# ---- block 1 ----
<file path="src/rtl/ah_credit_tx_pkg.sv">
// Shared definitions for the credit-flow link: widths, log2 helper and the
// pointer-compare functions used by both transmitter and receiver buffers.
package ah_credit_tx_pkg;

   localparam int DATA_W_DEF = 10;

   function automatic int clog2(input int value);
      int res;
      int x;
      res = 0;
      x   = value - 1;
      while (x > 0) begin
         res = res + 1;
         x   = x >> 1;
      end
      return res;
   endfunction

   // Width needed to hold every value 0..credits inclusive.
   function automatic int cnt_w(input int credits);
      return clog2(credits + 1);
   endfunction

   function automatic logic ptr_empty(input int wr, input int rd);
      return wr == rd;
   endfunction

   // Pointers carry one extra wrap bit above the aw index bits.
   function automatic logic ptr_full(input int wr, input int rd, input int aw);
      return (wr ^ rd) == (1 << aw);
   endfunction

endpackage

</file>
<file path="src/rtl/ah_credit_tx_buf.sv">
// Circular staging buffer with wrap-bit pointers; head entry is always
// visible on head_data so the pop can register it directly.
module ah_credit_tx_buf
   import ah_credit_tx_pkg::*;
#(
   parameter int DATA_W = DATA_W_DEF,
   parameter int DEPTH  = 4,
   localparam int AW    = clog2(DEPTH)
) (
   input  logic              clk,
   input  logic              rstn,
   input  logic              push,
   input  logic [DATA_W-1:0] push_data,
   input  logic              pop,
   output logic [DATA_W-1:0] head_data,
   output logic              full,
   output logic              empty
);

   logic [AW:0]       wr_ptr;
   logic [AW:0]       rd_ptr;
   logic [DATA_W-1:0] mem [DEPTH];

   assign full      = ptr_full(int'(wr_ptr), int'(rd_ptr), AW);
   assign empty     = ptr_empty(int'(wr_ptr), int'(rd_ptr));
   assign head_data = mem[rd_ptr[AW-1:0]];

   always_ff @(posedge clk or negedge rstn) begin
      if (!rstn) begin
         wr_ptr <= '0;
         rd_ptr <= '0;
      end else begin
         if (push) wr_ptr <= wr_ptr + (AW+1)'(1);
         if (pop)  rd_ptr <= rd_ptr + (AW+1)'(1);
      end
   end

   // Storage needs no reset: an entry is only read after it has been written.
   always_ff @(posedge clk) begin
      if (push) mem[wr_ptr[AW-1:0]] <= push_data;
   end

endmodule

</file>
<file path="src/rtl/ah_credit_tx.sv">
// Credit-based transmitter: stages producer words and launches one per cycle
// toward the receiver while credit is held.
module ah_credit_tx
   import ah_credit_tx_pkg::*;
#(
   parameter int DATA_W    = DATA_W_DEF,
   parameter int CREDITS   = 16,
   parameter int BUF_DEPTH = 4,
   localparam int CW       = cnt_w(CREDITS)
) (
   input  logic              clk,
   input  logic              rstn,
   input  logic [DATA_W-1:0] in_data,
   input  logic              in_valid,
   output logic              in_ready,
   output logic [DATA_W-1:0] tx_data,
   output logic              tx_valid,
   input  logic              credit_in,
   output logic [CW-1:0]     credit_cnt,
   output logic              idle,
   output logic              credit_err
);

   localparam logic [CW-1:0] CNT_FULL = CW'(CREDITS);

   logic              buf_full;
   logic              buf_empty;
   logic [DATA_W-1:0] head_data;
   logic              push;
   logic              send;

   // Producer handshake: a word transfers on a rising edge where in_valid and
   // in_ready are both high; in_ready comes only from registered pointers.
   assign in_ready = !buf_full;
   assign push     = in_valid && in_ready;
   assign send     = !buf_empty && (credit_cnt != '0);
   assign idle     = buf_empty && !tx_valid && (credit_cnt == CNT_FULL);

   ah_credit_tx_buf #(
      .DATA_W (DATA_W),
      .DEPTH  (BUF_DEPTH)
   ) u_buf (
      .clk       (clk),
      .rstn      (rstn),
      .push      (push),
      .push_data (in_data),
      .pop       (send),
      .head_data (head_data),
      .full      (buf_full),
      .empty     (buf_empty)
   );

   always_ff @(posedge clk or negedge rstn) begin
      if (!rstn) begin
         tx_valid <= 1'b0;
         tx_data  <= '0;
      end else begin
         tx_valid <= send;
         if (send) tx_data <= head_data;
      end
   end

   // A returned credit with a launch in the same cycle cancels out; a credit
   // arriving at the full count is a protocol error and is dropped.
   always_ff @(posedge clk or negedge rstn) begin
      if (!rstn) begin
         credit_cnt <= CNT_FULL;
         credit_err <= 1'b0;
      end else begin
         if (send && !credit_in) begin
            credit_cnt <= credit_cnt - CW'(1);
         end else if (!send && credit_in) begin
            if (credit_cnt == CNT_FULL) credit_err <= 1'b1;
            else                        credit_cnt <= credit_cnt + CW'(1);
         end
      end
   end

endmodule

</file>
<file path="config.mk">
export PLATFORM = sky130hd
export DESIGN_NAME = ah_credit_tx
export DESIGN_NICKNAME = d
export VERILOG_FILES = /design/src/rtl/ah_credit_tx_pkg.sv /design/src/rtl/ah_credit_tx_buf.sv /design/src/rtl/ah_credit_tx.sv
export SDC_FILE = /design/constraint.sdc
export NUM_CORES = 1
export LEC_CHECK = 0
export ABC_CLOCK_PERIOD_IN_PS = 4710
export CORE_MARGIN = 8
export CORE_UTILIZATION = 59
export CTS_CLUSTER_DIAMETER = 120
export DETAILED_ROUTE_END_ITERATION = 16
export GPL_TIMING_DRIVEN = 0
export PLACE_DENSITY = 0.95
export SYNTH_ARGS = -nofsm -noshare
export SYNTH_HDL_FRONTEND = slang
export SYNTH_HIERARCHICAL = 1
export SYNTH_SLANG_ARGS = --single-unit
</file>
<file path="constraint.sdc">
create_clock -name clk -period 4.71 [get_ports clk]
set_input_delay 0.471 -clock clk [delete_from_list [all_inputs] [get_ports clk]]
set_output_delay 0.471 -clock clk [all_outputs]
set_load 0.005 [all_outputs]
</file>
# ---- block 2 ----
## src/rtl/fetch_inst_queue_pkg.sv

```systemverilog
// Shared fetch definitions: entry layout, pc step and in_num encodings.
// The entry field offsets are also used by decode to unpack queue entries.
package fetch_inst_queue_pkg;

    localparam int IQ_ENTRY_W     = 64;
    localparam int ENTRY_INST_LSB = 0;
    localparam int ENTRY_INST_W   = 32;
    localparam int ENTRY_PC_LSB   = 32;
    localparam int ENTRY_PC_W     = 32;

    localparam logic [31:0] PC_INC = 32'd4;

    localparam logic [1:0] NUM_ONE = 2'd1;
    localparam logic [1:0] NUM_TWO = 2'd2;

    typedef logic [IQ_ENTRY_W-1:0] iq_entry_t;

    function automatic iq_entry_t entry_pack(input logic [31:0] pc, input logic [31:0] inst);
        iq_entry_t e;
        e = '0;
        e[ENTRY_PC_LSB +: ENTRY_PC_W]     = pc;
        e[ENTRY_INST_LSB +: ENTRY_INST_W] = inst;
        return e;
    endfunction

    function automatic logic [31:0] entry_pc(input iq_entry_t e);
        return e[ENTRY_PC_LSB +: ENTRY_PC_W];
    endfunction

    function automatic logic [31:0] entry_inst(input iq_entry_t e);
        return e[ENTRY_INST_LSB +: ENTRY_INST_W];
    endfunction

endpackage

```

## src/rtl/fetch_inst_queue_if.sv

```systemverilog
// Fetch-to-decode instruction queue bus: fetch group in, two decode slots out.
// master = fetch/decode side, slave = the queue.
interface fetch_inst_queue_if #(
    parameter int PTR_W = 3
);
    logic             flush;
    logic             in_valid;
    logic [1:0]       in_num;
    logic [31:0]      in_pc;
    logic [31:0]      in_inst0;
    logic [31:0]      in_inst1;
    logic             in_ready;
    logic             out_valid0;
    logic             out_valid1;
    logic [31:0]      out_pc0;
    logic [31:0]      out_inst0;
    logic [31:0]      out_pc1;
    logic [31:0]      out_inst1;
    logic [1:0]       out_accept;
    logic [PTR_W:0]   count;

    modport master (
        output flush, in_valid, in_num, in_pc, in_inst0, in_inst1, out_accept,
        input  in_ready, out_valid0, out_valid1, out_pc0, out_inst0, out_pc1, out_inst1, count
    );

    modport slave (
        input  flush, in_valid, in_num, in_pc, in_inst0, in_inst1, out_accept,
        output in_ready, out_valid0, out_valid1, out_pc0, out_inst0, out_pc1, out_inst1, count
    );

endinterface

```

## src/rtl/fetch_iq_storage.sv

```systemverilog
// Instruction queue entry array: two write ports (tail, tail+1) and two
// asynchronous read ports (head, head+1). Contents are not reset.
module fetch_iq_storage
    import fetch_inst_queue_pkg::*;
#(
    parameter int DEPTH = 8,
    parameter int PTR_W = 3
) (
    input  logic             clk,
    input  logic             wr0_en,
    input  logic [PTR_W-1:0] wr0_addr,
    input  iq_entry_t        wr0_data,
    input  logic             wr1_en,
    input  logic [PTR_W-1:0] wr1_addr,
    input  iq_entry_t        wr1_data,
    input  logic [PTR_W-1:0] rd0_addr,
    output iq_entry_t        rd0_data,
    input  logic [PTR_W-1:0] rd1_addr,
    output iq_entry_t        rd1_data
);

    iq_entry_t mem_q [DEPTH];
    iq_entry_t mem_d [DEPTH];

    always_comb begin
        mem_d = mem_q;
        if (wr0_en) mem_d[wr0_addr] = wr0_data;
        if (wr1_en) mem_d[wr1_addr] = wr1_data;
    end

    always_ff @(posedge clk) begin
        mem_q <= mem_d;
    end

    assign rd0_data = mem_q[rd0_addr];
    assign rd1_data = mem_q[rd1_addr];

endmodule

```

## src/rtl/fetch_inst_queue.sv

```systemverilog
// Decoupling instruction queue between icache return and decode.
// Optional same-cycle bypass when empty: define FETCH_IQ_BYPASS_EN.
module fetch_inst_queue
    import fetch_inst_queue_pkg::*;
#(
    parameter int DEPTH = 8,
    parameter int PTR_W = 3
) (
    input  logic               clk,
    input  logic               resetn,
    fetch_inst_queue_if.slave  iq
);

    logic [PTR_W-1:0] head_q, head_d;
    logic [PTR_W-1:0] tail_q, tail_d;
    logic [PTR_W:0]   count_q, count_d;

    logic [1:0]  enq_num;
    logic [1:0]  wr_num;
    logic [1:0]  deq_num;
    logic [1:0]  avail;
    logic [1:0]  acc_eff;
    logic        in_ready;
    logic        enq_fire;
    logic        out_valid0;
    logic        out_valid1;
    logic        wr0_en;
    logic        wr1_en;
    logic [31:0] pc_hi;
    iq_entry_t   wr0_data;
    iq_entry_t   wr1_data;
    iq_entry_t   rd0_data;
    iq_entry_t   rd1_data;
    iq_entry_t   out_e0;
    iq_entry_t   out_e1;
`ifdef FETCH_IQ_BYPASS_EN
    logic        byp_act;
`endif

    // Registered count only: a same-cycle dequeue never raises in_ready.
    assign in_ready = (count_q <= (PTR_W+1)'(DEPTH - 2));
    assign enq_fire = iq.in_valid & in_ready;
    assign pc_hi    = iq.in_pc + PC_INC;
    assign enq_num  = (iq.in_num == 2'd0)    ? 2'd0 :
                      (iq.in_num == NUM_ONE) ? 2'd1 : 2'd2;

    always_comb begin
        out_valid0 = (count_q != '0);
        out_valid1 = (count_q >= (PTR_W+1)'(2));
        out_e0     = rd0_data;
        out_e1     = rd1_data;
        wr0_data   = entry_pack(iq.in_pc, iq.in_inst0);
        wr1_data   = entry_pack(pc_hi, iq.in_inst1);
        avail      = out_valid1 ? 2'd2 : {1'b0, out_valid0};
        wr_num     = enq_fire ? enq_num : 2'd0;
`ifdef FETCH_IQ_BYPASS_EN
        byp_act = 1'b0;
        if ((count_q == '0) && !iq.flush) begin
            byp_act    = 1'b1;
            out_valid0 = iq.in_valid;
            out_valid1 = iq.in_valid & (enq_num == NUM_TWO);
            out_e0     = wr0_data;
            out_e1     = wr1_data;
            avail      = iq.in_valid ? enq_num : 2'd0;
        end
`endif
        acc_eff = (iq.out_accept > avail) ? avail : iq.out_accept;
        deq_num = acc_eff;
`ifdef FETCH_IQ_BYPASS_EN
        // Bypassed instructions that decode takes are never written.
        if (byp_act) begin
            deq_num = 2'd0;
            wr_num  = wr_num - acc_eff;
            if (acc_eff == 2'd1) wr0_data = wr1_data;
        end
`endif
        wr0_en = !iq.flush && (wr_num != 2'd0);
        wr1_en = !iq.flush && (wr_num == 2'd2);
    end

    always_comb begin
        head_d  = head_q + PTR_W'(deq_num);
        tail_d  = tail_q + PTR_W'(wr_num);
        count_d = count_q + (PTR_W+1)'(wr_num) - (PTR_W+1)'(deq_num);
        if (iq.flush) begin
            head_d  = '0;
            tail_d  = '0;
            count_d = '0;
        end
    end

    always_ff @(posedge clk or negedge resetn) begin
        if (!resetn) begin
            head_q  <= '0;
            tail_q  <= '0;
            count_q <= '0;
        end else begin
            head_q  <= head_d;
            tail_q  <= tail_d;
            count_q <= count_d;
        end
    end

    fetch_iq_storage #(
        .DEPTH (DEPTH),
        .PTR_W (PTR_W)
    ) u_storage (
        .clk      (clk),
        .wr0_en   (wr0_en),
        .wr0_addr (tail_q),
        .wr0_data (wr0_data),
        .wr1_en   (wr1_en),
        .wr1_addr (tail_q + PTR_W'(1)),
        .wr1_data (wr1_data),
        .rd0_addr (head_q),
        .rd0_data (rd0_data),
        .rd1_addr (head_q + PTR_W'(1)),
        .rd1_data (rd1_data)
    );

    assign iq.in_ready   = in_ready;
    assign iq.out_valid0 = out_valid0;
    assign iq.out_valid1 = out_valid1;
    assign iq.out_pc0    = entry_pc(out_e0);
    assign iq.out_inst0  = entry_inst(out_e0);
    assign iq.out_pc1    = entry_pc(out_e1);
    assign iq.out_inst1  = entry_inst(out_e1);
    assign iq.count      = count_q;

endmodule

```

## src/flat_wrapper.sv

```systemverilog
// flat-port wrapper written by rule: the top's interface ports become plain ports
module fetch_inst_queue_flat import fetch_inst_queue_pkg::*;
#(
    parameter int DEPTH = 8,
    parameter int PTR_W = 3
)
  (clk, resetn, iq_flush, iq_in_valid, iq_in_num, iq_in_pc, iq_in_inst0, iq_in_inst1, iq_out_accept, iq_in_ready, iq_out_valid0, iq_out_valid1, iq_out_pc0, iq_out_inst0, iq_out_pc1, iq_out_inst1, iq_count);
  fetch_inst_queue_if #(.PTR_W(PTR_W)) iq_i ();
  input  logic clk;
  input  logic resetn;
  input wire logic [$bits(iq_i.flush)-1:0] iq_flush;
  input wire logic [$bits(iq_i.in_valid)-1:0] iq_in_valid;
  input wire logic [$bits(iq_i.in_num)-1:0] iq_in_num;
  input wire logic [$bits(iq_i.in_pc)-1:0] iq_in_pc;
  input wire logic [$bits(iq_i.in_inst0)-1:0] iq_in_inst0;
  input wire logic [$bits(iq_i.in_inst1)-1:0] iq_in_inst1;
  input wire logic [$bits(iq_i.out_accept)-1:0] iq_out_accept;
  output wire logic [$bits(iq_i.in_ready)-1:0] iq_in_ready;
  output wire logic [$bits(iq_i.out_valid0)-1:0] iq_out_valid0;
  output wire logic [$bits(iq_i.out_valid1)-1:0] iq_out_valid1;
  output wire logic [$bits(iq_i.out_pc0)-1:0] iq_out_pc0;
  output wire logic [$bits(iq_i.out_inst0)-1:0] iq_out_inst0;
  output wire logic [$bits(iq_i.out_pc1)-1:0] iq_out_pc1;
  output wire logic [$bits(iq_i.out_inst1)-1:0] iq_out_inst1;
  output wire logic [$bits(iq_i.count)-1:0] iq_count;
  assign iq_i.flush = iq_flush;
  assign iq_i.in_valid = iq_in_valid;
  assign iq_i.in_num = iq_in_num;
  assign iq_i.in_pc = iq_in_pc;
  assign iq_i.in_inst0 = iq_in_inst0;
  assign iq_i.in_inst1 = iq_in_inst1;
  assign iq_i.out_accept = iq_out_accept;
  assign iq_in_ready = iq_i.in_ready;
  assign iq_out_valid0 = iq_i.out_valid0;
  assign iq_out_valid1 = iq_i.out_valid1;
  assign iq_out_pc0 = iq_i.out_pc0;
  assign iq_out_inst0 = iq_i.out_inst0;
  assign iq_out_pc1 = iq_i.out_pc1;
  assign iq_out_inst1 = iq_i.out_inst1;
  assign iq_count = iq_i.count;
  fetch_inst_queue #(.DEPTH(DEPTH), .PTR_W(PTR_W)) u_core (.clk(clk), .resetn(resetn), .iq(iq_i));
endmodule
```

## config.mk

```make
export PLATFORM = sky130hd
export DESIGN_NAME = fetch_inst_queue_flat
export DESIGN_NICKNAME = d
export VERILOG_FILES = /design/src/rtl/fetch_inst_queue_pkg.sv /design/src/rtl/fetch_inst_queue_if.sv /design/src/rtl/fetch_iq_storage.sv /design/src/rtl/fetch_inst_queue.sv /design/src/flat_wrapper.sv
export SDC_FILE = /design/constraint.sdc
export NUM_CORES = 2
export LEC_CHECK = 0
export CORE_UTILIZATION = 50
export DETAILED_ROUTE_END_ITERATION = 12
export PLACE_DENSITY = 0.7
export RECOVER_POWER = 50
export SLEW_MARGIN = 20
export SYNTH_ARGS = -nofsm -noshare
export SYNTH_HDL_FRONTEND = slang
export SYNTH_SLANG_ARGS = --single-unit
```

## constraint.sdc

```tcl
create_clock -name clk -period 3.2 [get_ports clk]
set_input_delay 0.64 -clock clk [delete_from_list [all_inputs] [get_ports clk]]
set_output_delay 0.64 -clock clk [all_outputs]
set_load 0.02 [all_outputs]
```

# ---- block 3 ----
### config.mk
export PLATFORM = sky130hd
export DESIGN_NAME = axi4lite_master
export DESIGN_NICKNAME = d
export VERILOG_FILES = /design/src/rtl/axi4lite_pkg.sv /design/src/rtl/axi4lite_master.sv
export SDC_FILE = /design/constraint.sdc
export NUM_CORES = 1
export LEC_CHECK = 0
export ABC_AREA = 1
export CORE_MARGIN = 2
export CORE_UTILIZATION = 35
export DETAILED_ROUTE_END_ITERATION = 6
export PLACE_DENSITY = 0.74
export SYNTH_ARGS = -nofsm -noshare
export SYNTH_HDL_FRONTEND = slang
export SYNTH_SLANG_ARGS = --single-unit
### constraint.sdc
create_clock -name A_CLK -period 1.4 [get_ports A_CLK]
set_input_delay 0.28 -clock A_CLK [delete_from_list [all_inputs] [get_ports A_CLK]]
set_output_delay 0.28 -clock A_CLK [all_outputs]
set_load 0.02 [all_outputs]
### src/rtl/axi4lite_pkg.sv
// Shared AXI4-Lite definitions: default bus widths, response codes and the
// initiator state encoding.
package axi4lite_pkg;

    localparam int DEFAULT_ADDR_WIDTH = 32;
    localparam int DEFAULT_DATA_WIDTH = 32;

    typedef enum logic [1:0] {
        OKAY   = 2'b00,
        EXOKAY = 2'b01,
        SLVERR = 2'b10,
        DECERR = 2'b11
    } resp_t;

    typedef enum logic [2:0] {
        IDLE    = 3'd0,
        WR_REQ  = 3'd1,
        WR_RESP = 3'd2,
        RD_REQ  = 3'd3,
        RD_RESP = 3'd4,
        RSP     = 3'd5
    } state_t;

endpackage

### src/rtl/axi4lite_master.sv
// AXI4-Lite initiator: one outstanding single-beat read or write, driven from a
// local command port, answered on a local response port, with a latency watchdog.
//
// Handshake rule on every channel (cmd, rsp, AW, W, B, AR, R): a transfer happens
// on the rising edge where VALID and READY are both 1; a VALID, once raised, stays
// up with its payload stable until that edge.
module axi4lite_master
    import axi4lite_pkg::*;
#(
    parameter int AXI_ADDR_WIDTH = DEFAULT_ADDR_WIDTH,
    parameter int AXI_DATA_WIDTH = DEFAULT_DATA_WIDTH,
    parameter int TIMEOUT_CYCLES = 256
) (
    input  logic                      A_CLK,
    input  logic                      A_RSTn,
    input  logic                      cmd_valid,
    output logic                      cmd_ready,
    input  logic                      cmd_write,
    input  logic [AXI_ADDR_WIDTH-1:0] cmd_addr,
    input  logic [AXI_DATA_WIDTH-1:0] cmd_wdata,
    output logic                      rsp_valid,
    input  logic                      rsp_ready,
    output logic                      rsp_write,
    output logic [AXI_DATA_WIDTH-1:0] rsp_rdata,
    output logic [1:0]                rsp_resp,
    output logic                      rsp_timeout,
    output logic                      AW_VALID,
    input  logic                      AW_READY,
    output logic [AXI_ADDR_WIDTH-1:0] AW_ADDR,
    output logic                      W_VALID,
    input  logic                      W_READY,
    output logic [AXI_DATA_WIDTH-1:0] W_DATA,
    input  logic                      B_VALID,
    output logic                      B_READY,
    input  logic [1:0]                B_RESP,
    output logic                      AR_VALID,
    input  logic                      AR_READY,
    output logic [AXI_ADDR_WIDTH-1:0] AR_ADDR,
    input  logic                      R_VALID,
    output logic                      R_READY,
    input  logic [AXI_DATA_WIDTH-1:0] R_DATA,
    input  logic [1:0]                R_RESP,
    output state_t                    dbg_state
);

    localparam int                WD_W   = $clog2(TIMEOUT_CYCLES + 1);
    localparam logic [WD_W-1:0]   WD_MAX = WD_W'(TIMEOUT_CYCLES);

    state_t                    state_q, state_d;
    logic                      aw_done_q, aw_done_d;
    logic                      w_done_q, w_done_d;
    logic                      write_q, write_d;
    logic [AXI_ADDR_WIDTH-1:0] addr_q, addr_d;
    logic [AXI_DATA_WIDTH-1:0] wdata_q, wdata_d;
    logic [AXI_DATA_WIDTH-1:0] rdata_q, rdata_d;
    logic [1:0]                resp_q, resp_d;
    logic                      timeout_q, timeout_d;
    logic [WD_W-1:0]           wdog_q, wdog_d;

    logic aw_hs;
    logic w_hs;
    logic wd_late;

    always_ff @(posedge A_CLK or negedge A_RSTn) begin
        if (!A_RSTn) begin
            state_q   <= IDLE;
            aw_done_q <= 1'b0;
            w_done_q  <= 1'b0;
            write_q   <= 1'b0;
            addr_q    <= '0;
            wdata_q   <= '0;
            rdata_q   <= '0;
            resp_q    <= 2'b00;
            timeout_q <= 1'b0;
            wdog_q    <= '0;
        end else begin
            state_q   <= state_d;
            aw_done_q <= aw_done_d;
            w_done_q  <= w_done_d;
            write_q   <= write_d;
            addr_q    <= addr_d;
            wdata_q   <= wdata_d;
            rdata_q   <= rdata_d;
            resp_q    <= resp_d;
            timeout_q <= timeout_d;
            wdog_q    <= wdog_d;
        end
    end

    always_comb begin
        state_d   = state_q;
        aw_done_d = aw_done_q;
        w_done_d  = w_done_q;
        write_d   = write_q;
        addr_d    = addr_q;
        wdata_d   = wdata_q;
        rdata_d   = rdata_q;
        resp_d    = resp_q;
        timeout_d = timeout_q;
        wdog_d    = wdog_q;

        aw_hs   = (state_q == WR_REQ) && !aw_done_q && AW_READY;
        w_hs    = (state_q == WR_REQ) && !w_done_q && W_READY;
        wd_late = (wdog_q == WD_MAX);

        // Watchdog only observes; it saturates and never aborts the transfer.
        if ((state_q != IDLE) && (state_q != RSP) && !wd_late) begin
            wdog_d = wdog_q + WD_W'(1);
        end

        case (state_q)
            IDLE: begin
                if (cmd_valid) begin
                    write_d   = cmd_write;
                    addr_d    = cmd_addr;
                    wdata_d   = cmd_wdata;
                    aw_done_d = 1'b0;
                    w_done_d  = 1'b0;
                    wdog_d    = '0;
                    state_d   = cmd_write ? WR_REQ : RD_REQ;
                end
            end
            WR_REQ: begin
                aw_done_d = aw_done_q | aw_hs;
                w_done_d  = w_done_q | w_hs;
                if (aw_done_d && w_done_d) begin
                    state_d = WR_RESP;
                end
            end
            WR_RESP: begin
                if (B_VALID) begin
                    resp_d    = B_RESP;
                    rdata_d   = '0;
                    timeout_d = wd_late;
                    state_d   = RSP;
                end
            end
            RD_REQ: begin
                if (AR_READY) begin
                    state_d = RD_RESP;
                end
            end
            RD_RESP: begin
                if (R_VALID) begin
                    resp_d    = R_RESP;
                    rdata_d   = R_DATA;
                    timeout_d = wd_late;
                    state_d   = RSP;
                end
            end
            RSP: begin
                if (rsp_ready) begin
                    state_d = IDLE;
                end
            end
            default: state_d = IDLE;
        endcase
    end

    // Handshake controls decode from state only, so reset drops them at once.
    always_comb begin
        cmd_ready = (state_q == IDLE);
        AW_VALID  = (state_q == WR_REQ) && !aw_done_q;
        W_VALID   = (state_q == WR_REQ) && !w_done_q;
        B_READY   = (state_q == WR_RESP);
        AR_VALID  = (state_q == RD_REQ);
        R_READY   = (state_q == RD_RESP);
        rsp_valid = (state_q == RSP);
    end

    assign AW_ADDR     = addr_q;
    assign AR_ADDR     = addr_q;
    assign W_DATA      = wdata_q;
    assign rsp_write   = write_q;
    assign rsp_rdata   = rdata_q;
    assign rsp_resp    = resp_q;
    assign rsp_timeout = timeout_q;
    assign dbg_state   = state_q;

endmodule


## Gallery

Gate-type map.
(a)
The bar under the picture is 20 µm long.
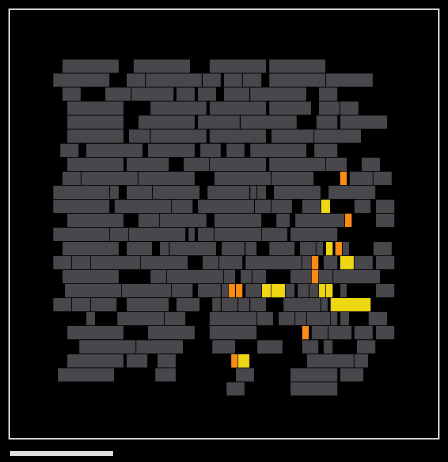
(b)
The bar under the picture is 50 µm long.
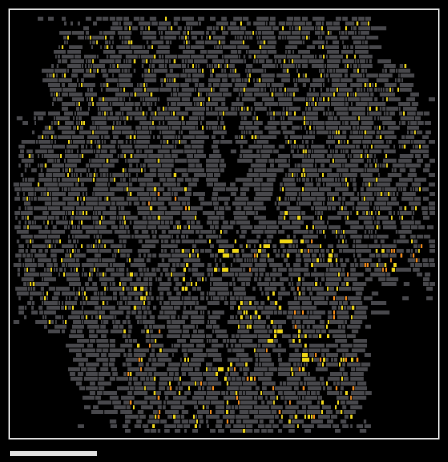
(c)
The bar under the picture is 20 µm long.
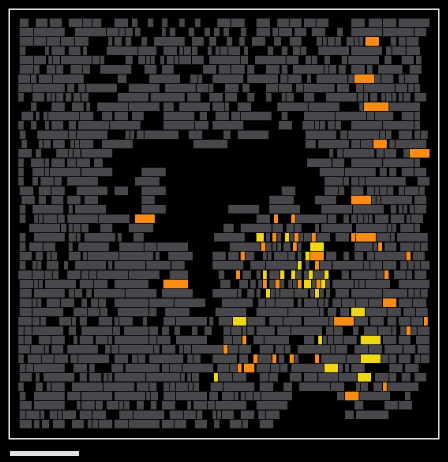
- largest die: (b)
(c) -> block 3
(b) -> block 2
(a) -> block 1

Key to (a):
Key: NOR gates = yellow [cells 9]; inverters = orange [cells 9]

Block 3, placement view:
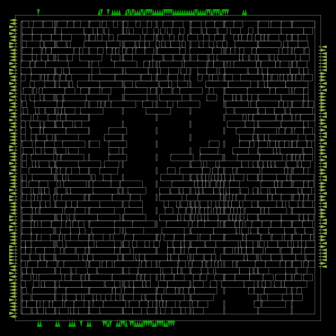
row count: 44
Final Util: 72.1%

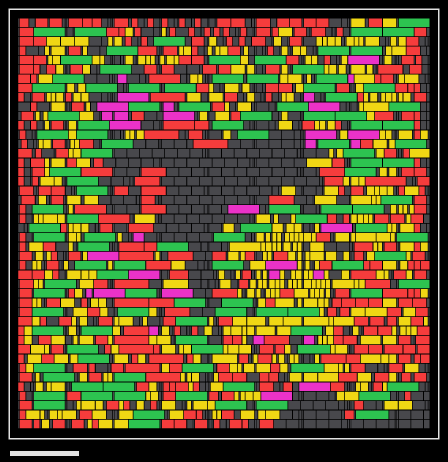
Block 3: cell classes on the final placement
The bar under the picture is 20 µm long. Fill, decap, tap and diode cells in gray.
Key: other buffers and delay cells = red [cells 354]; flops = green [cells 114]; clock drivers and dummy loads = magenta [cells 32]; combinational and other logic = yellow [cells 466]
Final Cell Area: 0.0104 mm²
Seq area share: 27.6%

==> run_results.csv, block 3 <==
group,metric,value,unit
final_timing,finalSetupTns,-24.87,ns
final_timing,setup_viol,124,
final_timing,relSlewSlack,81.5,%
setup_path,r2r_end,"rsp_rdata[26]",
setup_path,crit_path_start_kind,"flop",
finish,mi_logic_area,0.00282,mm²
logic_synthesis,ys_types,22,
final_timing,finClkSkew,0.00716,ns
power_and_ir_drop,power_frac_comb,60.5,%
route,wire_per_inst,17.7,µm
status,violations,"setup timing",
place,dpl_cell_area,0.00785,mm²
clocking,cts_made_buffers,17,
final_timing,setup_ws,-0.344,ns
place,pre_cts_slack,-0.317,ns
final_timing,fmax,0.573,GHz
status,outcome,"finished, violations left",
power_and_ir_drop,clock_power,4.06,mW
final_timing,hold_viol_final,0,
route,top_layer_used,"met4",
## block 3: cell type report
cell class | count | share of cell area (%)
Tap cell | 184 | 2.22
Sequential cell | 114 | 27.6
Inverter | 34 | 1.78
Multi-Input combinational cell | 424 | 27.3
Timing Repair inverter | 8 | 1.20
Clock inverter | 15 | 1.18
Timing Repair Buffer | 354 | 34.6
Clock buffer | 17 | 4.11
Antenna cell | 1 | 0.0242
## block 3: flip-flops by register name, indices dropped and copies added (netlist names)
register,count
aw_done_q,1
wdog_q,9
rsp_resp,2
dbg_state,3
W_DATA,32
AR_ADDR,32
rsp_timeout,1
rsp_write,1
rsp_rdata,32
w_done_q,1
## block 3: logic make-up (layout without fill, tap and decap cells)
logic type / Yosys count / count (layout) / synth area share (%)
simple gates: 408 / 408 / 31.9
fa+ha+maj: 2 / 2 / 0.490
buf+inv: 90 / 428 / 10.0
compound gates: 14 / 14 / 1.67
flops: 114 / 114 / 55.9
other cells: 0 / 1 / 0
## block 3: what timing repair did
action	CTS	global route
endpoints found under the hold margin	13	0
endpoints found under the setup margin	207	208
pin swaps	73	69
cloned	20	8
buffers inserted	30	28
hold buffers	1	0
gates resized	550	353
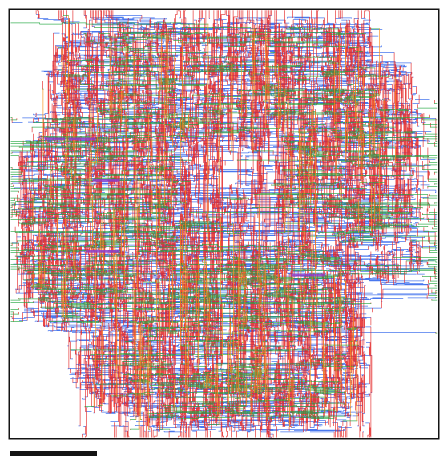
Block 2: metal layers overlaid
The bar under the picture is 50 µm long.
Key: metal 5 = purple [wire length 72.7 µm]; metal 3 = green [wire length 16900 µm]; metal 2 = red [wire length 52.5 mm]; metal 4 = orange [wire length 6830 µm]; metal 1 = blue [wire length 42.3 mm]
final WL: 119 mm
WL per Instance: 27.8 µm
total number of vias: 29700
overall routing resource usage: 37.6%

==> run_results.csv, block 2 <==
group,metric,value,unit
power_and_ir_drop,comb_power,24.5,mW
run,drv_cap,1,
route,wl_met2,52.5,mm
clocking,clockBufferDepth,3,
status,outcome,"finished, violations left",
route,drc,0,
power_and_ir_drop,vdd_drop_max,0.000738,V
logic_synthesis,synth_nets,3368,
global_routing,met3_usage,9.80,%
final_timing,drv_slew,42,
final_timing,finalCritPeriodShare,110,%
floorplan,initCoreUtil,51.1,%
setup_path,crit_family,"multiplexers",
logic_synthesis,netlist_instances,3246,
power_and_ir_drop,maxPowerGroup,"combinational logic",
clocking,cts_root_buffer,"clkbuf_16",
final_timing,setup_ws,-0.321,ns
final_timing,setup_viol,115,
status,violations,"capacitance limit, slew limit, setup timing",
setup_path,r2r_end,"u_core.u_storage.mem_q[297]",
==> block 2: registers in the layout, summed over array words and instances, names as in the netlist <==
signal                  count
u_core.tail_q               3
u_core.head_q               3
u_core.iq.count             4
u_core.u_storage.mem_q    512
==> block 2: metrics by stage <==
| step | instance area, µm² | hold WS [ns] |
|---|---|---|
| after floorplan | 29700 | 0.344 |
| after global placement | 33800 | 0.455 |
| after detailed placement | 33800 | 0.470 |
| after CTS | 36900 | 0.395 |
| after global routing | 37500 | 0.504 |
| final | 37600 | 0.459 |
==> block 2: layout make-up <==
cell class / instances / share of cell area (%)
antenna: 7 / 0.0466
clock buffer: 87 / 4.55
clock inverter: 15 / 0.630
inverter: 61 / 0.610
multi-input combinational: 2294 / 47.8
sequential: 522 / 28.0
tap: 765 / 2.55
timing repair buffer: 518 / 15.8
==> block 2: logic make-up after synthesis <==
logic type / after synthesis / synth area share, %
AOI/OAI and AO/OA: 601 / 13.6
and+or+nand+nor: 1164 / 16.0
buffers and inverters: 430 / 5.74
adders and majority gates: 18 / 0.860
muxes: 487 / 27.8
DFF: 522 / 35.4
xor gates and xnor gates: 24 / 0.708
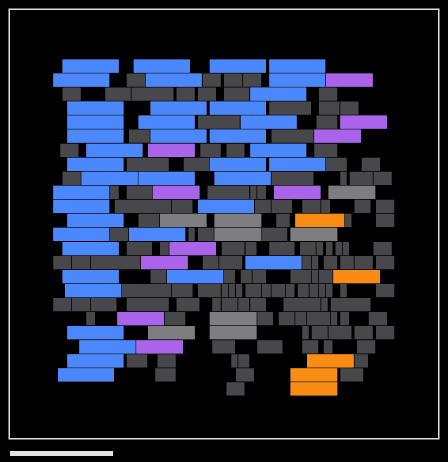
Block 1: where the registers sit
The bar under the picture is 20 µm long. Other sequential cells in the stronger gray, the rest of the logic in the fainter gray.
Key: `tx_data` = purple [sequential cells 10]; `credit_cnt` = orange [sequential cells 5, where lower right]; `u_buf/mem` = blue [sequential cells 40]
total sequential power: 0.915 mW
register area: 0.00178 mm²
Final Util: 74.4%

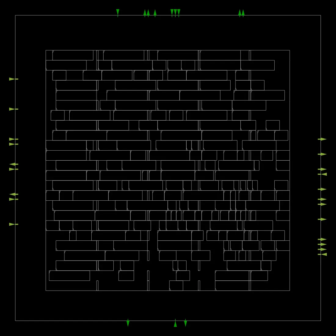
Block 1: placement view
Core Area: 0.00432 mm²
row count: 24

==> run_results.csv, block 1 <==
group,metric,value,unit
power_and_ir_drop,maxPowerGroup,"combinational logic",
final_timing,fmax,0.278,GHz
finish,flops,63,
global_routing,grt_pass1_vias,1618,
power_and_ir_drop,intPower,1.58,mW
status,outcome,"finished clean",
hold_path,min_path_type,"reg -> reg",
global_routing,grt_util_met1,15.3,%
route,ant_nets,0,
route,met1_length,1.91,mm
hold_path,hold_path_end,"credit_err",
logic_synthesis,top_cell_area_share,45.4,%
route,vias,1447,
setup_path,critical_path_class,"reg -> reg",
route,avgViaCountPerCell,5.74,
power_and_ir_drop,power_frac_comb,42.4,%
clocking,clkTransAtPathRegs,0.07,ns
==> block 1: logic make-up after synthesis <==
kind of cell             count (synthesis)  share of synthesized area [%]
AND/OR/NAND/NOR                         22                           4.83
AND-OR/OR-AND                           11                           2.65
buffers and inverters                   12                           2.18
multiplexers                            23                           14.3
XOR/XNOR                                10                           3.31
flip-flops                              63                           67.3
adder cells (fa/ha/maj)                 11                           5.49
==> block 1: registers in the layout (all words and copies together) (netlist names) <==
| name | flops |
|---|---|
| credit_cnt | 5 |
| credit_err | 1 |
| tx_data | 10 |
| tx_valid | 1 |
| u_buf/mem | 40 |
| u_buf/rd_ptr | 3 |
| u_buf/wr_ptr | 3 |
==> block 1: stage by stage <==
step	hold WS, ns	utilization (%)	area, µm²	total power, mW	setup WS [ns]
floorplan	0.175	-	2640	1.56	1.68
global placement	0.454	70.1	3030	1.84	1.30
detailed placement	0.458	70.1	3030	1.93	1.17
CTS	0.473	74.4	3220	2.38	1.15
global route	0.483	74.4	3220	2.51	0.908
finish	0.471	74.4	3220	2.35	1.11

# ---- block 4 ----
<file path="src/rtl/link_pkg.sv">
// Shared link-layer definitions: byte width and the four-state arbiter FSM encoding,
// common to the link master, slave and arbiter blocks.
package link_pkg;

    localparam int DATA_W = 8;

    typedef enum logic [1:0] {
        IDLE  = 2'd0,
        FWD   = 2'd1,
        ACK   = 2'd2,
        DRAIN = 2'd3
    } arb_state_t;

endpackage

</file>
<file path="src/rtl/rr_picker.sv">
// Combinational round-robin winner search: first set request bit at or above ptr,
// wrapping modulo N. With ptr tied to zero it degenerates to fixed lowest-index priority.
module rr_picker #(
    parameter int N = 4,
    parameter int W = $clog2(N)
) (
    input  logic [N-1:0] req,
    input  logic [W-1:0] ptr,
    output logic         valid,
    output logic [W-1:0] idx
);

    logic [N-1:0] w_rot;
    logic [W-1:0] w_off;
    logic [W:0]   w_sum;

    // Rotate so that bit 0 of w_rot is requester ptr; ptr < N keeps this a true modulo rotate.
    assign w_rot = N'({req, req} >> ptr);

    always_comb begin
        w_off = '0;
        for (int k = N - 1; k >= 0; k--) begin
            if (w_rot[k]) begin
                w_off = W'(k);
            end
        end
    end

    assign w_sum = {1'b0, ptr} + {1'b0, w_off};
    assign idx   = (w_sum >= (W + 1)'(N)) ? W'(w_sum - (W + 1)'(N)) : w_sum[W-1:0];
    assign valid = |req;

endmodule

</file>
<file path="src/rtl/link_arbiter.sv">
// N-to-1 four-phase link arbiter: grants one upstream requester, forwards its byte downstream,
// and relays the handshake. Define LINK_ARB_FIXED_PRIO_EN for fixed lowest-index priority.
module link_arbiter
    import link_pkg::*;
#(
    parameter int N_REQ = 4,
    parameter int GID_W = $clog2(N_REQ)
) (
    input  logic                    clk,
    input  logic                    rst,
    input  logic [N_REQ-1:0]        m_req,
    input  logic [DATA_W*N_REQ-1:0] m_data,
    output logic [N_REQ-1:0]        m_ack,
    output logic                    s_req,
    output logic [DATA_W-1:0]       s_data,
    input  logic                    s_ack,
    output logic [GID_W-1:0]        gnt_id,
    output logic                    busy,
    output logic                    xfer_done
);

    arb_state_t        r_state;
    logic [GID_W-1:0]  r_sel;
    logic [DATA_W-1:0] r_s_data;
    logic              r_s_req;
    logic [N_REQ-1:0]  r_m_ack;
    logic              r_busy;
    logic              r_xfer_done;

    logic [GID_W-1:0]  w_ptr;
    logic [GID_W-1:0]  w_idx;
    logic              w_valid;
    logic [N_REQ-1:0]  w_sel_onehot;
    logic [DATA_W-1:0] w_bytes [N_REQ];

    generate
        for (genvar gi = 0; gi < N_REQ; gi++) begin : g_unpack
            assign w_bytes[gi] = m_data[gi*DATA_W +: DATA_W];
        end
    endgenerate

    assign w_sel_onehot = N_REQ'(1) << r_sel;

`ifdef LINK_ARB_FIXED_PRIO_EN
    assign w_ptr = '0;
`else
    logic [GID_W-1:0] r_ptr;

    // The search origin moves past the requester that just completed.
    always_ff @(posedge clk) begin
        if (rst) begin
            r_ptr <= '0;
        end else if (r_state == DRAIN && !s_ack) begin
            r_ptr <= (r_sel == GID_W'(N_REQ - 1)) ? '0 : r_sel + 1'b1;
        end
    end

    assign w_ptr = r_ptr;
`endif

    rr_picker #(
        .N (N_REQ),
        .W (GID_W)
    ) u_picker (
        .req   (m_req),
        .ptr   (w_ptr),
        .valid (w_valid),
        .idx   (w_idx)
    );

    always_ff @(posedge clk) begin
        if (rst) begin
            r_state     <= IDLE;
            r_sel       <= '0;
            r_s_data    <= '0;
            r_s_req     <= 1'b0;
            r_m_ack     <= '0;
            r_busy      <= 1'b0;
            r_xfer_done <= 1'b0;
        end else begin
            r_xfer_done <= 1'b0;
            case (r_state)
                IDLE: begin
                    if (w_valid) begin
                        r_sel    <= w_idx;
                        r_s_data <= w_bytes[w_idx];
                        r_s_req  <= 1'b1;
                        r_busy   <= 1'b1;
                        r_state  <= FWD;
                    end
                end
                FWD: begin
                    // An early m_req drop is deliberately not checked here; ACK resolves it.
                    if (s_ack) begin
                        r_m_ack <= w_sel_onehot;
                        r_state <= ACK;
                    end
                end
                ACK: begin
                    if (!m_req[r_sel]) begin
                        r_s_req <= 1'b0;
                        r_state <= DRAIN;
                    end
                end
                DRAIN: begin
                    if (!s_ack) begin
                        r_m_ack     <= '0;
                        r_busy      <= 1'b0;
                        r_xfer_done <= 1'b1;
                        r_state     <= IDLE;
                    end
                end
                default: r_state <= IDLE;
            endcase
        end
    end

    assign m_ack     = r_m_ack;
    assign s_req     = r_s_req;
    assign s_data    = r_s_data;
    assign gnt_id    = r_sel;
    assign busy      = r_busy;
    assign xfer_done = r_xfer_done;

endmodule
</file>
<file path="config.mk">
export PLATFORM = sky130hd
export DESIGN_NAME = link_arbiter
export DESIGN_NICKNAME = d
export VERILOG_FILES = /design/src/rtl/link_pkg.sv /design/src/rtl/rr_picker.sv /design/src/rtl/link_arbiter.sv
export SDC_FILE = /design/constraint.sdc
export NUM_CORES = 1
export LEC_CHECK = 0
export ABC_CLOCK_PERIOD_IN_PS = 2950
export CORE_MARGIN = 5
export CORE_UTILIZATION = 43
export CTS_CLUSTER_SIZE = 12
export DETAILED_ROUTE_END_ITERATION = 12
export GPL_TIMING_DRIVEN = 0
export PLACE_DENSITY = 0.8
export SLEW_MARGIN = 10
export SYNTH_ARGS = -nofsm -noshare
export SYNTH_HDL_FRONTEND = slang
export SYNTH_HIERARCHICAL = 1
export SYNTH_SLANG_ARGS = --single-unit
</file>
<file path="constraint.sdc">
create_clock -name clk -period 2.95 [get_ports clk]
set_input_delay 0.4425 -clock clk [delete_from_list [all_inputs] [get_ports clk]]
set_output_delay 0.4425 -clock clk [all_outputs]
set_load 0.03 [all_outputs]
</file>
# ---- block 5 ----
<file path="config.mk">
export PLATFORM = sky130hd
export DESIGN_NAME = mem_port_arbiter
export DESIGN_NICKNAME = d
export VERILOG_FILES = /design/src/rtl/mem_port_arbiter_pkg.sv /design/src/rtl/arb_timeout_counter.sv /design/src/rtl/mem_port_arbiter.sv
export SDC_FILE = /design/constraint.sdc
export NUM_CORES = 1
export LEC_CHECK = 0
export ABC_AREA = 0
export CAP_MARGIN = 20
export CORE_AREA = 3 3 106 108
export DETAILED_ROUTE_END_ITERATION = 12
export DIE_AREA = 0 0 109 111
export HOLD_SLACK_MARGIN = 0.05
export PLACE_DENSITY = 0.89
export SETUP_SLACK_MARGIN = 0.15
export SLEW_MARGIN = 10
export SYNTH_ARGS = -nofsm -noshare
export SYNTH_HDL_FRONTEND = slang
export SYNTH_SLANG_ARGS = --single-unit
</file>
<file path="constraint.sdc">
create_clock -name clk -period 4.3 [get_ports clk]
set_input_delay 0.86 -clock clk [delete_from_list [all_inputs] [get_ports clk]]
set_output_delay 0.86 -clock clk [all_outputs]
set_load 0.005 [all_outputs]
</file>
<file path="src/rtl/mem_port_arbiter_pkg.sv">
// Shared encodings for the memory port arbiter: FSM states, grant identities
// and the default acknowledge timeout.
package mem_port_arbiter_pkg;

  typedef enum logic [1:0] {
    ARB_IDLE = 2'd0,
    ARB_BUSY = 2'd1,
    ARB_RESP = 2'd2
  } arb_state_t;

  typedef enum logic {
    GRANT_IF = 1'b0,
    GRANT_D  = 1'b1
  } grant_t;

  localparam int DEFAULT_TIMEOUT = 16;

  // Round-robin pick: a tie goes to whoever was not served last.
  function automatic grant_t pick_grant(input logic fetch_req, input logic data_req,
                                        input grant_t last);
    if (fetch_req && data_req) return (last == GRANT_IF) ? GRANT_D : GRANT_IF;
    else if (data_req)         return GRANT_D;
    else                       return GRANT_IF;
  endfunction

endpackage

</file>
<file path="src/rtl/arb_timeout_counter.sv">
// Clear/enable up-counter that flags when it holds TIMEOUT-1, the last BUSY
// cycle the arbiter will wait for mem_ack.
module arb_timeout_counter #(
  parameter int TIMEOUT = 16
) (
  input  logic clk,
  input  logic reset,
  input  logic clear,
  input  logic enable,
  output logic terminal
);

  localparam int CNT_W = (TIMEOUT > 1) ? $clog2(TIMEOUT) : 1;

  logic [CNT_W-1:0] count;

  // NOTE: sequential state is written with <= so every flop samples the
  // pre-edge values of its neighbours, independent of process ordering.
  always_ff @(posedge clk) begin
    if (!reset)      count <= '0;
    else if (clear)  count <= '0;
    else if (enable) count <= count + CNT_W'(1);
  end

  assign terminal = (count == CNT_W'(TIMEOUT - 1));

endmodule

</file>
<file path="src/rtl/mem_port_arbiter.sv">
// Shares the unified memory port between instruction fetch and data access
// with round-robin tie-breaking and a watchdog for unacknowledged requests.
module mem_port_arbiter
  import mem_port_arbiter_pkg::*;
#(
  parameter int ADDR_W  = 32,
  parameter int DATA_W  = 32,
  parameter int TIMEOUT = DEFAULT_TIMEOUT
) (
  input  logic              clk,
  input  logic              reset,
  input  logic              if_req,
  input  logic [ADDR_W-1:0] if_addr,
  output logic              if_ready,
  output logic [DATA_W-1:0] if_rdata,
  output logic              if_err,
  input  logic              d_req,
  input  logic              d_we,
  input  logic [ADDR_W-1:0] d_addr,
  input  logic [DATA_W-1:0] d_wdata,
  output logic              d_ready,
  output logic [DATA_W-1:0] d_rdata,
  output logic              d_err,
  output logic              mem_valid,
  output logic              mem_we,
  output logic [ADDR_W-1:0] mem_addr,
  output logic [DATA_W-1:0] mem_wdata,
  input  logic [DATA_W-1:0] mem_rdata,
  input  logic              mem_ack
);

  arb_state_t        state, state_next;
  grant_t            last_grant, grant_sel;
  logic              grant_load, ack_take, timeout_take;
  logic              cnt_clear, cnt_enable, cnt_terminal;
  logic [ADDR_W-1:0] req_addr;
  logic              req_we;
  logic [DATA_W-1:0] req_wdata;
  logic [DATA_W-1:0] resp_data;
  logic              resp_err;

  arb_timeout_counter #(.TIMEOUT(TIMEOUT)) u_timeout (
    .clk      (clk),
    .reset    (reset),
    .clear    (cnt_clear),
    .enable   (cnt_enable),
    .terminal (cnt_terminal)
  );

  always_ff @(posedge clk) begin
    if (!reset) state <= ARB_IDLE;
    else        state <= state_next;
  end

  // NOTE: every signal driven here gets a default first, so no path through
  // the case leaves one unassigned and no latch is inferred.
  always_comb begin
    state_next   = state;
    grant_sel    = pick_grant(if_req, d_req, last_grant);
    grant_load   = 1'b0;
    ack_take     = 1'b0;
    timeout_take = 1'b0;
    cnt_clear    = 1'b0;
    cnt_enable   = 1'b0;
    unique case (state)
      ARB_IDLE: begin
        if (if_req || d_req) begin
          grant_load = 1'b1;
          cnt_clear  = 1'b1;
          state_next = ARB_BUSY;
        end
      end
      ARB_BUSY: begin
        // An ack on the terminal cycle takes priority over the timeout.
        if (mem_ack) begin
          ack_take   = 1'b1;
          state_next = ARB_RESP;
        end else if (cnt_terminal) begin
          timeout_take = 1'b1;
          state_next   = ARB_RESP;
        end else begin
          cnt_enable = 1'b1;
        end
      end
      ARB_RESP: state_next = ARB_IDLE;
      default:  state_next = ARB_IDLE;
    endcase
  end

  // NOTE: the request/response registers are reset as well as the state so
  // that every output reads 0 while reset is held.
  always_ff @(posedge clk) begin
    if (!reset) begin
      last_grant <= GRANT_IF;
      req_addr   <= '0;
      req_we     <= 1'b0;
      req_wdata  <= '0;
      resp_data  <= '0;
      resp_err   <= 1'b0;
    end else begin
      if (grant_load) begin
        last_grant <= grant_sel;
        req_addr   <= (grant_sel == GRANT_D) ? d_addr : if_addr;
        req_we     <= (grant_sel == GRANT_D) && d_we;
        req_wdata  <= (grant_sel == GRANT_D) ? d_wdata : '0;
      end
      if (ack_take) begin
        resp_data <= mem_rdata;
        resp_err  <= 1'b0;
      end else if (timeout_take) begin
        resp_data <= '0;
        resp_err  <= 1'b1;
      end
    end
  end

  // Outputs decode state and registers only; req inputs never reach mem_*.
  assign mem_valid = (state == ARB_BUSY);
  assign mem_we    = req_we;
  assign mem_addr  = req_addr;
  assign mem_wdata = req_wdata;

  assign if_ready  = (state == ARB_RESP) && (last_grant == GRANT_IF);
  assign d_ready   = (state == ARB_RESP) && (last_grant == GRANT_D);
  assign if_rdata  = resp_data;
  assign d_rdata   = resp_data;
  assign if_err    = if_ready && resp_err;
  assign d_err     = d_ready && resp_err;

endmodule

</file>
# ---- block 6 ----
==> config.mk <==
export PLATFORM = sky130hd
export DESIGN_NAME = rs_complex_sched
export DESIGN_NICKNAME = d
export VERILOG_FILES = /design/src/rtl/rs_complex_sched.sv
export SDC_FILE = /design/constraint.sdc
export NUM_CORES = 1
export LEC_CHECK = 0
export CELL_PAD_IN_SITES_DETAIL_PLACEMENT = 0
export CELL_PAD_IN_SITES_GLOBAL_PLACEMENT = 1
export CORE_MARGIN = 5
export CORE_UTILIZATION = 35
export CTS_CLUSTER_DIAMETER = 30
export DETAILED_ROUTE_END_ITERATION = 12
export GPL_TIMING_DRIVEN = 1
export MAX_ROUTING_LAYER = met4
export PLACE_DENSITY = 0.79
export SLEW_MARGIN = 20
export SYNTH_ARGS = -nofsm -noshare
export SYNTH_HDL_FRONTEND = slang
export SYNTH_SLANG_ARGS = --single-unit
export TNS_END_PERCENT = 10
==> constraint.sdc <==
create_clock -name clk -period 4.55 [get_ports clk]
set_input_delay 0.6825 -clock clk [delete_from_list [all_inputs] [get_ports clk]]
set_output_delay 0.6825 -clock clk [all_outputs]
set_load 0.05 [all_outputs]
==> src/rtl/rs_complex_sched.sv <==
// Two-entry reservation station for the complex execution unit.
// Captures CDB results for pending operands and issues the oldest ready entry.
module rs_complex_sched #(
    parameter int ROB_W  = 4,
    parameter int DATA_W = 32
) (
    input  logic               clk,
    input  logic               rst,
    input  logic               flush,
    input  logic               disp_valid,
    output logic               disp_ready,
    input  logic [113:0]       disp_inst,
    input  logic [ROB_W-1:0]   disp_rob_num,
    input  logic [ROB_W-1:0]   disp_rs1_tag,
    input  logic [ROB_W-1:0]   disp_rs2_tag,
    input  logic               cdb_valid,
    input  logic [ROB_W-1:0]   cdb_rob_num,
    input  logic [DATA_W-1:0]  cdb_data,
    output logic               issue_valid,
    output logic [113:0]       issue_inst,
    output logic [ROB_W-1:0]   issue_rob_num,
    input  logic               issue_ready,
    output logic [1:0]         occupancy
);
    logic [1:0]       valid;
    logic             older;
    logic [113:0]     inst [2];
    logic [ROB_W-1:0] rob  [2];
    logic [ROB_W-1:0] tag1 [2];
    logic [ROB_W-1:0] tag2 [2];

    logic [1:0]   rdy;
    logic         sel;
    logic         fire;
    logic         accept;
    logic         slot;
    logic         other_stays;
    logic [113:0] disp_word;

    assign rdy[0] = valid[0] & inst[0][5] & inst[0][38];
    assign rdy[1] = valid[1] & inst[1][5] & inst[1][38];

    // With both ready the age bit decides; otherwise the single ready entry wins.
    assign sel    = (&rdy) ? older : (rdy[1] & ~rdy[0]);
    assign fire   = issue_valid & issue_ready;
    assign accept = disp_valid & disp_ready;
    assign slot   = valid[0];
    assign other_stays = valid[~slot] & ~(fire & (sel == ~slot));

    assign disp_ready    = ~&valid;
    assign occupancy     = {1'b0, valid[0]} + {1'b0, valid[1]};
    assign issue_valid   = |rdy;
    assign issue_inst    = issue_valid ? inst[sel] : '0;
    assign issue_rob_num = issue_valid ? rob[sel] : '0;

    always_comb begin
        disp_word = disp_inst;
        if (cdb_valid && !disp_inst[5] && disp_rs1_tag == cdb_rob_num) begin
            disp_word[5]    = 1'b1;
            disp_word[37:6] = cdb_data;
        end
        if (cdb_valid && !disp_inst[38] && disp_rs2_tag == cdb_rob_num) begin
            disp_word[38]    = 1'b1;
            disp_word[70:39] = cdb_data;
        end
    end

    always_ff @(posedge clk or posedge rst) begin
        if (rst) begin
            valid <= '0;
            older <= 1'b0;
        end else if (flush) begin
            valid <= '0;
            older <= 1'b0;
        end else begin
            if (fire)
                valid[sel] <= 1'b0;
            if (accept)
                valid[slot] <= 1'b1;
            if (accept)
                older <= other_stays ? ~slot : slot;
            else if (fire && valid[~sel])
                older <= ~sel;
        end
    end

    // Payload storage carries no reset; it is only observed through valid.
    for (genvar g = 0; g < 2; g++) begin : g_entry
        always_ff @(posedge clk) begin
            if (accept && slot == 1'(g)) begin
                inst[g] <= disp_word;
                rob[g]  <= disp_rob_num;
                tag1[g] <= disp_rs1_tag;
                tag2[g] <= disp_rs2_tag;
            end else begin
                if (cdb_valid && valid[g] && !inst[g][5] && tag1[g] == cdb_rob_num) begin
                    inst[g][5]    <= 1'b1;
                    inst[g][37:6] <= cdb_data;
                end
                if (cdb_valid && valid[g] && !inst[g][38] && tag2[g] == cdb_rob_num) begin
                    inst[g][38]    <= 1'b1;
                    inst[g][70:39] <= cdb_data;
                end
            end
        end
    end
endmodule

Block 5, gate-type map:
The bar under the picture is 20 µm long.
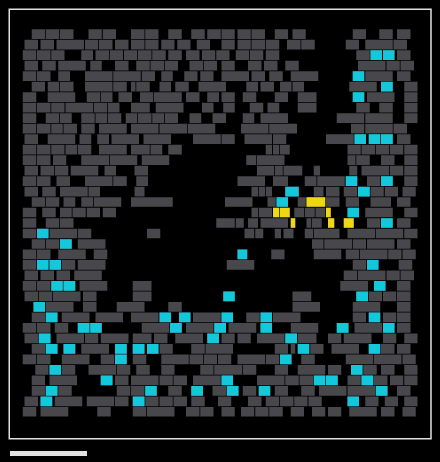
Key: AND-OR and OR-AND gates = cyan [cells 68]; NOR gates = yellow [cells 7, where middle right]
Cell Count, Final, Fillers Out: 697
logic share of the area: 21.8%

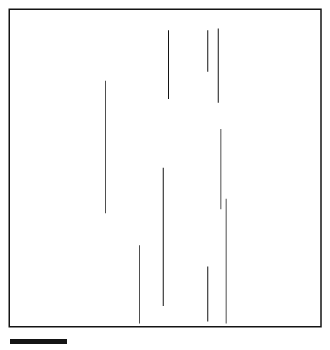
Block 5: met4 routing
The bar under the picture is 20 µm long.
The longest straight run is 48.3 µm. The layer holds 2.3% of the routed length. The wires run mostly vertical. 8 nets have wire on it.
final WL: 12.2 mm
total number of vias: 3531

==> run_results.csv, block 5 <==
group,metric,value,unit
status,outcome,"finished clean",
place,port-buffer-count,267,
power_and_ir_drop,p_sw,0.505,mW
logic_synthesis,edf_count,0,
global_routing,grt_util_met1,21.7,%
setup_path,slowest_delay,0.54,ns
power_and_ir_drop,swShare,23.6,%
final_timing,finClkSkew,0.00795,ns
hold_path,worstHoldStart,"mem_addr[11]",
hold_path,min_path_cells,1,
place,place_congestion,0.787,
global_routing,grt_pass1_wl,19.1,mm
finish,finalNetCount,692,
logic_synthesis,top_area_cell,"dfxtp_1",
power_and_ir_drop,power_frac_comb,20.7,%
[block 5: per-layer routing]
metal | wire [µm] | up-vias
met4 | 276 | 0
met2 | 6150 | 184
met3 | 1300 | 21
li1 | - | 1660
met5 | 0 | -
met1 | 4440 | 1666
[block 5: flip-flops by register name (all words and copies together), names as in the netlist]
signal and count:
state 2, mem_addr 32, last_grant 1, resp_err 1, mem_wdata 32, mem_we 1
u_timeout.count 4, d_rdata 32
[block 5: logic make-up after synthesis]
kind of cell	count (synthesis)
buf+inv	60
compound gates	113
mux	32
simple gates	21
fa+ha+maj	1
flops	105
[block 5: metrics by stage]
stage          utilization (%)  power (mW)  std cells  setup slack, ns
5_1_grt                   64.4        2.24        697             1.37
3_5_place_dp              62.3        1.55        681             1.33
3_3_place_gp              62.3        1.54        681             1.44
6_report                  64.4        2.14        697             1.52
4_1_cts                   64.2        2.16        696             1.49
2_1_floorplan                -        1.26        332             2.40
[block 5: power by group through the flow]
stage               clock [mW]  sequential (mW)  combinational, mW
floorplan                    0             1.10              0.155
global placement             0             1.10              0.436
detailed placement           0             1.10              0.446
CTS                      0.632             1.08              0.447
global route             0.668             1.09              0.477
finish                   0.614             1.08              0.443
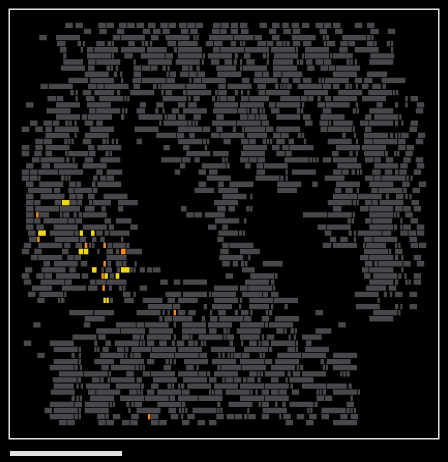
Block 6: gate-type map
The bar under the picture is 50 µm long.
Key: inverters = orange [cells 10, where middle left]; NOR gates = yellow [cells 12, where middle left]
logic share of the area: 20.3%
most frequent logic cell in the layout: clkdlybuf4s50_1
Cell Count, Final, Fillers Out: 1682

==> run_results.csv, block 6 <==
group,metric,value,unit
status,outcome,"finished clean",
place,dp_cells,1575,
setup_path,cp_data_required_time,3.87,ns
global_routing,grt_max_degree,117,
clocking,clockBufferDepth,3,
route,drtPass1Iterations,5,
logic_synthesis,synthArstFlopShare,1.18,%
finish,drive_gt1_share,14.7,%
route,totalWireLength,34.1,mm
logic_synthesis,yosysWarnings,0,
logic_synthesis,syn-cell-area,0.0114,mm²
place,place_hpwl,21.8,mm
finish,final_cell_area,0.0166,mm²
global_routing,antenna_found_initial,5,
floorplan,die-width,190,µm
global_routing,track_usage,18.5,%
logic_synthesis,edf_count,250,
logic_synthesis,synth_adder_area_share,0.329,%
route,ant_nets,0,
logic_synthesis,synth-xor-area-share,1.85,%
global_routing,grt_pass1_vias,8582,
logic_synthesis,top_area_cell,"edfxtp_1",
power_and_ir_drop,leakagePower,6.24,nW
setup_path,cp_num_buf_inv,3,
logic_synthesis,postSynthSeqShare,66.9,%
setup_path,cp_cell_sequence,"nand3_1 > o21ai_4 > inv_4 > buf_4 > nand2_1 > nand2_1 > clkdlybuf4s50_1",
[block 6: cells by family after synthesis]
logic type,after synthesis
buffers and inverters,71
adder cells (fa/ha/maj),3
AND/OR/NAND/NOR,391
AND-OR/OR-AND,74
multiplexers,67
flip-flops,255
XOR/XNOR,24
[block 6: sequential cells by signal, indices dropped and copies added, names as in the netlist]
signal  count
rob         8
older       1
valid       2
inst      228
tag2        8
tag1        8
[block 6: area by class of cell]
class	count	area, µm²
Clock inverter	38	473
Multi-Input combinational cell	559	3370
Inverter	10	40.0
Timing Repair Buffer	309	3080
Clock buffer	63	1430
Sequential cell	255	7620
Fill cell	2835	15800
Antenna cell	6	15.0
Tap cell	442	553
[block 6: final timing paths]
check | end | slack [ns] | cells past startpoint
hold reg to reg | inst[1][5] | 0.55 | 1
hold / removal | valid[1] | 0.33 | 2
setup reg to reg | inst[1][68] | 1.62 | 7
max in group asynchronous | older | 4.06 | 2
setup / recovery | issue_inst[54] | 0.56 | 7
min in group clk | inst[1][5] | 0.55 | 1
[block 6: where the power goes]
part	switching, mW	internal [mW]
registers	0.0407	2.75
logic	0.527	0.328
clock network	1.29	2.71
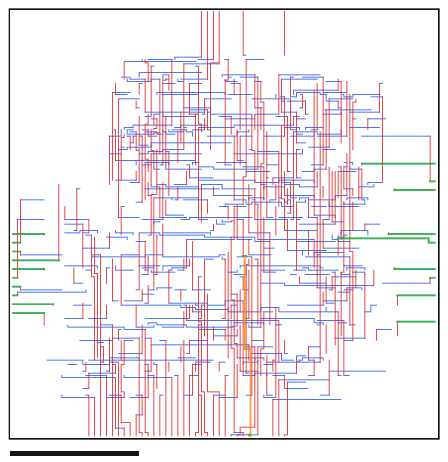
Block 4: metal layers overlaid
The bar under the picture is 20 µm long.
Key: metal 2 = red [wire length 1930 µm]; metal 3 = green [wire length 92.6 µm]; metal 4 = orange [wire length 28.8 µm]; metal 1 = blue [wire length 1440 µm]
overall routing resource usage: 16.4%
WL per Instance: 13.5 µm
final WL: 3.49 mm
total number of vias: 1343

==> run_results.csv, block 4 <==
group,metric,value,unit
global_routing,grt_pass1_vias,1323,
place,place_congestion,0.816,
finish,seqCellArea,420,µm²
finish,fill_cells,276,
route,wl_met3,92,µm
logic_synthesis,edf_count,0,
clocking,cts_setup_buffers,0,
finish,final_common_cell,"clkdlybuf4s50_1",
floorplan,dieArea,0.00440,mm²
logic_synthesis,postSynthSeqShare,30.8,%
power_and_ir_drop,clock_power,0.137,mW
logic_synthesis,netlist_instances,156,
setup_path,crit_fanout,9,
final_timing,setup_ws,0.315,ns
logic_synthesis,top_area_cell,"dfxtp_1",
run,tool_warnings,33,
logic_synthesis,synth-compound-area-share,17.5,%
logic_synthesis,syn-cell-area,0.00136,mm²
clocking,cts_made_buffers,3,
logic_synthesis,top_cell_area_share,30.8,%
finish,drive_gt1_share,7.91,%
route,ant_nets,0,
setup_path,cpMostUsedCell,"nand2_1",
route,wl_met2,1.93,mm
finish,num_antenna_cells,0,
route,drtIter0Drc,33,
logic_synthesis,ys_types,31,
status,outcome,"finished clean",
finish,seq_share,21.1,%
power_and_ir_drop,swShare,42.5,%
==> block 4: worst max path at each step <==
stage                        start        end  slack (ns)
after detailed placement  m_req[1]  s_data[2]       -0.18
after global placement    m_req[2]  s_data[3]       -0.09
after floorplan           m_req[0]  s_data[0]        0.74
final                     m_req[0]  s_data[2]        0.32
after global routing      m_req[0]  s_data[2]        0.13
after CTS                 m_req[1]  s_data[2]        0.14
==> block 4: worst max-delay path: cells and delay by family <==
family | cells | cell delay, ns
simple gates | 3 | 0.35
buf+inv | 2 | 0.88
mux | 1 | 0.33
fa+ha+maj | 1 | 0.19
compound gates | 3 | 0.29
xor+xnor | 2 | 0.32
==> block 4: cell usage after synthesis (2+ instances only) <==
cell type and count:
inv_1 7, nand2_1 27, dfxtp_1 21, mux4_2 8, nor3_1 11, o211ai_1 3, o21ai_0 7, nor3b_1 2
a21oi_1 20, mux2i_1 6, a2111oi_0 4, nor2_1 6, nand2b_1 3, clkbuf_1 5, ha_1 10
==> block 4: state kept, by name, summed over array words and instances (netlist names) <==
name	cells
r_ptr	2
busy	1
gnt_id	2
m_ack	4
s_data	8
xfer_done	1
s_req	1
r_state	2

# ---- block 7 ----
Block 7, cell classes on the final placement:
The bar under the picture is 50 µm long. Fill, decap, tap and diode cells in gray.
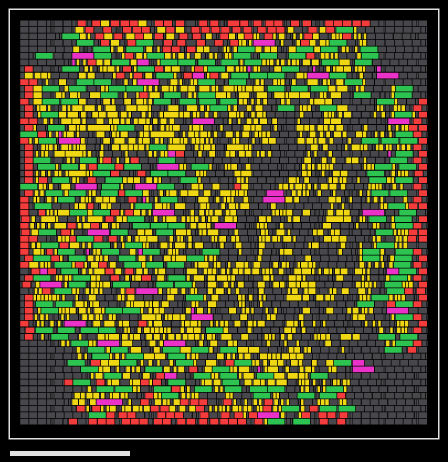

--- src/rtl/pu_defs_pkg.sv ---
// Shared processing-unit definitions: opcodes, compare condition indices, default widths.
package pu_defs_pkg;

  localparam int unsigned DEFAULT_REG_WIDTH    = 64;
  localparam int unsigned DEFAULT_OPCODE_WIDTH = 6;
  localparam int unsigned DEFAULT_IMM_WIDTH    = 16;
  localparam int unsigned REG_SEL_WIDTH        = 5;
  localparam int unsigned CMP_OP_WIDTH         = 4;

  localparam int unsigned OPC_SUB   = 1;
  localparam int unsigned OPC_ADD   = 2;
  localparam int unsigned OPC_ICMP  = 3;
  localparam int unsigned OPC_ADDC  = 4;
  localparam int unsigned OPC_ICMPI = 5;

  localparam logic [CMP_OP_WIDTH-1:0] FLAG_INDEX_EQ  = 4'd10;
  localparam logic [CMP_OP_WIDTH-1:0] FLAG_INDEX_NEQ = 4'd1;
  localparam logic [CMP_OP_WIDTH-1:0] FLAG_INDEX_GTU = 4'd2;
  localparam logic [CMP_OP_WIDTH-1:0] FLAG_INDEX_GTS = 4'd3;
  localparam logic [CMP_OP_WIDTH-1:0] FLAG_INDEX_GEU = 4'd4;
  localparam logic [CMP_OP_WIDTH-1:0] FLAG_INDEX_GES = 4'd5;
  localparam logic [CMP_OP_WIDTH-1:0] FLAG_INDEX_LTU = 4'd6;
  localparam logic [CMP_OP_WIDTH-1:0] FLAG_INDEX_LTS = 4'd7;
  localparam logic [CMP_OP_WIDTH-1:0] FLAG_INDEX_LEU = 4'd8;
  localparam logic [CMP_OP_WIDTH-1:0] FLAG_INDEX_LES = 4'd9;

endpackage

--- src/rtl/pu_cmp_eval.sv ---
// Combinational adder plus condition evaluator: (a, b', cin, cmp_op) -> r, c, v, cmp.
module pu_cmp_eval
  import pu_defs_pkg::*;
#(
  parameter int unsigned WIDTH = DEFAULT_REG_WIDTH
) (
  input  logic [WIDTH-1:0]        a,
  input  logic [WIDTH-1:0]        b,
  input  logic                    cin,
  input  logic [CMP_OP_WIDTH-1:0] cmp_op,
  output logic [WIDTH-1:0]        r,
  output logic                    c,
  output logic                    v,
  output logic                    cmp
);

  logic eq;
  logic lts;
  logic ltu;

  always_comb begin
    {c, r} = {1'b0, a} + {1'b0, b} + (WIDTH+1)'(cin);
    v      = (a[WIDTH-1] == b[WIDTH-1]) & (a[WIDTH-1] ^ r[WIDTH-1]);
    // b is the inverted operand with cin=1 for compares, so a zero difference means a == b
    eq     = (r == '0);
    lts    = r[WIDTH-1] ^ v;
    ltu    = ~c;
    cmp    = 1'b0;
    case (cmp_op)
      FLAG_INDEX_EQ:  cmp = eq;
      FLAG_INDEX_NEQ: cmp = ~eq;
      FLAG_INDEX_GTU: cmp = ~(eq | ltu);
      FLAG_INDEX_GTS: cmp = ~(eq | lts);
      FLAG_INDEX_GEU: cmp = ~ltu;
      FLAG_INDEX_GES: cmp = ~lts;
      FLAG_INDEX_LTU: cmp = ltu;
      FLAG_INDEX_LTS: cmp = lts;
      FLAG_INDEX_LEU: cmp = ltu | eq;
      FLAG_INDEX_LES: cmp = lts | eq;
      default:        cmp = 1'b0;
    endcase
  end

endmodule

--- src/rtl/pu_add_cmp_pipe.sv ---
// Two-stage ADD/SUB/ADDC/CMP processing unit with carry/overflow flags and
// writeback backpressure; sits in the unique-ack PU chain.
module pu_add_cmp_pipe
  import pu_defs_pkg::*;
#(
  parameter int unsigned OPTION_REG_WIDTH    = DEFAULT_REG_WIDTH,
  parameter int unsigned OPTION_OPCODE_WIDTH = DEFAULT_OPCODE_WIDTH,
  parameter int unsigned OPTION_IMM_WIDTH    = DEFAULT_IMM_WIDTH
) (
  input  logic                           i_clk,
  input  logic                           i_rst,
  input  logic                           i_valid,
  input  logic [OPTION_OPCODE_WIDTH-1:0] i_opcode,
  input  logic [REG_SEL_WIDTH-1:0]       i_rega,
  input  logic [REG_SEL_WIDTH-1:0]       i_regb,
  input  logic [REG_SEL_WIDTH-1:0]       i_regd,
  input  logic [OPTION_IMM_WIDTH-1:0]    i_imm,
  input  logic [CMP_OP_WIDTH-1:0]        i_cmp_op,
  input  logic                           i_unique_ack,
  output logic                           o_unique_ack,
  output logic                           o_ready,
  output logic [REG_SEL_WIDTH-1:0]       o_sela,
  output logic [REG_SEL_WIDTH-1:0]       o_selb,
  input  logic [OPTION_REG_WIDTH-1:0]    i_ina,
  input  logic [OPTION_REG_WIDTH-1:0]    i_inb,
  output logic [REG_SEL_WIDTH-1:0]       o_write_reg,
  output logic [OPTION_REG_WIDTH-1:0]    o_write_data,
  output logic                           o_write_en,
  output logic                           o_write_flag,
  output logic                           o_flag_cmp,
  output logic                           o_flag_carry,
  output logic                           o_flag_ov,
  input  logic                           i_wb_ready
);

  localparam int unsigned RW = OPTION_REG_WIDTH;
  localparam int unsigned OW = OPTION_OPCODE_WIDTH;

  function automatic logic op_is(input logic [OW-1:0] op, input int unsigned code);
    return op == OW'(code);
  endfunction

  // S1: latched operands
  logic                     s1_valid;
  logic [OW-1:0]            s1_op;
  logic [REG_SEL_WIDTH-1:0] s1_regd;
  logic [CMP_OP_WIDTH-1:0]  s1_cmp_op;
  logic [RW-1:0]            s1_a;
  logic [RW-1:0]            s1_b;

  // S2: executed result awaiting writeback
  logic                     s2_valid;
  logic                     s2_wen;
  logic                     s2_wflag;
  logic [REG_SEL_WIDTH-1:0] s2_reg;
  logic [RW-1:0]            s2_data;
  logic                     s2_c;
  logic                     s2_v;
  logic                     s2_cmp;

  logic carry_q;
  logic ov_q;

  logic          match;
  logic          accept;
  logic          s2_adv;
  logic          s1_move;
  logic          s1_inv;
  logic          s1_arith;
  logic          s1_is_cmp;
  logic          carry_eff;
  logic [RW-1:0] b_eff;
  logic          cin;
  logic [RW-1:0] ex_r;
  logic          ex_c;
  logic          ex_v;
  logic          ex_cmp;

  always_comb begin
    match = op_is(i_opcode, OPC_SUB) | op_is(i_opcode, OPC_ADD) | op_is(i_opcode, OPC_ICMP)
          | op_is(i_opcode, OPC_ADDC) | op_is(i_opcode, OPC_ICMPI);
    o_unique_ack = i_valid & ~i_unique_ack & match;
    s2_adv       = ~s2_valid | i_wb_ready;
    s1_move      = s1_valid & s2_adv;
    o_ready      = ~s1_valid | s1_move;
    accept       = o_unique_ack & o_ready;
    o_sela       = i_rega;
    o_selb       = i_regb;
  end

  // Execute decode; ADDC sees the carry of an arithmetic op still waiting in S2
  always_comb begin
    s1_inv    = op_is(s1_op, OPC_SUB) | op_is(s1_op, OPC_ICMP) | op_is(s1_op, OPC_ICMPI);
    s1_arith  = op_is(s1_op, OPC_SUB) | op_is(s1_op, OPC_ADD) | op_is(s1_op, OPC_ADDC);
    s1_is_cmp = op_is(s1_op, OPC_ICMP) | op_is(s1_op, OPC_ICMPI);
    carry_eff = s2_wen ? s2_c : carry_q;
    b_eff     = s1_inv ? ~s1_b : s1_b;
    cin       = s1_inv | (op_is(s1_op, OPC_ADDC) & carry_eff);
  end

  pu_cmp_eval #(
    .WIDTH (RW)
  ) u_cmp_eval (
    .a      (s1_a),
    .b      (b_eff),
    .cin    (cin),
    .cmp_op (s1_cmp_op),
    .r      (ex_r),
    .c      (ex_c),
    .v      (ex_v),
    .cmp    (ex_cmp)
  );

  always_ff @(posedge i_clk) begin
    if (i_rst) begin
      s1_valid  <= 1'b0;
      s1_op     <= '0;
      s1_regd   <= '0;
      s1_cmp_op <= '0;
      s1_a      <= '0;
      s1_b      <= '0;
      s2_valid  <= 1'b0;
      s2_wen    <= 1'b0;
      s2_wflag  <= 1'b0;
      s2_reg    <= '0;
      s2_data   <= '0;
      s2_c      <= 1'b0;
      s2_v      <= 1'b0;
      s2_cmp    <= 1'b0;
      carry_q   <= 1'b0;
      ov_q      <= 1'b0;
    end else begin
      if (accept) begin
        s1_valid  <= 1'b1;
        s1_op     <= i_opcode;
        s1_regd   <= i_regd;
        s1_cmp_op <= i_cmp_op;
        s1_a      <= i_ina;
        s1_b      <= op_is(i_opcode, OPC_ICMPI) ? RW'($signed(i_imm)) : i_inb;
      end else if (s1_move) begin
        s1_valid <= 1'b0;
      end
      if (s2_adv) begin
        s2_valid <= s1_valid;
        s2_wen   <= s1_valid & s1_arith;
        s2_wflag <= s1_valid & s1_is_cmp;
        if (s1_valid) begin
          s2_reg  <= s1_regd;
          s2_data <= ex_r;
          s2_c    <= ex_c;
          s2_v    <= ex_v;
          s2_cmp  <= s1_is_cmp & ex_cmp;
        end
      end
      if (s2_wen && i_wb_ready) begin
        carry_q <= s2_c;
        ov_q    <= s2_v;
      end
    end
  end

  always_comb begin
    o_write_reg  = s2_reg;
    o_write_data = s2_data;
    o_write_en   = s2_wen;
    o_write_flag = s2_wflag;
    o_flag_cmp   = s2_cmp;
    o_flag_carry = carry_q;
    o_flag_ov    = ov_q;
  end

endmodule
--- config.mk ---
export PLATFORM = sky130hd
export DESIGN_NAME = pu_add_cmp_pipe
export DESIGN_NICKNAME = d
export VERILOG_FILES = /design/src/rtl/pu_defs_pkg.sv /design/src/rtl/pu_cmp_eval.sv /design/src/rtl/pu_add_cmp_pipe.sv
export SDC_FILE = /design/constraint.sdc
export NUM_CORES = 1
export LEC_CHECK = 0
export CORE_MARGIN = 4
export CORE_UTILIZATION = 45
export DETAILED_ROUTE_END_ITERATION = 16
export PLACE_DENSITY = 0.77
export SLEW_MARGIN = 40
export SYNTH_ARGS = -nofsm -noshare
export SYNTH_HDL_FRONTEND = slang
export SYNTH_SLANG_ARGS = --single-unit
export TNS_END_PERCENT = 1
--- constraint.sdc ---
create_clock -name i_clk -period 14.9 [get_ports i_clk]
set_clock_uncertainty 0.15 [all_clocks]
set_input_delay 2.98 -clock i_clk [delete_from_list [all_inputs] [get_ports i_clk]]
set_output_delay 2.98 -clock i_clk [all_outputs]
set_load 0.02 [all_outputs]
# ---- block 8 ----
File: config.mk
export PLATFORM = sky130hd
export DESIGN_NAME = hazard_stall_ctrl
export DESIGN_NICKNAME = d
export VERILOG_FILES = /design/src/rtl/hazard_stall_ctrl.sv
export SDC_FILE = /design/constraint.sdc
export NUM_CORES = 1
export LEC_CHECK = 0
export ABC_AREA = 1
export CAP_MARGIN = 20
export CORE_ASPECT_RATIO = 2
export CORE_MARGIN = 2
export CORE_UTILIZATION = 55
export CTS_CLUSTER_DIAMETER = 50
export DETAILED_ROUTE_END_ITERATION = 12
export GPL_TIMING_DRIVEN = 1
export PLACE_DENSITY = 0.91
export SLEW_MARGIN = 0
export SYNTH_ARGS = -nofsm -noshare
export SYNTH_HDL_FRONTEND = slang
export SYNTH_SLANG_ARGS = --single-unit
File: constraint.sdc
create_clock -name clk -period 2.7 [get_ports clk]
set_input_delay 0.405 -clock clk [delete_from_list [all_inputs] [get_ports clk]]
set_output_delay 0.405 -clock clk [all_outputs]
set_load 0.01 [all_outputs]
File: src/rtl/hazard_stall_ctrl.sv
// Hazard / stall controller for the 5-stage core.
// Covers what forwarding cannot. A load-use hazard stalls IF/ID for one cycle.
// A taken branch flushes the wrong-path fetches. A busy data memory freezes the
// whole pipe. Saturating counters record stall cycles and flush events.
module hazard_stall_ctrl #(
  parameter int FLUSH_CYCLES = 2,
  parameter int MEM_TIMEOUT  = 64,
  parameter int STAT_W       = 16
) (
  input  logic              clk,
  input  logic              reset,
  input  logic [4:0]        id_rs1,
  input  logic [4:0]        id_rs2,
  input  logic              id_uses_rs1,
  input  logic              id_uses_rs2,
  input  logic [4:0]        ex_rd,
  input  logic              ex_mem_read,
  input  logic              ex_reg_write,
  input  logic              ex_branch_taken,
  input  logic              mem_busy,
  output logic              pc_write,
  output logic              if_id_write,
  output logic              if_id_flush,
  output logic              id_ex_bubble,
  output logic              pipe_freeze,
  output logic              mem_timeout,
  output logic [STAT_W-1:0] stall_cnt,
  output logic [STAT_W-1:0] flush_cnt
);

  localparam int FL_W = (FLUSH_CYCLES > 1) ? $clog2(FLUSH_CYCLES + 1) : 1;
  localparam int WT_W = $clog2(MEM_TIMEOUT + 1);
  localparam logic [WT_W-1:0] WAIT_MAX   = WT_W'(MEM_TIMEOUT);
  localparam logic [FL_W-1:0] FLUSH_INIT = FL_W'(FLUSH_CYCLES - 1);

  typedef enum logic [1:0] {
    RUN     = 2'd0,
    FLUSH   = 2'd1,
    MEMWAIT = 2'd2
  } state_t;

  state_t            state, state_nxt;
  state_t            saved_state, saved_nxt;
  state_t            eff_state;
  logic [FL_W-1:0]   flush_left, flush_left_nxt;
  logic [WT_W-1:0]   wait_cnt, wait_nxt;
  logic              timeout_set;
  logic              stall_inc;
  logic              flush_inc;
  logic              load_use;

  // Load in EX whose destination is read by the instruction in ID; x0 is never a hazard.
  assign load_use = ex_mem_read & ex_reg_write & (ex_rd != 5'd0) &
                    ((id_uses_rs1 & (id_rs1 == ex_rd)) |
                     (id_uses_rs2 & (id_rs2 == ex_rd)));

  // The cycle mem_busy drops, the saved state resumes straight away.
  // No dead cycle is spent in MEMWAIT.
  assign eff_state = (state == MEMWAIT) ? saved_state : state;

  // Next-state and same-cycle control outputs, highest priority first.
  always_comb begin
    // NOTE: every output of this block gets a default first.
    // Otherwise a path that skips the assignment infers a latch.
    pc_write       = 1'b1;
    if_id_write    = 1'b1;
    if_id_flush    = 1'b0;
    id_ex_bubble   = 1'b0;
    pipe_freeze    = 1'b0;
    state_nxt      = state;
    saved_nxt      = saved_state;
    flush_left_nxt = flush_left;
    wait_nxt       = '0;
    timeout_set    = 1'b0;
    stall_inc      = 1'b0;
    flush_inc      = 1'b0;

    if (mem_busy) begin
      pc_write    = 1'b0;
      if_id_write = 1'b0;
      pipe_freeze = 1'b1;
      state_nxt   = MEMWAIT;
      // Record the state to resume. While already waiting, keep the original.
      // flush_left is simply held during the freeze.
      saved_nxt   = eff_state;
      wait_nxt    = (wait_cnt == WAIT_MAX) ? wait_cnt : wait_cnt + 1'b1;
      timeout_set = (wait_nxt == WAIT_MAX);
    end else begin
      state_nxt = eff_state;
      case (eff_state)
        RUN: begin
          if (ex_branch_taken) begin
            // Branch wins over load-use: ID holds a wrong-path instruction anyway.
            if_id_flush  = 1'b1;
            id_ex_bubble = 1'b1;
            flush_inc    = 1'b1;
            if (FLUSH_CYCLES > 1) begin
              state_nxt      = FLUSH;
              flush_left_nxt = FLUSH_INIT;
            end
          end else if (load_use) begin
            pc_write     = 1'b0;
            if_id_write  = 1'b0;
            id_ex_bubble = 1'b1;
            stall_inc    = 1'b1;
          end
        end
        FLUSH: begin
          // EX holds a bubble here, so branch and load-use inputs are ignored.
          if_id_flush = 1'b1;
          if (flush_left <= FL_W'(1)) begin
            flush_left_nxt = '0;
            state_nxt      = RUN;
          end else begin
            flush_left_nxt = flush_left - 1'b1;
          end
        end
        default: state_nxt = RUN;
      endcase
    end

    // While reset is held the pipe runs free with no flush, bubble or freeze.
    if (reset) begin
      pc_write     = 1'b1;
      if_id_write  = 1'b1;
      if_id_flush  = 1'b0;
      id_ex_bubble = 1'b0;
      pipe_freeze  = 1'b0;
    end
  end

  // State, flush/wait counters and the sticky timeout flag.
  always_ff @(posedge clk or posedge reset) begin
    // NOTE: sequential state uses non-blocking assignments only.
    // Every register then updates from the same pre-edge values.
    if (reset) begin
      state       <= RUN;
      saved_state <= RUN;
      flush_left  <= '0;
      wait_cnt    <= '0;
      mem_timeout <= 1'b0;
    end else begin
      state       <= state_nxt;
      saved_state <= saved_nxt;
      flush_left  <= flush_left_nxt;
      wait_cnt    <= wait_nxt;
      if (timeout_set) mem_timeout <= 1'b1;
    end
  end

  // Saturating statistics counters; nothing is counted during a freeze.
  always_ff @(posedge clk or posedge reset) begin
    if (reset) begin
      stall_cnt <= '0;
      flush_cnt <= '0;
    end else begin
      if (stall_inc && (stall_cnt != '1)) stall_cnt <= stall_cnt + 1'b1;
      if (flush_inc && (flush_cnt != '1)) flush_cnt <= flush_cnt + 1'b1;
    end
  end

endmodule
# ---- block 9 ----
$ cat config.mk
export PLATFORM = sky130hd
export DESIGN_NAME = mdio_link_poller
export DESIGN_NICKNAME = d
export VERILOG_FILES = /design/src/rtl/mdio_link_poller.sv
export SDC_FILE = /design/constraint.sdc
export NUM_CORES = 1
export LEC_CHECK = 0
export CORE_MARGIN = 4
export CORE_UTILIZATION = 40
export CTS_CLUSTER_SIZE = 28
export DETAILED_ROUTE_END_ITERATION = 7
export MAX_ROUTING_LAYER = met4
export PLACE_DENSITY_LB_ADDON = 0.08
export SYNTH_ARGS = -nofsm -noshare
export SYNTH_HDL_FRONTEND = slang
export SYNTH_SLANG_ARGS = --single-unit
export TNS_END_PERCENT = 20
$ cat constraint.sdc
create_clock -name clk -period 4.3 [get_ports clk]
set_clock_uncertainty 0.05 [all_clocks]
set_input_delay 1.075 -clock clk [delete_from_list [all_inputs] [get_ports clk]]
set_output_delay 1.075 -clock clk [all_outputs]
set_load 0.02 [all_outputs]
$ cat src/rtl/mdio_link_poller.sv
// mdio_link_poller: arbitrates one mdio_master between host commands and a
// periodic PHY status poll, and publishes the polled link state and speed.
module mdio_link_poller #(
  parameter logic [23:0] POLL_INTERVAL = 24'd1250000,
  parameter logic [4:0]  POLL_REG      = 5'h11,
  parameter int          LINK_BIT      = 10,
  parameter int          SPEED_LSB     = 14
) (
  input  logic        clk,
  input  logic        rst,
  input  logic        enable,
  input  logic [4:0]  poll_phy_addr,
  input  logic [4:0]  s_cmd_phy_addr,
  input  logic [4:0]  s_cmd_reg_addr,
  input  logic [15:0] s_cmd_data,
  input  logic [1:0]  s_cmd_opcode,
  input  logic        s_cmd_valid,
  output logic        s_cmd_ready,
  output logic [15:0] s_data_out,
  output logic        s_data_out_valid,
  input  logic        s_data_out_ready,
  output logic [4:0]  m_cmd_phy_addr,
  output logic [4:0]  m_cmd_reg_addr,
  output logic [15:0] m_cmd_data,
  output logic [1:0]  m_cmd_opcode,
  output logic        m_cmd_valid,
  input  logic        m_cmd_ready,
  input  logic [15:0] m_data_out,
  input  logic        m_data_out_valid,
  output logic        m_data_out_ready,
  output logic        link_up,
  output logic [1:0]  link_speed,
  output logic        status_valid,
  output logic        status_change,
  output logic        busy
);

  typedef enum logic [1:0] {IDLE, ISSUE, WAIT_RD} state_t;

  localparam logic [23:0] TIMER_MAX = POLL_INTERVAL - 24'd1;

  state_t      state_q, state_d;
  logic        src_poll_q;
  logic [23:0] timer_q;
  logic        poll_pending_q;
  logic        discard_q;
  logic        host_take, poll_take, poll_rd_done;
  logic        new_link;
  logic [1:0]  new_speed;

  assign m_cmd_valid = (state_q == ISSUE);
  assign busy        = (state_q != IDLE);
  assign new_link    = m_data_out[LINK_BIT];
  assign new_speed   = m_data_out[SPEED_LSB +: 2];

  // State register
  always_ff @(posedge clk) begin
    if (rst) state_q <= IDLE;
    else     state_q <= state_d;
  end

  // Next-state, arbitration and read-data steering
  always_comb begin
    state_d          = state_q;
    host_take        = 1'b0;
    poll_take        = 1'b0;
    poll_rd_done     = 1'b0;
    s_cmd_ready      = 1'b0;
    s_data_out       = 16'h0;
    s_data_out_valid = 1'b0;
    m_data_out_ready = 1'b0;
    case (state_q)
      IDLE: begin
        // stray read data outside a read is drained and dropped
        m_data_out_ready = m_data_out_valid;
        if (s_cmd_valid) begin
          s_cmd_ready = 1'b1;
          host_take   = 1'b1;
          state_d     = ISSUE;
        end else if (poll_pending_q) begin
          poll_take = 1'b1;
          state_d   = ISSUE;
        end
      end
      ISSUE: begin
        m_data_out_ready = m_data_out_valid;
        if (m_cmd_ready) state_d = m_cmd_opcode[1] ? WAIT_RD : IDLE;
      end
      WAIT_RD: begin
        if (src_poll_q) begin
          m_data_out_ready = 1'b1;
          if (m_data_out_valid) begin
            poll_rd_done = 1'b1;
            state_d      = IDLE;
          end
        end else begin
          s_data_out       = m_data_out;
          s_data_out_valid = m_data_out_valid;
          m_data_out_ready = s_data_out_ready;
          if (m_data_out_valid && s_data_out_ready) state_d = IDLE;
        end
      end
      default: state_d = IDLE;
    endcase
  end

  // Command latch toward mdio_master, held stable through ISSUE
  always_ff @(posedge clk) begin
    if (rst) begin
      m_cmd_phy_addr <= 5'h0;
      m_cmd_reg_addr <= 5'h0;
      m_cmd_data     <= 16'h0;
      m_cmd_opcode   <= 2'b00;
      src_poll_q     <= 1'b0;
    end else if (host_take) begin
      m_cmd_phy_addr <= s_cmd_phy_addr;
      m_cmd_reg_addr <= s_cmd_reg_addr;
      m_cmd_data     <= s_cmd_data;
      m_cmd_opcode   <= s_cmd_opcode;
      src_poll_q     <= 1'b0;
    end else if (poll_take) begin
      m_cmd_phy_addr <= poll_phy_addr;
      m_cmd_reg_addr <= POLL_REG;
      m_cmd_data     <= 16'h0;
      m_cmd_opcode   <= 2'b10;
      src_poll_q     <= 1'b1;
    end
  end

  // Poll timer and single-deep pending flag; an expiry wins over the take
  always_ff @(posedge clk) begin
    if (rst || !enable) begin
      timer_q        <= 24'h0;
      poll_pending_q <= 1'b0;
    end else begin
      if (poll_take) poll_pending_q <= 1'b0;
      if (timer_q == TIMER_MAX) begin
        timer_q        <= 24'h0;
        poll_pending_q <= 1'b1;
      end else begin
        timer_q <= timer_q + 24'd1;
      end
    end
  end

  // A poll in flight when enable drops must not publish its result
  always_ff @(posedge clk) begin
    if (rst)            discard_q <= 1'b0;
    else if (!enable)   discard_q <= 1'b1;
    else if (poll_take) discard_q <= 1'b0;
  end

  // Published link status; change pulse only once status is already valid
  always_ff @(posedge clk) begin
    if (rst) begin
      link_up       <= 1'b0;
      link_speed    <= 2'b00;
      status_valid  <= 1'b0;
      status_change <= 1'b0;
    end else begin
      status_change <= 1'b0;
      if (!enable) status_valid <= 1'b0;
      if (poll_rd_done && enable && !discard_q) begin
        link_up       <= new_link;
        link_speed    <= new_speed;
        status_valid  <= 1'b1;
        status_change <= status_valid &&
                         ((new_link != link_up) || (new_speed != link_speed));
      end
    end
  end

endmodule

# ---- block 10 ----
<file path="src/rtl/password_prog.sv">
// rtl/password_prog.sv - stored-password programming FSM (old / new / confirm entry)
module password_prog #(
  parameter logic [15:0] DEFAULT_PW = 16'h1234,
  parameter int          TIMEOUT    = 200
) (
  input  logic        CLK_Prog,
  input  logic        RST_Prog,
  input  logic        Change_Req_Prog,
  input  logic        Digit_Valid_Prog,
  input  logic [3:0]  Digit_Prog,
  input  logic        Admin_Lock_Prog,
  output logic [15:0] Reg_out_Prog,
  output logic        Busy_Prog,
  output logic        Done_Prog,
  output logic        Error_Prog,
  output logic [1:0]  Digit_Cnt_Prog
);

  typedef enum logic [1:0] {IDLE, GET_OLD, GET_NEW, GET_CONF} state_t;

  localparam logic [7:0] IDLE_LAST = 8'(TIMEOUT - 1);

  state_t      state;
  logic [11:0] phase_buf;
  logic [15:0] cand;
  logic [7:0]  idle_cnt;
  logic [15:0] word;

  // Only three nibbles are ever held; the fourth is consumed straight from Digit_Prog.
  assign word      = {phase_buf, Digit_Prog};
  assign Busy_Prog = (state != IDLE);

  always_ff @(posedge CLK_Prog) begin
    Done_Prog  <= 1'b0;
    Error_Prog <= 1'b0;
    if (!RST_Prog) begin
      state          <= IDLE;
      Reg_out_Prog   <= DEFAULT_PW;
      phase_buf      <= '0;
      cand           <= '0;
      idle_cnt       <= '0;
      Digit_Cnt_Prog <= '0;
    end else begin
      case (state)
        IDLE: begin
          if (Change_Req_Prog && !Admin_Lock_Prog) begin
            state          <= GET_OLD;
            phase_buf      <= '0;
            Digit_Cnt_Prog <= '0;
            idle_cnt       <= '0;
          end
        end
        default: begin
          if (Admin_Lock_Prog) begin
            state          <= IDLE;
            Error_Prog     <= 1'b1;
            phase_buf      <= '0;
            Digit_Cnt_Prog <= '0;
            idle_cnt       <= '0;
          end else if (Digit_Valid_Prog) begin
            idle_cnt <= '0;
            if (Digit_Cnt_Prog == 2'd3) begin
              phase_buf      <= '0;
              Digit_Cnt_Prog <= '0;
              case (state)
                GET_OLD: begin
                  if (word == Reg_out_Prog) begin
                    state <= GET_NEW;
                  end else begin
                    state      <= IDLE;
                    Error_Prog <= 1'b1;
                  end
                end
                GET_NEW: begin
                  cand  <= word;
                  state <= GET_CONF;
                end
                GET_CONF: begin
                  state <= IDLE;
                  if (word == cand) begin
                    Reg_out_Prog <= cand;
                    Done_Prog    <= 1'b1;
                  end else begin
                    Error_Prog <= 1'b1;
                  end
                end
                default: state <= IDLE;
              endcase
            end else begin
              phase_buf      <= word[11:0];
              Digit_Cnt_Prog <= Digit_Cnt_Prog + 2'd1;
            end
          end else if (idle_cnt == IDLE_LAST) begin
            state          <= IDLE;
            Error_Prog     <= 1'b1;
            phase_buf      <= '0;
            Digit_Cnt_Prog <= '0;
            idle_cnt       <= '0;
          end else begin
            idle_cnt <= idle_cnt + 8'd1;
          end
        end
      endcase
    end
  end

endmodule

</file>
<file path="config.mk">
export PLATFORM = sky130hd
export DESIGN_NAME = password_prog
export DESIGN_NICKNAME = d
export VERILOG_FILES = /design/src/rtl/password_prog.sv
export SDC_FILE = /design/constraint.sdc
export NUM_CORES = 1
export LEC_CHECK = 0
export CAP_MARGIN = 25
export CELL_PAD_IN_SITES_DETAIL_PLACEMENT = 1
export CELL_PAD_IN_SITES_GLOBAL_PLACEMENT = 2
export CORE_MARGIN = 1
export CORE_UTILIZATION = 35
export DETAILED_ROUTE_END_ITERATION = 10
export GPL_ROUTABILITY_DRIVEN = 1
export GPL_TIMING_DRIVEN = 0
export PLACE_DENSITY_LB_ADDON = 0.1
export SYNTH_ARGS = -nofsm -noshare
export SYNTH_HDL_FRONTEND = slang
export SYNTH_SLANG_ARGS = --single-unit
</file>
<file path="constraint.sdc">
create_clock -name CLK_Prog -period 2.1 [get_ports CLK_Prog]
set_input_delay 0.63 -clock CLK_Prog [delete_from_list [all_inputs] [get_ports CLK_Prog]]
set_output_delay 0.63 -clock CLK_Prog [all_outputs]
set_load 0.005 [all_outputs]
</file>

==> gallery <==
Metal layers overlaid.
picture 1
The bar under the picture is 50 µm long.
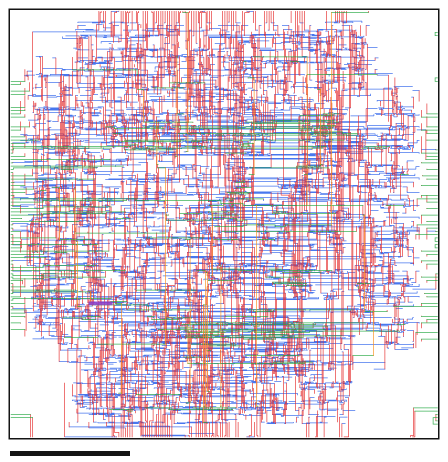
picture 2
The bar under the picture is 20 µm long.
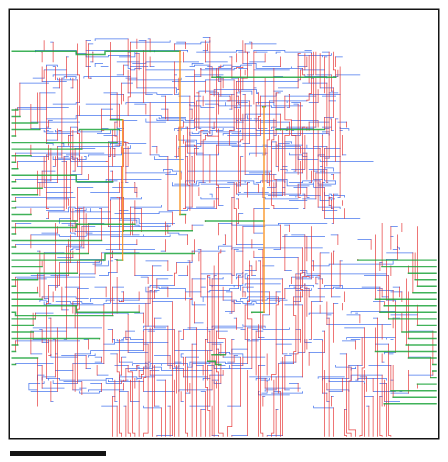
picture 3
The bar under the picture is 20 µm long.
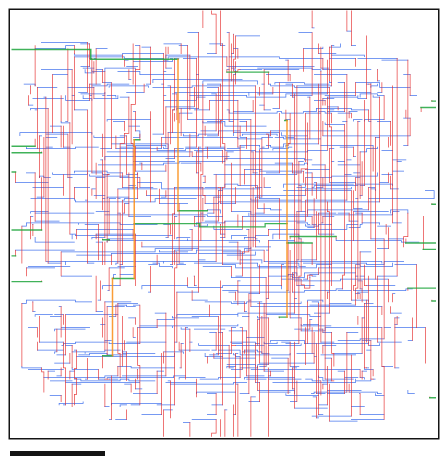
picture 4
The bar under the picture is 20 µm long.
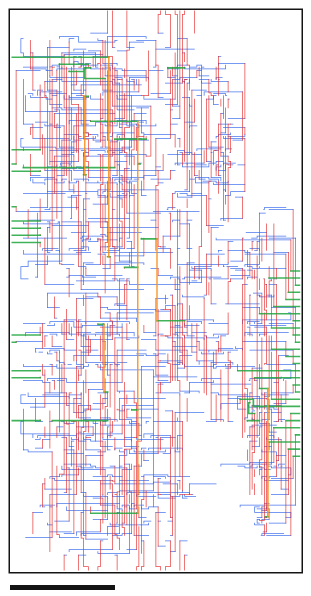
block 8: picture 4
block 9: picture 2
block 10: picture 3
block 7: picture 1
The one with the smallest die is picture 4.
The one with the largest die is picture 1.

Key to picture 1:
Key: metal 1 = blue [wire length 18400 µm]; metal 5 = purple [wire length 8.30 µm]; metal 4 = orange [wire length 1030 µm]; metal 3 = green [wire length 3890 µm]; metal 2 = red [wire length 18100 µm]

Block 10, gate-type map:
The bar under the picture is 20 µm long.
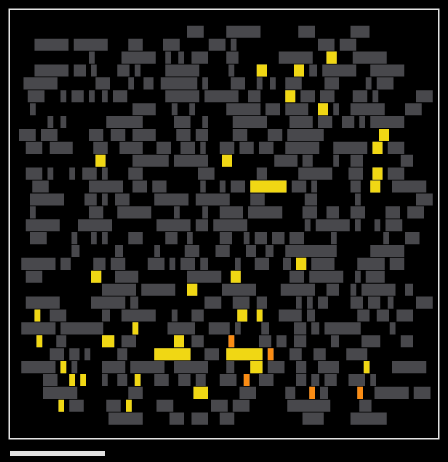
Key: NOR gates = yellow [cells 34, where widely spread]; inverters = orange [cells 5, where bottom center]
logic share of the area: 44.2%
most frequent logic cell in the layout: nand2_1
Cell Count, Final, Fillers Out: 446

==> run_results.csv, block 10 <==
group,metric,value,unit
logic_synthesis,synth_adder_area_share,2.75,%
floorplan,die-width,90.3,µm
logic_synthesis,yosys_area,0.00273,mm²
route,wire_per_inst,16.7,µm
logic_synthesis,top_area_cell,"dfxtp_1",
logic_synthesis,synth-compound-area-share,11.4,%
finish,n_all_inverters,5,
place,dpl_cell_area,0.00314,mm²
finish,final_cell_mix,"nand2_1 (61), dfxtp_1 (52), clkdlybuf4s50_1 (23)",
status,outcome,"finished clean",
finish,flops,58,
finish,buffers,52,
finish,syn2layout_area_growth,28.1,%
global_routing,antenna_found_initial,0,
finish,finalNetCount,359,
logic_synthesis,ys_types,34,
logic_synthesis,synthArstFlopShare,0,%
setup_path,endpoint_kind,"flop",
[block 10: layer usage]
layer | share of wire [%] | up-vias
li1 | - | 1102
met4 | 1.6 | 0
met5 | 0 | -
met1 | 50 | 1080
met3 | 2.1 | 11
met2 | 46 | 28
[block 10: path summary, 6_finish.rpt]
| check | startpoint | endpoint | slack (ns) | depth (start not counted) |
|---|---|---|---|---|
| worst max-delay path | Digit_Valid_Prog | phase_buf[3] | 0.1 | 7 |
| worst min-delay path | cand[15] | cand[15] | 0.49 | 2 |
| worst max register to register | phase_buf[2] | Reg_out_Prog[11] | 0.12 | 7 |
| worst min register to register | cand[15] | cand[15] | 0.49 | 2 |
[block 10: power breakdown]
group	total (mW)	internal [mW]	switching, mW
registers	1.12	1.11	0.0114
logic	0.209	0.0933	0.115
clock network	1.04	0.596	0.446
total	2.37	1.80	0.573
[block 10: stage by stage]
step | setup WS [ns] | power (mW)
after global placement | -0.778 | 1.32
after global routing | -0.00946 | 2.46
after CTS | -0.0121 | 2.38
final | 0.0964 | 2.37
after detailed placement | -0.834 | 1.32
after floorplan | 0.255 | 1.25
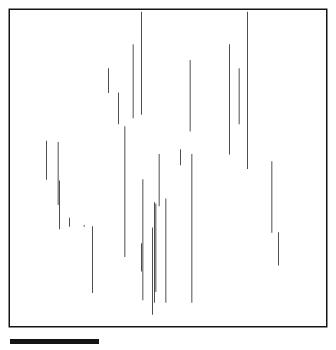
Block 7: met4 routing
The bar under the picture is 50 µm long.
The longest straight run is 88.4 µm. 19 nets have wire on it. The wires run mostly vertical. The layer holds 2.5% of the routed length.
final WL: 41.4 mm
total number of vias: 12700

## Picture notes: 'cell classes on the final placement' of block 7
Key: clock drivers and dummy loads = magenta [cells 45]; combinational and other logic = yellow [cells 1374]; other buffers and delay cells = red [cells 248]; flops = green [cells 221]
Final Cell Area: 0.0163 mm²
Final Util: 57.1%

==> run_results.csv, block 7 <==
group,metric,value,unit
final_timing,hold_viol_final,0,
logic_synthesis,synth-xor-area-share,8.59,%
floorplan,rows,62,
floorplan,io_pins,260,
final_timing,hold_slack,0.301,ns
global_routing,grt_pass1_vias,12000,
finish,signal_buffer_area_fraction,15.2,%
logic_synthesis,yosysWarnings,0,
place,place_congestion,0.978,
setup_path,reg2regPathDepth,18,
clocking,cts_made_buffers,25,
clocking,htree_levels,1,
final_timing,relSlewSlack,45.0,%
logic_synthesis,edf_count,0,
status,outcome,"finished clean",
finish,buffers,248,
final_timing,fmax,0.125,GHz
finish,sh_comb_area,49.4,%
setup_path,critical_path_class,"in -> out",
[block 7: routing by layer]
| layer | part of all wire [%] | vias to the layer above |
|---|---|---|
| met5 | 0.019 | - |
| met4 | 2.5 | 2 |
| met3 | 9.4 | 56 |
| met2 | 44 | 426 |
| met1 | 44 | 5932 |
| li1 | - | 6333 |
[block 7: through the flow]
step	cell area (µm²)	std cells
3_3_place_gp	15500	2227
2_1_floorplan	13000	1725
3_5_place_dp	15500	2227
4_1_cts	16300	2272
6_report	16300	2272
5_1_grt	16300	2272
[block 7: worst max-delay path: stages]
cell	delay [ns]
clkdlybuf4s50_1	0.46
nor2b_1	0.56
nand2_1	0.26
clkdlybuf4s50_1	0.60
[block 7: where the power goes]
group	leakage, nW	switching, mW	internal, mW	total [mW]
Combinational	3.67	0.0577	0.0606	0.118
Sequential	1.78	0.00370	0.596	0.600
Clock	0.395	0.247	0.355	0.602
[block 7: path summary, 6_finish.rpt]
check	from	endpoint
min	s1_regd[1]	o_write_reg[1]
min reg2reg	s1_regd[1]	o_write_reg[1]
max	i_wb_ready	o_ready
max reg2reg	s1_op[5]	o_flag_cmp
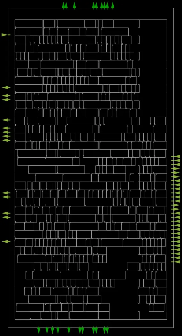
Block 8: placement view
FF+latch count: 46
Seq area share: 31.2%
Core Area: 0.00514 mm²
Cell Count, Final, Fillers Out: 511
row count: 37

==> run_results.csv, block 8 <==
group,metric,value,unit
final_timing,finalCritPeriodShare,85.5,%
clocking,clkTransAtPathRegs,0.09,ns
logic_synthesis,ys_cells,389,
hold_path,hold_path_end,"mem_timeout",
status,outcome,"finished clean",
finish,finalNetCount,479,
power_and_ir_drop,power_frac_comb,25.4,%
logic_synthesis,yosysWarnings,0,
clocking,cts_sinks,46,
logic_synthesis,ys_top_cells_by_area,"dfrtp_1 (39%), nand2_1 (16%), nor2_1 (5.6%)",
finish,final_cell_mix,"nand2_1 (123), clkdlybuf4s50_1 (56), dfrtp_1 (46)",
power_and_ir_drop,seq_power_share,46.1,%
logic_synthesis,synth_nets,416,
finish,syn2layout_area_growth,25.9,%
setup_path,endpoint_kind,"primary output",
clocking,clockBufferDepth,2,
route,met1_length,2.58,mm
global_routing,grt_util_met2,42.3,%
global_routing,busiest_layer,"met2",
clocking,htree_levels,2,
floorplan,io_pins,61,
setup_path,rr_startpoint,"flush_cnt[0]",
route,ant_nets,0,
floorplan,initCoreUtil,57.1,%
global_routing,antenna_found_initial,0,
setup_path,slowest_delay,0.55,ns
finish,largestRegisters,"flush_cnt: 16 flops, stall_cnt: 16 flops, wait_cnt: 7 flops",
## block 8: repair_timing
item | in CTS | in global routing
setup endpoints to repair | 0 | 3
hold buffers | 0 | 0
gates resized | 0 | 4
setup buffers | 0 | 0
## block 8: kinds of logic after synthesis
kind of cell	share of synthesized area, %
xor+xnor	8.96
flops	39.2
simple gates	38.9
buf+inv	8.28
compound gates	2.94
fa+ha+maj	1.71
## block 8: through the flow
| step | power, mW | util [%] | setup slack (ns) | std cells |
|---|---|---|---|---|
| floorplan | 1.11 | - | 0.409 | 389 |
| global placement | 1.31 | 69.5 | 0.0899 | 503 |
| detailed placement | 1.32 | 69.5 | 0.0566 | 503 |
| CTS | 1.85 | 71.7 | 0.0468 | 511 |
| global route | 1.92 | 71.9 | 0.266 | 511 |
| finish | 1.84 | 71.9 | 0.391 | 511 |
## block 8: final cells by class
| class | instances | area, µm² |
|---|---|---|
| Fill cell | 396 | 1450 |
| Clock buffer | 5 | 68.8 |
| Timing Repair Buffer | 63 | 633 |
| Inverter | 49 | 184 |
| Clock inverter | 3 | 43.8 |
| Multi-Input combinational cell | 287 | 1540 |
| Tap cell | 58 | 72.6 |
| Sequential cell | 46 | 1150 |
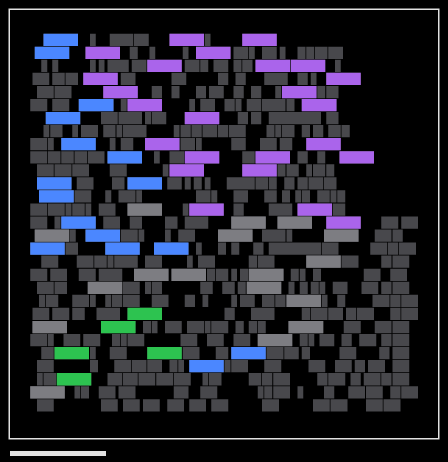
Block 9: where the registers sit
The bar under the picture is 20 µm long. Other sequential cells in the stronger gray, the rest of the logic in the fainter gray.
Key: `timer_q` = purple [sequential cells 24]; `m_cmd_phy_addr` = green [sequential cells 5, where lower left]; `m_cmd_data` = blue [sequential cells 16]
Another 17 sequential cells are not colored.
total sequential power: 0.607 mW
Seq area share: 30.9%
register area: 0.00124 mm²
Final Util: 63.0%

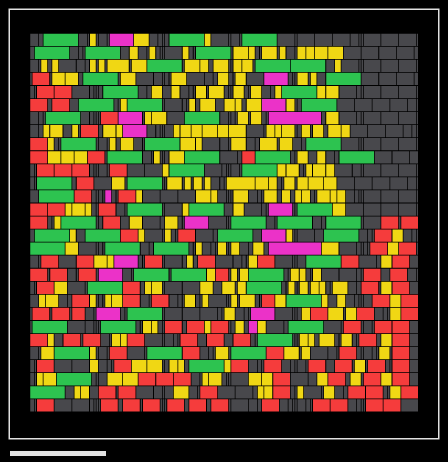
Block 9: cell classes on the final placement
The bar under the picture is 20 µm long. Fill, decap, tap and diode cells in gray.
Key: clock drivers and dummy loads = magenta [cells 16]; flops = green [cells 62]; other buffers and delay cells = red [cells 113]; combinational and other logic = yellow [cells 224]
Core Area: 0.00639 mm²
row count: 29

==> run_results.csv, block 9 <==
group,metric,value,unit
clocking,cts_made_buffers,9,
final_timing,setup_ws,0.669,ns
power_and_ir_drop,power_frac_clock,42.3,%
logic_synthesis,logic_family,"simple AND/OR/NAND/NOR gates",
power_and_ir_drop,swShare,22.7,%
power_and_ir_drop,maxPowerGroup,"sequential cells",
logic_synthesis,yosysWarnings,0,
global_routing,grt_pass1_vias,2380,
setup_path,reg2regPathDepth,5,
finish,largestRegisters,"timer_q: 24 flops, m_cmd_data: 16 flops",
route,drtIter0Drc,101,
floorplan,io_pins,110,
floorplan,die-width,89.2,µm
final_timing,hold_slack,0.401,ns
power_and_ir_drop,p_sw,0.316,mW
route,vias,2609,
logic_synthesis,synth-compound-area-share,17.9,%
final_timing,rsz0062_at_grt,"no",
clocking,cts_resized,0,
route,totalWireLength,7.25,mm
setup_path,crit_path_start_kind,"primary input",
clocking,holdBufCountCts,0,
global_routing,grt_max_degree,38,
logic_synthesis,synth-xor-area-share,5.32,%
status,outcome,"finished clean",
route,avgViaCountPerCell,5.30,
finish,drive_gt1_share,5.30,%
-- block 9: per-layer routing --
| metal | global-route usage, % | routed length, µm | up-vias |
|---|---|---|---|
| met1 | 21.6 | 3020 | 1217 |
| li1 | - | - | 1301 |
| met2 | 30.5 | 3490 | 83 |
| met4 | 7.85 | 106 | 0 |
| met3 | 5.81 | 627 | 8 |
| met5 | - | 0 | - |
-- block 9: area by class of cell --
type | count | area [µm²] | area share (%)
clock buffers | 13 | 169 | 4.20
clock inverters | 3 | 65.1 | 1.62
inverters | 6 | 22.5 | 0.560
multi-input cells | 218 | 1310 | 32.5
flip-flops and latches | 62 | 1240 | 30.9
well taps | 77 | 96.3 | 2.40
repair buffers | 113 | 1120 | 27.9
-- block 9: path summary, 6_finish.rpt --
kind | startpoint | slack (ns) | to
hold reg to reg | m_cmd_phy_addr[2] | 0.40 | m_cmd_phy_addr[2]
setup reg to reg | timer_q[0] | 1.63 | timer_q[20]
hold / removal | m_cmd_phy_addr[2] | 0.40 | m_cmd_phy_addr[2]
setup / recovery | s_cmd_valid | 0.67 | s_cmd_ready

# ---- block 11 ----
Block 11, gate-type map:
The bar under the picture is 50 µm long.
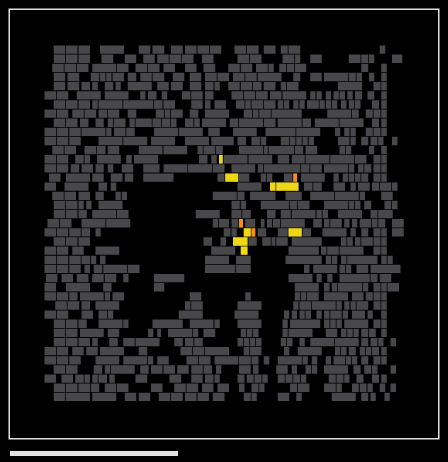

**src/rtl/xbus_arbiter_pkg.sv**
```systemverilog
`default_nettype none
// +----------------------------------------------------------------------------+
// | xbus_arbiter_pkg : shared widths, access-length default and FSM encoding   |
// | Revision: 1.0                                                              |
// +----------------------------------------------------------------------------+
package xbus_arbiter_pkg;

    localparam int XB_ADDR_W  = 16;
    localparam int XB_DATA_W  = 32;
    localparam int XB_ACC_CYC = 2;
    localparam int XB_CNT_W   = 4;

    typedef enum logic [1:0] {
        ST_IDLE = 2'd0,
        ST_BUSY = 2'd1,
        ST_RESP = 2'd2
    } xb_state_e;

    // Saturating decrement keeps the access counter from wrapping below zero.
    function automatic logic [XB_CNT_W-1:0] cnt_dec(input logic [XB_CNT_W-1:0] c);
        return (c == '0) ? '0 : c - 1'b1;
    endfunction

endpackage
`default_nettype wire

```
**src/rtl/xbus_arbiter_if.sv**
```systemverilog
`default_nettype none
// +----------------------------------------------------------------------------+
// | xbus_arbiter_if : two-master request bus plus decoder-side access signals  |
// | Revision: 1.0                                                              |
// +----------------------------------------------------------------------------+
interface xbus_arbiter_if
    import xbus_arbiter_pkg::*;
#(
    parameter int ADDR_W = XB_ADDR_W
) ();

    logic                 m0_req;
    logic [ADDR_W-1:0]    m0_addr;
    logic                 m0_we;
    logic [XB_DATA_W-1:0] m0_wdata;
    logic                 m0_ack;
    logic [XB_DATA_W-1:0] m0_rdata;
    logic                 m0_err;

    logic                 m1_req;
    logic [ADDR_W-1:0]    m1_addr;
    logic                 m1_we;
    logic [XB_DATA_W-1:0] m1_wdata;
    logic                 m1_ack;
    logic [XB_DATA_W-1:0] m1_rdata;
    logic                 m1_err;

    logic [ADDR_W-1:0]    addr;
    logic                 sel;
    logic                 we;
    logic [XB_DATA_W-1:0] data_to_wr;
    logic [XB_DATA_W-1:0] data_to_rd;
    logic                 trap_sel;
    logic                 owner;

    // Arbiter view: accepts master requests, drives the decoder side.
    modport slave (
        input  m0_req, m0_addr, m0_we, m0_wdata,
        input  m1_req, m1_addr, m1_we, m1_wdata,
        input  data_to_rd, trap_sel,
        output m0_ack, m0_rdata, m0_err,
        output m1_ack, m1_rdata, m1_err,
        output addr, sel, we, data_to_wr, owner
    );

    // Environment view: masters plus the external address decoder.
    modport master (
        output m0_req, m0_addr, m0_we, m0_wdata,
        output m1_req, m1_addr, m1_we, m1_wdata,
        output data_to_rd, trap_sel,
        input  m0_ack, m0_rdata, m0_err,
        input  m1_ack, m1_rdata, m1_err,
        input  addr, sel, we, data_to_wr, owner
    );

endinterface
`default_nettype wire

```
**src/rtl/xrr_arb2.sv**
```systemverilog
`default_nettype none
// +----------------------------------------------------------------------------+
// | xrr_arb2 : combinational two-input round-robin grant (one-hot output)      |
// | Revision: 1.0                                                              |
// +----------------------------------------------------------------------------+
module xrr_arb2 (
    input  wire logic [1:0] req_i,
    input  wire logic       last_i,
    output logic      [1:0] gnt_o
);

    // On contention the master that was not granted last wins.
    always_comb begin
        gnt_o    = 2'b00;
        gnt_o[0] = req_i[0] & (~req_i[1] | last_i);
        gnt_o[1] = req_i[1] & (~req_i[0] | ~last_i);
    end

endmodule
`default_nettype wire

```
**src/rtl/xbus_arbiter.sv**
```systemverilog
`default_nettype none
// +----------------------------------------------------------------------------+
// | xbus_arbiter : two-master round-robin bus arbiter with fixed-length access |
// | Revision: 1.0                                                              |
// +----------------------------------------------------------------------------+
module xbus_arbiter
    import xbus_arbiter_pkg::*;
#(
    parameter int ADDR_W  = XB_ADDR_W,
    parameter int ACC_CYC = XB_ACC_CYC
) (
    input wire logic      clk,
    input wire logic      rst,
    xbus_arbiter_if.slave bus
);

    xb_state_e            state_q, state_d;
    logic [XB_CNT_W-1:0]  cnt_q, cnt_d;
    logic                 owner_q, owner_d;
    logic                 last_q, last_d;
    logic [ADDR_W-1:0]    addr_q, addr_d;
    logic                 we_q, we_d;
    logic [XB_DATA_W-1:0] wdata_q, wdata_d;
    logic [XB_DATA_W-1:0] rdata_q, rdata_d;
    logic                 err_q, err_d;

    logic [1:0] req;
    logic [1:0] gnt;
    logic       in_busy;
    logic       in_resp;
    logic       ack0;
    logic       ack1;

    assign req = {bus.m1_req, bus.m0_req};

    xrr_arb2 u_rr (
        .req_i  (req),
        .last_i (last_q),
        .gnt_o  (gnt)
    );

    // last_q resets to 1 so that m0 wins the first contended arbitration.
    always_ff @(posedge clk) begin
        if (rst) begin
            state_q <= ST_IDLE;
            cnt_q   <= '0;
            owner_q <= 1'b0;
            last_q  <= 1'b1;
            addr_q  <= '0;
            we_q    <= 1'b0;
            wdata_q <= '0;
            rdata_q <= '0;
            err_q   <= 1'b0;
        end else begin
            state_q <= state_d;
            cnt_q   <= cnt_d;
            owner_q <= owner_d;
            last_q  <= last_d;
            addr_q  <= addr_d;
            we_q    <= we_d;
            wdata_q <= wdata_d;
            rdata_q <= rdata_d;
            err_q   <= err_d;
        end
    end

    always_comb begin
        state_d = state_q;
        cnt_d   = cnt_q;
        owner_d = owner_q;
        last_d  = last_q;
        addr_d  = addr_q;
        we_d    = we_q;
        wdata_d = wdata_q;
        rdata_d = rdata_q;
        err_d   = err_q;

        case (state_q)
            ST_IDLE: begin
                if (|req) begin
                    owner_d = gnt[1];
                    last_d  = gnt[1];
                    addr_d  = gnt[1] ? bus.m1_addr  : bus.m0_addr;
                    we_d    = gnt[1] ? bus.m1_we    : bus.m0_we;
                    wdata_d = gnt[1] ? bus.m1_wdata : bus.m0_wdata;
                    cnt_d   = XB_CNT_W'(ACC_CYC - 1);
                    state_d = ST_BUSY;
                end
            end
            ST_BUSY: begin
                if (cnt_q == '0) begin
                    rdata_d = bus.data_to_rd;
                    err_d   = bus.trap_sel;
                    state_d = ST_RESP;
                end else begin
                    cnt_d = cnt_dec(cnt_q);
                end
            end
            ST_RESP: begin
                state_d = ST_IDLE;
            end
            default: begin
                state_d = ST_IDLE;
            end
        endcase
    end

    assign in_busy = (state_q == ST_BUSY);
    assign in_resp = (state_q == ST_RESP);
    assign ack0    = in_resp & ~owner_q;
    assign ack1    = in_resp &  owner_q;

    assign bus.sel        = in_busy;
    assign bus.addr       = addr_q;
    assign bus.we         = we_q;
    assign bus.data_to_wr = wdata_q;
    assign bus.owner      = owner_q;

    // Read data is only presented on a read ack; writes and idle masters see zero.
    assign bus.m0_ack   = ack0;
    assign bus.m0_rdata = (ack0 & ~we_q) ? rdata_q : '0;
    assign bus.m0_err   = ack0 & err_q;
    assign bus.m1_ack   = ack1;
    assign bus.m1_rdata = (ack1 & ~we_q) ? rdata_q : '0;
    assign bus.m1_err   = ack1 & err_q;

endmodule
`default_nettype wire
```
**src/flat_wrapper.sv**
```systemverilog
// flat-port wrapper written by rule: the top's interface ports become plain ports
module xbus_arbiter_flat import xbus_arbiter_pkg::*;
#(
    parameter int ADDR_W  = XB_ADDR_W,
    parameter int ACC_CYC = XB_ACC_CYC
)
  (clk, rst, bus_m0_req, bus_m0_addr, bus_m0_we, bus_m0_wdata, bus_m1_req, bus_m1_addr, bus_m1_we, bus_m1_wdata, bus_data_to_rd, bus_trap_sel, bus_m0_ack, bus_m0_rdata, bus_m0_err, bus_m1_ack, bus_m1_rdata, bus_m1_err, bus_addr, bus_sel, bus_we, bus_data_to_wr, bus_owner);
  xbus_arbiter_if #(.ADDR_W(ADDR_W)) bus_i ();
  input wire logic clk;
  input wire logic rst;
  input wire logic [$bits(bus_i.m0_req)-1:0] bus_m0_req;
  input wire logic [$bits(bus_i.m0_addr)-1:0] bus_m0_addr;
  input wire logic [$bits(bus_i.m0_we)-1:0] bus_m0_we;
  input wire logic [$bits(bus_i.m0_wdata)-1:0] bus_m0_wdata;
  input wire logic [$bits(bus_i.m1_req)-1:0] bus_m1_req;
  input wire logic [$bits(bus_i.m1_addr)-1:0] bus_m1_addr;
  input wire logic [$bits(bus_i.m1_we)-1:0] bus_m1_we;
  input wire logic [$bits(bus_i.m1_wdata)-1:0] bus_m1_wdata;
  input wire logic [$bits(bus_i.data_to_rd)-1:0] bus_data_to_rd;
  input wire logic [$bits(bus_i.trap_sel)-1:0] bus_trap_sel;
  output wire logic [$bits(bus_i.m0_ack)-1:0] bus_m0_ack;
  output wire logic [$bits(bus_i.m0_rdata)-1:0] bus_m0_rdata;
  output wire logic [$bits(bus_i.m0_err)-1:0] bus_m0_err;
  output wire logic [$bits(bus_i.m1_ack)-1:0] bus_m1_ack;
  output wire logic [$bits(bus_i.m1_rdata)-1:0] bus_m1_rdata;
  output wire logic [$bits(bus_i.m1_err)-1:0] bus_m1_err;
  output wire logic [$bits(bus_i.addr)-1:0] bus_addr;
  output wire logic [$bits(bus_i.sel)-1:0] bus_sel;
  output wire logic [$bits(bus_i.we)-1:0] bus_we;
  output wire logic [$bits(bus_i.data_to_wr)-1:0] bus_data_to_wr;
  output wire logic [$bits(bus_i.owner)-1:0] bus_owner;
  assign bus_i.m0_req = bus_m0_req;
  assign bus_i.m0_addr = bus_m0_addr;
  assign bus_i.m0_we = bus_m0_we;
  assign bus_i.m0_wdata = bus_m0_wdata;
  assign bus_i.m1_req = bus_m1_req;
  assign bus_i.m1_addr = bus_m1_addr;
  assign bus_i.m1_we = bus_m1_we;
  assign bus_i.m1_wdata = bus_m1_wdata;
  assign bus_i.data_to_rd = bus_data_to_rd;
  assign bus_i.trap_sel = bus_trap_sel;
  assign bus_m0_ack = bus_i.m0_ack;
  assign bus_m0_rdata = bus_i.m0_rdata;
  assign bus_m0_err = bus_i.m0_err;
  assign bus_m1_ack = bus_i.m1_ack;
  assign bus_m1_rdata = bus_i.m1_rdata;
  assign bus_m1_err = bus_i.m1_err;
  assign bus_addr = bus_i.addr;
  assign bus_sel = bus_i.sel;
  assign bus_we = bus_i.we;
  assign bus_data_to_wr = bus_i.data_to_wr;
  assign bus_owner = bus_i.owner;
  xbus_arbiter #(.ADDR_W(ADDR_W), .ACC_CYC(ACC_CYC)) u_core (.clk(clk), .rst(rst), .bus(bus_i));
endmodule
```
**config.mk**
```make
export PLATFORM = sky130hd
export DESIGN_NAME = xbus_arbiter_flat
export DESIGN_NICKNAME = d
export VERILOG_FILES = /design/src/rtl/xbus_arbiter_pkg.sv /design/src/rtl/xbus_arbiter_if.sv /design/src/rtl/xrr_arb2.sv /design/src/rtl/xbus_arbiter.sv /design/src/flat_wrapper.sv
export SDC_FILE = /design/constraint.sdc
export NUM_CORES = 1
export LEC_CHECK = 0
export CORE_MARGIN = 10
export CORE_UTILIZATION = 38
export CTS_CLUSTER_DIAMETER = 200
export DETAILED_ROUTE_END_ITERATION = 8
export HOLD_SLACK_MARGIN = 0.1
export PLACE_DENSITY = 0.8
export SYNTH_ARGS = -nofsm -noshare
export SYNTH_HDL_FRONTEND = slang
export SYNTH_SLANG_ARGS = --single-unit
```
**constraint.sdc**
```tcl
create_clock -name clk -period 1.9 [get_ports clk]
set_input_delay 0.19 -clock clk [delete_from_list [all_inputs] [get_ports clk]]
set_output_delay 0.19 -clock clk [all_outputs]
set_load 0.01 [all_outputs]
```
# ---- block 12 ----
===== src/rtl/sprite_compositor.sv =====
// Two-stage sprite compositor: per-sprite hit/transparency test and flash timer in
// stage 1, fixed-priority resolve, flash overlay and colour expansion in stage 2.

module sprite_lane #(
    parameter int                 COORD_W      = 10,
    parameter int                 COLOR_W      = 4,
    parameter logic [3*COLOR_W-1:0] KEY_RGB    = 12'h0F0,
    parameter int                 FLASH_FRAMES = 6
) (
    input  logic                   Clk,
    input  logic                   Reset_n,
    input  logic [COORD_W-1:0]     draw_x_i,
    input  logic [COORD_W-1:0]     draw_y_i,
    input  logic [COORD_W-1:0]     pos_x_i,
    input  logic [COORD_W-1:0]     pos_y_i,
    input  logic [COORD_W-1:0]     size_i,
    input  logic                   en_i,
    input  logic [3*COLOR_W-1:0]   texel_i,
    input  logic                   frame_start_i,
    input  logic                   trig_i,
    output logic                   opaque_o,
    output logic                   flash_act_o
);
    logic [COORD_W:0] dx, dy;
    logic             hit;
    logic [7:0]       flash_cnt_q, flash_cnt_d;

    // Offsets are one bit wider so a sprite running off the right/bottom edge clips
    // instead of wrapping back to coordinate 0.
    assign dx  = {1'b0, draw_x_i} - {1'b0, pos_x_i};
    assign dy  = {1'b0, draw_y_i} - {1'b0, pos_y_i};
    assign hit = en_i && (draw_x_i >= pos_x_i) && (dx < {1'b0, size_i})
                      && (draw_y_i >= pos_y_i) && (dy < {1'b0, size_i});

    assign opaque_o    = hit && (texel_i != KEY_RGB);
    assign flash_act_o = (flash_cnt_q != 8'd0);

    always_comb begin
        flash_cnt_d = flash_cnt_q;
        if (trig_i)
            flash_cnt_d = 8'(FLASH_FRAMES);
        else if (frame_start_i && flash_cnt_q != 8'd0)
            flash_cnt_d = flash_cnt_q - 8'd1;
    end

    always_ff @(posedge Clk or negedge Reset_n) begin
        if (!Reset_n) flash_cnt_q <= 8'd0;
        else          flash_cnt_q <= flash_cnt_d;
    end
endmodule

module sprite_compositor #(
    parameter int                   N_SPRITES    = 4,
    parameter int                   COORD_W      = 10,
    parameter int                   COLOR_W      = 4,
    parameter logic [3*COLOR_W-1:0] KEY_RGB      = 12'h0F0,
    parameter int                   FLASH_FRAMES = 6,
    localparam int                  ID_W         = $clog2(N_SPRITES)
) (
    input  logic                             Clk,
    input  logic                             Reset_n,
    input  logic                             pix_valid,
    input  logic [COORD_W-1:0]               DrawX,
    input  logic [COORD_W-1:0]               DrawY,
    input  logic [N_SPRITES*COORD_W-1:0]     SpriteX,
    input  logic [N_SPRITES*COORD_W-1:0]     SpriteY,
    input  logic [N_SPRITES*COORD_W-1:0]     SpriteSize,
    input  logic [N_SPRITES-1:0]             sprite_en,
    input  logic [N_SPRITES*3*COLOR_W-1:0]   SpriteRGB,
    input  logic [3*COLOR_W-1:0]             BKG_RGB,
    input  logic                             frame_start,
    input  logic [N_SPRITES-1:0]             flash_trig,
    output logic [7:0]                       Red,
    output logic [7:0]                       Green,
    output logic [7:0]                       Blue,
    output logic                             hit_any,
    output logic [ID_W-1:0]                  top_id,
    output logic                             pix_valid_o
);
    logic [N_SPRITES-1:0]                opaque_w, flash_w;
    logic [N_SPRITES-1:0]                opaque_q, flash_q;
    logic [N_SPRITES-1:0][3*COLOR_W-1:0] texel_q;
    logic [3*COLOR_W-1:0]                bkg_q;
    logic [1:0]                          vld_pipe_q;

    logic [3*COLOR_W-1:0] sel;
    logic                 hit_d, flash_d;
    logic [ID_W-1:0]      id_d;
    logic [23:0]          rgb_d, rgb_q;
    logic                 hit_q;
    logic [ID_W-1:0]      id_q;

    for (genvar g = 0; g < N_SPRITES; g++) begin : g_lane
        sprite_lane #(
            .COORD_W(COORD_W), .COLOR_W(COLOR_W),
            .KEY_RGB(KEY_RGB), .FLASH_FRAMES(FLASH_FRAMES)
        ) u_lane (
            .Clk          (Clk),
            .Reset_n      (Reset_n),
            .draw_x_i     (DrawX),
            .draw_y_i     (DrawY),
            .pos_x_i      (SpriteX[g*COORD_W +: COORD_W]),
            .pos_y_i      (SpriteY[g*COORD_W +: COORD_W]),
            .size_i       (SpriteSize[g*COORD_W +: COORD_W]),
            .en_i         (sprite_en[g]),
            .texel_i      (SpriteRGB[g*3*COLOR_W +: 3*COLOR_W]),
            .frame_start_i(frame_start),
            .trig_i       (flash_trig[g]),
            .opaque_o     (opaque_w[g]),
            .flash_act_o  (flash_w[g])
        );
    end

    function automatic logic [7:0] expand(input logic [COLOR_W-1:0] c);
        logic [7:0] r;
        for (int b = 0; b < 8; b++) r[7-b] = c[COLOR_W-1 - (b % COLOR_W)];
        return r;
    endfunction

    // Walk from the bottom layer up so the lowest opaque index is left selected.
    always_comb begin
        hit_d   = 1'b0;
        flash_d = 1'b0;
        id_d    = '0;
        sel     = bkg_q;
        for (int i = N_SPRITES-1; i >= 0; i--) begin
            if (opaque_q[i]) begin
                hit_d   = 1'b1;
                flash_d = flash_q[i];
                id_d    = ID_W'(i);
                sel     = texel_q[i];
            end
        end
        rgb_d = {expand(sel[3*COLOR_W-1 -: COLOR_W]),
                 expand(sel[2*COLOR_W-1 -: COLOR_W]),
                 expand(sel[COLOR_W-1:0])};
        if (hit_d && flash_d) rgb_d = '1;
        if (!vld_pipe_q[0])   rgb_d = '0;
    end

    always_ff @(posedge Clk or negedge Reset_n) begin
        if (!Reset_n) begin
            opaque_q   <= '0;
            flash_q    <= '0;
            texel_q    <= '0;
            bkg_q      <= '0;
            vld_pipe_q <= '0;
            rgb_q      <= '0;
            hit_q      <= 1'b0;
            id_q       <= '0;
        end else begin
            opaque_q   <= opaque_w;
            flash_q    <= flash_w;
            texel_q    <= SpriteRGB;
            bkg_q      <= BKG_RGB;
            vld_pipe_q <= {vld_pipe_q[0], pix_valid};
            rgb_q      <= rgb_d;
            hit_q      <= hit_d;
            id_q       <= id_d;
        end
    end

    assign Red         = rgb_q[23:16];
    assign Green       = rgb_q[15:8];
    assign Blue        = rgb_q[7:0];
    assign hit_any     = hit_q;
    assign top_id      = id_q;
    assign pix_valid_o = vld_pipe_q[1];
endmodule


===== config.mk =====
export PLATFORM = sky130hd
export DESIGN_NAME = sprite_compositor
export DESIGN_NICKNAME = d
export VERILOG_FILES = /design/src/rtl/sprite_compositor.sv
export SDC_FILE = /design/constraint.sdc
export NUM_CORES = 1
export LEC_CHECK = 0
export ABC_AREA = 1
export CELL_PAD_IN_SITES_DETAIL_PLACEMENT = 1
export CELL_PAD_IN_SITES_GLOBAL_PLACEMENT = 1
export CORE_UTILIZATION = 33
export CTS_BUF_LIST = sky130_fd_sc_hd__clkbuf_16
export DETAILED_ROUTE_END_ITERATION = 8
export DONT_BUFFER_PORTS = 1
export PLACE_DENSITY_LB_ADDON = 0.1
export SLEW_MARGIN = 15
export SYNTH_ARGS = -nofsm -noshare
export SYNTH_HDL_FRONTEND = slang
export SYNTH_SLANG_ARGS = --single-unit

===== constraint.sdc =====
create_clock -name Clk -period 1.3 [get_ports Clk]
set_input_delay 0.195 -clock Clk [delete_from_list [all_inputs] [get_ports Clk]]
set_output_delay 0.195 -clock Clk [all_outputs]
set_load 0.01 [all_outputs]


## Gallery

Placement view.
image #1
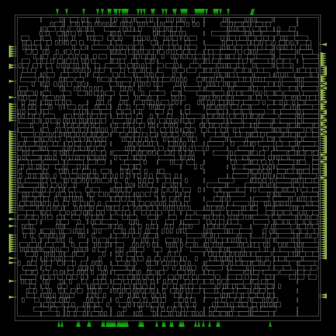
image #2
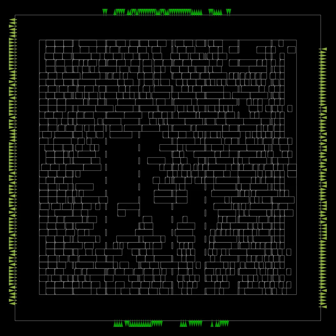
Image #2 comes from block 11.
Image #1 comes from block 12.
Of these, most sequential cells: image #1

Block 11, met4 routing:
The bar under the picture is 50 µm long.
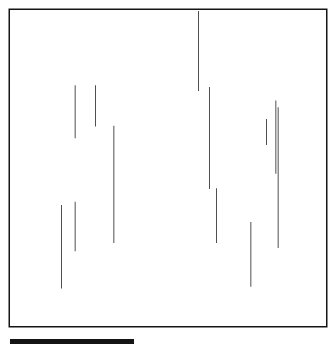
The longest straight run is 56.4 µm. The layer carries 354 µm of wire. 9 nets have wire on it. The layer holds 2.1% of the routed length.
total number of vias: 4741
final WL: 17.0 mm

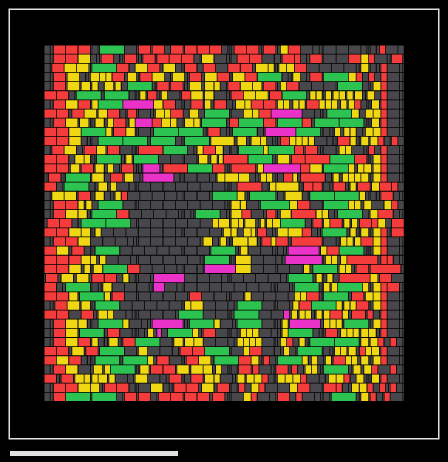
Block 11: cell classes on the final placement
The bar under the picture is 50 µm long. Fill, decap, tap and diode cells in gray.
Key: other buffers and delay cells = red [cells 285]; combinational and other logic = yellow [cells 355]; clock drivers and dummy loads = magenta [cells 16]; flops = green [cells 90]
Final Util: 64.2%
row count: 39
Seq area share: 24.8%

Notes on 'gate-type map' of block 11 above:
Key: NOR gates = yellow [cells 8, where center]; inverters = orange [cells 3]
most frequent logic cell in the layout: clkdlybuf4s50_1
logic share of the area: 31.9%
Cell Count, Final, Fillers Out: 889

==> run_results.csv, block 11 <==
group,metric,value,unit
clocking,clock_latency,0.34,ns
setup_path,cp-startpoint,"u_core.state_q[0]",
logic_synthesis,ys_types,35,
hold_path,hold_path_end,"u_core.rdata_q[3]",
global_routing,grt_max_degree,54,
logic_synthesis,synthArstFlopShare,0,%
logic_synthesis,common_cells,"dfxtp_1 (90), a21oi_1 (87), and2_1 (66)",
place,pre_cts_slack,0.00848,ns
route,avgViaCountPerCell,5.33,
place,dpl_cell_area,0.00712,mm²
power_and_ir_drop,power_density,838,mW/mm²
clocking,holdBufCountCts,0,
final_timing,relSlewSlack,67.8,%
floorplan,io_pins,254,
status,outcome,"finished clean",
power_and_ir_drop,leakagePower,2.93,nW
global_routing,grt_pass1_vias,4963,
finish,syn2layout_area_growth,66.5,%
floorplan,dieArea,0.0162,mm²
==> block 11: layout make-up <==
class / instances / area [µm²]
Clock buffer: 12 / 256
Clock inverter: 4 / 73.8
Fill cell: 945 / 4070
Inverter: 3 / 11.3
Multi-Input combinational cell: 352 / 2330
Sequential cell: 90 / 1810
Tap cell: 143 / 179
Timing Repair Buffer: 285 / 2640
==> block 11: state kept, by name, indices dropped and copies added, names as in the netlist <==
name	flops
u_core.last_q	1
u_core.bus.we	1
u_core.rdata_q	32
u_core.bus.owner	1
u_core.bus.addr	16
u_core.err_q	1
u_core.state_q	2
u_core.cnt_q	4
u_core.bus.data_to_wr	32
==> block 11: kinds of logic after synthesis <==
family,count (synthesis)
simple gates,122
compound gates,179
fa+ha+maj,2
buf+inv,57
flops,90
mux,49
==> block 11: power breakdown <==
part | leakage, nW | switching [mW] | internal (mW)
combinational | 2.02 | 0.920 | 0.963
clock | 0.163 | 0.716 | 1.22
sequential | 0.743 | 0.154 | 2.14
==> block 11: timing repair <==
action | CTS | global route
setup endpoints to repair | 66 | 63
buffers inserted | 1 | 1
pin swaps | 0 | 1
gates cloned | 0 | 5
resized | 114 | 105
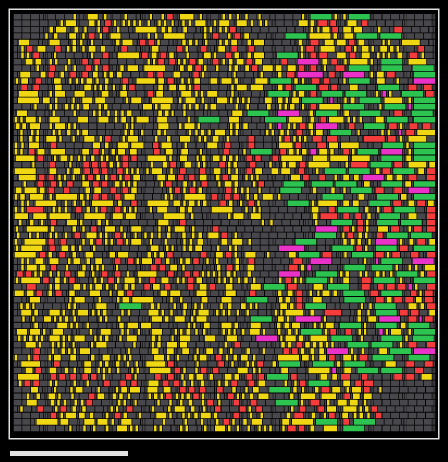
Block 12: cell classes on the final placement
The bar under the picture is 50 µm long. Fill, decap, tap and diode cells in gray.
Key: other buffers and delay cells = red [cells 363]; clock drivers and dummy loads = magenta [cells 32]; combinational and other logic = yellow [cells 1295]; flops = green [cells 117]
Core Area: 0.0316 mm²
Final Util: 49.6%
row count: 65

==> run_results.csv, block 12 <==
group,metric,value,unit
final_timing,hold_slack,-0.540,ns
final_timing,hold_viol_final,117,
route,avgViaCountPerCell,4.89,
logic_synthesis,simple_gate_share,23.8,%
final_timing,setup_viol,34,
setup_path,cp-startpoint,"SpriteX[14]",
final_timing,finalSetupTns,-5.81,ns
final_timing,setup_ws,-0.588,ns
logic_synthesis,top_cell_area_share,27.7,%
finish,stdcell_count,2210,
logic_synthesis,ys_cells,1436,
clocking,clockBufferDepth,2,
logic_synthesis,ys_sh_mux,0.213,%
logic_synthesis,synthArstFlopShare,100,%
setup_path,cpMostUsedCell,"nand2_1",
setup_path,crit_family,"simple AND/OR/NAND/NOR gates",
status,outcome,"finished, violations left",
clocking,clkTransAtPathRegs,0.06,ns
status,violations,"hold timing, setup timing",
-- block 12: worst min path at each step --
| stage | start | end | slack, ns | cells after the start |
|---|---|---|---|---|
| final | Reset_n | texel_q[34] | -0.54 | 0 |
| after global routing | Reset_n | bkg_q[10] | -0.56 | 0 |
| after CTS | Reset_n | opaque_q[2] | -0.56 | 0 |
| after detailed placement | Reset_n | g_lane[0].u_lane.flash_cnt_q[4] | -0.1 | 0 |
| after global placement | Reset_n | g_lane[0].u_lane.flash_cnt_q[3] | -0.1 | 0 |
| after floorplan | Reset_n | bkg_q[0] | -0.10 | 0 |
-- block 12: layout make-up --
type | instances | area [µm²]
clock inverters | 15 | 146
flip-flops and latches | 117 | 2930
inverters | 253 | 1000
clock buffers | 17 | 425
well taps | 402 | 503
diodes | 1 | 2.50
fillers | 3837 | 15900
repair buffers | 363 | 3020
multi-input cells | 1042 | 7620
-- block 12: repair_timing --
action,4_1_cts,5_1_grt
hold endpoints to repair,195,117
setup endpoints to repair,42,48
gates resized,144,94
gates cloned,0,1
buffers inserted,38,16
pin swaps,77,47

# ---- block 13 ----
Block 13, gate-type map:
The bar under the picture is 50 µm long.
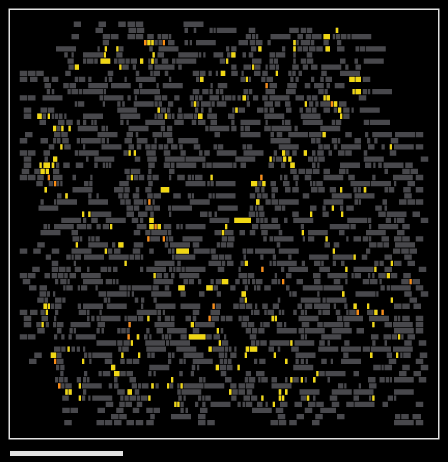

[src/rtl/mult_controller.sv]
// -----------------------------------------------------------------------------
// mult_controller
//   Sequencer for the iterative HI/LO multiplier in the execute stage.
//   A multiply is accepted on start_E. The controller then runs a radix-2
//   shift-add loop on the operand magnitudes for WIDTH cycles. A final fix-up
//   cycle applies the sign and writes {hi,lo}. It also handles mthi/mtlo
//   writes while idle, and requests a pipeline stall while a multiply is in
//   flight and the execute stage holds a dependent HI/LO operation.
//
// Ports
//   clk         rising-edge pipeline clock
//   reset       asynchronous, active-low; clears all state
//   start_E     multiply request (mult/multu) from execute
//   multSign_E  1 = signed multiply, 0 = unsigned
//   srcA_E      multiplicand
//   srcB_E      multiplier
//   abort       pipeline flush; cancels an in-flight multiply
//   hiRead      mfhi in execute
//   loRead      mflo in execute
//   hiWrite     mthi in execute
//   loWrite     mtlo in execute
//   wrData      data for mthi/mtlo
//   hi, lo      HI/LO result registers
//   busy        multiply in flight
//   done        one-cycle pulse in the cycle after hi/lo are written
//   stall_mult  combinational stall request to the hazard unit
// -----------------------------------------------------------------------------
module mult_controller #(
    parameter int WIDTH = 32
) (
    input  logic             clk,
    input  logic             reset,
    input  logic             start_E,
    input  logic             multSign_E,
    input  logic [WIDTH-1:0] srcA_E,
    input  logic [WIDTH-1:0] srcB_E,
    input  logic             abort,
    input  logic             hiRead,
    input  logic             loRead,
    input  logic             hiWrite,
    input  logic             loWrite,
    input  logic [WIDTH-1:0] wrData,
    output logic [WIDTH-1:0] hi,
    output logic [WIDTH-1:0] lo,
    output logic             busy,
    output logic             done,
    output logic             stall_mult
);

    localparam int CNT_W = $clog2(WIDTH + 1);

    typedef enum logic [1:0] {
        S_IDLE = 2'd0,
        S_BUSY = 2'd1,
        S_FIX  = 2'd2
    } state_t;

    state_t             state_q, state_d;
    logic [WIDTH-1:0]   mcand_q, mcand_d;
    logic [WIDTH-1:0]   mplr_q,  mplr_d;
    logic [WIDTH-1:0]   acc_q,   acc_d;
    logic               negate_q, negate_d;
    logic [CNT_W-1:0]   count_q, count_d;
    logic [WIDTH-1:0]   hi_q,    hi_d;
    logic [WIDTH-1:0]   lo_q,    lo_d;
    logic               done_q,  done_d;

    logic [WIDTH:0]     sum;       // carry + accumulator after the conditional add
    logic [2*WIDTH:0]   shifted;   // {carry, acc, mplr} shifted right by one
    logic [2*WIDTH-1:0] prod;      // unsigned product of the magnitudes
    logic [2*WIDTH-1:0] result;    // signed-corrected product

    always_comb begin
        state_d  = state_q;
        mcand_d  = mcand_q;
        mplr_d   = mplr_q;
        acc_d    = acc_q;
        negate_d = negate_q;
        count_d  = count_q;
        hi_d     = hi_q;
        lo_d     = lo_q;
        done_d   = 1'b0;

        sum     = mplr_q[0] ? ({1'b0, acc_q} + {1'b0, mcand_q}) : {1'b0, acc_q};
        shifted = {sum, mplr_q} >> 1;
        prod    = {acc_q, mplr_q};
        result  = negate_q ? -prod : prod;

        case (state_q)
            S_IDLE: begin
                // A flush kills a start presented on the same edge.
                if (start_E && !abort) begin
                    // Magnitudes are held unsigned, so -(2^(WIDTH-1)) maps
                    // cleanly onto 2^(WIDTH-1) without overflow.
                    mcand_d  = (multSign_E && srcA_E[WIDTH-1]) ? -srcA_E : srcA_E;
                    mplr_d   = (multSign_E && srcB_E[WIDTH-1]) ? -srcB_E : srcB_E;
                    negate_d = multSign_E & (srcA_E[WIDTH-1] ^ srcB_E[WIDTH-1]);
                    acc_d    = '0;
                    count_d  = '0;
                    state_d  = S_BUSY;
                end else begin
                    // Writes only land when no multiply is being started.
                    if (hiWrite) hi_d = wrData;
                    if (loWrite) lo_d = wrData;
                end
            end
            S_BUSY: begin
                if (abort) begin
                    state_d = S_IDLE;
                end else begin
                    acc_d   = shifted[2*WIDTH-1:WIDTH];
                    mplr_d  = shifted[WIDTH-1:0];
                    count_d = count_q + CNT_W'(1);
                    if (count_q == CNT_W'(WIDTH - 1)) begin
                        state_d = S_FIX;
                    end
                end
            end
            S_FIX: begin
                state_d = S_IDLE;
                if (!abort) begin
                    hi_d   = result[2*WIDTH-1:WIDTH];
                    lo_d   = result[WIDTH-1:0];
                    done_d = 1'b1;
                end
            end
            default: begin
                state_d = S_IDLE;
            end
        endcase
    end

    always_ff @(posedge clk or negedge reset) begin
        if (!reset) begin
            state_q  <= S_IDLE;
            mcand_q  <= '0;
            mplr_q   <= '0;
            acc_q    <= '0;
            negate_q <= 1'b0;
            count_q  <= '0;
            hi_q     <= '0;
            lo_q     <= '0;
            done_q   <= 1'b0;
        end else begin
            state_q  <= state_d;
            mcand_q  <= mcand_d;
            mplr_q   <= mplr_d;
            acc_q    <= acc_d;
            negate_q <= negate_d;
            count_q  <= count_d;
            hi_q     <= hi_d;
            lo_q     <= lo_d;
            done_q   <= done_d;
        end
    end

    assign hi         = hi_q;
    assign lo         = lo_q;
    assign busy       = (state_q != S_IDLE);
    assign done       = done_q;
    assign stall_mult = busy & (hiRead | loRead | hiWrite | loWrite | start_E);

endmodule

[config.mk]
export PLATFORM = sky130hd
export DESIGN_NAME = mult_controller
export DESIGN_NICKNAME = d
export VERILOG_FILES = /design/src/rtl/mult_controller.sv
export SDC_FILE = /design/constraint.sdc
export NUM_CORES = 1
export LEC_CHECK = 0
export ABC_CLOCK_PERIOD_IN_PS = 4360
export CAP_MARGIN = 20
export CORE_MARGIN = 4
export CORE_UTILIZATION = 35
export CTS_CLUSTER_SIZE = 14
export DETAILED_ROUTE_END_ITERATION = 12
export PLACE_DENSITY_LB_ADDON = 0.05
export SYNTH_ARGS = -nofsm -noshare
export SYNTH_HDL_FRONTEND = slang
export SYNTH_SLANG_ARGS = --single-unit
[constraint.sdc]
create_clock -name clk -period 4.36 [get_ports clk]
set_clock_uncertainty 0.05 [all_clocks]
set_input_delay 0.654 -clock clk [delete_from_list [all_inputs] [get_ports clk]]
set_output_delay 0.654 -clock clk [all_outputs]
set_load 0.005 [all_outputs]
# ---- block 14 ----
$ cat src/rtl/bcd_serial_adder_ctrl.sv
`timescale 1ns/1ps
`default_nettype none
// ============================================================================
// Module      : bcd_serial_adder_ctrl
// Description : Digit-serial multi-digit BCD adder controller. One single-digit
//               BCD add/correct stage is reused over DIGITS packed-BCD digit
//               pairs, least significant digit first. The decimal carry passes
//               from one digit to the next through a register.
// Ports       : clk     - clock, rising edge
//               rst_n   - asynchronous active-low reset
//               start   - request pulse, accepted in IDLE or DONE
//               a, b    - packed BCD operands (digit i = [4i+3:4i])
//               cin     - decimal carry-in to digit 0
//               busy    - operation in progress
//               done    - one-cycle completion pulse
//               sum     - packed BCD result, held until next completion
//               cout    - decimal carry-out of the top digit
//               invalid - an operand digit was >9 in the last operation
// Revision    : 1.0 - initial release
// ============================================================================
module bcd_serial_adder_ctrl #(
    parameter int DIGITS = 4
) (
    input  logic                  clk,
    input  logic                  rst_n,
    input  logic                  start,
    input  logic [4*DIGITS-1:0]   a,
    input  logic [4*DIGITS-1:0]   b,
    input  logic                  cin,
    output logic                  busy,
    output logic                  done,
    output logic [4*DIGITS-1:0]   sum,
    output logic                  cout,
    output logic                  invalid
);

    localparam int W  = 4 * DIGITS;
    localparam int CW = (DIGITS > 1) ? $clog2(DIGITS) : 1;

    typedef enum logic [1:0] {
        S_IDLE = 2'd0,
        S_ADD  = 2'd1,
        S_DONE = 2'd2
    } state_t;

    state_t          state_q;
    logic [W-1:0]    a_q;
    logic [W-1:0]    b_q;
    logic [W-1:0]    res_q;
    logic            carry_q;
    logic            inv_q;
    logic [CW-1:0]   cnt_q;

    // One-digit add/correct stage: the only arithmetic in the design.
    logic [4:0]      t_d;
    logic            gt9_d;
    logic [3:0]      digit_d;
    logic [W-1:0]    res_d;
    logic            inv_d;

    always_comb begin
        t_d     = {1'b0, a_q[3:0]} + {1'b0, b_q[3:0]} + {4'b0000, carry_q};
        gt9_d   = (t_d > 5'd9);
        // +6 skips the six unused codes; the top bit is the decimal carry.
        digit_d = gt9_d ? 4'(t_d + 5'd6) : t_d[3:0];
        // New digit enters at the MS end so digit 0 ends up at the LS end.
        res_d   = {digit_d, res_q[W-1:4]};
        inv_d   = inv_q | (a_q[3:0] > 4'd9) | (b_q[3:0] > 4'd9);
    end

    always_ff @(posedge clk or negedge rst_n) begin
        if (!rst_n) begin
            state_q <= S_IDLE;
            a_q     <= '0;
            b_q     <= '0;
            res_q   <= '0;
            carry_q <= 1'b0;
            inv_q   <= 1'b0;
            cnt_q   <= '0;
            busy    <= 1'b0;
            done    <= 1'b0;
            sum     <= '0;
            cout    <= 1'b0;
            invalid <= 1'b0;
        end else begin
            case (state_q)
                S_IDLE, S_DONE: begin
                    done <= 1'b0;
                    if (start) begin
                        a_q     <= a;
                        b_q     <= b;
                        carry_q <= cin;
                        cnt_q   <= '0;
                        inv_q   <= 1'b0;
                        busy    <= 1'b1;
                        state_q <= S_ADD;
                    end else begin
                        busy    <= 1'b0;
                        state_q <= S_IDLE;
                    end
                end
                S_ADD: begin
                    res_q   <= res_d;
                    a_q     <= {4'b0000, a_q[W-1:4]};
                    b_q     <= {4'b0000, b_q[W-1:4]};
                    carry_q <= gt9_d;
                    inv_q   <= inv_d;
                    cnt_q   <= cnt_q + CW'(1);
                    if (cnt_q == CW'(DIGITS - 1)) begin
                        // Last digit: publish the freshly shifted result.
                        sum     <= res_d;
                        cout    <= gt9_d;
                        invalid <= inv_d;
                        busy    <= 1'b0;
                        done    <= 1'b1;
                        state_q <= S_DONE;
                    end
                end
                default: begin
                    busy    <= 1'b0;
                    done    <= 1'b0;
                    state_q <= S_IDLE;
                end
            endcase
        end
    end

endmodule
`default_nettype wire

$ cat config.mk
export PLATFORM = sky130hd
export DESIGN_NAME = bcd_serial_adder_ctrl
export DESIGN_NICKNAME = d
export VERILOG_FILES = /design/src/rtl/bcd_serial_adder_ctrl.sv
export SDC_FILE = /design/constraint.sdc
export NUM_CORES = 1
export LEC_CHECK = 0
export ABC_AREA = 1
export CORE_AREA = 2 2 82 92
export CTS_CLUSTER_DIAMETER = 60
export DETAILED_ROUTE_END_ITERATION = 6
export DIE_AREA = 0 0 84 94
export PLACE_DENSITY = 0.66
export SYNTH_ARGS = -nofsm -noshare
export SYNTH_HDL_FRONTEND = slang
export SYNTH_SLANG_ARGS = --single-unit
$ cat constraint.sdc
create_clock -name clk -period 5.5 [get_ports clk]
set_input_delay 0.825 -clock clk [delete_from_list [all_inputs] [get_ports clk]]
set_output_delay 0.825 -clock clk [all_outputs]
set_load 0.05 [all_outputs]
# ---- block 15 ----
`config.mk`:
```
export PLATFORM = sky130hd
export DESIGN_NAME = argmax_stream_ctrl_flat
export DESIGN_NICKNAME = d
export VERILOG_FILES = /design/src/rtl/argmax_stream_ctrl_if.sv /design/src/rtl/argmax_stream_ctrl.sv /design/src/flat_wrapper.sv
export SDC_FILE = /design/constraint.sdc
export NUM_CORES = 1
export LEC_CHECK = 0
export ABC_AREA = 1
export CAP_MARGIN = 5
export CELL_PAD_IN_SITES_DETAIL_PLACEMENT = 0
export CELL_PAD_IN_SITES_GLOBAL_PLACEMENT = 1
export CORE_ASPECT_RATIO = 1.5
export CORE_MARGIN = 10
export CORE_UTILIZATION = 37
export DETAILED_ROUTE_END_ITERATION = 7
export PLACE_DENSITY_LB_ADDON = 0.1
export SLEW_MARGIN = 20
export SYNTH_ARGS = -nofsm -noshare
export SYNTH_HDL_FRONTEND = slang
export SYNTH_SLANG_ARGS = --single-unit
```
`constraint.sdc`:
```
create_clock -name clk -period 6.29 [get_ports clk]
set_clock_uncertainty 0.05 [all_clocks]
set_input_delay 1.258 -clock clk [delete_from_list [all_inputs] [get_ports clk]]
set_output_delay 1.258 -clock clk [all_outputs]
set_load 0.03 [all_outputs]
```
`src/rtl/argmax_stream_ctrl_if.sv`:
```
// argmax_stream_ctrl_if: job, bid stream, engine and result signals of the argmax stream controller
// Ports (slave = controller view):
//   start/cfg_count in, busy/err_zero out            job control
//   bid_valid/bid_data in, bid_ready out             bid stream
//   arg_bids/arg_in_valid out, arg_out_valid/arg_win in   argmax10 engine
//   res_ready in, res_valid/res_index/res_bid out    result
interface argmax_stream_ctrl_if #(
  parameter int bW = 17,
  parameter int IW = 8
);
  logic           start;
  logic [IW-1:0]  cfg_count;
  logic           busy;
  logic           err_zero;
  logic           bid_valid;
  logic           bid_ready;
  logic [bW-1:0]  bid_data;
  logic [10*bW-1:0] arg_bids;
  logic           arg_in_valid;
  logic           arg_out_valid;
  logic [3:0]     arg_win;
  logic           res_valid;
  logic           res_ready;
  logic [IW-1:0]  res_index;
  logic [bW-1:0]  res_bid;
  modport slave (
    input  start, cfg_count, bid_valid, bid_data, arg_out_valid, arg_win, res_ready,
    output busy, err_zero, bid_ready, arg_bids, arg_in_valid, res_valid, res_index, res_bid
  );
  modport master (
    output start, cfg_count, bid_valid, bid_data, arg_out_valid, arg_win, res_ready,
    input  busy, err_zero, bid_ready, arg_bids, arg_in_valid, res_valid, res_index, res_bid
  );
endinterface

```
`src/rtl/argmax_stream_ctrl.sv`:
```
// argmax_stream_ctrl: streams bids in groups of up to 10 through an argmax10 engine and keeps the global maximum
// Ports: clk, rst_n (sync, active-low), bus (argmax_stream_ctrl_if.slave: job, bid stream, engine, result)
module argmax_stream_ctrl #(
  parameter int bW = 17,
  parameter int IW = 8
) (
  input logic clk,
  input logic rst_n,
  argmax_stream_ctrl_if.slave bus
);
  typedef enum logic [2:0] {IDLE, FILL, LAUNCH, WAIT, DONE} state_t;
  state_t        r_state;
  logic [bW-1:0] r_slot [10];
  logic [3:0]    r_fill;
  logic [IW-1:0] r_remaining, r_base, r_best_idx;
  logic [bW-1:0] r_best_bid;
  logic          r_have_best, r_busy, r_bid_ready, r_arg_in_valid, r_res_valid, r_err_zero;
  logic [3:0]    w_win;
  logic [bW-1:0] w_cand;
  logic          w_take;
  logic [10*bW-1:0] w_bids;
  // a winner pointing at a padding slot is folded back to slot 0, which holds the same value
  always_comb begin
    w_win = (bus.arg_win >= r_fill) ? 4'd0 : bus.arg_win;
    w_cand = r_slot[w_win];
    w_take = !r_have_best || (w_cand > r_best_bid);
    w_bids = '0;
    for (int k = 0; k < 10; k++) w_bids[k*bW +: bW] = (4'(k) < r_fill) ? r_slot[k] : r_slot[0];
  end
  assign bus.arg_bids     = w_bids;
  assign bus.busy         = r_busy;
  assign bus.bid_ready    = r_bid_ready;
  assign bus.arg_in_valid = r_arg_in_valid;
  assign bus.res_valid    = r_res_valid;
  assign bus.err_zero     = r_err_zero;
  assign bus.res_index    = r_best_idx;
  assign bus.res_bid      = r_best_bid;
  always_ff @(posedge clk) begin
    if (!rst_n) begin
      r_state        <= IDLE;
      r_slot         <= '{default: '0};
      r_fill         <= '0;
      r_remaining    <= '0;
      r_base         <= '0;
      r_best_idx     <= '0;
      r_best_bid     <= '0;
      r_have_best    <= 1'b0;
      r_busy         <= 1'b0;
      r_bid_ready    <= 1'b0;
      r_arg_in_valid <= 1'b0;
      r_res_valid    <= 1'b0;
      r_err_zero     <= 1'b0;
    end else begin
      r_err_zero <= 1'b0;
      case (r_state)
        IDLE: if (bus.start) begin
          if (bus.cfg_count == '0) r_err_zero <= 1'b1;
          else begin
            r_state     <= FILL;
            r_remaining <= bus.cfg_count;
            r_base      <= '0;
            r_fill      <= '0;
            r_have_best <= 1'b0;
            r_busy      <= 1'b1;
            r_bid_ready <= 1'b1;
          end
        end
        FILL: if (bus.bid_valid) begin
          r_slot[r_fill] <= bus.bid_data;
          r_fill         <= r_fill + 4'd1;
          r_remaining    <= r_remaining - IW'(1);
          if (r_fill == 4'd9 || r_remaining == IW'(1)) begin
            r_state        <= LAUNCH;
            r_bid_ready    <= 1'b0;
            r_arg_in_valid <= 1'b1;
          end
        end
        LAUNCH: begin
          r_arg_in_valid <= 1'b0;
          r_state        <= WAIT;
        end
        WAIT: if (bus.arg_out_valid) begin
          if (w_take) begin
            r_best_bid  <= w_cand;
            r_best_idx  <= r_base + IW'(w_win);
            r_have_best <= 1'b1;
          end
          if (r_remaining == '0) begin
            r_state     <= DONE;
            r_res_valid <= 1'b1;
          end else begin
            r_base      <= r_base + IW'(r_fill);
            r_fill      <= '0;
            r_state     <= FILL;
            r_bid_ready <= 1'b1;
          end
        end
        DONE: if (bus.res_ready) begin
          r_res_valid <= 1'b0;
          r_busy      <= 1'b0;
          r_state     <= IDLE;
        end
        default: r_state <= IDLE;
      endcase
    end
  end
endmodule

```
`src/flat_wrapper.sv`:
```
// flat-port wrapper written by rule: the top's interface ports become plain ports
module argmax_stream_ctrl_flat 
#(
  parameter int bW = 17,
  parameter int IW = 8
)
  (clk, rst_n, bus_start, bus_cfg_count, bus_bid_valid, bus_bid_data, bus_arg_out_valid, bus_arg_win, bus_res_ready, bus_busy, bus_err_zero, bus_bid_ready, bus_arg_bids, bus_arg_in_valid, bus_res_valid, bus_res_index, bus_res_bid);
  argmax_stream_ctrl_if #(.bW(bW), .IW(IW)) bus_i ();
  input logic clk;
  input logic rst_n;
  input wire logic [$bits(bus_i.start)-1:0] bus_start;
  input wire logic [$bits(bus_i.cfg_count)-1:0] bus_cfg_count;
  input wire logic [$bits(bus_i.bid_valid)-1:0] bus_bid_valid;
  input wire logic [$bits(bus_i.bid_data)-1:0] bus_bid_data;
  input wire logic [$bits(bus_i.arg_out_valid)-1:0] bus_arg_out_valid;
  input wire logic [$bits(bus_i.arg_win)-1:0] bus_arg_win;
  input wire logic [$bits(bus_i.res_ready)-1:0] bus_res_ready;
  output wire logic [$bits(bus_i.busy)-1:0] bus_busy;
  output wire logic [$bits(bus_i.err_zero)-1:0] bus_err_zero;
  output wire logic [$bits(bus_i.bid_ready)-1:0] bus_bid_ready;
  output wire logic [$bits(bus_i.arg_bids)-1:0] bus_arg_bids;
  output wire logic [$bits(bus_i.arg_in_valid)-1:0] bus_arg_in_valid;
  output wire logic [$bits(bus_i.res_valid)-1:0] bus_res_valid;
  output wire logic [$bits(bus_i.res_index)-1:0] bus_res_index;
  output wire logic [$bits(bus_i.res_bid)-1:0] bus_res_bid;
  assign bus_i.start = bus_start;
  assign bus_i.cfg_count = bus_cfg_count;
  assign bus_i.bid_valid = bus_bid_valid;
  assign bus_i.bid_data = bus_bid_data;
  assign bus_i.arg_out_valid = bus_arg_out_valid;
  assign bus_i.arg_win = bus_arg_win;
  assign bus_i.res_ready = bus_res_ready;
  assign bus_busy = bus_i.busy;
  assign bus_err_zero = bus_i.err_zero;
  assign bus_bid_ready = bus_i.bid_ready;
  assign bus_arg_bids = bus_i.arg_bids;
  assign bus_arg_in_valid = bus_i.arg_in_valid;
  assign bus_res_valid = bus_i.res_valid;
  assign bus_res_index = bus_i.res_index;
  assign bus_res_bid = bus_i.res_bid;
  argmax_stream_ctrl #(.bW(bW), .IW(IW)) u_core (.clk(clk), .rst_n(rst_n), .bus(bus_i));
endmodule
```
# ---- block 16 ----
<file path="src/rtl/mul_div_unit.sv">
// mul_div_unit: iterative 32x32 multiply / 32/32 divide with architectural
// HI/LO registers. One iteration per cycle, 32 iterations, then one fix-up
// cycle that applies sign correction and commits HI/LO.
module mul_div_unit (
    input  logic        clk,
    input  logic        rst,
    input  logic        start,
    input  logic [1:0]  op,
    input  logic [31:0] srca,
    input  logic [31:0] srcb,
    input  logic        mtwrite,
    input  logic        mtsel,
    input  logic        hisel,
    output logic [31:0] result,
    output logic        busy,
    output logic        done
);

    typedef enum logic [1:0] {
        IDLE,
        CALC,
        FIX
    } state_t;

    state_t state, state_next;

    // Architectural registers
    logic [31:0] hi, lo;

    // In-flight operation context
    logic        isdiv;
    logic [4:0]  count;
    logic [31:0] opa;
    logic [31:0] opb;
    logic [63:0] acc;
    logic        nega, negb, divzero;

    // Operand magnitudes for signed ops; raw operands for unsigned ops
    logic        issigned;
    logic [31:0] maga, magb;

    assign issigned = ~op[0];
    assign maga     = (issigned && srca[31]) ? -srca : srca;
    assign magb     = (issigned && srcb[31]) ? -srcb : srcb;

    // Multiply step: add the shifted multiplicand when the current
    // multiplier bit (always at opb[0], since opb shifts right) is set
    logic [63:0] addend;
    assign addend = opb[0] ? ({32'b0, opa} << count) : 64'b0;

    // Restoring divide step: acc[63:32] is the partial remainder, acc[31:0]
    // holds the dividend bits still to be consumed, with quotient bits
    // entering from the bottom
    logic [32:0] shifted, diff;
    assign shifted = {acc[63:32], acc[31]};
    assign diff    = shifted - {1'b0, opb};

    // Sign-corrected results committed in FIX; divide-by-zero forces an
    // all-ones quotient while the remainder path reproduces the dividend
    logic [63:0] prod;
    logic [31:0] quo, rem;
    assign prod = (nega ^ negb) ? -acc : acc;
    assign quo  = divzero ? 32'hFFFF_FFFF
                          : ((nega ^ negb) ? -acc[31:0] : acc[31:0]);
    assign rem  = nega ? -acc[63:32] : acc[63:32];

    // State register
    always_ff @(posedge clk or posedge rst) begin
        if (rst) begin
            state <= IDLE;
        end else begin
            state <= state_next;
        end
    end

    // Next-state logic and combinational outputs
    always_comb begin
        state_next = state;
        busy       = 1'b0;
        result     = hisel ? hi : lo;
        case (state)
            IDLE: begin
                if (start) begin
                    state_next = CALC;
                end
            end
            CALC: begin
                busy = 1'b1;
                if (count == 5'd31) begin
                    state_next = FIX;
                end
            end
            FIX: begin
                busy       = 1'b1;
                state_next = IDLE;
            end
            default: begin
                state_next = IDLE;
            end
        endcase
    end

    // Datapath: operand capture, iteration, HI/LO commit and mthi/mtlo writes
    always_ff @(posedge clk or posedge rst) begin
        if (rst) begin
            hi      <= 32'b0;
            lo      <= 32'b0;
            isdiv   <= 1'b0;
            count   <= 5'b0;
            opa     <= 32'b0;
            opb     <= 32'b0;
            acc     <= 64'b0;
            nega    <= 1'b0;
            negb    <= 1'b0;
            divzero <= 1'b0;
            done    <= 1'b0;
        end else begin
            done <= 1'b0;
            case (state)
                IDLE: begin
                    if (start) begin
                        isdiv   <= op[1];
                        count   <= 5'b0;
                        nega    <= issigned & srca[31];
                        negb    <= issigned & srcb[31];
                        divzero <= (srcb == 32'd0);
                        opa     <= maga;
                        opb     <= magb;
                        if (op[1]) begin
                            acc <= {32'b0, maga};
                        end else begin
                            acc <= 64'b0;
                        end
                    end else if (mtwrite) begin
                        if (mtsel) begin
                            hi <= srca;
                        end else begin
                            lo <= srca;
                        end
                    end
                end
                CALC: begin
                    count <= count + 5'd1;
                    if (isdiv) begin
                        if (!diff[32]) begin
                            acc <= {diff[31:0], acc[30:0], 1'b1};
                        end else begin
                            acc <= {shifted[31:0], acc[30:0], 1'b0};
                        end
                    end else begin
                        acc <= acc + addend;
                        opb <= {1'b0, opb[31:1]};
                    end
                end
                FIX: begin
                    done <= 1'b1;
                    if (isdiv) begin
                        hi <= rem;
                        lo <= quo;
                    end else begin
                        hi <= prod[63:32];
                        lo <= prod[31:0];
                    end
                end
                default: begin
                end
            endcase
        end
    end

endmodule

</file>
<file path="config.mk">
export PLATFORM = sky130hd
export DESIGN_NAME = mul_div_unit
export DESIGN_NICKNAME = d
export VERILOG_FILES = /design/src/rtl/mul_div_unit.sv
export SDC_FILE = /design/constraint.sdc
export NUM_CORES = 1
export LEC_CHECK = 0
export CORE_MARGIN = 5
export CORE_UTILIZATION = 50
export DETAILED_ROUTE_END_ITERATION = 8
export PLACE_DENSITY = 0.78
export SYNTH_ARGS = -nofsm -noshare
export SYNTH_HDL_FRONTEND = slang
export SYNTH_SLANG_ARGS = --single-unit
</file>
<file path="constraint.sdc">
create_clock -name clk -period 14.1 [get_ports clk]
set_input_delay 2.82 -clock clk [delete_from_list [all_inputs] [get_ports clk]]
set_output_delay 2.82 -clock clk [all_outputs]
set_load 0.01 [all_outputs]
</file>

## Gallery

Placement view.
panel A
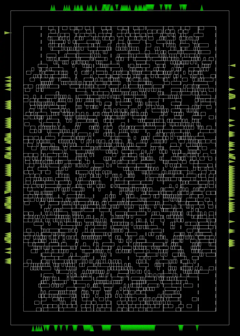
panel B
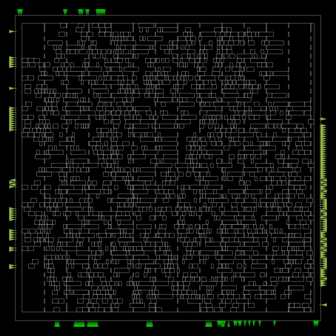
panel C
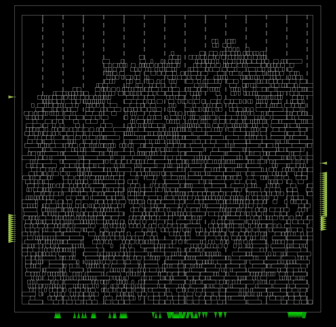
panel D
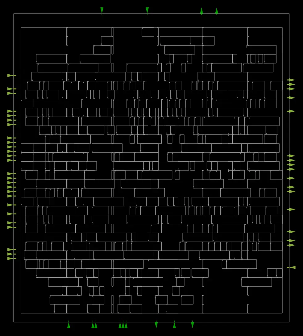
Of these, fewest sequential cells: panel D
Of these, fewest cells: panel D
| picture | from |
|---|---|
| panel D | block 14 |
| panel A | block 15 |
| panel B | block 13 |
| panel C | block 16 |

Block 16, cell classes on the final placement:
The bar under the picture is 50 µm long. Fill, decap, tap and diode cells in gray.
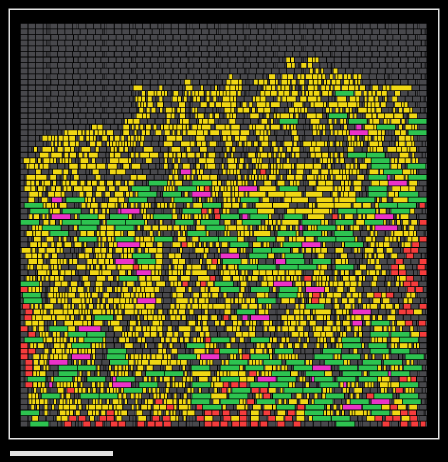
Key: combinational and other logic = yellow [cells 2149]; clock drivers and dummy loads = magenta [cells 42]; flops = green [cells 204]; other buffers and delay cells = red [cells 126]
Final Util: 56.2%
Seq area share: 23.5%
Final Cell Area: 0.0217 mm²

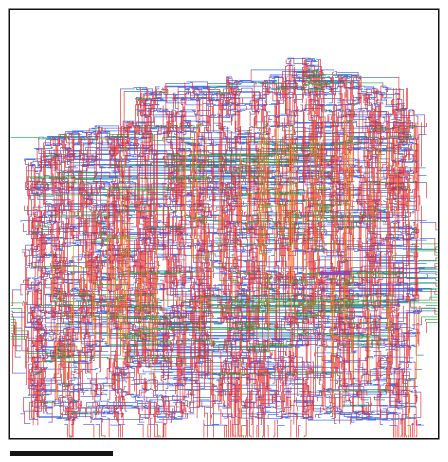
Block 16: metal layers overlaid
The bar under the picture is 50 µm long.
Key: metal 4 = orange [wire length 3730 µm]; metal 2 = red [wire length 31.4 mm]; metal 3 = green [wire length 4930 µm]; metal 1 = blue [wire length 26.4 mm]; metal 5 = purple [wire length 12.9 µm]
final WL: 66.5 mm
WL per Instance: 21.9 µm

==> run_results.csv, block 16 <==
group,metric,value,unit
setup_path,crit_end,"result[5]",
route,ant_nets,0,
finish,finalNetCount,2682,
status,outcome,"finished clean",
setup_path,cp-startpoint,"hisel",
logic_synthesis,yosys_area,0.0196,mm²
logic_synthesis,logic_family,"AND-OR/OR-AND gates",
route,drc,0,
run,tool_warnings,28,
clocking,cts_setup_buffers,0,
logic_synthesis,common_cells,"nand2_1 (295), o21ai_0 (255), a21oi_1 (238)",
global_routing,grt_max_degree,95,
final_timing,rsz0062_at_grt,"no",
setup_path,cp_cell_sequence,"clkdlybuf4s50_1 > buf_4 > mux2_2 > clkdlybuf4s50_1",
global_routing,track_usage,29.4,%
route,drtIter0Drc,1919,
clocking,holdBufCountCts,0,
final_timing,setup_viol,0,
floorplan,die-width,208,µm
hold_path,min_path_type,"reg -> reg",
power_and_ir_drop,power_density,252,mW/mm²
clocking,clkTransAtPathRegs,0.06,ns
final_timing,finalSetupTns,0,ns
block 16: per-stage QoR:
stage	hold WS, ns	area (µm²)	instances	power [mW]
6_report	0.485	21700	3040	5.46
4_1_cts	0.486	21700	3039	5.38
5_1_grt	0.503	21700	3039	5.82
3_5_place_dp	0.475	20900	2997	4.71
3_3_place_gp	0.462	20900	2997	4.63
2_1_floorplan	0.444	19600	2504	3.63
block 16: power by group:
group          leakage [nW]  internal, mW  total, mW  switching, mW
logic                  6.18          1.42       3.60           2.18
clock network         0.382         0.380      0.643          0.263
registers              2.54         0.847       1.22          0.374
block 16: routing by layer:
metal / up-vias / GRT usage [%] / wire [µm]
met2: 877 / 49.4 / 31400
li1: 9031 / - / -
met1: 9270 / 37.1 / 26400
met5: - / 0 / 12
met4: 2 / 13.5 / 3730
met3: 223 / 5.14 / 4930
block 16: area by class of cell:
class	count	area [µm²]	area share [%]
clock inverters	10	148	0.680
flip-flops and latches	204	5110	23.5
clock buffers	32	649	2.99
well taps	518	648	2.99
diodes	1	2.50	0.0115
repair buffers	126	1210	5.57
inverters	84	323	1.49
multi-input cells	2065	13600	62.7
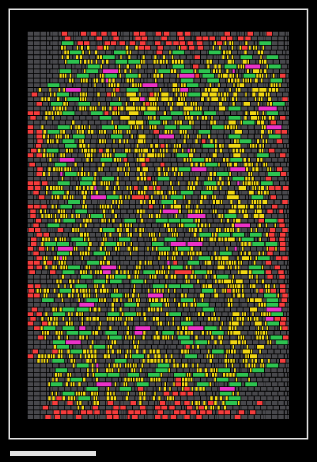
Block 15: cell classes on the final placement
The bar under the picture is 50 µm long. Fill, decap, tap and diode cells in gray.
Key: combinational and other logic = yellow [cells 1673]; other buffers and delay cells = red [cells 260]; flops = green [cells 224]; clock drivers and dummy loads = magenta [cells 43]
Final Cell Area: 0.0162 mm²
Seq area share: 27.7%
row count: 83
Final Util: 47.1%
Core Area: 0.0344 mm²

==> run_results.csv, block 15 <==
group,metric,value,unit
status,outcome,"finished clean",
place,dp_cells,2624,
floorplan,initCoreUtil,37.7,%
setup_path,critPathSlowestCell,"clkdlybuf4s50_1",
setup_path,worst-path-stages,26,
finish,finalNetCount,2257,
place,place_hpwl,40.2,mm
hold_path,hold_path_end,"u_core.bus.arg_in_valid",
power_and_ir_drop,vdd_drop_max,0.000220,V
final_timing,drv_slew,0,
setup_path,cp-startpoint,"bus_arg_win[3]",
global_routing,grt_pass1_vias,13600,
logic_synthesis,yosysWarnings,0,
place,place_congestion,0.892,
power_and_ir_drop,finalPower,5.84,mW
finish,seqCellArea,0.00448,mm²
setup_path,critical_path_class,"in -> reg",
setup_path,cpMostUsedCell,"nand2_1",
global_routing,track_usage,23.7,%
route,totalWireLength,53.7,mm
final_timing,period_minus_slack,5.23,ns
logic_synthesis,syn-cell-area,0.0129,mm²
logic_synthesis,top_area_cell,"dfxtp_1",
## block 15: worst min-delay path, stage by stage, from the launching register on
cell	delay, ns
dfxtp_1	0.31
inv_1	0.05
a21oi_1	0.05
## block 15: layer usage
metal / part of all wire, % / vias up
met1: 41 / 6511
met4: 3.4 / 0
li1: - / 6915
met2: 49 / 477
met3: 6.0 / 92
met5: 0 / -
## block 15: kinds of logic after synthesis
| logic type | count (synthesis) | share of synthesized area, % |
|---|---|---|
| and+or+nand+nor | 999 | 32.4 |
| DFF | 224 | 34.6 |
| xor gates and xnor gates | 10 | 0.677 |
| buffers and inverters | 305 | 9.94 |
| AOI/OAI and AO/OA | 474 | 18.6 |
| adders and majority gates | 38 | 3.79 |
## block 15: where the power goes
| group | leakage (nW) | internal, mW | switching [mW] | total [mW] |
|---|---|---|---|---|
| clock network | 0.401 | 0.859 | 0.641 | 1.50 |
| registers | 1.81 | 1.53 | 0.138 | 1.67 |
| logic | 4.76 | 0.899 | 1.77 | 2.67 |
| total | 6.97 | 3.29 | 2.55 | 5.84 |
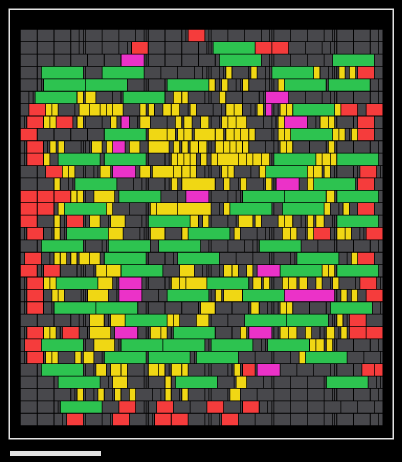
Block 14: cell classes on the final placement
The bar under the picture is 20 µm long. Fill, decap, tap and diode cells in gray.
Key: flops = green [cells 69]; clock drivers and dummy loads = magenta [cells 16]; other buffers and delay cells = red [cells 57]; combinational and other logic = yellow [cells 230]
Core Area: 0.00693 mm²
Final Util: 54.4%
row count: 32
Seq area share: 45.8%

==> run_results.csv, block 14 <==
group,metric,value,unit
status,outcome,"finished clean",
logic_synthesis,synth-compound-area-share,13.6,%
final_timing,drv_slew,0,
route,drtIter0Drc,118,
setup_path,r2r_setup_slack,2.97,ns
logic_synthesis,syn-cell-area,0.00299,mm²
finish,num_antenna_cells,0,
logic_synthesis,ys_cells,312,
place,place_hpwl,4.02,mm
clocking,cts_setup_buffers,0,
clocking,cts_sinks,69,
run,drv_cap,0,
finish,syn2layout_area_growth,26.1,%
setup_path,crit_family,"adder cells",
finish,finalNetCount,410,
setup_path,critical_path_class,"reg -> reg",
setup_path,reg2regPathDepth,13,
logic_synthesis,ys_top_cells_by_area,"dfrtp_1 (58%), nand2_1 (8.5%), nor2_1 (6.5%)",
setup_path,crit_path_start_kind,"flop",
setup_path,cp_num_buf_inv,1,
place,port-buffer-count,55,
-- block 14: power by group --
part | total [mW] | switching, mW | internal, mW
Sequential | 0.914 | 0.156 | 0.758
Combinational | 1.44 | 0.920 | 0.521
Clock | 0.431 | 0.185 | 0.246
-- block 14: per-stage QoR --
| step | cell area, µm² | std cells |
|---|---|---|
| after floorplan | 2990 | 312 |
| after global placement | 3560 | 441 |
| after detailed placement | 3560 | 441 |
| after CTS | 3770 | 457 |
| after global routing | 3770 | 457 |
| final | 3770 | 457 |
-- block 14: flip-flops by register name, summed over array words and instances, names as in the netlist --
signal / cells
b_q: 16
sum: 16
carry_q: 1
a_q: 16
busy: 1
done: 1
invalid: 1
inv_q: 1
state_q: 1
res_q: 12
cout: 1
cnt_q: 2
-- block 14: routing by layer --
layer | vias to the layer above | track usage (%) | part of all wire, %
met2 | 80 | 26.3 | 45
met5 | - | 0 | 0
li1 | 1140 | - | -
met3 | 13 | 3.16 | 4.5
met1 | 1059 | 21.5 | 48
met4 | 0 | 9.41 | 2.6
-- block 14: area by class of cell --
type	instances	area share (%)
clock buffer	13	4.48
clock inverter	3	1.13
inverter	22	2.19
multi-input combinational	208	28.7
sequential	69	45.8
tap	85	2.82
timing repair buffer	57	14.9
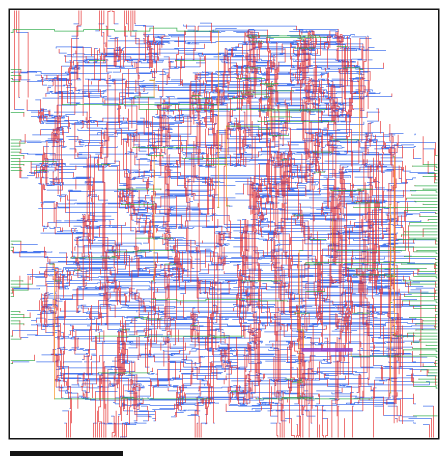
Block 13: metal layers overlaid
The bar under the picture is 50 µm long.
Key: metal 1 = blue [wire length 20.5 mm]; metal 3 = green [wire length 2200 µm]; metal 2 = red [wire length 16100 µm]; metal 5 = purple [wire length 21.2 µm]; metal 4 = orange [wire length 536 µm]
final WL: 39.4 mm
total number of vias: 10700
overall routing resource usage: 21.9%

About 'gate-type map' of block 13:
Key: inverters = orange [cells 22]; NOR gates = yellow [cells 167, where widely spread]
logic share of the area: 48.7%
Cell Count, Final, Fillers Out: 1975
most frequent logic cell in the layout: nand2_1

==> run_results.csv, block 13 <==
group,metric,value,unit
status,outcome,"finished clean",
global_routing,grt_util_met2,31.1,%
setup_path,crit_path_start_kind,"flop",
clocking,cts_setup_buffers,0,
route,wl_met2,16.1,mm
place,port-buffer-count,171,
finish,syn2layout_area_growth,23.7,%
setup_path,critical_path_class,"reg -> reg",
final_timing,period_minus_slack,3.35,ns
route,drtIter0Drc,740,
hold_path,min_path_type,"in -> async",
logic_synthesis,yosysWarnings,0,
power_and_ir_drop,power_frac_clock,20.8,%
setup_path,cp-startpoint,"mplr_q[12]",
power_and_ir_drop,p_sw,3.06,mW
block 13: worst max path at each step:
| stage | cells past startpoint | to |
|---|---|---|
| after floorplan | 10 | hi[0] |
| after global placement | 10 | mcand_q[29] |
| after detailed placement | 10 | mcand_q[27] |
| after CTS | 9 | hi[0] |
| after global routing | 12 | acc_q[31] |
| final | 8 | hi[26] |
block 13: per-stage QoR:
stage                     utilization (%)  hold slack (ns)
final                                44.0            0.119
after global routing                 44.0            0.161
after CTS                            43.9            0.147
after detailed placement             42.2            0.417
after global placement               42.2            0.412
after floorplan                         -            0.308
block 13: kinds of logic after synthesis:
logic type | Yosys count | share of synthesized area (%)
buffers and inverters | 102 | 3.32
AOI/OAI and AO/OA | 453 | 24.4
DFF | 170 | 36.7
adders and majority gates | 37 | 4.06
xor gates and xnor gates | 142 | 10.7
and+or+nand+nor | 468 | 19.3
muxes | 17 | 1.47
block 13: flip-flops by register name, indices dropped and copies added, names as in the netlist:
name / count
acc_q: 32
hi: 32
lo: 32
mcand_q: 32
mplr_q: 32
count_q: 6
state_q: 2
done: 1
negate_q: 1

# ---- block 17 ----
Block 17, metal layers overlaid:
The bar under the picture is 20 µm long.
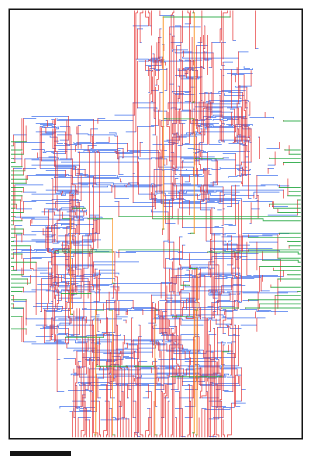

--- src/rtl/sent_tx_slow_sched_if.sv ---
// Bundle between the SENT slow-channel scheduler and its environment:
// the requester side, the transmitter's frame strobe, and the latched message fields.
interface sent_tx_slow_sched_if #(
    parameter int NUM_REQ = 4
);
    logic [1:0]            channel_format_i;
    logic                  frame_done_i;
    logic [NUM_REQ-1:0]    req_i;
    logic [8*NUM_REQ-1:0]  req_id_i;
    logic [16*NUM_REQ-1:0] req_data_i;
    logic [NUM_REQ-1:0]    req_config_i;

    logic [NUM_REQ-1:0]    grant_o;
    logic [NUM_REQ-1:0]    done_o;
    logic                  enable_o;
    logic [7:0]            id_o;
    logic [15:0]           data_bit_field_o;
    logic                  config_bit_o;
    logic [4:0]            frame_cnt_o;
    logic                  busy_o;

    modport master (
        output channel_format_i, frame_done_i, req_i, req_id_i, req_data_i, req_config_i,
        input  grant_o, done_o, enable_o, id_o, data_bit_field_o, config_bit_o,
               frame_cnt_o, busy_o
    );

    modport slave (
        input  channel_format_i, frame_done_i, req_i, req_id_i, req_data_i, req_config_i,
        output grant_o, done_o, enable_o, id_o, data_bit_field_o, config_bit_o,
               frame_cnt_o, busy_o
    );
endinterface

--- src/rtl/sent_tx_slow_sched.sv ---
// Round-robin scheduler for the SENT slow (serial) channel: latches one requester's
// message and holds it for exactly 16 or 18 fast frames, then hands over on the frame boundary.
module sent_tx_slow_sched #(
    parameter int NUM_REQ = 4
) (
    input  logic                clk_tx,
    input  logic                reset_tx,
    sent_tx_slow_sched_if.slave bus
);

    localparam int PTR_W = $clog2(NUM_REQ);

    typedef enum logic [1:0] {IDLE, WAIT, SEND} state_t;

    state_t             state_q;
    logic [PTR_W-1:0]   ptr_q;
    logic [PTR_W-1:0]   owner_q;
    logic [NUM_REQ-1:0] grant_q;
    logic [NUM_REQ-1:0] done_q;
    logic               enable_q;
    logic               config_q;
    logic               lenLong_q;
    logic [7:0]         id_q;
    logic [15:0]        data_q;
    logic [4:0]         frameCnt_q;

    logic [PTR_W-1:0]   ptr_d;
    logic [PTR_W-1:0]   winner;
    logic [PTR_W-1:0]   rrIdx;
    logic [NUM_REQ-1:0] winnerHot;
    logic [NUM_REQ-1:0] ownerHot;
    logic               found;
    logic               arbitrate;
    logic               lastFrame;
    logic               frameEnd;
    logic               doLatch;
    int                 rrSum;

    // Search starts at the pointer and wraps, so the previous winner is considered last.
    always_comb begin
        found  = 1'b0;
        winner = '0;
        rrSum  = 0;
        rrIdx  = '0;
        for (int i = 0; i < NUM_REQ; i++) begin
            rrSum = int'(ptr_q) + i;
            if (rrSum >= NUM_REQ) begin
                rrSum = rrSum - NUM_REQ;
            end
            rrIdx = PTR_W'(rrSum);
            if (!found && bus.req_i[rrIdx]) begin
                found  = 1'b1;
                winner = rrIdx;
            end
        end
    end

    always_comb begin
        winnerHot         = '0;
        winnerHot[winner] = 1'b1;
        ownerHot          = '0;
        ownerHot[owner_q] = 1'b1;
    end

    assign ptr_d     = (winner == PTR_W'(NUM_REQ - 1)) ? '0 : winner + 1'b1;
    assign arbitrate = ~bus.channel_format_i[1] & found;
    assign lastFrame = (frameCnt_q == (lenLong_q ? 5'd17 : 5'd15));
    assign frameEnd  = (state_q == SEND) & bus.frame_done_i & lastFrame;
    assign doLatch   = arbitrate & ((state_q == IDLE) | frameEnd);

    always_ff @(posedge clk_tx) begin
        if (reset_tx) begin
            state_q    <= IDLE;
            ptr_q      <= '0;
            owner_q    <= '0;
            grant_q    <= '0;
            done_q     <= '0;
            enable_q   <= 1'b0;
            config_q   <= 1'b0;
            lenLong_q  <= 1'b0;
            id_q       <= '0;
            data_q     <= '0;
            frameCnt_q <= '0;
        end else begin
            grant_q <= '0;
            done_q  <= '0;
            case (state_q)
                IDLE: begin
                    if (arbitrate) begin
                        state_q <= WAIT;
                    end
                end
                // A frame strobe coinciding with the grant pulse belongs to a frame
                // that began before the message was latched, so it cannot start it.
                WAIT: begin
                    if (bus.frame_done_i && !(|grant_q)) begin
                        enable_q   <= 1'b1;
                        frameCnt_q <= '0;
                        state_q    <= SEND;
                    end
                end
                SEND: begin
                    if (bus.frame_done_i) begin
                        if (lastFrame) begin
                            done_q     <= ownerHot;
                            frameCnt_q <= '0;
                            if (!arbitrate) begin
                                enable_q <= 1'b0;
                                state_q  <= IDLE;
                            end
                        end else begin
                            frameCnt_q <= frameCnt_q + 5'd1;
                        end
                    end
                end
                default: begin
                    state_q <= IDLE;
                end
            endcase
            if (doLatch) begin
                grant_q   <= winnerHot;
                owner_q   <= winner;
                ptr_q     <= ptr_d;
                id_q      <= bus.req_id_i[8*winner +: 8];
                data_q    <= bus.req_data_i[16*winner +: 16];
                config_q  <= bus.req_config_i[winner];
                lenLong_q <= bus.channel_format_i[0];
            end
        end
    end

    assign bus.grant_o          = grant_q;
    assign bus.done_o           = done_q;
    assign bus.enable_o         = enable_q;
    assign bus.id_o             = id_q;
    assign bus.data_bit_field_o = data_q;
    assign bus.config_bit_o     = config_q;
    assign bus.frame_cnt_o      = frameCnt_q;
    assign bus.busy_o           = (state_q != IDLE);

endmodule

--- src/flat_wrapper.sv ---
// flat-port wrapper written by rule: the top's interface ports become plain ports
module sent_tx_slow_sched_flat 
#(
    parameter int NUM_REQ = 4
)
  (clk_tx, reset_tx, bus_channel_format_i, bus_frame_done_i, bus_req_i, bus_req_id_i, bus_req_data_i, bus_req_config_i, bus_grant_o, bus_done_o, bus_enable_o, bus_id_o, bus_data_bit_field_o, bus_config_bit_o, bus_frame_cnt_o, bus_busy_o);
  sent_tx_slow_sched_if #(.NUM_REQ(NUM_REQ)) bus_i ();
  input  logic clk_tx;
  input  logic reset_tx;
  input wire logic [$bits(bus_i.channel_format_i)-1:0] bus_channel_format_i;
  input wire logic [$bits(bus_i.frame_done_i)-1:0] bus_frame_done_i;
  input wire logic [$bits(bus_i.req_i)-1:0] bus_req_i;
  input wire logic [$bits(bus_i.req_id_i)-1:0] bus_req_id_i;
  input wire logic [$bits(bus_i.req_data_i)-1:0] bus_req_data_i;
  input wire logic [$bits(bus_i.req_config_i)-1:0] bus_req_config_i;
  output wire logic [$bits(bus_i.grant_o)-1:0] bus_grant_o;
  output wire logic [$bits(bus_i.done_o)-1:0] bus_done_o;
  output wire logic [$bits(bus_i.enable_o)-1:0] bus_enable_o;
  output wire logic [$bits(bus_i.id_o)-1:0] bus_id_o;
  output wire logic [$bits(bus_i.data_bit_field_o)-1:0] bus_data_bit_field_o;
  output wire logic [$bits(bus_i.config_bit_o)-1:0] bus_config_bit_o;
  output wire logic [$bits(bus_i.frame_cnt_o)-1:0] bus_frame_cnt_o;
  output wire logic [$bits(bus_i.busy_o)-1:0] bus_busy_o;
  assign bus_i.channel_format_i = bus_channel_format_i;
  assign bus_i.frame_done_i = bus_frame_done_i;
  assign bus_i.req_i = bus_req_i;
  assign bus_i.req_id_i = bus_req_id_i;
  assign bus_i.req_data_i = bus_req_data_i;
  assign bus_i.req_config_i = bus_req_config_i;
  assign bus_grant_o = bus_i.grant_o;
  assign bus_done_o = bus_i.done_o;
  assign bus_enable_o = bus_i.enable_o;
  assign bus_id_o = bus_i.id_o;
  assign bus_data_bit_field_o = bus_i.data_bit_field_o;
  assign bus_config_bit_o = bus_i.config_bit_o;
  assign bus_frame_cnt_o = bus_i.frame_cnt_o;
  assign bus_busy_o = bus_i.busy_o;
  sent_tx_slow_sched #(.NUM_REQ(NUM_REQ)) u_core (.clk_tx(clk_tx), .reset_tx(reset_tx), .bus(bus_i));
endmodule
--- config.mk ---
export PLATFORM = sky130hd
export DESIGN_NAME = sent_tx_slow_sched_flat
export DESIGN_NICKNAME = d
export VERILOG_FILES = /design/src/rtl/sent_tx_slow_sched_if.sv /design/src/rtl/sent_tx_slow_sched.sv /design/src/flat_wrapper.sv
export SDC_FILE = /design/constraint.sdc
export NUM_CORES = 1
export LEC_CHECK = 0
export ABC_CLOCK_PERIOD_IN_PS = 5800
export CELL_PAD_IN_SITES_DETAIL_PLACEMENT = 1
export CELL_PAD_IN_SITES_GLOBAL_PLACEMENT = 2
export CORE_ASPECT_RATIO = 1.5
export CORE_MARGIN = 3
export CORE_UTILIZATION = 24
export DETAILED_ROUTE_END_ITERATION = 6
export HOLD_SLACK_MARGIN = 0.15
export MAX_ROUTING_LAYER = met4
export PLACE_DENSITY = 0.93
export SYNTH_ARGS = -nofsm -noshare
export SYNTH_HDL_FRONTEND = slang
export SYNTH_SLANG_ARGS = --single-unit
--- constraint.sdc ---
create_clock -name clk_tx -period 5.8 [get_ports clk_tx]
set_input_delay 0.58 -clock clk_tx [delete_from_list [all_inputs] [get_ports clk_tx]]
set_output_delay 0.58 -clock clk_tx [all_outputs]
set_load 0.05 [all_outputs]
# ---- block 18 ----
<file path="src/rtl/commit_trace_fifo.sv">
//------------------------------------------------------------------------------
// Module   : commit_trace_fifo
// Brief    : Commit-record FIFO between the core's commit stage and a trace
//            consumer. Optional back-pressure enabled by COMMIT_TRACE_STALL_EN.
// Revision : 1.0 - initial release
//------------------------------------------------------------------------------
`default_nettype none

module commit_trace_fifo #(
    parameter int DEPTH  = 16,
    parameter int DROP_W = 16
) (
    input  logic                     clk,
    input  logic                     reset,
    input  logic                     commit_valid,
    input  logic [31:0]              commit_pc,
    input  logic                     commit_wen,
    input  logic [4:0]               commit_wreg,
    input  logic [31:0]              commit_wdata,
    output logic                     trace_valid,
    input  logic                     trace_ready,
    output logic [31:0]              trace_seq,
    output logic [31:0]              trace_pc,
    output logic                     trace_wen,
    output logic [4:0]               trace_wreg,
    output logic [31:0]              trace_wdata,
    output logic [$clog2(DEPTH):0]   count,
    output logic [DROP_W-1:0]        drop_count,
    output logic                     overflow,
    output logic                     commit_stall
);

    localparam int              c_AW    = $clog2(DEPTH);
    localparam int              c_REC_W = 32 + 32 + 1 + 5 + 32;
    localparam logic [c_AW:0]   c_FULL  = (c_AW + 1)'(DEPTH);
    localparam logic [c_AW:0]   c_ONE   = (c_AW + 1)'(1);

    logic [c_REC_W-1:0] r_mem [DEPTH];
    logic [c_AW-1:0]    r_wr_ptr;
    logic [c_AW-1:0]    r_rd_ptr;
    logic [c_AW:0]      r_count;
    logic [31:0]        r_seq;
    logic [DROP_W-1:0]  r_drop;
    logic               r_ovf;

    logic               w_pop;
    logic               w_push_ok;
    logic [c_REC_W-1:0] w_rec;
    logic [c_REC_W-1:0] w_head;

    assign trace_valid = (r_count != '0);
    assign w_pop       = trace_valid & trace_ready;
    // At full a push still fits when the head leaves in the same cycle.
    assign w_push_ok   = commit_valid & ((r_count != c_FULL) | w_pop);
    assign w_rec       = {r_seq, commit_pc, commit_wen & (commit_wreg != 5'd0),
                          commit_wreg, commit_wdata};

    always_ff @(posedge clk) begin
        if (w_push_ok) begin
            r_mem[r_wr_ptr] <= w_rec;
        end
    end

    always_ff @(posedge clk or posedge reset) begin
        if (reset) begin
            r_wr_ptr <= '0;
            r_rd_ptr <= '0;
            r_count  <= '0;
            r_seq    <= '0;
            r_drop   <= '0;
            r_ovf    <= 1'b0;
        end else begin
            if (w_push_ok) begin
                r_wr_ptr <= r_wr_ptr + c_AW'(1);
            end
            if (w_pop) begin
                r_rd_ptr <= r_rd_ptr + c_AW'(1);
            end
            if (w_push_ok && !w_pop) begin
                r_count <= r_count + c_ONE;
            end else if (!w_push_ok && w_pop) begin
                r_count <= r_count - c_ONE;
            end
            if (commit_valid) begin
                r_seq <= r_seq + 32'd1;
            end
            if (commit_valid && !w_push_ok) begin
                r_ovf <= 1'b1;
                if (r_drop != '1) begin
                    r_drop <= r_drop + DROP_W'(1);
                end
            end
        end
    end

    // Gating keeps fields at zero when empty (memory itself is not reset).
    assign w_head      = trace_valid ? r_mem[r_rd_ptr] : '0;
    assign trace_seq   = w_head[101:70];
    assign trace_pc    = w_head[69:38];
    assign trace_wen   = w_head[37];
    assign trace_wreg  = w_head[36:32];
    assign trace_wdata = w_head[31:0];

    assign count       = r_count;
    assign drop_count  = r_drop;
    assign overflow    = r_ovf;

`ifdef COMMIT_TRACE_STALL_EN
    localparam logic [c_AW:0] c_HIGH = (c_AW + 1)'(DEPTH - 1);
    logic r_stall;

    always_ff @(posedge clk or posedge reset) begin
        if (reset) begin
            r_stall <= 1'b0;
        end else begin
            r_stall <= (r_count >= c_HIGH);
        end
    end

    assign commit_stall = r_stall;
`else
    assign commit_stall = 1'b0;
`endif

endmodule

`default_nettype wire

</file>
<file path="config.mk">
export PLATFORM = sky130hd
export DESIGN_NAME = commit_trace_fifo
export DESIGN_NICKNAME = d
export VERILOG_FILES = /design/src/rtl/commit_trace_fifo.sv
export SDC_FILE = /design/constraint.sdc
export NUM_CORES = 1
export LEC_CHECK = 0
export CAP_MARGIN = 20
export CORE_ASPECT_RATIO = 2
export CORE_MARGIN = 10
export CORE_UTILIZATION = 40
export DETAILED_ROUTE_END_ITERATION = 6
export GPL_TIMING_DRIVEN = 0
export SKIP_LAST_GASP = 1
export SLEW_MARGIN = 20
export SYNTH_ARGS = -nofsm -noshare
export SYNTH_HDL_FRONTEND = slang
export SYNTH_SLANG_ARGS = --single-unit
</file>
<file path="constraint.sdc">
create_clock -name clk -period 16.8 [get_ports clk]
set_input_delay 2.52 -clock clk [delete_from_list [all_inputs] [get_ports clk]]
set_output_delay 2.52 -clock clk [all_outputs]
set_load 0.05 [all_outputs]
</file>
# ---- block 19 ----
File: src/rtl/vga_mem_arbiter.sv
// Single-port frame RAM arbiter between the VGA pixel fetch path and the ASIP load/store port.
// VGA has priority. After STARVE_LIMIT denied cycles the ASIP takes one forced slot, and the
// dropped pixel fetch is reported on vga_miss.
module vga_mem_arbiter #(
  parameter int unsigned AW           = 19,
  parameter int unsigned DW           = 8,
  parameter int unsigned STARVE_LIMIT = 64
) (
  input  logic          clk,
  input  logic          rst,
  input  logic          vga_req,
  input  logic [AW-1:0] vga_addr,
  output logic          vga_valid,
  output logic [DW-1:0] vga_rdata,
  output logic          vga_miss,
  input  logic          cpu_req,
  input  logic          cpu_we,
  input  logic [AW-1:0] cpu_addr,
  input  logic [DW-1:0] cpu_wdata,
  output logic          cpu_ack,
  output logic [DW-1:0] cpu_rdata,
  output logic [15:0]   miss_count,
  output logic [AW-1:0] mem_addr,
  output logic          mem_we,
  output logic [DW-1:0] mem_wdata,
  input  logic [DW-1:0] mem_rdata
);

  localparam int unsigned CW = $clog2(STARVE_LIMIT + 1);

  localparam logic [1:0] StIdle   = 2'd0;
  localparam logic [1:0] StRdWait = 2'd1;
  localparam logic [1:0] StAck    = 2'd2;

  logic [1:0]    state_q, state_d;
  logic [CW-1:0] starve_q, starve_d;
  logic          vga_p1_q, vga_valid_q;
  logic          miss_p1_q, vga_miss_q;
  logic [DW-1:0] vga_rdata_q, cpu_rdata_q;
  logic [15:0]   miss_count_q;

  logic cpu_pending, force_grant, vga_grant, cpu_grant;

  // Grant decision for the current cycle; VGA wins unless the starvation guard fires.
  always_comb begin
    cpu_pending = cpu_req & (state_q == StIdle);
    force_grant = cpu_pending & (starve_q == CW'(STARVE_LIMIT));
    vga_grant   = vga_req & ~force_grant;
    cpu_grant   = cpu_pending & ~vga_grant;
  end

  // RAM port mux; held quiet while reset is asserted so no stray write can reach the RAM.
  always_comb begin
    mem_addr  = '0;
    mem_we    = 1'b0;
    mem_wdata = '0;
    if (rst) begin
      if (vga_grant) begin
        mem_addr = vga_addr;
      end else if (cpu_grant) begin
        mem_addr = cpu_addr;
        mem_we   = cpu_we;
        if (cpu_we) mem_wdata = cpu_wdata;
      end
    end
  end

  // Starvation counter: counts denied ASIP cycles, clears on any ASIP grant.
  always_comb begin
    starve_d = starve_q;
    if (cpu_grant) begin
      starve_d = '0;
    end else if (cpu_pending && vga_req && (starve_q != CW'(STARVE_LIMIT))) begin
      starve_d = starve_q + CW'(1);
    end
  end

  // ASIP FSM next state; requests are only looked at in IDLE.
  always_comb begin
    state_d = state_q;
    case (state_q)
      StIdle:   if (cpu_grant) state_d = cpu_we ? StAck : StRdWait;
      StRdWait: state_d = StAck;
      StAck:    state_d = StIdle;
      default:  state_d = StIdle;
    endcase
  end

  // State, VGA read pipeline, miss reporting and read-data capture registers.
  always_ff @(posedge clk or negedge rst) begin
    if (!rst) begin
      state_q      <= StIdle;
      starve_q     <= '0;
      vga_p1_q     <= 1'b0;
      vga_valid_q  <= 1'b0;
      miss_p1_q    <= 1'b0;
      vga_miss_q   <= 1'b0;
      vga_rdata_q  <= '0;
      cpu_rdata_q  <= '0;
      miss_count_q <= '0;
    end else begin
      state_q     <= state_d;
      starve_q    <= starve_d;
      vga_p1_q    <= vga_grant;
      vga_valid_q <= vga_p1_q;
      // A forced grant with a live VGA request drops that pixel.
      miss_p1_q   <= force_grant & vga_req;
      vga_miss_q  <= miss_p1_q;
      if (vga_p1_q) vga_rdata_q <= mem_rdata;
      if (state_q == StRdWait) cpu_rdata_q <= mem_rdata;
      if (miss_p1_q && (miss_count_q != 16'hFFFF)) miss_count_q <= miss_count_q + 16'd1;
    end
  end

  assign vga_valid  = vga_valid_q;
  assign vga_rdata  = vga_rdata_q;
  assign vga_miss   = vga_miss_q;
  assign cpu_ack    = (state_q == StAck);
  assign cpu_rdata  = cpu_rdata_q;
  assign miss_count = miss_count_q;

endmodule
File: config.mk
export PLATFORM = sky130hd
export DESIGN_NAME = vga_mem_arbiter
export DESIGN_NICKNAME = d
export VERILOG_FILES = /design/src/rtl/vga_mem_arbiter.sv
export SDC_FILE = /design/constraint.sdc
export NUM_CORES = 1
export LEC_CHECK = 0
export CAP_MARGIN = 25
export CORE_MARGIN = 10
export CORE_UTILIZATION = 30
export CTS_BUF_LIST = sky130_fd_sc_hd__clkbuf_2 sky130_fd_sc_hd__clkbuf_4 sky130_fd_sc_hd__clkbuf_8
export DETAILED_ROUTE_END_ITERATION = 8
export GPL_TIMING_DRIVEN = 0
export MAX_ROUTING_LAYER = met4
export SLEW_MARGIN = 10
export SYNTH_ARGS = -nofsm -noshare
export SYNTH_HDL_FRONTEND = slang
export SYNTH_SLANG_ARGS = --single-unit
File: constraint.sdc
create_clock -name clk -period 6.4 [get_ports clk]
set_clock_uncertainty 0.15 [all_clocks]
set_input_delay 1.92 -clock clk [delete_from_list [all_inputs] [get_ports clk]]
set_output_delay 1.92 -clock clk [all_outputs]
set_load 0.01 [all_outputs]
Block 19, cell classes on the final placement:
The bar under the picture is 20 µm long. Fill, decap, tap and diode cells in gray.
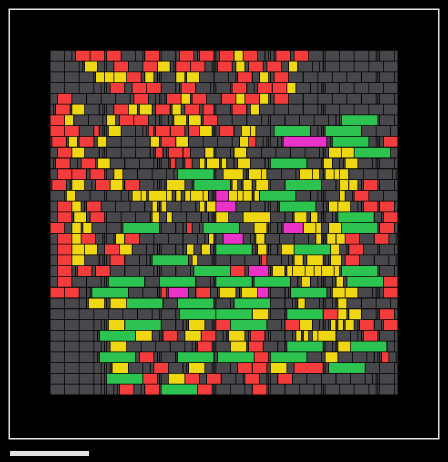
Key: flops = green [cells 45]; combinational and other logic = yellow [cells 158]; other buffers and delay cells = red [cells 134]; clock drivers and dummy loads = magenta [cells 8]
row count: 32
Core Area: 0.00765 mm²

==> run_results.csv, block 19 <==
group,metric,value,unit
logic_synthesis,top_area_cell,"dfrtp_1",
route,wl_met3,398,µm
global_routing,met3_usage,3.63,%
global_routing,grt_util_met2,20.5,%
route,avgViaCountPerCell,4.70,
power_and_ir_drop,finalPower,0.750,mW
power_and_ir_drop,swShare,26.0,%
setup_path,endpoint_kind,"primary output",
global_routing,grt_pass1_wl,10.8,mm
global_routing,grt_pass1_vias,2170,
logic_synthesis,yosys_area,0.00233,mm²
logic_synthesis,synthArstFlopShare,100,%
run,drv_cap,0,
final_timing,fmax,0.160,GHz
power_and_ir_drop,intPower,0.555,mW
status,outcome,"finished clean",
==> block 19: stage by stage <==
stage                     hold WS (ns)  instances  cell area [µm²]  utilization (%)
after floorplan                  0.202        216             2330                -
after global placement           0.208        439             3670             48.0
after CTS                        0.232        448             3800             49.7
after detailed placement         0.211        440             3680             48.2
final                            0.227        447             3800             49.7
after global routing             0.242        447             3800             49.7
==> block 19: final timing paths <==
path,startpoint,cells after the start,to,slack [ns]
worst max-delay path,cpu_req,7,mem_addr[16],0.15
worst min register to register,vga_p1_q,0,vga_valid,0.23
worst min-delay path,vga_p1_q,0,vga_valid,0.23
min in group asynchronous,rst,1,miss_count[2],1.42
max in group asynchronous,rst,2,starve_q[6],4.17
worst max register to register,miss_count[0],5,miss_count[13],4.47
==> block 19: kinds of logic (layout without fill, tap and decap cells) <==
group / Yosys count / count (layout)
flops: 45 / 45
simple gates: 89 / 89
buf+inv: 17 / 146
xor+xnor: 20 / 20
mux: 16 / 16
fa+ha+maj: 3 / 3
compound gates: 26 / 26
==> block 19: critical path, delay by kind of cell <==
family                 cells  cell delay (ns)
buffers and inverters      3             1.18
AND/OR/NAND/NOR            2             0.55
AND-OR/OR-AND              2             0.52
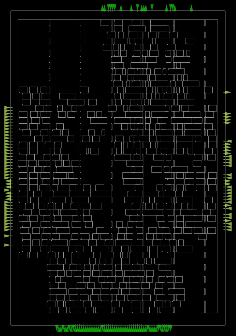
Block 17: placement view
Seq area share: 19.9%
row count: 48
FF+latch count: 46
fill count: 1352

About 'metal layers overlaid' of block 17:
Key: metal 4 = orange [wire length 413 µm]; metal 1 = blue [wire length 4800 µm]; metal 2 = red [wire length 6050 µm]; metal 3 = green [wire length 711 µm]
overall routing resource usage: 18.3%
total number of vias: 3226
WL per Instance: 20.1 µm
final WL: 12.0 mm

==> run_results.csv, block 17 <==
group,metric,value,unit
setup_path,arrival,3.52,ns
place,place_hpwl,8.50,mm
setup_path,critPathSlowestCell,"clkinv_1",
setup_path,cp_data_required_time,6.02,ns
setup_path,endpoint_kind,"flop",
floorplan,dieHeight,140,µm
clocking,cts_setup_buffers,0,
logic_synthesis,top_cell_area_share,32.1,%
floorplan,die-width,95.3,µm
clocking,cts_sinks,46,
final_timing,setup_ws,2.50,ns
final_timing,fmax,0.303,GHz
hold_path,hold_path_end,"u_core.bus.enable_o",
clocking,tritoncts,"yes",
status,outcome,"finished clean",
route,drc,0,
setup_path,worst-path-stages,9,
clocking,htree_levels,2,
[block 17: layout make-up]
type	instances	area share, %
antenna	1	0.0541
timing repair buffer	155	33.2
clock buffer	7	3.09
tap	150	4.06
inverter	4	0.325
multi-input combinational	233	39.3
sequential	46	19.9
clock inverter	1	0.108
[block 17: Yosys cell counts, types with 5 or more instances]
cell type,count
nand3_1,6
nor4b_1,52
nand2b_1,27
o21ai_0,5
clkbuf_1,30
nor2_1,9
o32ai_1,22
ha_1,5
a21oi_1,11
and2_1,5
a211oi_1,51
nand2_1,5
dfxtp_1,46
[block 17: routing by layer]
metal / share of wire (%) / wire (µm) / track usage [%]
met1: 40 / 4800 / 21.2
met2: 51 / 6050 / 30.7
met3: 5.9 / 711 / 2.79
met4: 3.4 / 413 / 7.68
met5: 0 / 0 / -
[block 17: sequential cells by signal, summed over array words and instances, names as in the netlist]
name and count:
u_core.ptr_q 2, u_core.bus.id_o 8, u_core.lenLong_q 1, u_core.owner_q 2
u_core.bus.done_o 4, u_core.bus.frame_cnt_o 5, u_core.bus.data_bit_field_o 16, u_core.state_q 2
u_core.bus.enable_o 1, u_core.bus.grant_o 4, u_core.bus.config_bit_o 1
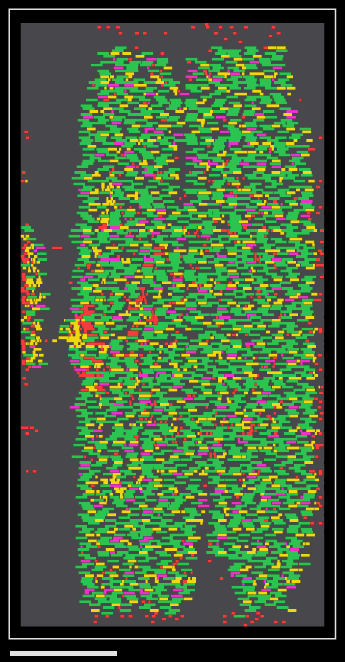
Block 18: cell classes on the final placement
The bar under the picture is 100 µm long. Fill, decap, tap and diode cells in gray.
Key: other buffers and delay cells = red [cells 547]; flops = green [cells 1694]; combinational and other logic = yellow [cells 941]; clock drivers and dummy loads = magenta [cells 270]
Final Util: 47.3%
Final Cell Area: 0.0761 mm²
Core Area: 0.161 mm²
row count: 208

==> run_results.csv, block 18 <==
group,metric,value,unit
power_and_ir_drop,seq_power_share,37.7,%
final_timing,finalCritPeriodShare,43.3,%
finish,nClkBuffers,195,
logic_synthesis,synth-xor-area-share,0.758,%
setup_path,critPathSlowestCell,"clkdlybuf4s50_1",
logic_synthesis,ys_top_cells_by_area,"edfxtp_1 (76%), mux4_2 (14%), mux2i_1 (3.2%)",
global_routing,met3_usage,3.54,%
route,drtPass1Iterations,5,
logic_synthesis,netlist_instances,2782,
place,place_congestion,0.733,
global_routing,track_usage,18.6,%
final_timing,setup_viol,0,
status,outcome,"finished clean",
logic_synthesis,syn_area_per_cell,23.3,µm²
clocking,cts_sinks,1694,
clocking,clockBufferDepth,4,
clocking,tritoncts,"yes",
finish,buffers,547,
final_timing,period_minus_slack,7.28,ns
route,wl_met2,89.5,mm
final_timing,worst_slew_pin_slew,1.13,ns
place,dpl_cell_area,0.0712,mm²
setup_path,cp_data_required_time,14.28,ns
floorplan,io_pins,200,
finish,regMostFlops,"r_mem",
clocking,cts_root_buffer,"clkbuf_16",
global_routing,grt.overflow.total,0,
place,place_hpwl,113,mm
final_timing,hold_slack,0.474,ns
block 18: worst paths after layout:
check | startpoint | end | slack, ns | cells past startpoint
max | count[0] | trace_seq[5] | 9.52 | 7
min | overflow | overflow | 0.47 | 1
max reg2reg | count[4] | r_mem[3][26] | 13.12 | 11
min reg2reg | overflow | overflow | 0.47 | 1
max in group asynchronous | reset | r_seq[2] | 14.14 | 3
min in group asynchronous | reset | r_seq[21] | 2.03 | 2
block 18: cells in the final DEF (no fill, tap or decap), drive strengths merged, types with 2 or more instances in the layout:
cell type and n:
clkinv 53, nand2 21, a21o 2, nor3b 4, ha 11, diode 6
clkdlybuf4s50 197, buf 293, o21ai 5, and4 7, mux2 4, o22ai 102
edfxtp 1632, nand4 18, or2 2, a21oi 2, dfrtp 62, nand2b 3
clkbuf 252, nor3 10, mux2i 205, or4 3, a211oi 3, nand3 15
clkinvlp 6, nor2 10, or3 2, nor4 13, bufinv 12, xnor2 37
mux4 408, xor2 19, and3 9, nor4b 4, o211ai 4, inv 15
block 18: worst max-delay path: cells and delay by family (launching register included):
kind	cells	cell delay, ns
buffers and inverters	3	2.06
flip-flops	1	0.46
AND/OR/NAND/NOR	3	1.09
AND-OR/OR-AND	1	0.34

# ---- block 20 ----
Block 20, cell classes on the final placement:
The bar under the picture is 20 µm long. Fill, decap, tap and diode cells in gray.
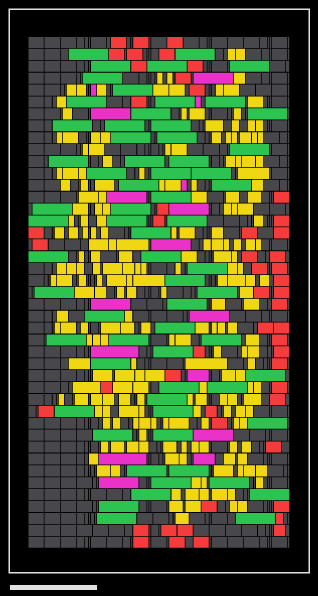

--- config.mk ---
export PLATFORM = sky130hd
export DESIGN_NAME = adder_bist_flat
export DESIGN_NICKNAME = d
export VERILOG_FILES = /design/src/rtl/adder_bist_pkg.sv /design/src/rtl/adder_bist_if.sv /design/src/rtl/adder_bist_scoreboard.sv /design/src/rtl/adder_bist.sv /design/src/flat_wrapper.sv
export SDC_FILE = /design/constraint.sdc
export NUM_CORES = 1
export LEC_CHECK = 0
export CAP_MARGIN = 20
export CORE_ASPECT_RATIO = 2
export CORE_MARGIN = 4
export CORE_UTILIZATION = 45
export DETAILED_ROUTE_END_ITERATION = 10
export PLACE_DENSITY_LB_ADDON = 0.25
export SLEW_MARGIN = 20
export SYNTH_ARGS = -nofsm -noshare
export SYNTH_HDL_FRONTEND = slang
export SYNTH_HIERARCHICAL = 1
export SYNTH_SLANG_ARGS = --single-unit
export TNS_END_PERCENT = 1
--- constraint.sdc ---
create_clock -name clk -period 3.4 [get_ports clk]
set_input_delay 0.68 -clock clk [delete_from_list [all_inputs] [get_ports clk]]
set_output_delay 0.68 -clock clk [all_outputs]
set_load 0.02 [all_outputs]
--- src/rtl/adder_bist_pkg.sv ---
// Shared types and constants for the ripple-adder BIST engine.
package adder_bist_pkg;

  typedef enum logic [1:0] {
    IDLE,
    RUN,
    DRAIN,
    DONE
  } state_t;

  localparam int MAX_DUT_LAT = 3;

  // Vector index is {X, Y, Cin}.
  function automatic int vec_w(input int width);
    return 2 * width + 1;
  endfunction

endpackage

--- src/rtl/adder_bist_if.sv ---
// Operand/response bus between the BIST engine and the adder under test.
interface adder_bist_if #(
  parameter int WIDTH = 4
);
  logic [WIDTH-1:0] x_o;
  logic [WIDTH-1:0] y_o;
  logic             cin_o;
  logic [WIDTH-1:0] sum_i;
  logic             cout_i;

  modport master (output x_o, y_o, cin_o, input sum_i, cout_i);
  modport slave  (input x_o, y_o, cin_o, output sum_i, cout_i);
endinterface

--- src/rtl/adder_bist_scoreboard.sv ---
// Delay line of applied vectors, golden compare, saturating error count and first-fail capture.
module adder_bist_scoreboard
  import adder_bist_pkg::*;
#(
  parameter int WIDTH   = 4,
  parameter int DUT_LAT = 0,
  parameter int ERR_W   = 16,
  localparam int VW     = vec_w(WIDTH)
) (
  input  logic             clk,
  input  logic             rst_n,
  input  logic             clear,
  input  logic             in_valid,
  input  logic [VW-1:0]    in_vec,
  input  logic [WIDTH-1:0] sum,
  input  logic             cout,
  output logic [ERR_W-1:0] err_count,
  output logic [VW-1:0]    fail_vec,
  output logic             fail_valid
);

  typedef struct packed {
    logic             valid;
    logic [VW-1:0]    vec;
    logic [WIDTH:0]   gold;
  } entry_t;

  function automatic logic [WIDTH:0] golden(input logic [VW-1:0] v);
    return {1'b0, v[VW-1 -: WIDTH]} + {1'b0, v[WIDTH:1]} + {{WIDTH{1'b0}}, v[0]};
  endfunction

  entry_t line [DUT_LAT+1];
  entry_t tail;
  logic   mismatch;

  // Stage 0 loads alongside the operand register, so the tail lines up with the adder's latency.
  always_ff @(posedge clk or negedge rst_n) begin
    if (!rst_n) begin
      for (int i = 0; i <= DUT_LAT; i++) line[i] <= '0;
    end else begin
      line[0] <= {in_valid, in_vec, golden(in_vec)};
      for (int i = 1; i <= DUT_LAT; i++) line[i] <= line[i-1];
    end
  end

  assign tail     = line[DUT_LAT];
  assign mismatch = tail.valid && ({cout, sum} != tail.gold);

  always_ff @(posedge clk or negedge rst_n) begin
    if (!rst_n) begin
      err_count  <= '0;
      fail_vec   <= '0;
      fail_valid <= 1'b0;
    end else if (clear) begin
      err_count  <= '0;
      fail_vec   <= '0;
      fail_valid <= 1'b0;
    end else if (mismatch) begin
      if (err_count != '1) err_count <= err_count + ERR_W'(1);
      if (!fail_valid) begin
        fail_vec   <= tail.vec;
        fail_valid <= 1'b1;
      end
    end
  end

endmodule

--- src/rtl/adder_bist.sv ---
// BIST top: sweep FSM and vector counter driving the adder under test.
module adder_bist
  import adder_bist_pkg::*;
#(
  parameter int WIDTH   = 4,
  parameter int DUT_LAT = 0,
  parameter int ERR_W   = 16
) (
  input  logic               clk,
  input  logic               rst_n,
  input  logic               start,
  adder_bist_if.master       adder,
  output logic               busy,
  output logic               done,
  output logic               pass,
  output logic [ERR_W-1:0]   err_count,
  output logic [2*WIDTH:0]   fail_vec,
  output logic               fail_valid
);

  localparam int VW = vec_w(WIDTH);
  localparam int DW = $clog2(MAX_DUT_LAT + 1);

  state_t        state, state_nx;
  logic [VW-1:0] vec, vec_nx;
  logic [VW-1:0] drive;
  logic [DW-1:0] drain_cnt, drain_nx;
  logic          busy_nx;
  logic          armed;
  logic          clear;

  always_comb begin
    state_nx = state;
    vec_nx   = vec;
    drain_nx = drain_cnt;
    clear    = 1'b0;
    case (state)
      IDLE, DONE: begin
        if (start && armed) begin
          state_nx = RUN;
          vec_nx   = '0;
          clear    = 1'b1;
        end
      end
      RUN: begin
        vec_nx = vec + VW'(1);
        if (&vec) begin
          state_nx = DRAIN;
          drain_nx = '0;
        end
      end
      DRAIN: begin
        if (drain_cnt == DW'(DUT_LAT)) state_nx = DONE;
        else                           drain_nx = drain_cnt + DW'(1);
      end
      default: state_nx = IDLE;
    endcase
    // busy follows the operand register: rises one edge after RUN begins, falls as DONE is entered
    busy_nx = (state == RUN || state == DRAIN) && (state_nx == RUN || state_nx == DRAIN);
  end

  always_ff @(posedge clk or negedge rst_n) begin
    if (!rst_n) begin
      state     <= IDLE;
      vec       <= '0;
      drain_cnt <= '0;
      drive     <= '0;
      busy      <= 1'b0;
      armed     <= 1'b0;
    end else begin
      state     <= state_nx;
      vec       <= vec_nx;
      drain_cnt <= drain_nx;
      drive     <= (state == RUN) ? vec : '0;
      busy      <= busy_nx;
      armed     <= 1'b1;
    end
  end

  assign adder.x_o   = drive[VW-1 -: WIDTH];
  assign adder.y_o   = drive[WIDTH:1];
  assign adder.cin_o = drive[0];

  assign done = (state == DONE);
  assign pass = done && (err_count == '0);

  adder_bist_scoreboard #(
    .WIDTH   (WIDTH),
    .DUT_LAT (DUT_LAT),
    .ERR_W   (ERR_W)
  ) u_scoreboard (
    .clk        (clk),
    .rst_n      (rst_n),
    .clear      (clear),
    .in_valid   (state == RUN),
    .in_vec     (vec),
    .sum        (adder.sum_i),
    .cout       (adder.cout_i),
    .err_count  (err_count),
    .fail_vec   (fail_vec),
    .fail_valid (fail_valid)
  );

endmodule

--- src/flat_wrapper.sv ---
// flat-port wrapper written by rule: the top's interface ports become plain ports
module adder_bist_flat import adder_bist_pkg::*;
#(
  parameter int WIDTH   = 4,
  parameter int DUT_LAT = 0,
  parameter int ERR_W   = 16
)
  (clk, rst_n, start, busy, done, pass, err_count, fail_vec, fail_valid, adder_x_o, adder_y_o, adder_cin_o, adder_sum_i, adder_cout_i);
  adder_bist_if #(.WIDTH(WIDTH)) adder_i ();
  input  logic clk;
  input  logic rst_n;
  input  logic start;
  output logic busy;
  output logic done;
  output logic pass;
  output logic [ERR_W-1:0] err_count;
  output logic [2*WIDTH:0] fail_vec;
  output logic fail_valid;
  output wire logic [$bits(adder_i.x_o)-1:0] adder_x_o;
  output wire logic [$bits(adder_i.y_o)-1:0] adder_y_o;
  output wire logic [$bits(adder_i.cin_o)-1:0] adder_cin_o;
  input wire logic [$bits(adder_i.sum_i)-1:0] adder_sum_i;
  input wire logic [$bits(adder_i.cout_i)-1:0] adder_cout_i;
  assign adder_x_o = adder_i.x_o;
  assign adder_y_o = adder_i.y_o;
  assign adder_cin_o = adder_i.cin_o;
  assign adder_i.sum_i = adder_sum_i;
  assign adder_i.cout_i = adder_cout_i;
  adder_bist #(.WIDTH(WIDTH), .DUT_LAT(DUT_LAT), .ERR_W(ERR_W)) u_core (.clk(clk), .rst_n(rst_n), .start(start), .adder(adder_i), .busy(busy), .done(done), .pass(pass), .err_count(err_count), .fail_vec(fail_vec), .fail_valid(fail_valid));
endmodule
# ---- block 21 ----
--- src/rtl/spc_image_writer.sv ---
// spc_image_writer: decodes the SPC file byte stream from the SD loader into
// CPU boot registers, APU RAM writes (ready handshake) and DSP register writes.
// Holds the APU in reset until the whole image is committed.
// Optional: define SPC_EXTRA_RAM_EN to write file offsets 0x101C0-0x101FF to
// RAM 0xFFC0-0xFFFF after the main image.
module spc_image_writer #(
   parameter int unsigned FIFO_AW = 2
) (
   input  logic        clk,
   input  logic        resetn,
   input  logic        start,
   input  logic        load_done,
   input  logic        load_fail,
   input  logic [7:0]  in_data,
   input  logic [16:0] in_addr,
   input  logic        in_valid,
   output logic        ram_we,
   output logic [15:0] ram_addr,
   output logic [7:0]  ram_din,
   input  logic        ram_ready,
   output logic        dsp_we,
   output logic [6:0]  dsp_addr,
   output logic [7:0]  dsp_din,
   output logic [15:0] cpu_pc,
   output logic [7:0]  cpu_a,
   output logic [7:0]  cpu_x,
   output logic [7:0]  cpu_y,
   output logic [7:0]  cpu_psw,
   output logic [7:0]  cpu_sp,
   output logic        apu_reset,
   output logic        finished,
   output logic        error,
   output logic        overflow
);

   localparam int unsigned DEPTH = 1 << FIFO_AW;

   typedef enum logic [2:0] {S_IDLE, S_LOAD, S_COMMIT, S_DONE, S_FAIL} state_t;

   state_t              r_state, w_next;
   logic                r_first;
   logic [24:0]         r_mem [DEPTH];
   logic [FIFO_AW-1:0]  r_wp, r_rp;
   logic [FIFO_AW:0]    r_cnt;
   logic                r_ram_we, r_dsp_we, r_hdr_bad;
   logic                r_finished, r_error, r_apu_reset, r_overflow;
   logic [15:0]         r_ram_addr, r_pc;
   logic [7:0]          r_ram_din, r_dsp_din, r_a, r_x, r_y, r_psw, r_sp;
   logic [6:0]          r_dsp_addr;

   logic                w_empty, w_full, w_active, w_kill;
   logic                w_head_ram, w_head_dsp, w_pop, w_push_req, w_push, w_drop;
   logic [16:0]         w_head_addr;
   logic [7:0]          w_head_data;
   logic [15:0]         w_ram_a;

   assign w_head_addr = r_mem[r_rp][24:8];
   assign w_head_data = r_mem[r_rp][7:0];
   assign w_empty     = (r_cnt == '0);
   assign w_full      = (r_cnt == (FIFO_AW+1)'(DEPTH));

   // State register; r_first masks the loader's stale done level after start
   always_ff @(posedge clk) begin
      if (!resetn) begin
         r_state <= S_IDLE;
         r_first <= 1'b0;
      end else begin
         r_state <= w_next;
         r_first <= start;
      end
   end

   // Next-state decode
   always_comb begin
      w_next = r_state;
      if (start) begin
         w_next = S_LOAD;
      end else begin
         case (r_state)
            S_LOAD: begin
               if (load_fail)                 w_next = S_FAIL;
               else if (load_done && !r_first) w_next = S_COMMIT;
            end
            S_COMMIT: begin
               if (w_empty && !r_ram_we)
                  w_next = (r_hdr_bad || r_overflow) ? S_FAIL : S_DONE;
            end
            default: ;
         endcase
      end
   end

   // FIFO head decode and push/pop control
   always_comb begin
      w_active   = (r_state == S_LOAD) || (r_state == S_COMMIT);
      w_kill     = start || (w_next == S_FAIL);
      w_head_dsp = (w_head_addr[16:7] == 10'h202);
      w_head_ram = (w_head_addr >= 17'h00100) && (w_head_addr <= 17'h100FF);
      w_ram_a    = w_head_addr[15:0] - 16'h0100;
`ifdef SPC_EXTRA_RAM_EN
      if (w_head_addr[16:6] == 11'h407) begin
         w_head_ram = 1'b1;
         w_ram_a    = {10'h3FF, w_head_addr[5:0]};
      end
`endif
      // a RAM entry may leave the FIFO once the output slot is free or being accepted
      w_pop      = w_active && !w_kill && !w_empty &&
                   (!w_head_ram || !r_ram_we || ram_ready);
      w_push_req = in_valid && (r_state == S_LOAD) && !w_kill;
      w_push     = w_push_req && (!w_full || w_pop);
      w_drop     = w_push_req && w_full && !w_pop;
   end

   // Skid FIFO pointers and occupancy; flushed on start and on failure
   always_ff @(posedge clk) begin
      if (!resetn || w_kill) begin
         r_wp  <= '0;
         r_rp  <= '0;
         r_cnt <= '0;
      end else begin
         if (w_push) r_wp <= r_wp + FIFO_AW'(1);
         if (w_pop)  r_rp <= r_rp + FIFO_AW'(1);
         case ({w_push, w_pop})
            2'b10:   r_cnt <= r_cnt + (FIFO_AW+1)'(1);
            2'b01:   r_cnt <= r_cnt - (FIFO_AW+1)'(1);
            default: ;
         endcase
      end
   end

   // Skid FIFO storage
   always_ff @(posedge clk) begin
      if (w_push) r_mem[r_wp] <= {in_addr, in_data};
   end

   // RAM write port: request held until accepted, cancelled on start/failure
   always_ff @(posedge clk) begin
      if (!resetn) begin
         r_ram_we   <= 1'b0;
         r_ram_addr <= '0;
         r_ram_din  <= '0;
      end else if (w_kill) begin
         r_ram_we <= 1'b0;
      end else if (w_pop && w_head_ram) begin
         r_ram_we   <= 1'b1;
         r_ram_addr <= w_ram_a;
         r_ram_din  <= w_head_data;
      end else if (ram_ready) begin
         r_ram_we <= 1'b0;
      end
   end

   // DSP register write: one-cycle strobe after the pop
   always_ff @(posedge clk) begin
      if (!resetn) begin
         r_dsp_we   <= 1'b0;
         r_dsp_addr <= '0;
         r_dsp_din  <= '0;
      end else begin
         r_dsp_we <= w_pop && w_head_dsp;
         if (w_pop && w_head_dsp) begin
            r_dsp_addr <= w_head_addr[6:0];
            r_dsp_din  <= w_head_data;
         end
      end
   end

   // Header capture and signature check
   always_ff @(posedge clk) begin
      if (!resetn) begin
         r_hdr_bad <= 1'b0;
         r_pc      <= '0;
         r_a       <= '0;
         r_x       <= '0;
         r_y       <= '0;
         r_psw     <= '0;
         r_sp      <= '0;
      end else if (start) begin
         r_hdr_bad <= 1'b0;
      end else if (w_pop) begin
         case (w_head_addr)
            17'h00021, 17'h00022: if (w_head_data != 8'h1A) r_hdr_bad <= 1'b1;
            17'h00025: r_pc[7:0]  <= w_head_data;
            17'h00026: r_pc[15:8] <= w_head_data;
            17'h00027: r_a        <= w_head_data;
            17'h00028: r_x        <= w_head_data;
            17'h00029: r_y        <= w_head_data;
            17'h0002A: r_psw      <= w_head_data;
            17'h0002B: r_sp       <= w_head_data;
            default: ;
         endcase
      end
   end

   // Status outputs, registered from the next state so they change on entry
   always_ff @(posedge clk) begin
      if (!resetn) begin
         r_finished  <= 1'b0;
         r_error     <= 1'b0;
         r_apu_reset <= 1'b1;
         r_overflow  <= 1'b0;
      end else begin
         r_finished  <= (w_next == S_DONE);
         r_error     <= (w_next == S_FAIL);
         r_apu_reset <= (w_next != S_DONE);
         if (start)       r_overflow <= 1'b0;
         else if (w_drop) r_overflow <= 1'b1;
      end
   end

   assign ram_we    = r_ram_we;
   assign ram_addr  = r_ram_addr;
   assign ram_din   = r_ram_din;
   assign dsp_we    = r_dsp_we;
   assign dsp_addr  = r_dsp_addr;
   assign dsp_din   = r_dsp_din;
   assign cpu_pc    = r_pc;
   assign cpu_a     = r_a;
   assign cpu_x     = r_x;
   assign cpu_y     = r_y;
   assign cpu_psw   = r_psw;
   assign cpu_sp    = r_sp;
   assign apu_reset = r_apu_reset;
   assign finished  = r_finished;
   assign error     = r_error;
   assign overflow  = r_overflow;

endmodule

--- config.mk ---
export PLATFORM = sky130hd
export DESIGN_NAME = spc_image_writer
export DESIGN_NICKNAME = d
export VERILOG_FILES = /design/src/rtl/spc_image_writer.sv
export SDC_FILE = /design/constraint.sdc
export NUM_CORES = 1
export LEC_CHECK = 0
export CORE_ASPECT_RATIO = 1.5
export CORE_MARGIN = 2
export CORE_UTILIZATION = 53
export CTS_CLUSTER_SIZE = 40
export DETAILED_ROUTE_END_ITERATION = 10
export HOLD_SLACK_MARGIN = 0.1
export PLACE_DENSITY = 0.79
export SLEW_MARGIN = 20
export SYNTH_ARGS = -nofsm -noshare
export SYNTH_HDL_FRONTEND = slang
export SYNTH_SLANG_ARGS = --single-unit
--- constraint.sdc ---
create_clock -name clk -period 5.4 [get_ports clk]
set_input_delay 0.81 -clock clk [delete_from_list [all_inputs] [get_ports clk]]
set_output_delay 0.81 -clock clk [all_outputs]
set_load 0.02 [all_outputs]
Block 21, cell classes on the final placement:
The bar under the picture is 20 µm long. Fill, decap, tap and diode cells in gray.
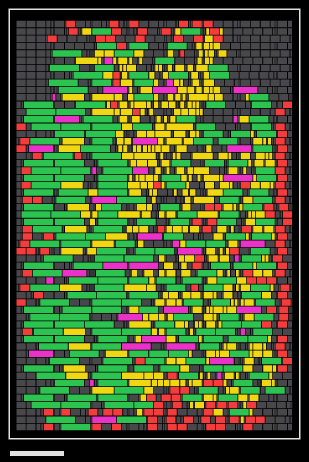
Key: flops = green [cells 215]; combinational and other logic = yellow [cells 366]; clock drivers and dummy loads = magenta [cells 36]; other buffers and delay cells = red [cells 141]
row count: 56
Seq area share: 49.6%
Core Area: 0.0156 mm²

==> run_results.csv, block 21 <==
group,metric,value,unit
status,outcome,"finished clean",
power_and_ir_drop,p_sw,0.662,mW
global_routing,grt_max_degree,55,
logic_synthesis,ys_types,58,
global_routing,grt_pass1_wl,29.4,mm
power_and_ir_drop,intPower,2.63,mW
finish,drive_gt1_share,11.6,%
finish,final_common_cell,"clkdlybuf4s50_1",
logic_synthesis,ff_type,"dfxtp_1",
floorplan,die-width,107,µm
finish,num_antenna_cells,0,
final_timing,setup_viol,0,
clocking,cts_made_buffers,20,
global_routing,grt_pass1_vias,5639,
finish,utilization,68.4,%
place,place_hpwl,13.1,mm
final_timing,rsz0062_at_grt,"no",
clocking,cts_sinks,215,
final_timing,finalSetupTns,0,ns
finish,nClkBuffers,20,
power_and_ir_drop,finalPower,3.29,mW
[block 21: state kept, by name (all words and copies together) (netlist names), 2 cells and up, named ones only]
signal,cells
ram_addr,16
dsp_addr,7
ram_din,8
cpu_a,8
cpu_pc,16
cpu_y,8
r_wp,2
r_state,3
r_cnt,3
cpu_x,8
dsp_din,8
cpu_psw,8
cpu_sp,8
r_mem,100
r_rp,2
[block 21: path summary, 6_finish.rpt]
kind	from	end	slack, ns	cells past startpoint
worst max-delay path	flop	r_mem[0][10]	1.09	9
worst min-delay path	cpu_pc[9]	cpu_pc[9]	0.46	2
worst max register to register	flop	r_mem[0][10]	1.09	9
worst min register to register	cpu_pc[9]	cpu_pc[9]	0.46	2
[block 21: kinds of logic (layout without fill, tap and decap cells)]
group	Yosys count	in the layout	share of synthesized area [%]
muxes	115	115	17.3
xor gates and xnor gates	8	8	0.826
and+or+nand+nor	192	192	12.8
adders and majority gates	8	8	1.27
AOI/OAI and AO/OA	32	32	3.17
DFF	215	215	62.6
buffers and inverters	39	188	2.11
[block 21: routing by layer]
metal	wire (µm)	global-route usage, %	vias to the layer above
met4	530	7.91	0
met5	0	0	-
li1	-	-	2486
met2	10000	40.3	180
met1	7200	26.3	2650
met3	959	2.59	36
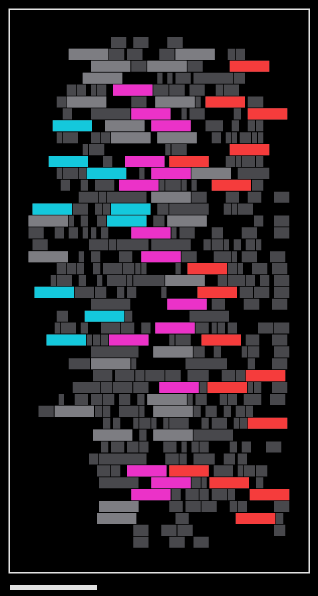
Block 20: where the registers sit
The bar under the picture is 20 µm long. Other sequential cells in the stronger gray, the rest of the logic in the fainter gray.
Key: `u_core/vec` = cyan [sequential cells 9]; `u_core/u_scoreboard/err_count` = red [sequential cells 16]; `u_core/u_scoreboard/line` = magenta [sequential cells 15]
Final Util: 58.6%
Seq area share: 39.7%

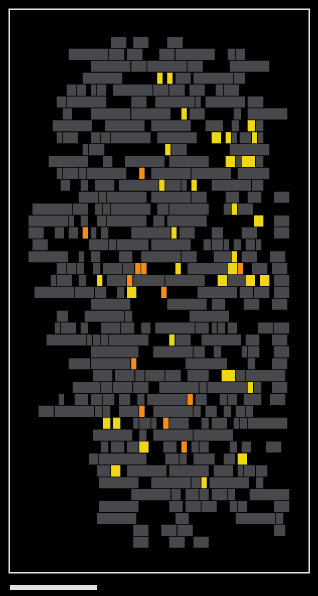
Block 20: gate-type map
The bar under the picture is 20 µm long.
Key: NOR gates = yellow [cells 32]; inverters = orange [cells 12, where center]
most frequent logic cell in the layout: dfrtp_1
Cell Count, Final, Fillers Out: 444
logic share of the area: 36.5%

About 'cell classes on the final placement' of block 20:
Key: flops = green [cells 65]; combinational and other logic = yellow [cells 222]; clock drivers and dummy loads = magenta [cells 16]; other buffers and delay cells = red [cells 51]
Final Cell Area: 0.00410 mm²
Core Area: 0.00699 mm²
row count: 43

==> run_results.csv, block 20 <==
group,metric,value,unit
status,outcome,"finished clean",
final_timing,setup_viol,0,
power_and_ir_drop,clock_power,0.986,mW
global_routing,grt_util_met1,19.3,%
logic_synthesis,common_cells,"dfrtp_1 (65), a21oi_1 (22), nand2_1 (20)",
logic_synthesis,synth-xor-area-share,1.88,%
run,drv_cap,0,
route,met1_length,2.55,mm
place,pre_cts_slack,0.854,ns
clocking,cts_sinks,65,
logic_synthesis,yosys_area,0.00327,mm²
final_timing,fmax,0.348,GHz
run,tool_warnings,29,
power_and_ir_drop,leakagePower,1.81,nW
clocking,htree_levels,3,
setup_path,rr_startpoint,"u_core/vec[0]",
global_routing,met3_usage,4.45,%
setup_path,crit_end,"pass",
clocking,cts_made_buffers,9,
setup_path,crit_fanout,6,
final_timing,period_minus_slack,2.87,ns
power_and_ir_drop,finalPower,2.78,mW
logic_synthesis,edf_count,0,
clocking,tritoncts,"yes",
final_timing,relSlewSlack,45.5,%
[block 20: worst max-delay path: stages (launching register included)]
cell and delay [ns]:
dfrtp_1 0.44, ha_1 0.20, nor4b_1 0.23, nand4_1 0.16, nor4_1 0.20, clkdlybuf4s50_1 0.65
[block 20: layout by cell type, fill, tap and decap left out, types with 3 or more instances in the layout]
master           Yosys  routed
dfrtp_1             65      65
clkdlybuf4s50_1      0      44
a21oi_1             22      22
nand2_1             20      20
nor2_1              16      16
mux2i_1             16      16
nand3_1             13      13
inv_1               12      12
o21ai_0             11      11
ha_1                11      11
nand2b_1            10      10
clkbuf_16            0       9
and2_1               9       9
xnor2_1              7       7
nor4_1               6       6
buf_4                3       6
or3_1                6       6
o31ai_1              4       4
nand4_1              4       4
nor2b_1              4       4
or4_1                4       4
clkbuf_1             4       3
nor3_1               3       3
a211oi_2             3       3
o41ai_1              3       3
[block 20: cell type report]
cell class	instances	area share [%]
clock buffers	14	6.45
clock inverters	2	1.47
inverters	12	1.10
multi-input cells	210	36.5
flip-flops and latches	65	39.7
well taps	90	2.75
repair buffers	51	12.0

==> gallery <==
Metal layers overlaid.
The bar under the picture is 20 µm long.
shot_01.png
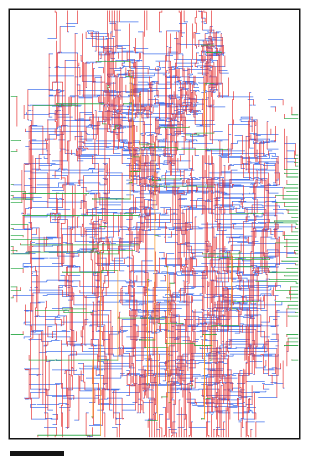
shot_02.png
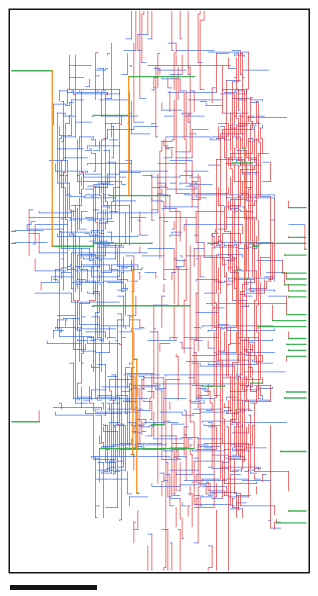
shot_01.png comes from block 21.
shot_02.png comes from block 20.
The one with the largest die is shot_01.png.
The one with the most wire is shot_01.png.


# ---- block 22 ----
Block 22, gate-type map:
The bar under the picture is 50 µm long.
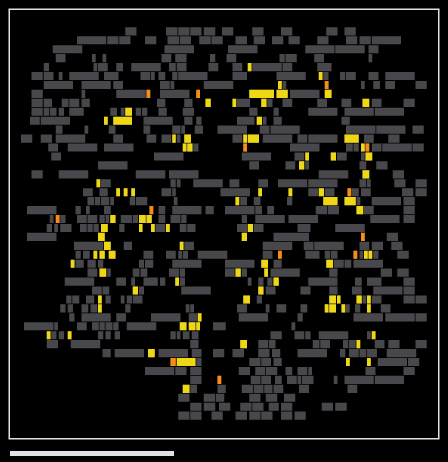

==> config.mk <==
export PLATFORM = sky130hd
export DESIGN_NAME = hazard_stall_controller
export DESIGN_NICKNAME = d
export VERILOG_FILES = /design/src/rtl/hazard_stall_controller.sv
export SDC_FILE = /design/constraint.sdc
export NUM_CORES = 1
export LEC_CHECK = 0
export CAP_MARGIN = 20
export CELL_PAD_IN_SITES_DETAIL_PLACEMENT = 0
export CELL_PAD_IN_SITES_GLOBAL_PLACEMENT = 1
export CORE_MARGIN = 3
export CORE_UTILIZATION = 30
export CTS_BUF_LIST = sky130_fd_sc_hd__clkbuf_4
export DETAILED_ROUTE_END_ITERATION = 8
export MAX_ROUTING_LAYER = met4
export PLACE_DENSITY_LB_ADDON = 0.1
export REMOVE_ABC_BUFFERS = 1
export SYNTH_ARGS = -nofsm -noshare
export SYNTH_HDL_FRONTEND = slang
export SYNTH_SLANG_ARGS = --single-unit
==> constraint.sdc <==
create_clock -name clk -period 4.85 [get_ports clk]
set_input_delay 1.2125 -clock clk [delete_from_list [all_inputs] [get_ports clk]]
set_output_delay 1.2125 -clock clk [all_outputs]
set_load 0.02 [all_outputs]
==> src/rtl/hazard_stall_controller.sv <==
// hazard_stall_controller
// Pipeline sequencer for the 5-stage core. It handles the load-use bubble, the
// data-memory wait freeze, taken-branch flushes and the debug halt handshake.
// It also keeps saturating stall and flush counters.
// The pipeline enables are combinational from the current state and inputs.
// The state, halt_ack, the timeout flag and the counters are registered.
module hazard_stall_controller #(
    parameter int REG_AW  = 5,
    parameter int CNT_W   = 32,
    parameter int MEM_TMO = 255
) (
    input  logic              clk,
    input  logic              reset,
    input  logic [REG_AW-1:0] if_id_rs1,
    input  logic [REG_AW-1:0] if_id_rs2,
    input  logic              if_id_use_rs1,
    input  logic              if_id_use_rs2,
    input  logic [REG_AW-1:0] id_ex_rd,
    input  logic              id_ex_is_load,
    input  logic              ex_branch_taken,
    input  logic              mem_req,
    input  logic              mem_ready,
    input  logic              halt_req,
    output logic              pc_we,
    output logic              if_id_we,
    output logic              if_id_flush,
    output logic              id_ex_we,
    output logic              id_ex_bubble,
    output logic              ex_mem_we,
    output logic              mem_wb_bubble,
    output logic              halt_ack,
    output logic              mem_timeout,
    output logic [CNT_W-1:0]  stall_cnt,
    output logic [CNT_W-1:0]  flush_cnt
);

    typedef enum logic [1:0] {
        ST_RUN      = 2'd0,
        ST_MEM_WAIT = 2'd1,
        ST_HALTED   = 2'd2
    } state_t;

    localparam logic [15:0] TMO_LIMIT = 16'(MEM_TMO);

    state_t            r_state;
    state_t            w_state_nxt;
    logic              r_halt_ack;
    logic              r_mem_timeout;
    logic [15:0]       r_wait_cnt;
    logic [15:0]       w_wait_nxt;
    logic [CNT_W-1:0]  r_stall_cnt;
    logic [CNT_W-1:0]  r_flush_cnt;
    logic              w_lu_hz;
    logic              w_mfreeze;
    logic              w_flush_evt;
    logic              w_stall_evt;
    logic              w_wait_evt;

    // The ID instruction reads the register that a load in EX has not yet produced.
    // x0 never creates a dependency.
    assign w_lu_hz = id_ex_is_load && (id_ex_rd != '0) &&
                     ((if_id_use_rs1 && (if_id_rs1 == id_ex_rd)) ||
                      (if_id_use_rs2 && (if_id_rs2 == id_ex_rd)));

    assign w_mfreeze = mem_req && !mem_ready;

    // Next-state logic and pipeline controls, prioritized: freeze, then branch, then halt entry, then load-use.
    always_comb begin
        // NOTE: every output of this block gets a default first, so no path can leave one unassigned and infer a latch.
        w_state_nxt   = r_state;
        pc_we         = 1'b0;
        if_id_we      = 1'b0;
        if_id_flush   = 1'b0;
        id_ex_we      = 1'b0;
        id_ex_bubble  = 1'b0;
        ex_mem_we     = 1'b0;
        mem_wb_bubble = 1'b0;
        w_flush_evt   = 1'b0;
        if (!reset) begin
            if (r_state == ST_HALTED) begin
                mem_wb_bubble = 1'b1;
                if (!halt_req) begin
                    w_state_nxt = ST_RUN;
                end
            end else if (w_mfreeze) begin
                // A branch or load-use hazard in flight stays put in its stage and is acted on at release.
                mem_wb_bubble = 1'b1;
                w_state_nxt   = ST_MEM_WAIT;
            end else begin
                pc_we       = 1'b1;
                if_id_we    = 1'b1;
                id_ex_we    = 1'b1;
                ex_mem_we   = 1'b1;
                w_state_nxt = ST_RUN;
                if (ex_branch_taken) begin
                    // The ID instruction is on the wrong path, so its load-use hazard is irrelevant.
                    if_id_flush  = 1'b1;
                    id_ex_bubble = 1'b1;
                    w_flush_evt  = 1'b1;
                end else if (halt_req) begin
                    // The halt entry cycle lets the pipeline advance normally.
                    w_state_nxt = ST_HALTED;
                end else if (w_lu_hz) begin
                    // A single bubble is enough because the load result is forwarded from WB.
                    pc_we        = 1'b0;
                    if_id_we     = 1'b0;
                    id_ex_bubble = 1'b1;
                end
            end
        end
    end

    assign w_stall_evt = !reset && !pc_we && (r_state != ST_HALTED);
    assign w_wait_evt  = w_mfreeze && (r_state != ST_HALTED);

    // The wait count covers the frozen cycles of the current episode, so the entry cycle counts as 1.
    assign w_wait_nxt = (r_state != ST_MEM_WAIT) ? 16'd1 :
                        (r_wait_cnt == 16'hFFFF) ? r_wait_cnt : r_wait_cnt + 16'd1;

    // State register; halt_ack mirrors the registered HALTED state.
    always_ff @(posedge clk or posedge reset) begin
        // NOTE: sequential state uses non-blocking assignments, so every register samples pre-edge values.
        if (reset) begin
            r_state    <= ST_RUN;
            r_halt_ack <= 1'b0;
        end else begin
            r_state    <= w_state_nxt;
            r_halt_ack <= (w_state_nxt == ST_HALTED);
        end
    end

    // Memory-wait counter and sticky timeout flag.
    always_ff @(posedge clk or posedge reset) begin
        if (reset) begin
            r_wait_cnt    <= '0;
            r_mem_timeout <= 1'b0;
        end else if (w_wait_evt) begin
            r_wait_cnt <= w_wait_nxt;
            if (w_wait_nxt == TMO_LIMIT) begin
                r_mem_timeout <= 1'b1;
            end
        end
    end

    // Saturating performance counters.
    always_ff @(posedge clk or posedge reset) begin
        if (reset) begin
            r_stall_cnt <= '0;
            r_flush_cnt <= '0;
        end else begin
            if (w_stall_evt && (r_stall_cnt != '1)) begin
                r_stall_cnt <= r_stall_cnt + 1'b1;
            end
            if (w_flush_evt && (r_flush_cnt != '1)) begin
                r_flush_cnt <= r_flush_cnt + 1'b1;
            end
        end
    end

    assign halt_ack    = r_halt_ack;
    assign mem_timeout = r_mem_timeout;
    assign stall_cnt   = r_stall_cnt;
    assign flush_cnt   = r_flush_cnt;

endmodule

# ---- block 23 ----
<file path="src/rtl/nh_pkg.sv">
// Shared definitions for the neighborhood window scheduler.
// Holds the default neighborhood size and image geometry, the FSM state
// type, the coordinate width constants and a width helper.
package nh_pkg;

  // Neighborhood edge length in pixels (default for NH_DIM).
  localparam int NH_DIM_DEF     = 3;
  localparam int IMG_WIDTH_DEF  = 32;
  localparam int IMG_HEIGHT_DEF = 32;

  // Width of a counter that must hold 0..n-1; never narrower than 1 bit.
  function automatic int coord_w(input int n);
    return (n > 1) ? $clog2(n) : 1;
  endfunction

  localparam int ROW_W_DEF = coord_w(IMG_HEIGHT_DEF);
  localparam int COL_W_DEF = coord_w(IMG_WIDTH_DEF);

  typedef enum logic [1:0] {
    ST_IDLE   = 2'd0,
    ST_STREAM = 2'd1,
    ST_DRAIN  = 2'd2,
    ST_DONE   = 2'd3
  } nh_state_e;

endpackage

</file>
<file path="src/rtl/nh_window_sched_pos_counter.sv">
// nh_pos_counter: row/column position of the next accepted pixel, plus
// stride phase counters that replace the modulo tests on window origins.
// Ports:
//   clock, reset   - clock, async active-low reset
//   clear          - synchronous restart of all counters (frame start)
//   adv            - a pixel is accepted this cycle
//   last           - current position is the final pixel of the frame
//   complete       - the pixel accepted this cycle completes a window
//   win_row_nxt    - top row of the window that pixel would complete
//   win_col_nxt    - left column of the window that pixel would complete
module nh_pos_counter
  import nh_pkg::*;
#(
  parameter int NH_DIM     = NH_DIM_DEF,
  parameter int IMG_WIDTH  = IMG_WIDTH_DEF,
  parameter int IMG_HEIGHT = IMG_HEIGHT_DEF,
  parameter int STRIDE     = 1,
  parameter int ROW_W      = coord_w(IMG_HEIGHT),
  parameter int COL_W      = coord_w(IMG_WIDTH)
) (
  input  logic             clock,
  input  logic             reset,
  input  logic             clear,
  input  logic             adv,
  output logic             last,
  output logic             complete,
  output logic [ROW_W-1:0] win_row_nxt,
  output logic [COL_W-1:0] win_col_nxt
);

  localparam int PH_W = coord_w(STRIDE);

  localparam logic [COL_W-1:0] COL_MAX   = COL_W'(IMG_WIDTH - 1);
  localparam logic [ROW_W-1:0] ROW_MAX   = ROW_W'(IMG_HEIGHT - 1);
  localparam logic [COL_W-1:0] COL_START = COL_W'(NH_DIM - 1);
  localparam logic [ROW_W-1:0] ROW_START = ROW_W'(NH_DIM - 1);
  localparam logic [PH_W-1:0]  PH_MAX    = PH_W'(STRIDE - 1);

  logic [ROW_W-1:0] row;
  logic [COL_W-1:0] col;
  // Phase = (pos - NH_DIM + 1) mod STRIDE once pos reaches NH_DIM-1;
  // held at 0 below that so it starts counting from the first valid origin.
  logic [PH_W-1:0]  row_ph;
  logic [PH_W-1:0]  col_ph;

  always_ff @(posedge clock or negedge reset) begin
    if (!reset) begin
      row    <= '0;
      col    <= '0;
      row_ph <= '0;
      col_ph <= '0;
    end else if (clear) begin
      row    <= '0;
      col    <= '0;
      row_ph <= '0;
      col_ph <= '0;
    end else if (adv) begin
      if (col == COL_MAX) begin
        col    <= '0;
        col_ph <= '0;
        row    <= (row == ROW_MAX) ? '0 : row + 1'b1;
        if (row >= ROW_START)
          row_ph <= (row_ph == PH_MAX) ? '0 : row_ph + 1'b1;
      end else begin
        col <= col + 1'b1;
        if (col >= COL_START)
          col_ph <= (col_ph == PH_MAX) ? '0 : col_ph + 1'b1;
      end
    end
  end

  // col >= NH_DIM-1 also rules out windows that would straddle a line wrap.
  assign complete    = adv && (row >= ROW_START) && (col >= COL_START) &&
                       (row_ph == '0) && (col_ph == '0);
  assign last        = (row == ROW_MAX) && (col == COL_MAX);
  assign win_row_nxt = row - ROW_START;
  assign win_col_nxt = col - COL_START;

endmodule

</file>
<file path="src/rtl/nh_window_sched.sv">
// nh_window_sched: frame-level scheduler for a sliding neighborhood window.
// Accepts a raster-ordered pixel stream, strobes the external shift
// register, and flags when it holds a complete in-bounds window.
// Ports:
//   clock, reset      - clock, async active-low reset
//   start             - one-cycle frame request (honoured only in IDLE)
//   pix_valid         - upstream pixel offered
//   pix_ready         - pixel accepted this cycle
//   shift_en          - shift register advance (pix_valid & pix_ready)
//   out_ready         - downstream consumes the current window
//   win_valid         - complete window available
//   win_row, win_col  - top-left coordinate of the current window
//   busy              - any state other than IDLE
//   frame_done        - one-cycle pulse at frame completion
module nh_window_sched
  import nh_pkg::*;
#(
  parameter int NH_DIM     = NH_DIM_DEF,
  parameter int IMG_WIDTH  = IMG_WIDTH_DEF,
  parameter int IMG_HEIGHT = IMG_HEIGHT_DEF,
  parameter int STRIDE     = 1
) (
  input  logic                          clock,
  input  logic                          reset,
  input  logic                          start,
  input  logic                          pix_valid,
  output logic                          pix_ready,
  output logic                          shift_en,
  input  logic                          out_ready,
  output logic                          win_valid,
  output logic [coord_w(IMG_HEIGHT)-1:0] win_row,
  output logic [coord_w(IMG_WIDTH)-1:0]  win_col,
  output logic                          busy,
  output logic                          frame_done
);

  // state  | meaning
  // IDLE   | waiting for start
  // STREAM | accepting pixels, producing windows
  // DRAIN  | last pixel taken, waiting for the final window to be consumed
  // DONE   | one-cycle frame completion pulse

  localparam int ROW_W = coord_w(IMG_HEIGHT);
  localparam int COL_W = coord_w(IMG_WIDTH);

  nh_state_e        state;
  nh_state_e        state_nxt;
  logic             accept;
  logic             clear;
  logic             last;
  logic             complete;
  logic [ROW_W-1:0] win_row_nxt;
  logic [COL_W-1:0] win_col_nxt;

  assign pix_ready  = (state == ST_STREAM) && (!win_valid || out_ready);
  assign accept     = pix_valid && pix_ready;
  assign shift_en   = accept;
  assign clear      = (state == ST_IDLE) && start;
  assign busy       = (state != ST_IDLE);
  assign frame_done = (state == ST_DONE);

  nh_pos_counter #(
    .NH_DIM     (NH_DIM),
    .IMG_WIDTH  (IMG_WIDTH),
    .IMG_HEIGHT (IMG_HEIGHT),
    .STRIDE     (STRIDE),
    .ROW_W      (ROW_W),
    .COL_W      (COL_W)
  ) u_pos (
    .clock       (clock),
    .reset       (reset),
    .clear       (clear),
    .adv         (accept),
    .last        (last),
    .complete    (complete),
    .win_row_nxt (win_row_nxt),
    .win_col_nxt (win_col_nxt)
  );

  always_ff @(posedge clock or negedge reset) begin
    if (!reset) state <= ST_IDLE;
    else        state <= state_nxt;
  end

  always_comb begin
    state_nxt = state;
    case (state)
      ST_IDLE:   if (start) state_nxt = ST_STREAM;
      ST_STREAM: if (accept && last) state_nxt = ST_DRAIN;
      ST_DRAIN:  if (!win_valid || out_ready) state_nxt = ST_DONE;
      ST_DONE:   state_nxt = ST_IDLE;
      default:   state_nxt = ST_IDLE;
    endcase
  end

  // A completing accept wins over consumption so back-to-back windows
  // keep win_valid high with fresh coordinates.
  always_ff @(posedge clock or negedge reset) begin
    if (!reset) begin
      win_valid <= 1'b0;
      win_row   <= '0;
      win_col   <= '0;
    end else if (complete) begin
      win_valid <= 1'b1;
      win_row   <= win_row_nxt;
      win_col   <= win_col_nxt;
    end else if (out_ready) begin
      win_valid <= 1'b0;
    end
  end

endmodule
</file>
<file path="config.mk">
export PLATFORM = sky130hd
export DESIGN_NAME = nh_window_sched
export DESIGN_NICKNAME = d
export VERILOG_FILES = /design/src/rtl/nh_pkg.sv /design/src/rtl/nh_window_sched_pos_counter.sv /design/src/rtl/nh_window_sched.sv
export SDC_FILE = /design/constraint.sdc
export NUM_CORES = 1
export LEC_CHECK = 0
export ABC_AREA = 1
export CORE_MARGIN = 8
export CORE_UTILIZATION = 35
export CTS_CLUSTER_DIAMETER = 120
export DETAILED_ROUTE_END_ITERATION = 10
export GPL_TIMING_DRIVEN = 0
export PLACE_DENSITY = 0.54
export SLEW_MARGIN = 20
export SYNTH_ARGS = -nofsm -noshare
export SYNTH_HDL_FRONTEND = slang
export SYNTH_SLANG_ARGS = --single-unit
</file>
<file path="constraint.sdc">
create_clock -name clock -period 1.3 [get_ports clock]
set_input_delay 0.13 -clock clock [delete_from_list [all_inputs] [get_ports clock]]
set_output_delay 0.13 -clock clock [all_outputs]
set_load 0.03 [all_outputs]
</file>
Block 22, metal layers overlaid:
The bar under the picture is 50 µm long.
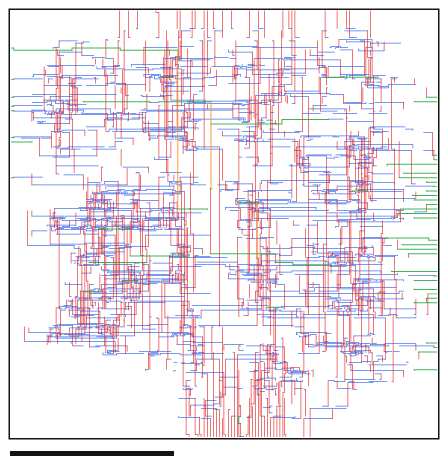
Key: metal 3 = green [wire length 482 µm]; metal 4 = orange [wire length 91.8 µm]; metal 1 = blue [wire length 5710 µm]; metal 2 = red [wire length 5770 µm]
overall routing resource usage: 15.2%
final WL: 12.1 mm

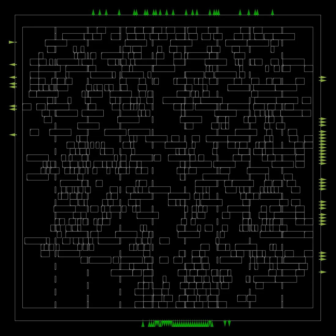
Block 22: placement view
fill count: 1496
Core Area: 0.0148 mm²
row count: 44
Final Util: 39.8%
FF+latch count: 84

About 'gate-type map' of block 22:
Key: NOR gates = yellow [cells 90]; inverters = orange [cells 13]
logic share of the area: 40.5%
most frequent logic cell in the layout: clkdlybuf4s50_1
Cell Count, Final, Fillers Out: 764

==> run_results.csv, block 22 <==
group,metric,value,unit
hold_path,worstHoldStart,"stall_cnt[23]",
clocking,htree_levels,3,
logic_synthesis,yosysWarnings,0,
clocking,cts_made_buffers,9,
clocking,holdBufCountCts,0,
setup_path,cpMostUsedCell,"clkdlybuf4s50_1",
finish,syn2layout_area_growth,27.1,%
setup_path,arrival,3.27,ns
status,outcome,"finished clean",
final_timing,hold_slack,0.504,ns
setup_path,endpoint_kind,"primary output",
logic_synthesis,ys_top_cells_by_area,"dfrtp_1 (45%), xnor2_1 (7.8%), xor2_1 (6.1%)",
logic_synthesis,logic_family,"simple AND/OR/NAND/NOR gates",
floorplan,initCoreUtil,31.3,%
logic_synthesis,syn-cell-area,0.00463,mm²
finish,drive_gt1_share,7.41,%
final_timing,setup_ws,0.364,ns
logic_synthesis,netlist_instances,483,
[block 22: sequential cells by signal, indices dropped and copies added (netlist names)]
signal and count:
flush_cnt 32, halt_ack 1, mem_timeout 1, r_state 2, r_wait_cnt 16, stall_cnt 32
[block 22: layout make-up]
type                       count  share of cell area [%]
inverter                      13                   0.850
tap                          184                    3.91
clock buffer                  10                    1.27
sequential                    84                    35.7
clock inverter                 6                    1.08
multi-input combinational    368                    40.5
timing repair buffer          99                    16.7
[block 22: report_power, final]
part | total [mW] | internal [mW] | switching (mW)
Combinational | 0.335 | 0.154 | 0.181
Clock | 0.422 | 0.163 | 0.259
Sequential | 0.814 | 0.746 | 0.0682
Total | 1.57 | 1.06 | 0.507
[block 22: layer usage]
layer / global-route usage (%) / vias up / share of wire, %
li1: - / 1910 / -
met1: 20.5 / 1892 / 47
met2: 23.5 / 75 / 48
met3: 3.81 / 7 / 4.0
met4: 2.93 / 0 / 0.75
met5: - / - / 0
[block 22: critical path, delay by kind of cell]
kind                   cells  cell delay [ns]
AOI/OAI and AO/OA          2             0.43
buffers and inverters      2             1.08
and+or+nand+nor            1             0.55
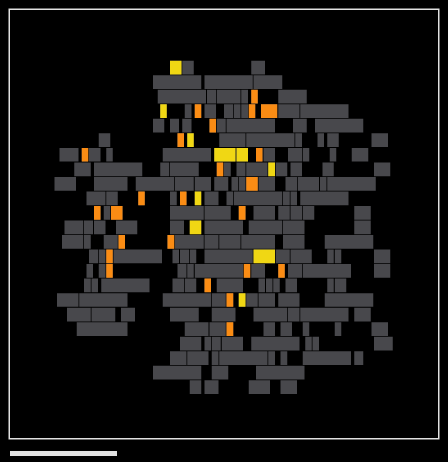
Block 23: gate-type map
The bar under the picture is 20 µm long.
Key: NOR gates = yellow [cells 10]; inverters = orange [cells 24]
logic share of the area: 44.2%
Cell Count, Final, Fillers Out: 264
most frequent logic cell in the layout: nand2_1

==> run_results.csv, block 23 <==
group,metric,value,unit
status,outcome,"finished, violations left",
status,violations,"setup timing",
logic_synthesis,ys_top_cells_by_area,"dfrtp_1 (40%), nand2_1 (13%), ha_1 (12%)",
logic_synthesis,synth-xor-area-share,1.82,%
floorplan,tapCellCount,50,
setup_path,arrival,1.70,ns
setup_path,cp_num_buf_inv,0,
floorplan,dieArea,0.00642,mm²
setup_path,crit_family,"simple AND/OR/NAND/NOR gates",
final_timing,setup_ws,-0.202,ns
logic_synthesis,synth_nets,191,
logic_synthesis,synth_adder_area_share,12.2,%
logic_synthesis,logic_family,"simple AND/OR/NAND/NOR gates",
place,pre_cts_slack,-0.648,ns
power_and_ir_drop,finalPower,5.29,mW
finish,fill_cells,350,
setup_path,crit_fanout,5,
finish,logic_gate_count,121,
place,place_hpwl,2.21,mm
final_timing,setup_viol,24,
global_routing,track_usage,10.2,%
logic_synthesis,common_cells,"nand2_1 (50), dfrtp_1 (23), inv_1 (22)",
power_and_ir_drop,leakagePower,1.07,nW
logic_synthesis,ys_types,25,
## block 23: worst max path at each step
stage / start / to / cells after the start
after CTS: u_pos.row[0] / state[0] / 11
after floorplan: u_pos.col[1] / u_pos.col[3] / 8
after global routing: u_pos.row[0] / state[1] / 11
final: u_pos.col[0] / u_pos.col[3] / 8
after detailed placement: state[1] / shift_en / 6
after global placement: out_ready / shift_en / 7
## block 23: report_power, final
part / internal [mW] / switching (mW)
sequential: 1.00 / 0.234
combinational: 1.57 / 2.04
clock: 0.219 / 0.236
## block 23: per-layer routing
layer  part of all wire (%)  up-vias  GRT usage, %
met5                      0        -             0
met4                    3.1        0          4.91
met3                    5.9       11          2.79
met2                     48       32          17.3
met1                     43      569          11.6
li1                       -      630             -
## block 23: what timing repair did
action | 4_1_cts | 5_1_grt
setup buffers | 9 | 7
hold buffers | 0 | 1
gates resized | 67 | 33
gates cloned | 1 | 2
endpoints found under the setup margin | 38 | 27
pin swaps | 4 | 10
hold endpoints to repair | 0 | 23
## block 23: registers in the layout, indices dropped and copies added (netlist names)
name / count
u_pos.col: 5
win_row: 5
state: 2
win_col: 5
u_pos.row: 5
win_valid: 1

==> screenshots <==
Where the registers sit.
Plate I
The bar under the picture is 20 µm long. Other sequential cells in the stronger gray, the rest of the logic in the fainter gray.
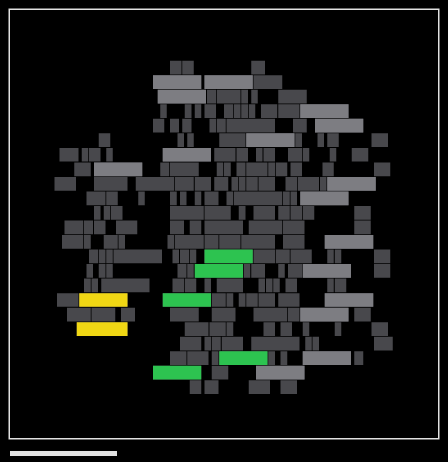
Plate II
The bar under the picture is 50 µm long. Other sequential cells in the stronger gray, the rest of the logic in the fainter gray.
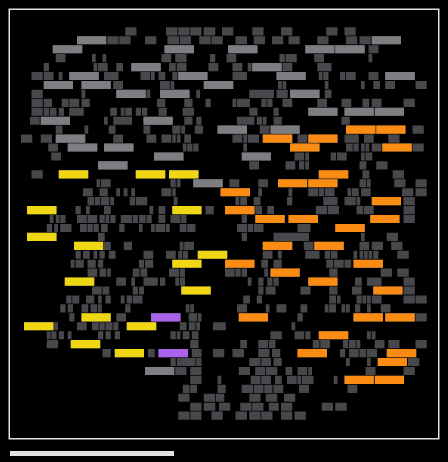
- most cells: Plate II
- largest die: Plate II
- block 23 = Plate I
- block 22 = Plate II

Key to Plate I:
Key: `u_pos.row` = green [sequential cells 5]; `state` = yellow [sequential cells 2]


# ---- block 24 ----
===== src/rtl/imem_arbiter_if.sv =====
// Requester-side bus of the instruction memory arbiter.
// It carries two request ports (fetch = bit 0, debug = bit 1) sharing one response word.
interface imem_arbiter_if #(
    parameter int ADDR_W = 16,
    parameter int DATA_W = 16
);
    logic [1:0]        req_valid;
    logic [ADDR_W-1:0] req_addr0;
    logic [ADDR_W-1:0] req_addr1;
    logic [1:0]        req_ready;
    logic [1:0]        rsp_valid;
    logic [DATA_W-1:0] rsp_data;
    logic [1:0]        rsp_ready;

    // Requester side: fetch unit and debug/loader port together
    modport master (
        output req_valid,
        output req_addr0,
        output req_addr1,
        output rsp_ready,
        input  req_ready,
        input  rsp_valid,
        input  rsp_data
    );

    // Arbiter side
    modport slave (
        input  req_valid,
        input  req_addr0,
        input  req_addr1,
        input  rsp_ready,
        output req_ready,
        output rsp_valid,
        output rsp_data
    );
endinterface


===== src/rtl/imem_arbiter.sv =====
// Round-robin arbiter that shares one combinational-read instruction memory
// between the fetch port (0) and the debug/loader port (1).
// One transaction is outstanding at a time. The response word is registered and
// held until its owner takes it. A new grant may overlap the completing handshake,
// so a consumer that keeps rsp_ready high sees one word per cycle.
module imem_arbiter #(
    parameter int ADDR_W = 16,
    parameter int DATA_W = 16
) (
    input  logic              clk,
    input  logic              rst,
    imem_arbiter_if.slave     bus,
    output logic              mem_read,
    output logic [ADDR_W-1:0] mem_addr,
    input  logic [DATA_W-1:0] mem_rdata
);

    typedef enum logic {
        IDLE = 1'b0,
        HOLD = 1'b1
    } state_t;

    state_t            state_q, state_d;
    logic              last_q, last_d;
    logic              own_q, own_d;
    logic [DATA_W-1:0] rsp_data_q, rsp_data_d;

    logic              hold_done;
    logic              grant_ok;
    logic              grant;
    logic              winner;

    // The held response completes only when its owner consumes it. A new grant is possible in IDLE or on that completion, and never while reset is asserted.
    always_comb begin
        hold_done = (state_q == HOLD) && bus.rsp_ready[own_q];
        grant_ok  = (state_q == IDLE) || hold_done;
        grant     = !rst && grant_ok && (bus.req_valid != 2'b00);
        if (bus.req_valid == 2'b11) begin
            winner = ~last_q;
        end else if (bus.req_valid[0]) begin
            winner = 1'b0;
        end else begin
            winner = 1'b1;
        end
    end

    // State register; reset takes priority over everything else in the cycle
    always_ff @(posedge clk) begin
        if (rst) begin
            state_q <= IDLE;
        end else begin
            state_q <= state_d;
        end
    end

    // Next state: a grant always leads to HOLD (possibly with a new owner); otherwise a completed response returns to IDLE
    always_comb begin
        state_d = state_q;
        case (state_q)
            IDLE: begin
                if (grant) begin
                    state_d = HOLD;
                end
            end
            HOLD: begin
                if (grant) begin
                    state_d = HOLD;
                end else if (hold_done) begin
                    state_d = IDLE;
                end
            end
            default: state_d = IDLE;
        endcase
    end

    // Outputs: the memory is driven only in a grant cycle, and the response valid follows the current owner while in HOLD
    always_comb begin
        bus.req_ready = 2'b00;
        mem_read      = 1'b0;
        mem_addr      = '0;
        bus.rsp_valid = 2'b00;
        if (grant) begin
            bus.req_ready[winner] = 1'b1;
            mem_read              = 1'b1;
            mem_addr              = winner ? bus.req_addr1 : bus.req_addr0;
        end
        if (state_q == HOLD) begin
            bus.rsp_valid[own_q] = 1'b1;
        end
        bus.rsp_data = rsp_data_q;
    end

    // Datapath next values: capture the memory word, owner and round-robin pointer only on a grant
    always_comb begin
        last_d     = last_q;
        own_d      = own_q;
        rsp_data_d = rsp_data_q;
        if (grant) begin
            last_d     = winner;
            own_d      = winner;
            rsp_data_d = mem_rdata;
        end
    end

    // Datapath registers. last resets to 1 so that fetch wins the first contended grant.
    always_ff @(posedge clk) begin
        if (rst) begin
            last_q     <= 1'b1;
            own_q      <= 1'b0;
            rsp_data_q <= '0;
        end else begin
            last_q     <= last_d;
            own_q      <= own_d;
            rsp_data_q <= rsp_data_d;
        end
    end

endmodule

===== src/flat_wrapper.sv =====
// flat-port wrapper written by rule: the top's interface ports become plain ports
module imem_arbiter_flat 
#(
    parameter int ADDR_W = 16,
    parameter int DATA_W = 16
)
  (clk, rst, mem_read, mem_addr, mem_rdata, bus_req_valid, bus_req_addr0, bus_req_addr1, bus_rsp_ready, bus_req_ready, bus_rsp_valid, bus_rsp_data);
  imem_arbiter_if #(.ADDR_W(ADDR_W), .DATA_W(DATA_W)) bus_i ();
  input  logic clk;
  input  logic rst;
  output logic mem_read;
  output logic [ADDR_W-1:0] mem_addr;
  input  logic [DATA_W-1:0] mem_rdata;
  input wire logic [$bits(bus_i.req_valid)-1:0] bus_req_valid;
  input wire logic [$bits(bus_i.req_addr0)-1:0] bus_req_addr0;
  input wire logic [$bits(bus_i.req_addr1)-1:0] bus_req_addr1;
  input wire logic [$bits(bus_i.rsp_ready)-1:0] bus_rsp_ready;
  output wire logic [$bits(bus_i.req_ready)-1:0] bus_req_ready;
  output wire logic [$bits(bus_i.rsp_valid)-1:0] bus_rsp_valid;
  output wire logic [$bits(bus_i.rsp_data)-1:0] bus_rsp_data;
  assign bus_i.req_valid = bus_req_valid;
  assign bus_i.req_addr0 = bus_req_addr0;
  assign bus_i.req_addr1 = bus_req_addr1;
  assign bus_i.rsp_ready = bus_rsp_ready;
  assign bus_req_ready = bus_i.req_ready;
  assign bus_rsp_valid = bus_i.rsp_valid;
  assign bus_rsp_data = bus_i.rsp_data;
  imem_arbiter #(.ADDR_W(ADDR_W), .DATA_W(DATA_W)) u_core (.clk(clk), .rst(rst), .bus(bus_i), .mem_read(mem_read), .mem_addr(mem_addr), .mem_rdata(mem_rdata));
endmodule

===== config.mk =====
export PLATFORM = sky130hd
export DESIGN_NAME = imem_arbiter_flat
export DESIGN_NICKNAME = d
export VERILOG_FILES = /design/src/rtl/imem_arbiter_if.sv /design/src/rtl/imem_arbiter.sv /design/src/flat_wrapper.sv
export SDC_FILE = /design/constraint.sdc
export NUM_CORES = 1
export LEC_CHECK = 0
export CORE_MARGIN = 5
export CORE_UTILIZATION = 33
export DETAILED_ROUTE_END_ITERATION = 10
export HOLD_SLACK_MARGIN = 0.12
export PLACE_DENSITY_LB_ADDON = 0.08
export SLEW_MARGIN = 25
export SYNTH_ARGS = -nofsm -noshare
export SYNTH_HDL_FRONTEND = slang
export SYNTH_SLANG_ARGS = --single-unit
export TNS_END_PERCENT = 50

===== constraint.sdc =====
create_clock -name clk -period 1.9 [get_ports clk]
set_input_delay 0.19 -clock clk [delete_from_list [all_inputs] [get_ports clk]]
set_output_delay 0.19 -clock clk [all_outputs]
set_load 0.005 [all_outputs]

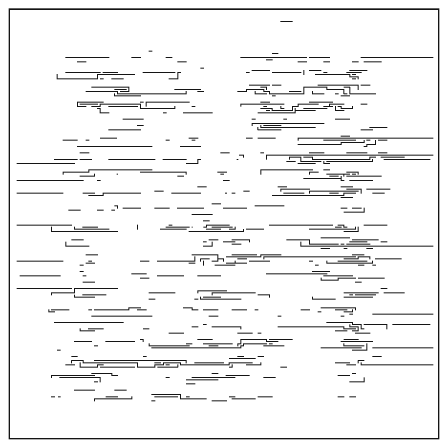
Block 24: met1 routing
The layer carries 1460 µm of wire. The layer holds 38% of the routed length. 242 nets have wire on it. The wires run mostly horizontal. The longest straight run is 26.7 µm.
final WL: 3.82 mm
met1 Resource Use GR: 19.5%
total number of vias: 1283

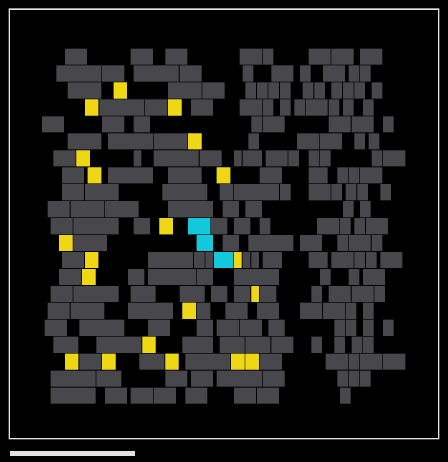
Block 24: gate-type map
The bar under the picture is 20 µm long.
Key: AND-OR and OR-AND gates = cyan [cells 3]; NOR gates = yellow [cells 20]
Cell Count, Final, Fillers Out: 270
most frequent logic cell in the layout: clkdlybuf4s50_1
logic share of the area: 32.3%

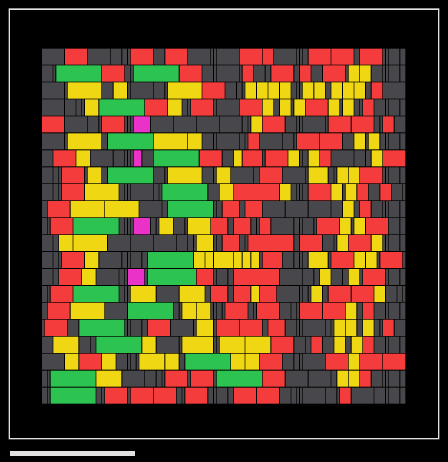
Block 24: cell classes on the final placement
The bar under the picture is 20 µm long. Fill, decap, tap and diode cells in gray.
Key: clock drivers and dummy loads = magenta [cells 4]; combinational and other logic = yellow [cells 98]; other buffers and delay cells = red [cells 103]; flops = green [cells 19]
Seq area share: 18.3%
Core Area: 0.00334 mm²
row count: 21

==> run_results.csv <==
group,metric,value,unit
finish,flops,19,
setup_path,cp-startpoint,"u_core.own_q",
setup_path,arrival,1.60,ns
setup_path,cp_num_buf_inv,3,
logic_synthesis,simple_gate_share,20.0,%
power_and_ir_drop,swShare,25.5,%
power_and_ir_drop,maxPowerGroup,"sequential cells",
logic_synthesis,synth-xor-area-share,0,%
floorplan,initCoreUtil,34.0,%
hold_path,hold_path_end,"u_core.bus.rsp_data[4]",
power_and_ir_drop,intPower,0.813,mW
finish,finalNetCount,279,
place,dpl_cell_area,0.00214,mm²
floorplan,tapCellCount,46,
power_and_ir_drop,vdd_drop_max,0.000414,V
status,outcome,"finished clean",
clocking,cts_resized,21,
clocking,tritoncts,"yes",
place,port-buffer-count,90,
final_timing,setup_viol,0,
final_timing,finalCritPeriodShare,94.2,%
logic_synthesis,netlist_instances,129,
clocking,cts_setup_buffers,0,
logic_synthesis,synth-compound-area-share,17.3,%
logic_synthesis,synth-seq-cells,19,
final_timing,relSlewSlack,82.3,%
hold_path,min_path_cells,2,
clocking,cts_made_buffers,3,
finish,utilization,62.7,%
## synthesized netlist by cell type
| cell type | count | area share [%] |
|---|---|---|
| dfxtp_1 | 19 | 33 |
| a21oi_1 | 18 | 7.9 |
| nor2b_1 | 18 | 9.9 |
| nand3_1 | 16 | 7.0 |
| o21ai_0 | 16 | 7.0 |
| mux2_4 | 10 | 13 |
| clkbuf_1 | 7 | 2.3 |
| mux2_2 | 7 | 6.9 |
| buf_6 | 3 | 3.0 |
| inv_1 | 2 | 0.66 |
| nand2_1 | 2 | 0.66 |
| nor2_1 | 2 | 0.66 |
| a211o_1 | 1 | 0.77 |
| a21o_1 | 1 | 0.66 |
| a221o_1 | 1 | 0.88 |
| and2_1 | 1 | 0.55 |
| and2b_1 | 1 | 0.66 |
| buf_12 | 1 | 1.8 |
| buf_2 | 1 | 0.44 |
| mux2i_1 | 1 | 0.88 |
| nand2b_1 | 1 | 0.55 |
## metal layers
metal  share of wire, %  global-route usage (%)  vias up
li1                   -                       -      641
met1                 38                    19.5      579
met2                 49                    28.7       57
met3                 12                    4.21        6
met4                1.3                    5.96        0
met5                  0                       0        -


==> gallery <==
Metal layers overlaid.
image #1
The bar under the picture is 50 µm long.
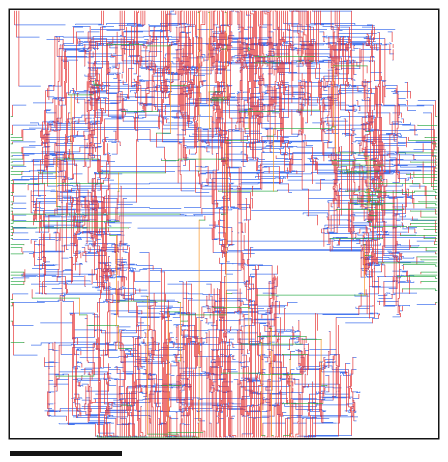
image #2
The bar under the picture is 20 µm long.
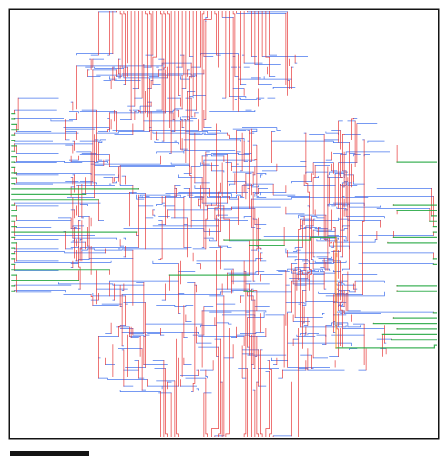
image #3
The bar under the picture is 50 µm long.
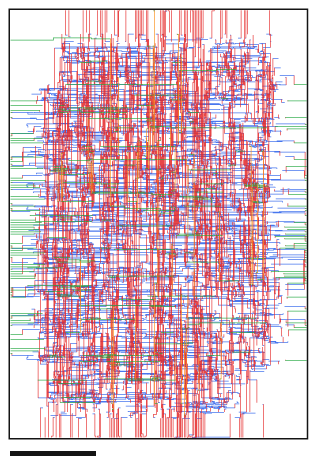
image #4
The bar under the picture is 20 µm long.
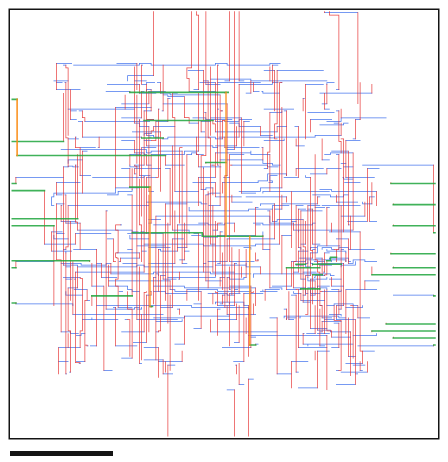
image #5
The bar under the picture is 50 µm long.
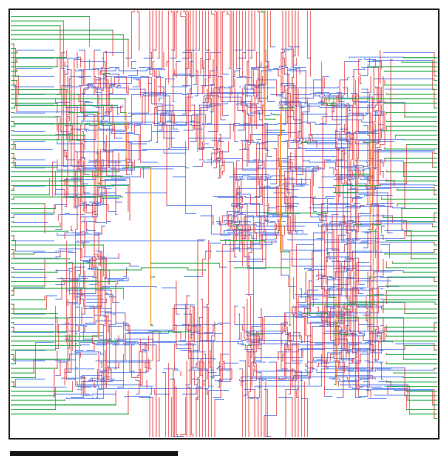
image #6
The bar under the picture is 20 µm long.
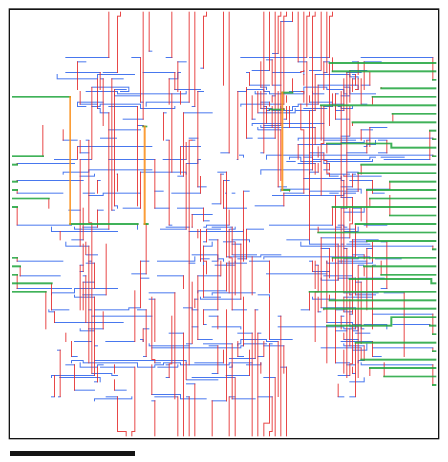
- block 19 = image #2
- block 11 = image #5
- block 15 = image #3
- block 6 = image #1
- block 1 = image #4
- block 24 = image #6

Key to image #5:
Key: metal 2 = red [wire length 8210 µm]; metal 1 = blue [wire length 6160 µm]; metal 3 = green [wire length 2290 µm]; metal 4 = orange [wire length 354 µm]


==> gallery <==
Where the registers sit.
The bar under the picture is 20 µm long. Other sequential cells in the stronger gray, the rest of the logic in the fainter gray.
panel A
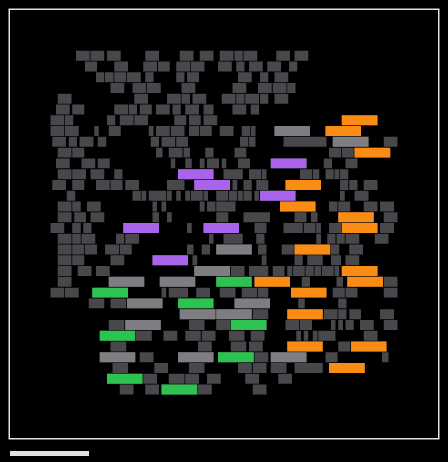
panel B
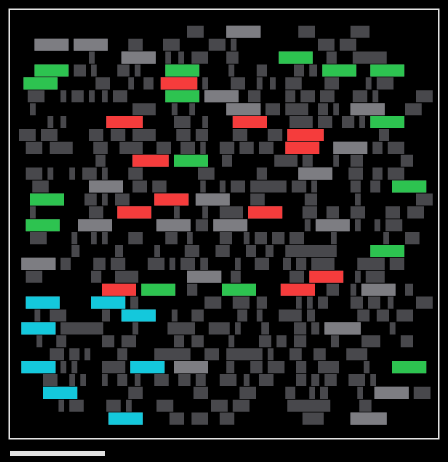
panel C
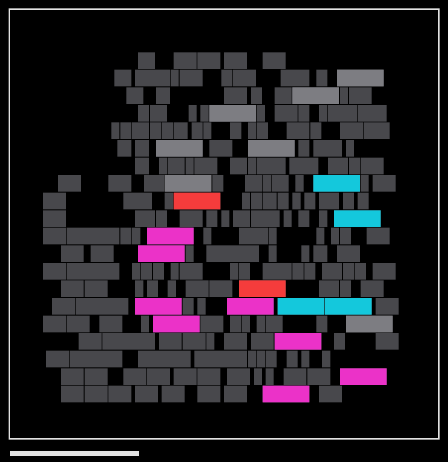
- fewest sequential cells: panel C
- largest die: panel A
For block 4, see panel C.
For block 10, see panel B.
For block 19, see panel A.

Key to panel C:
Key: `m_ack` = cyan [sequential cells 4, where middle right]; `s_data` = magenta [sequential cells 8]; `gnt_id` = red [sequential cells 2]

No activity file was given, so power comes from the tool's default toggle rates.
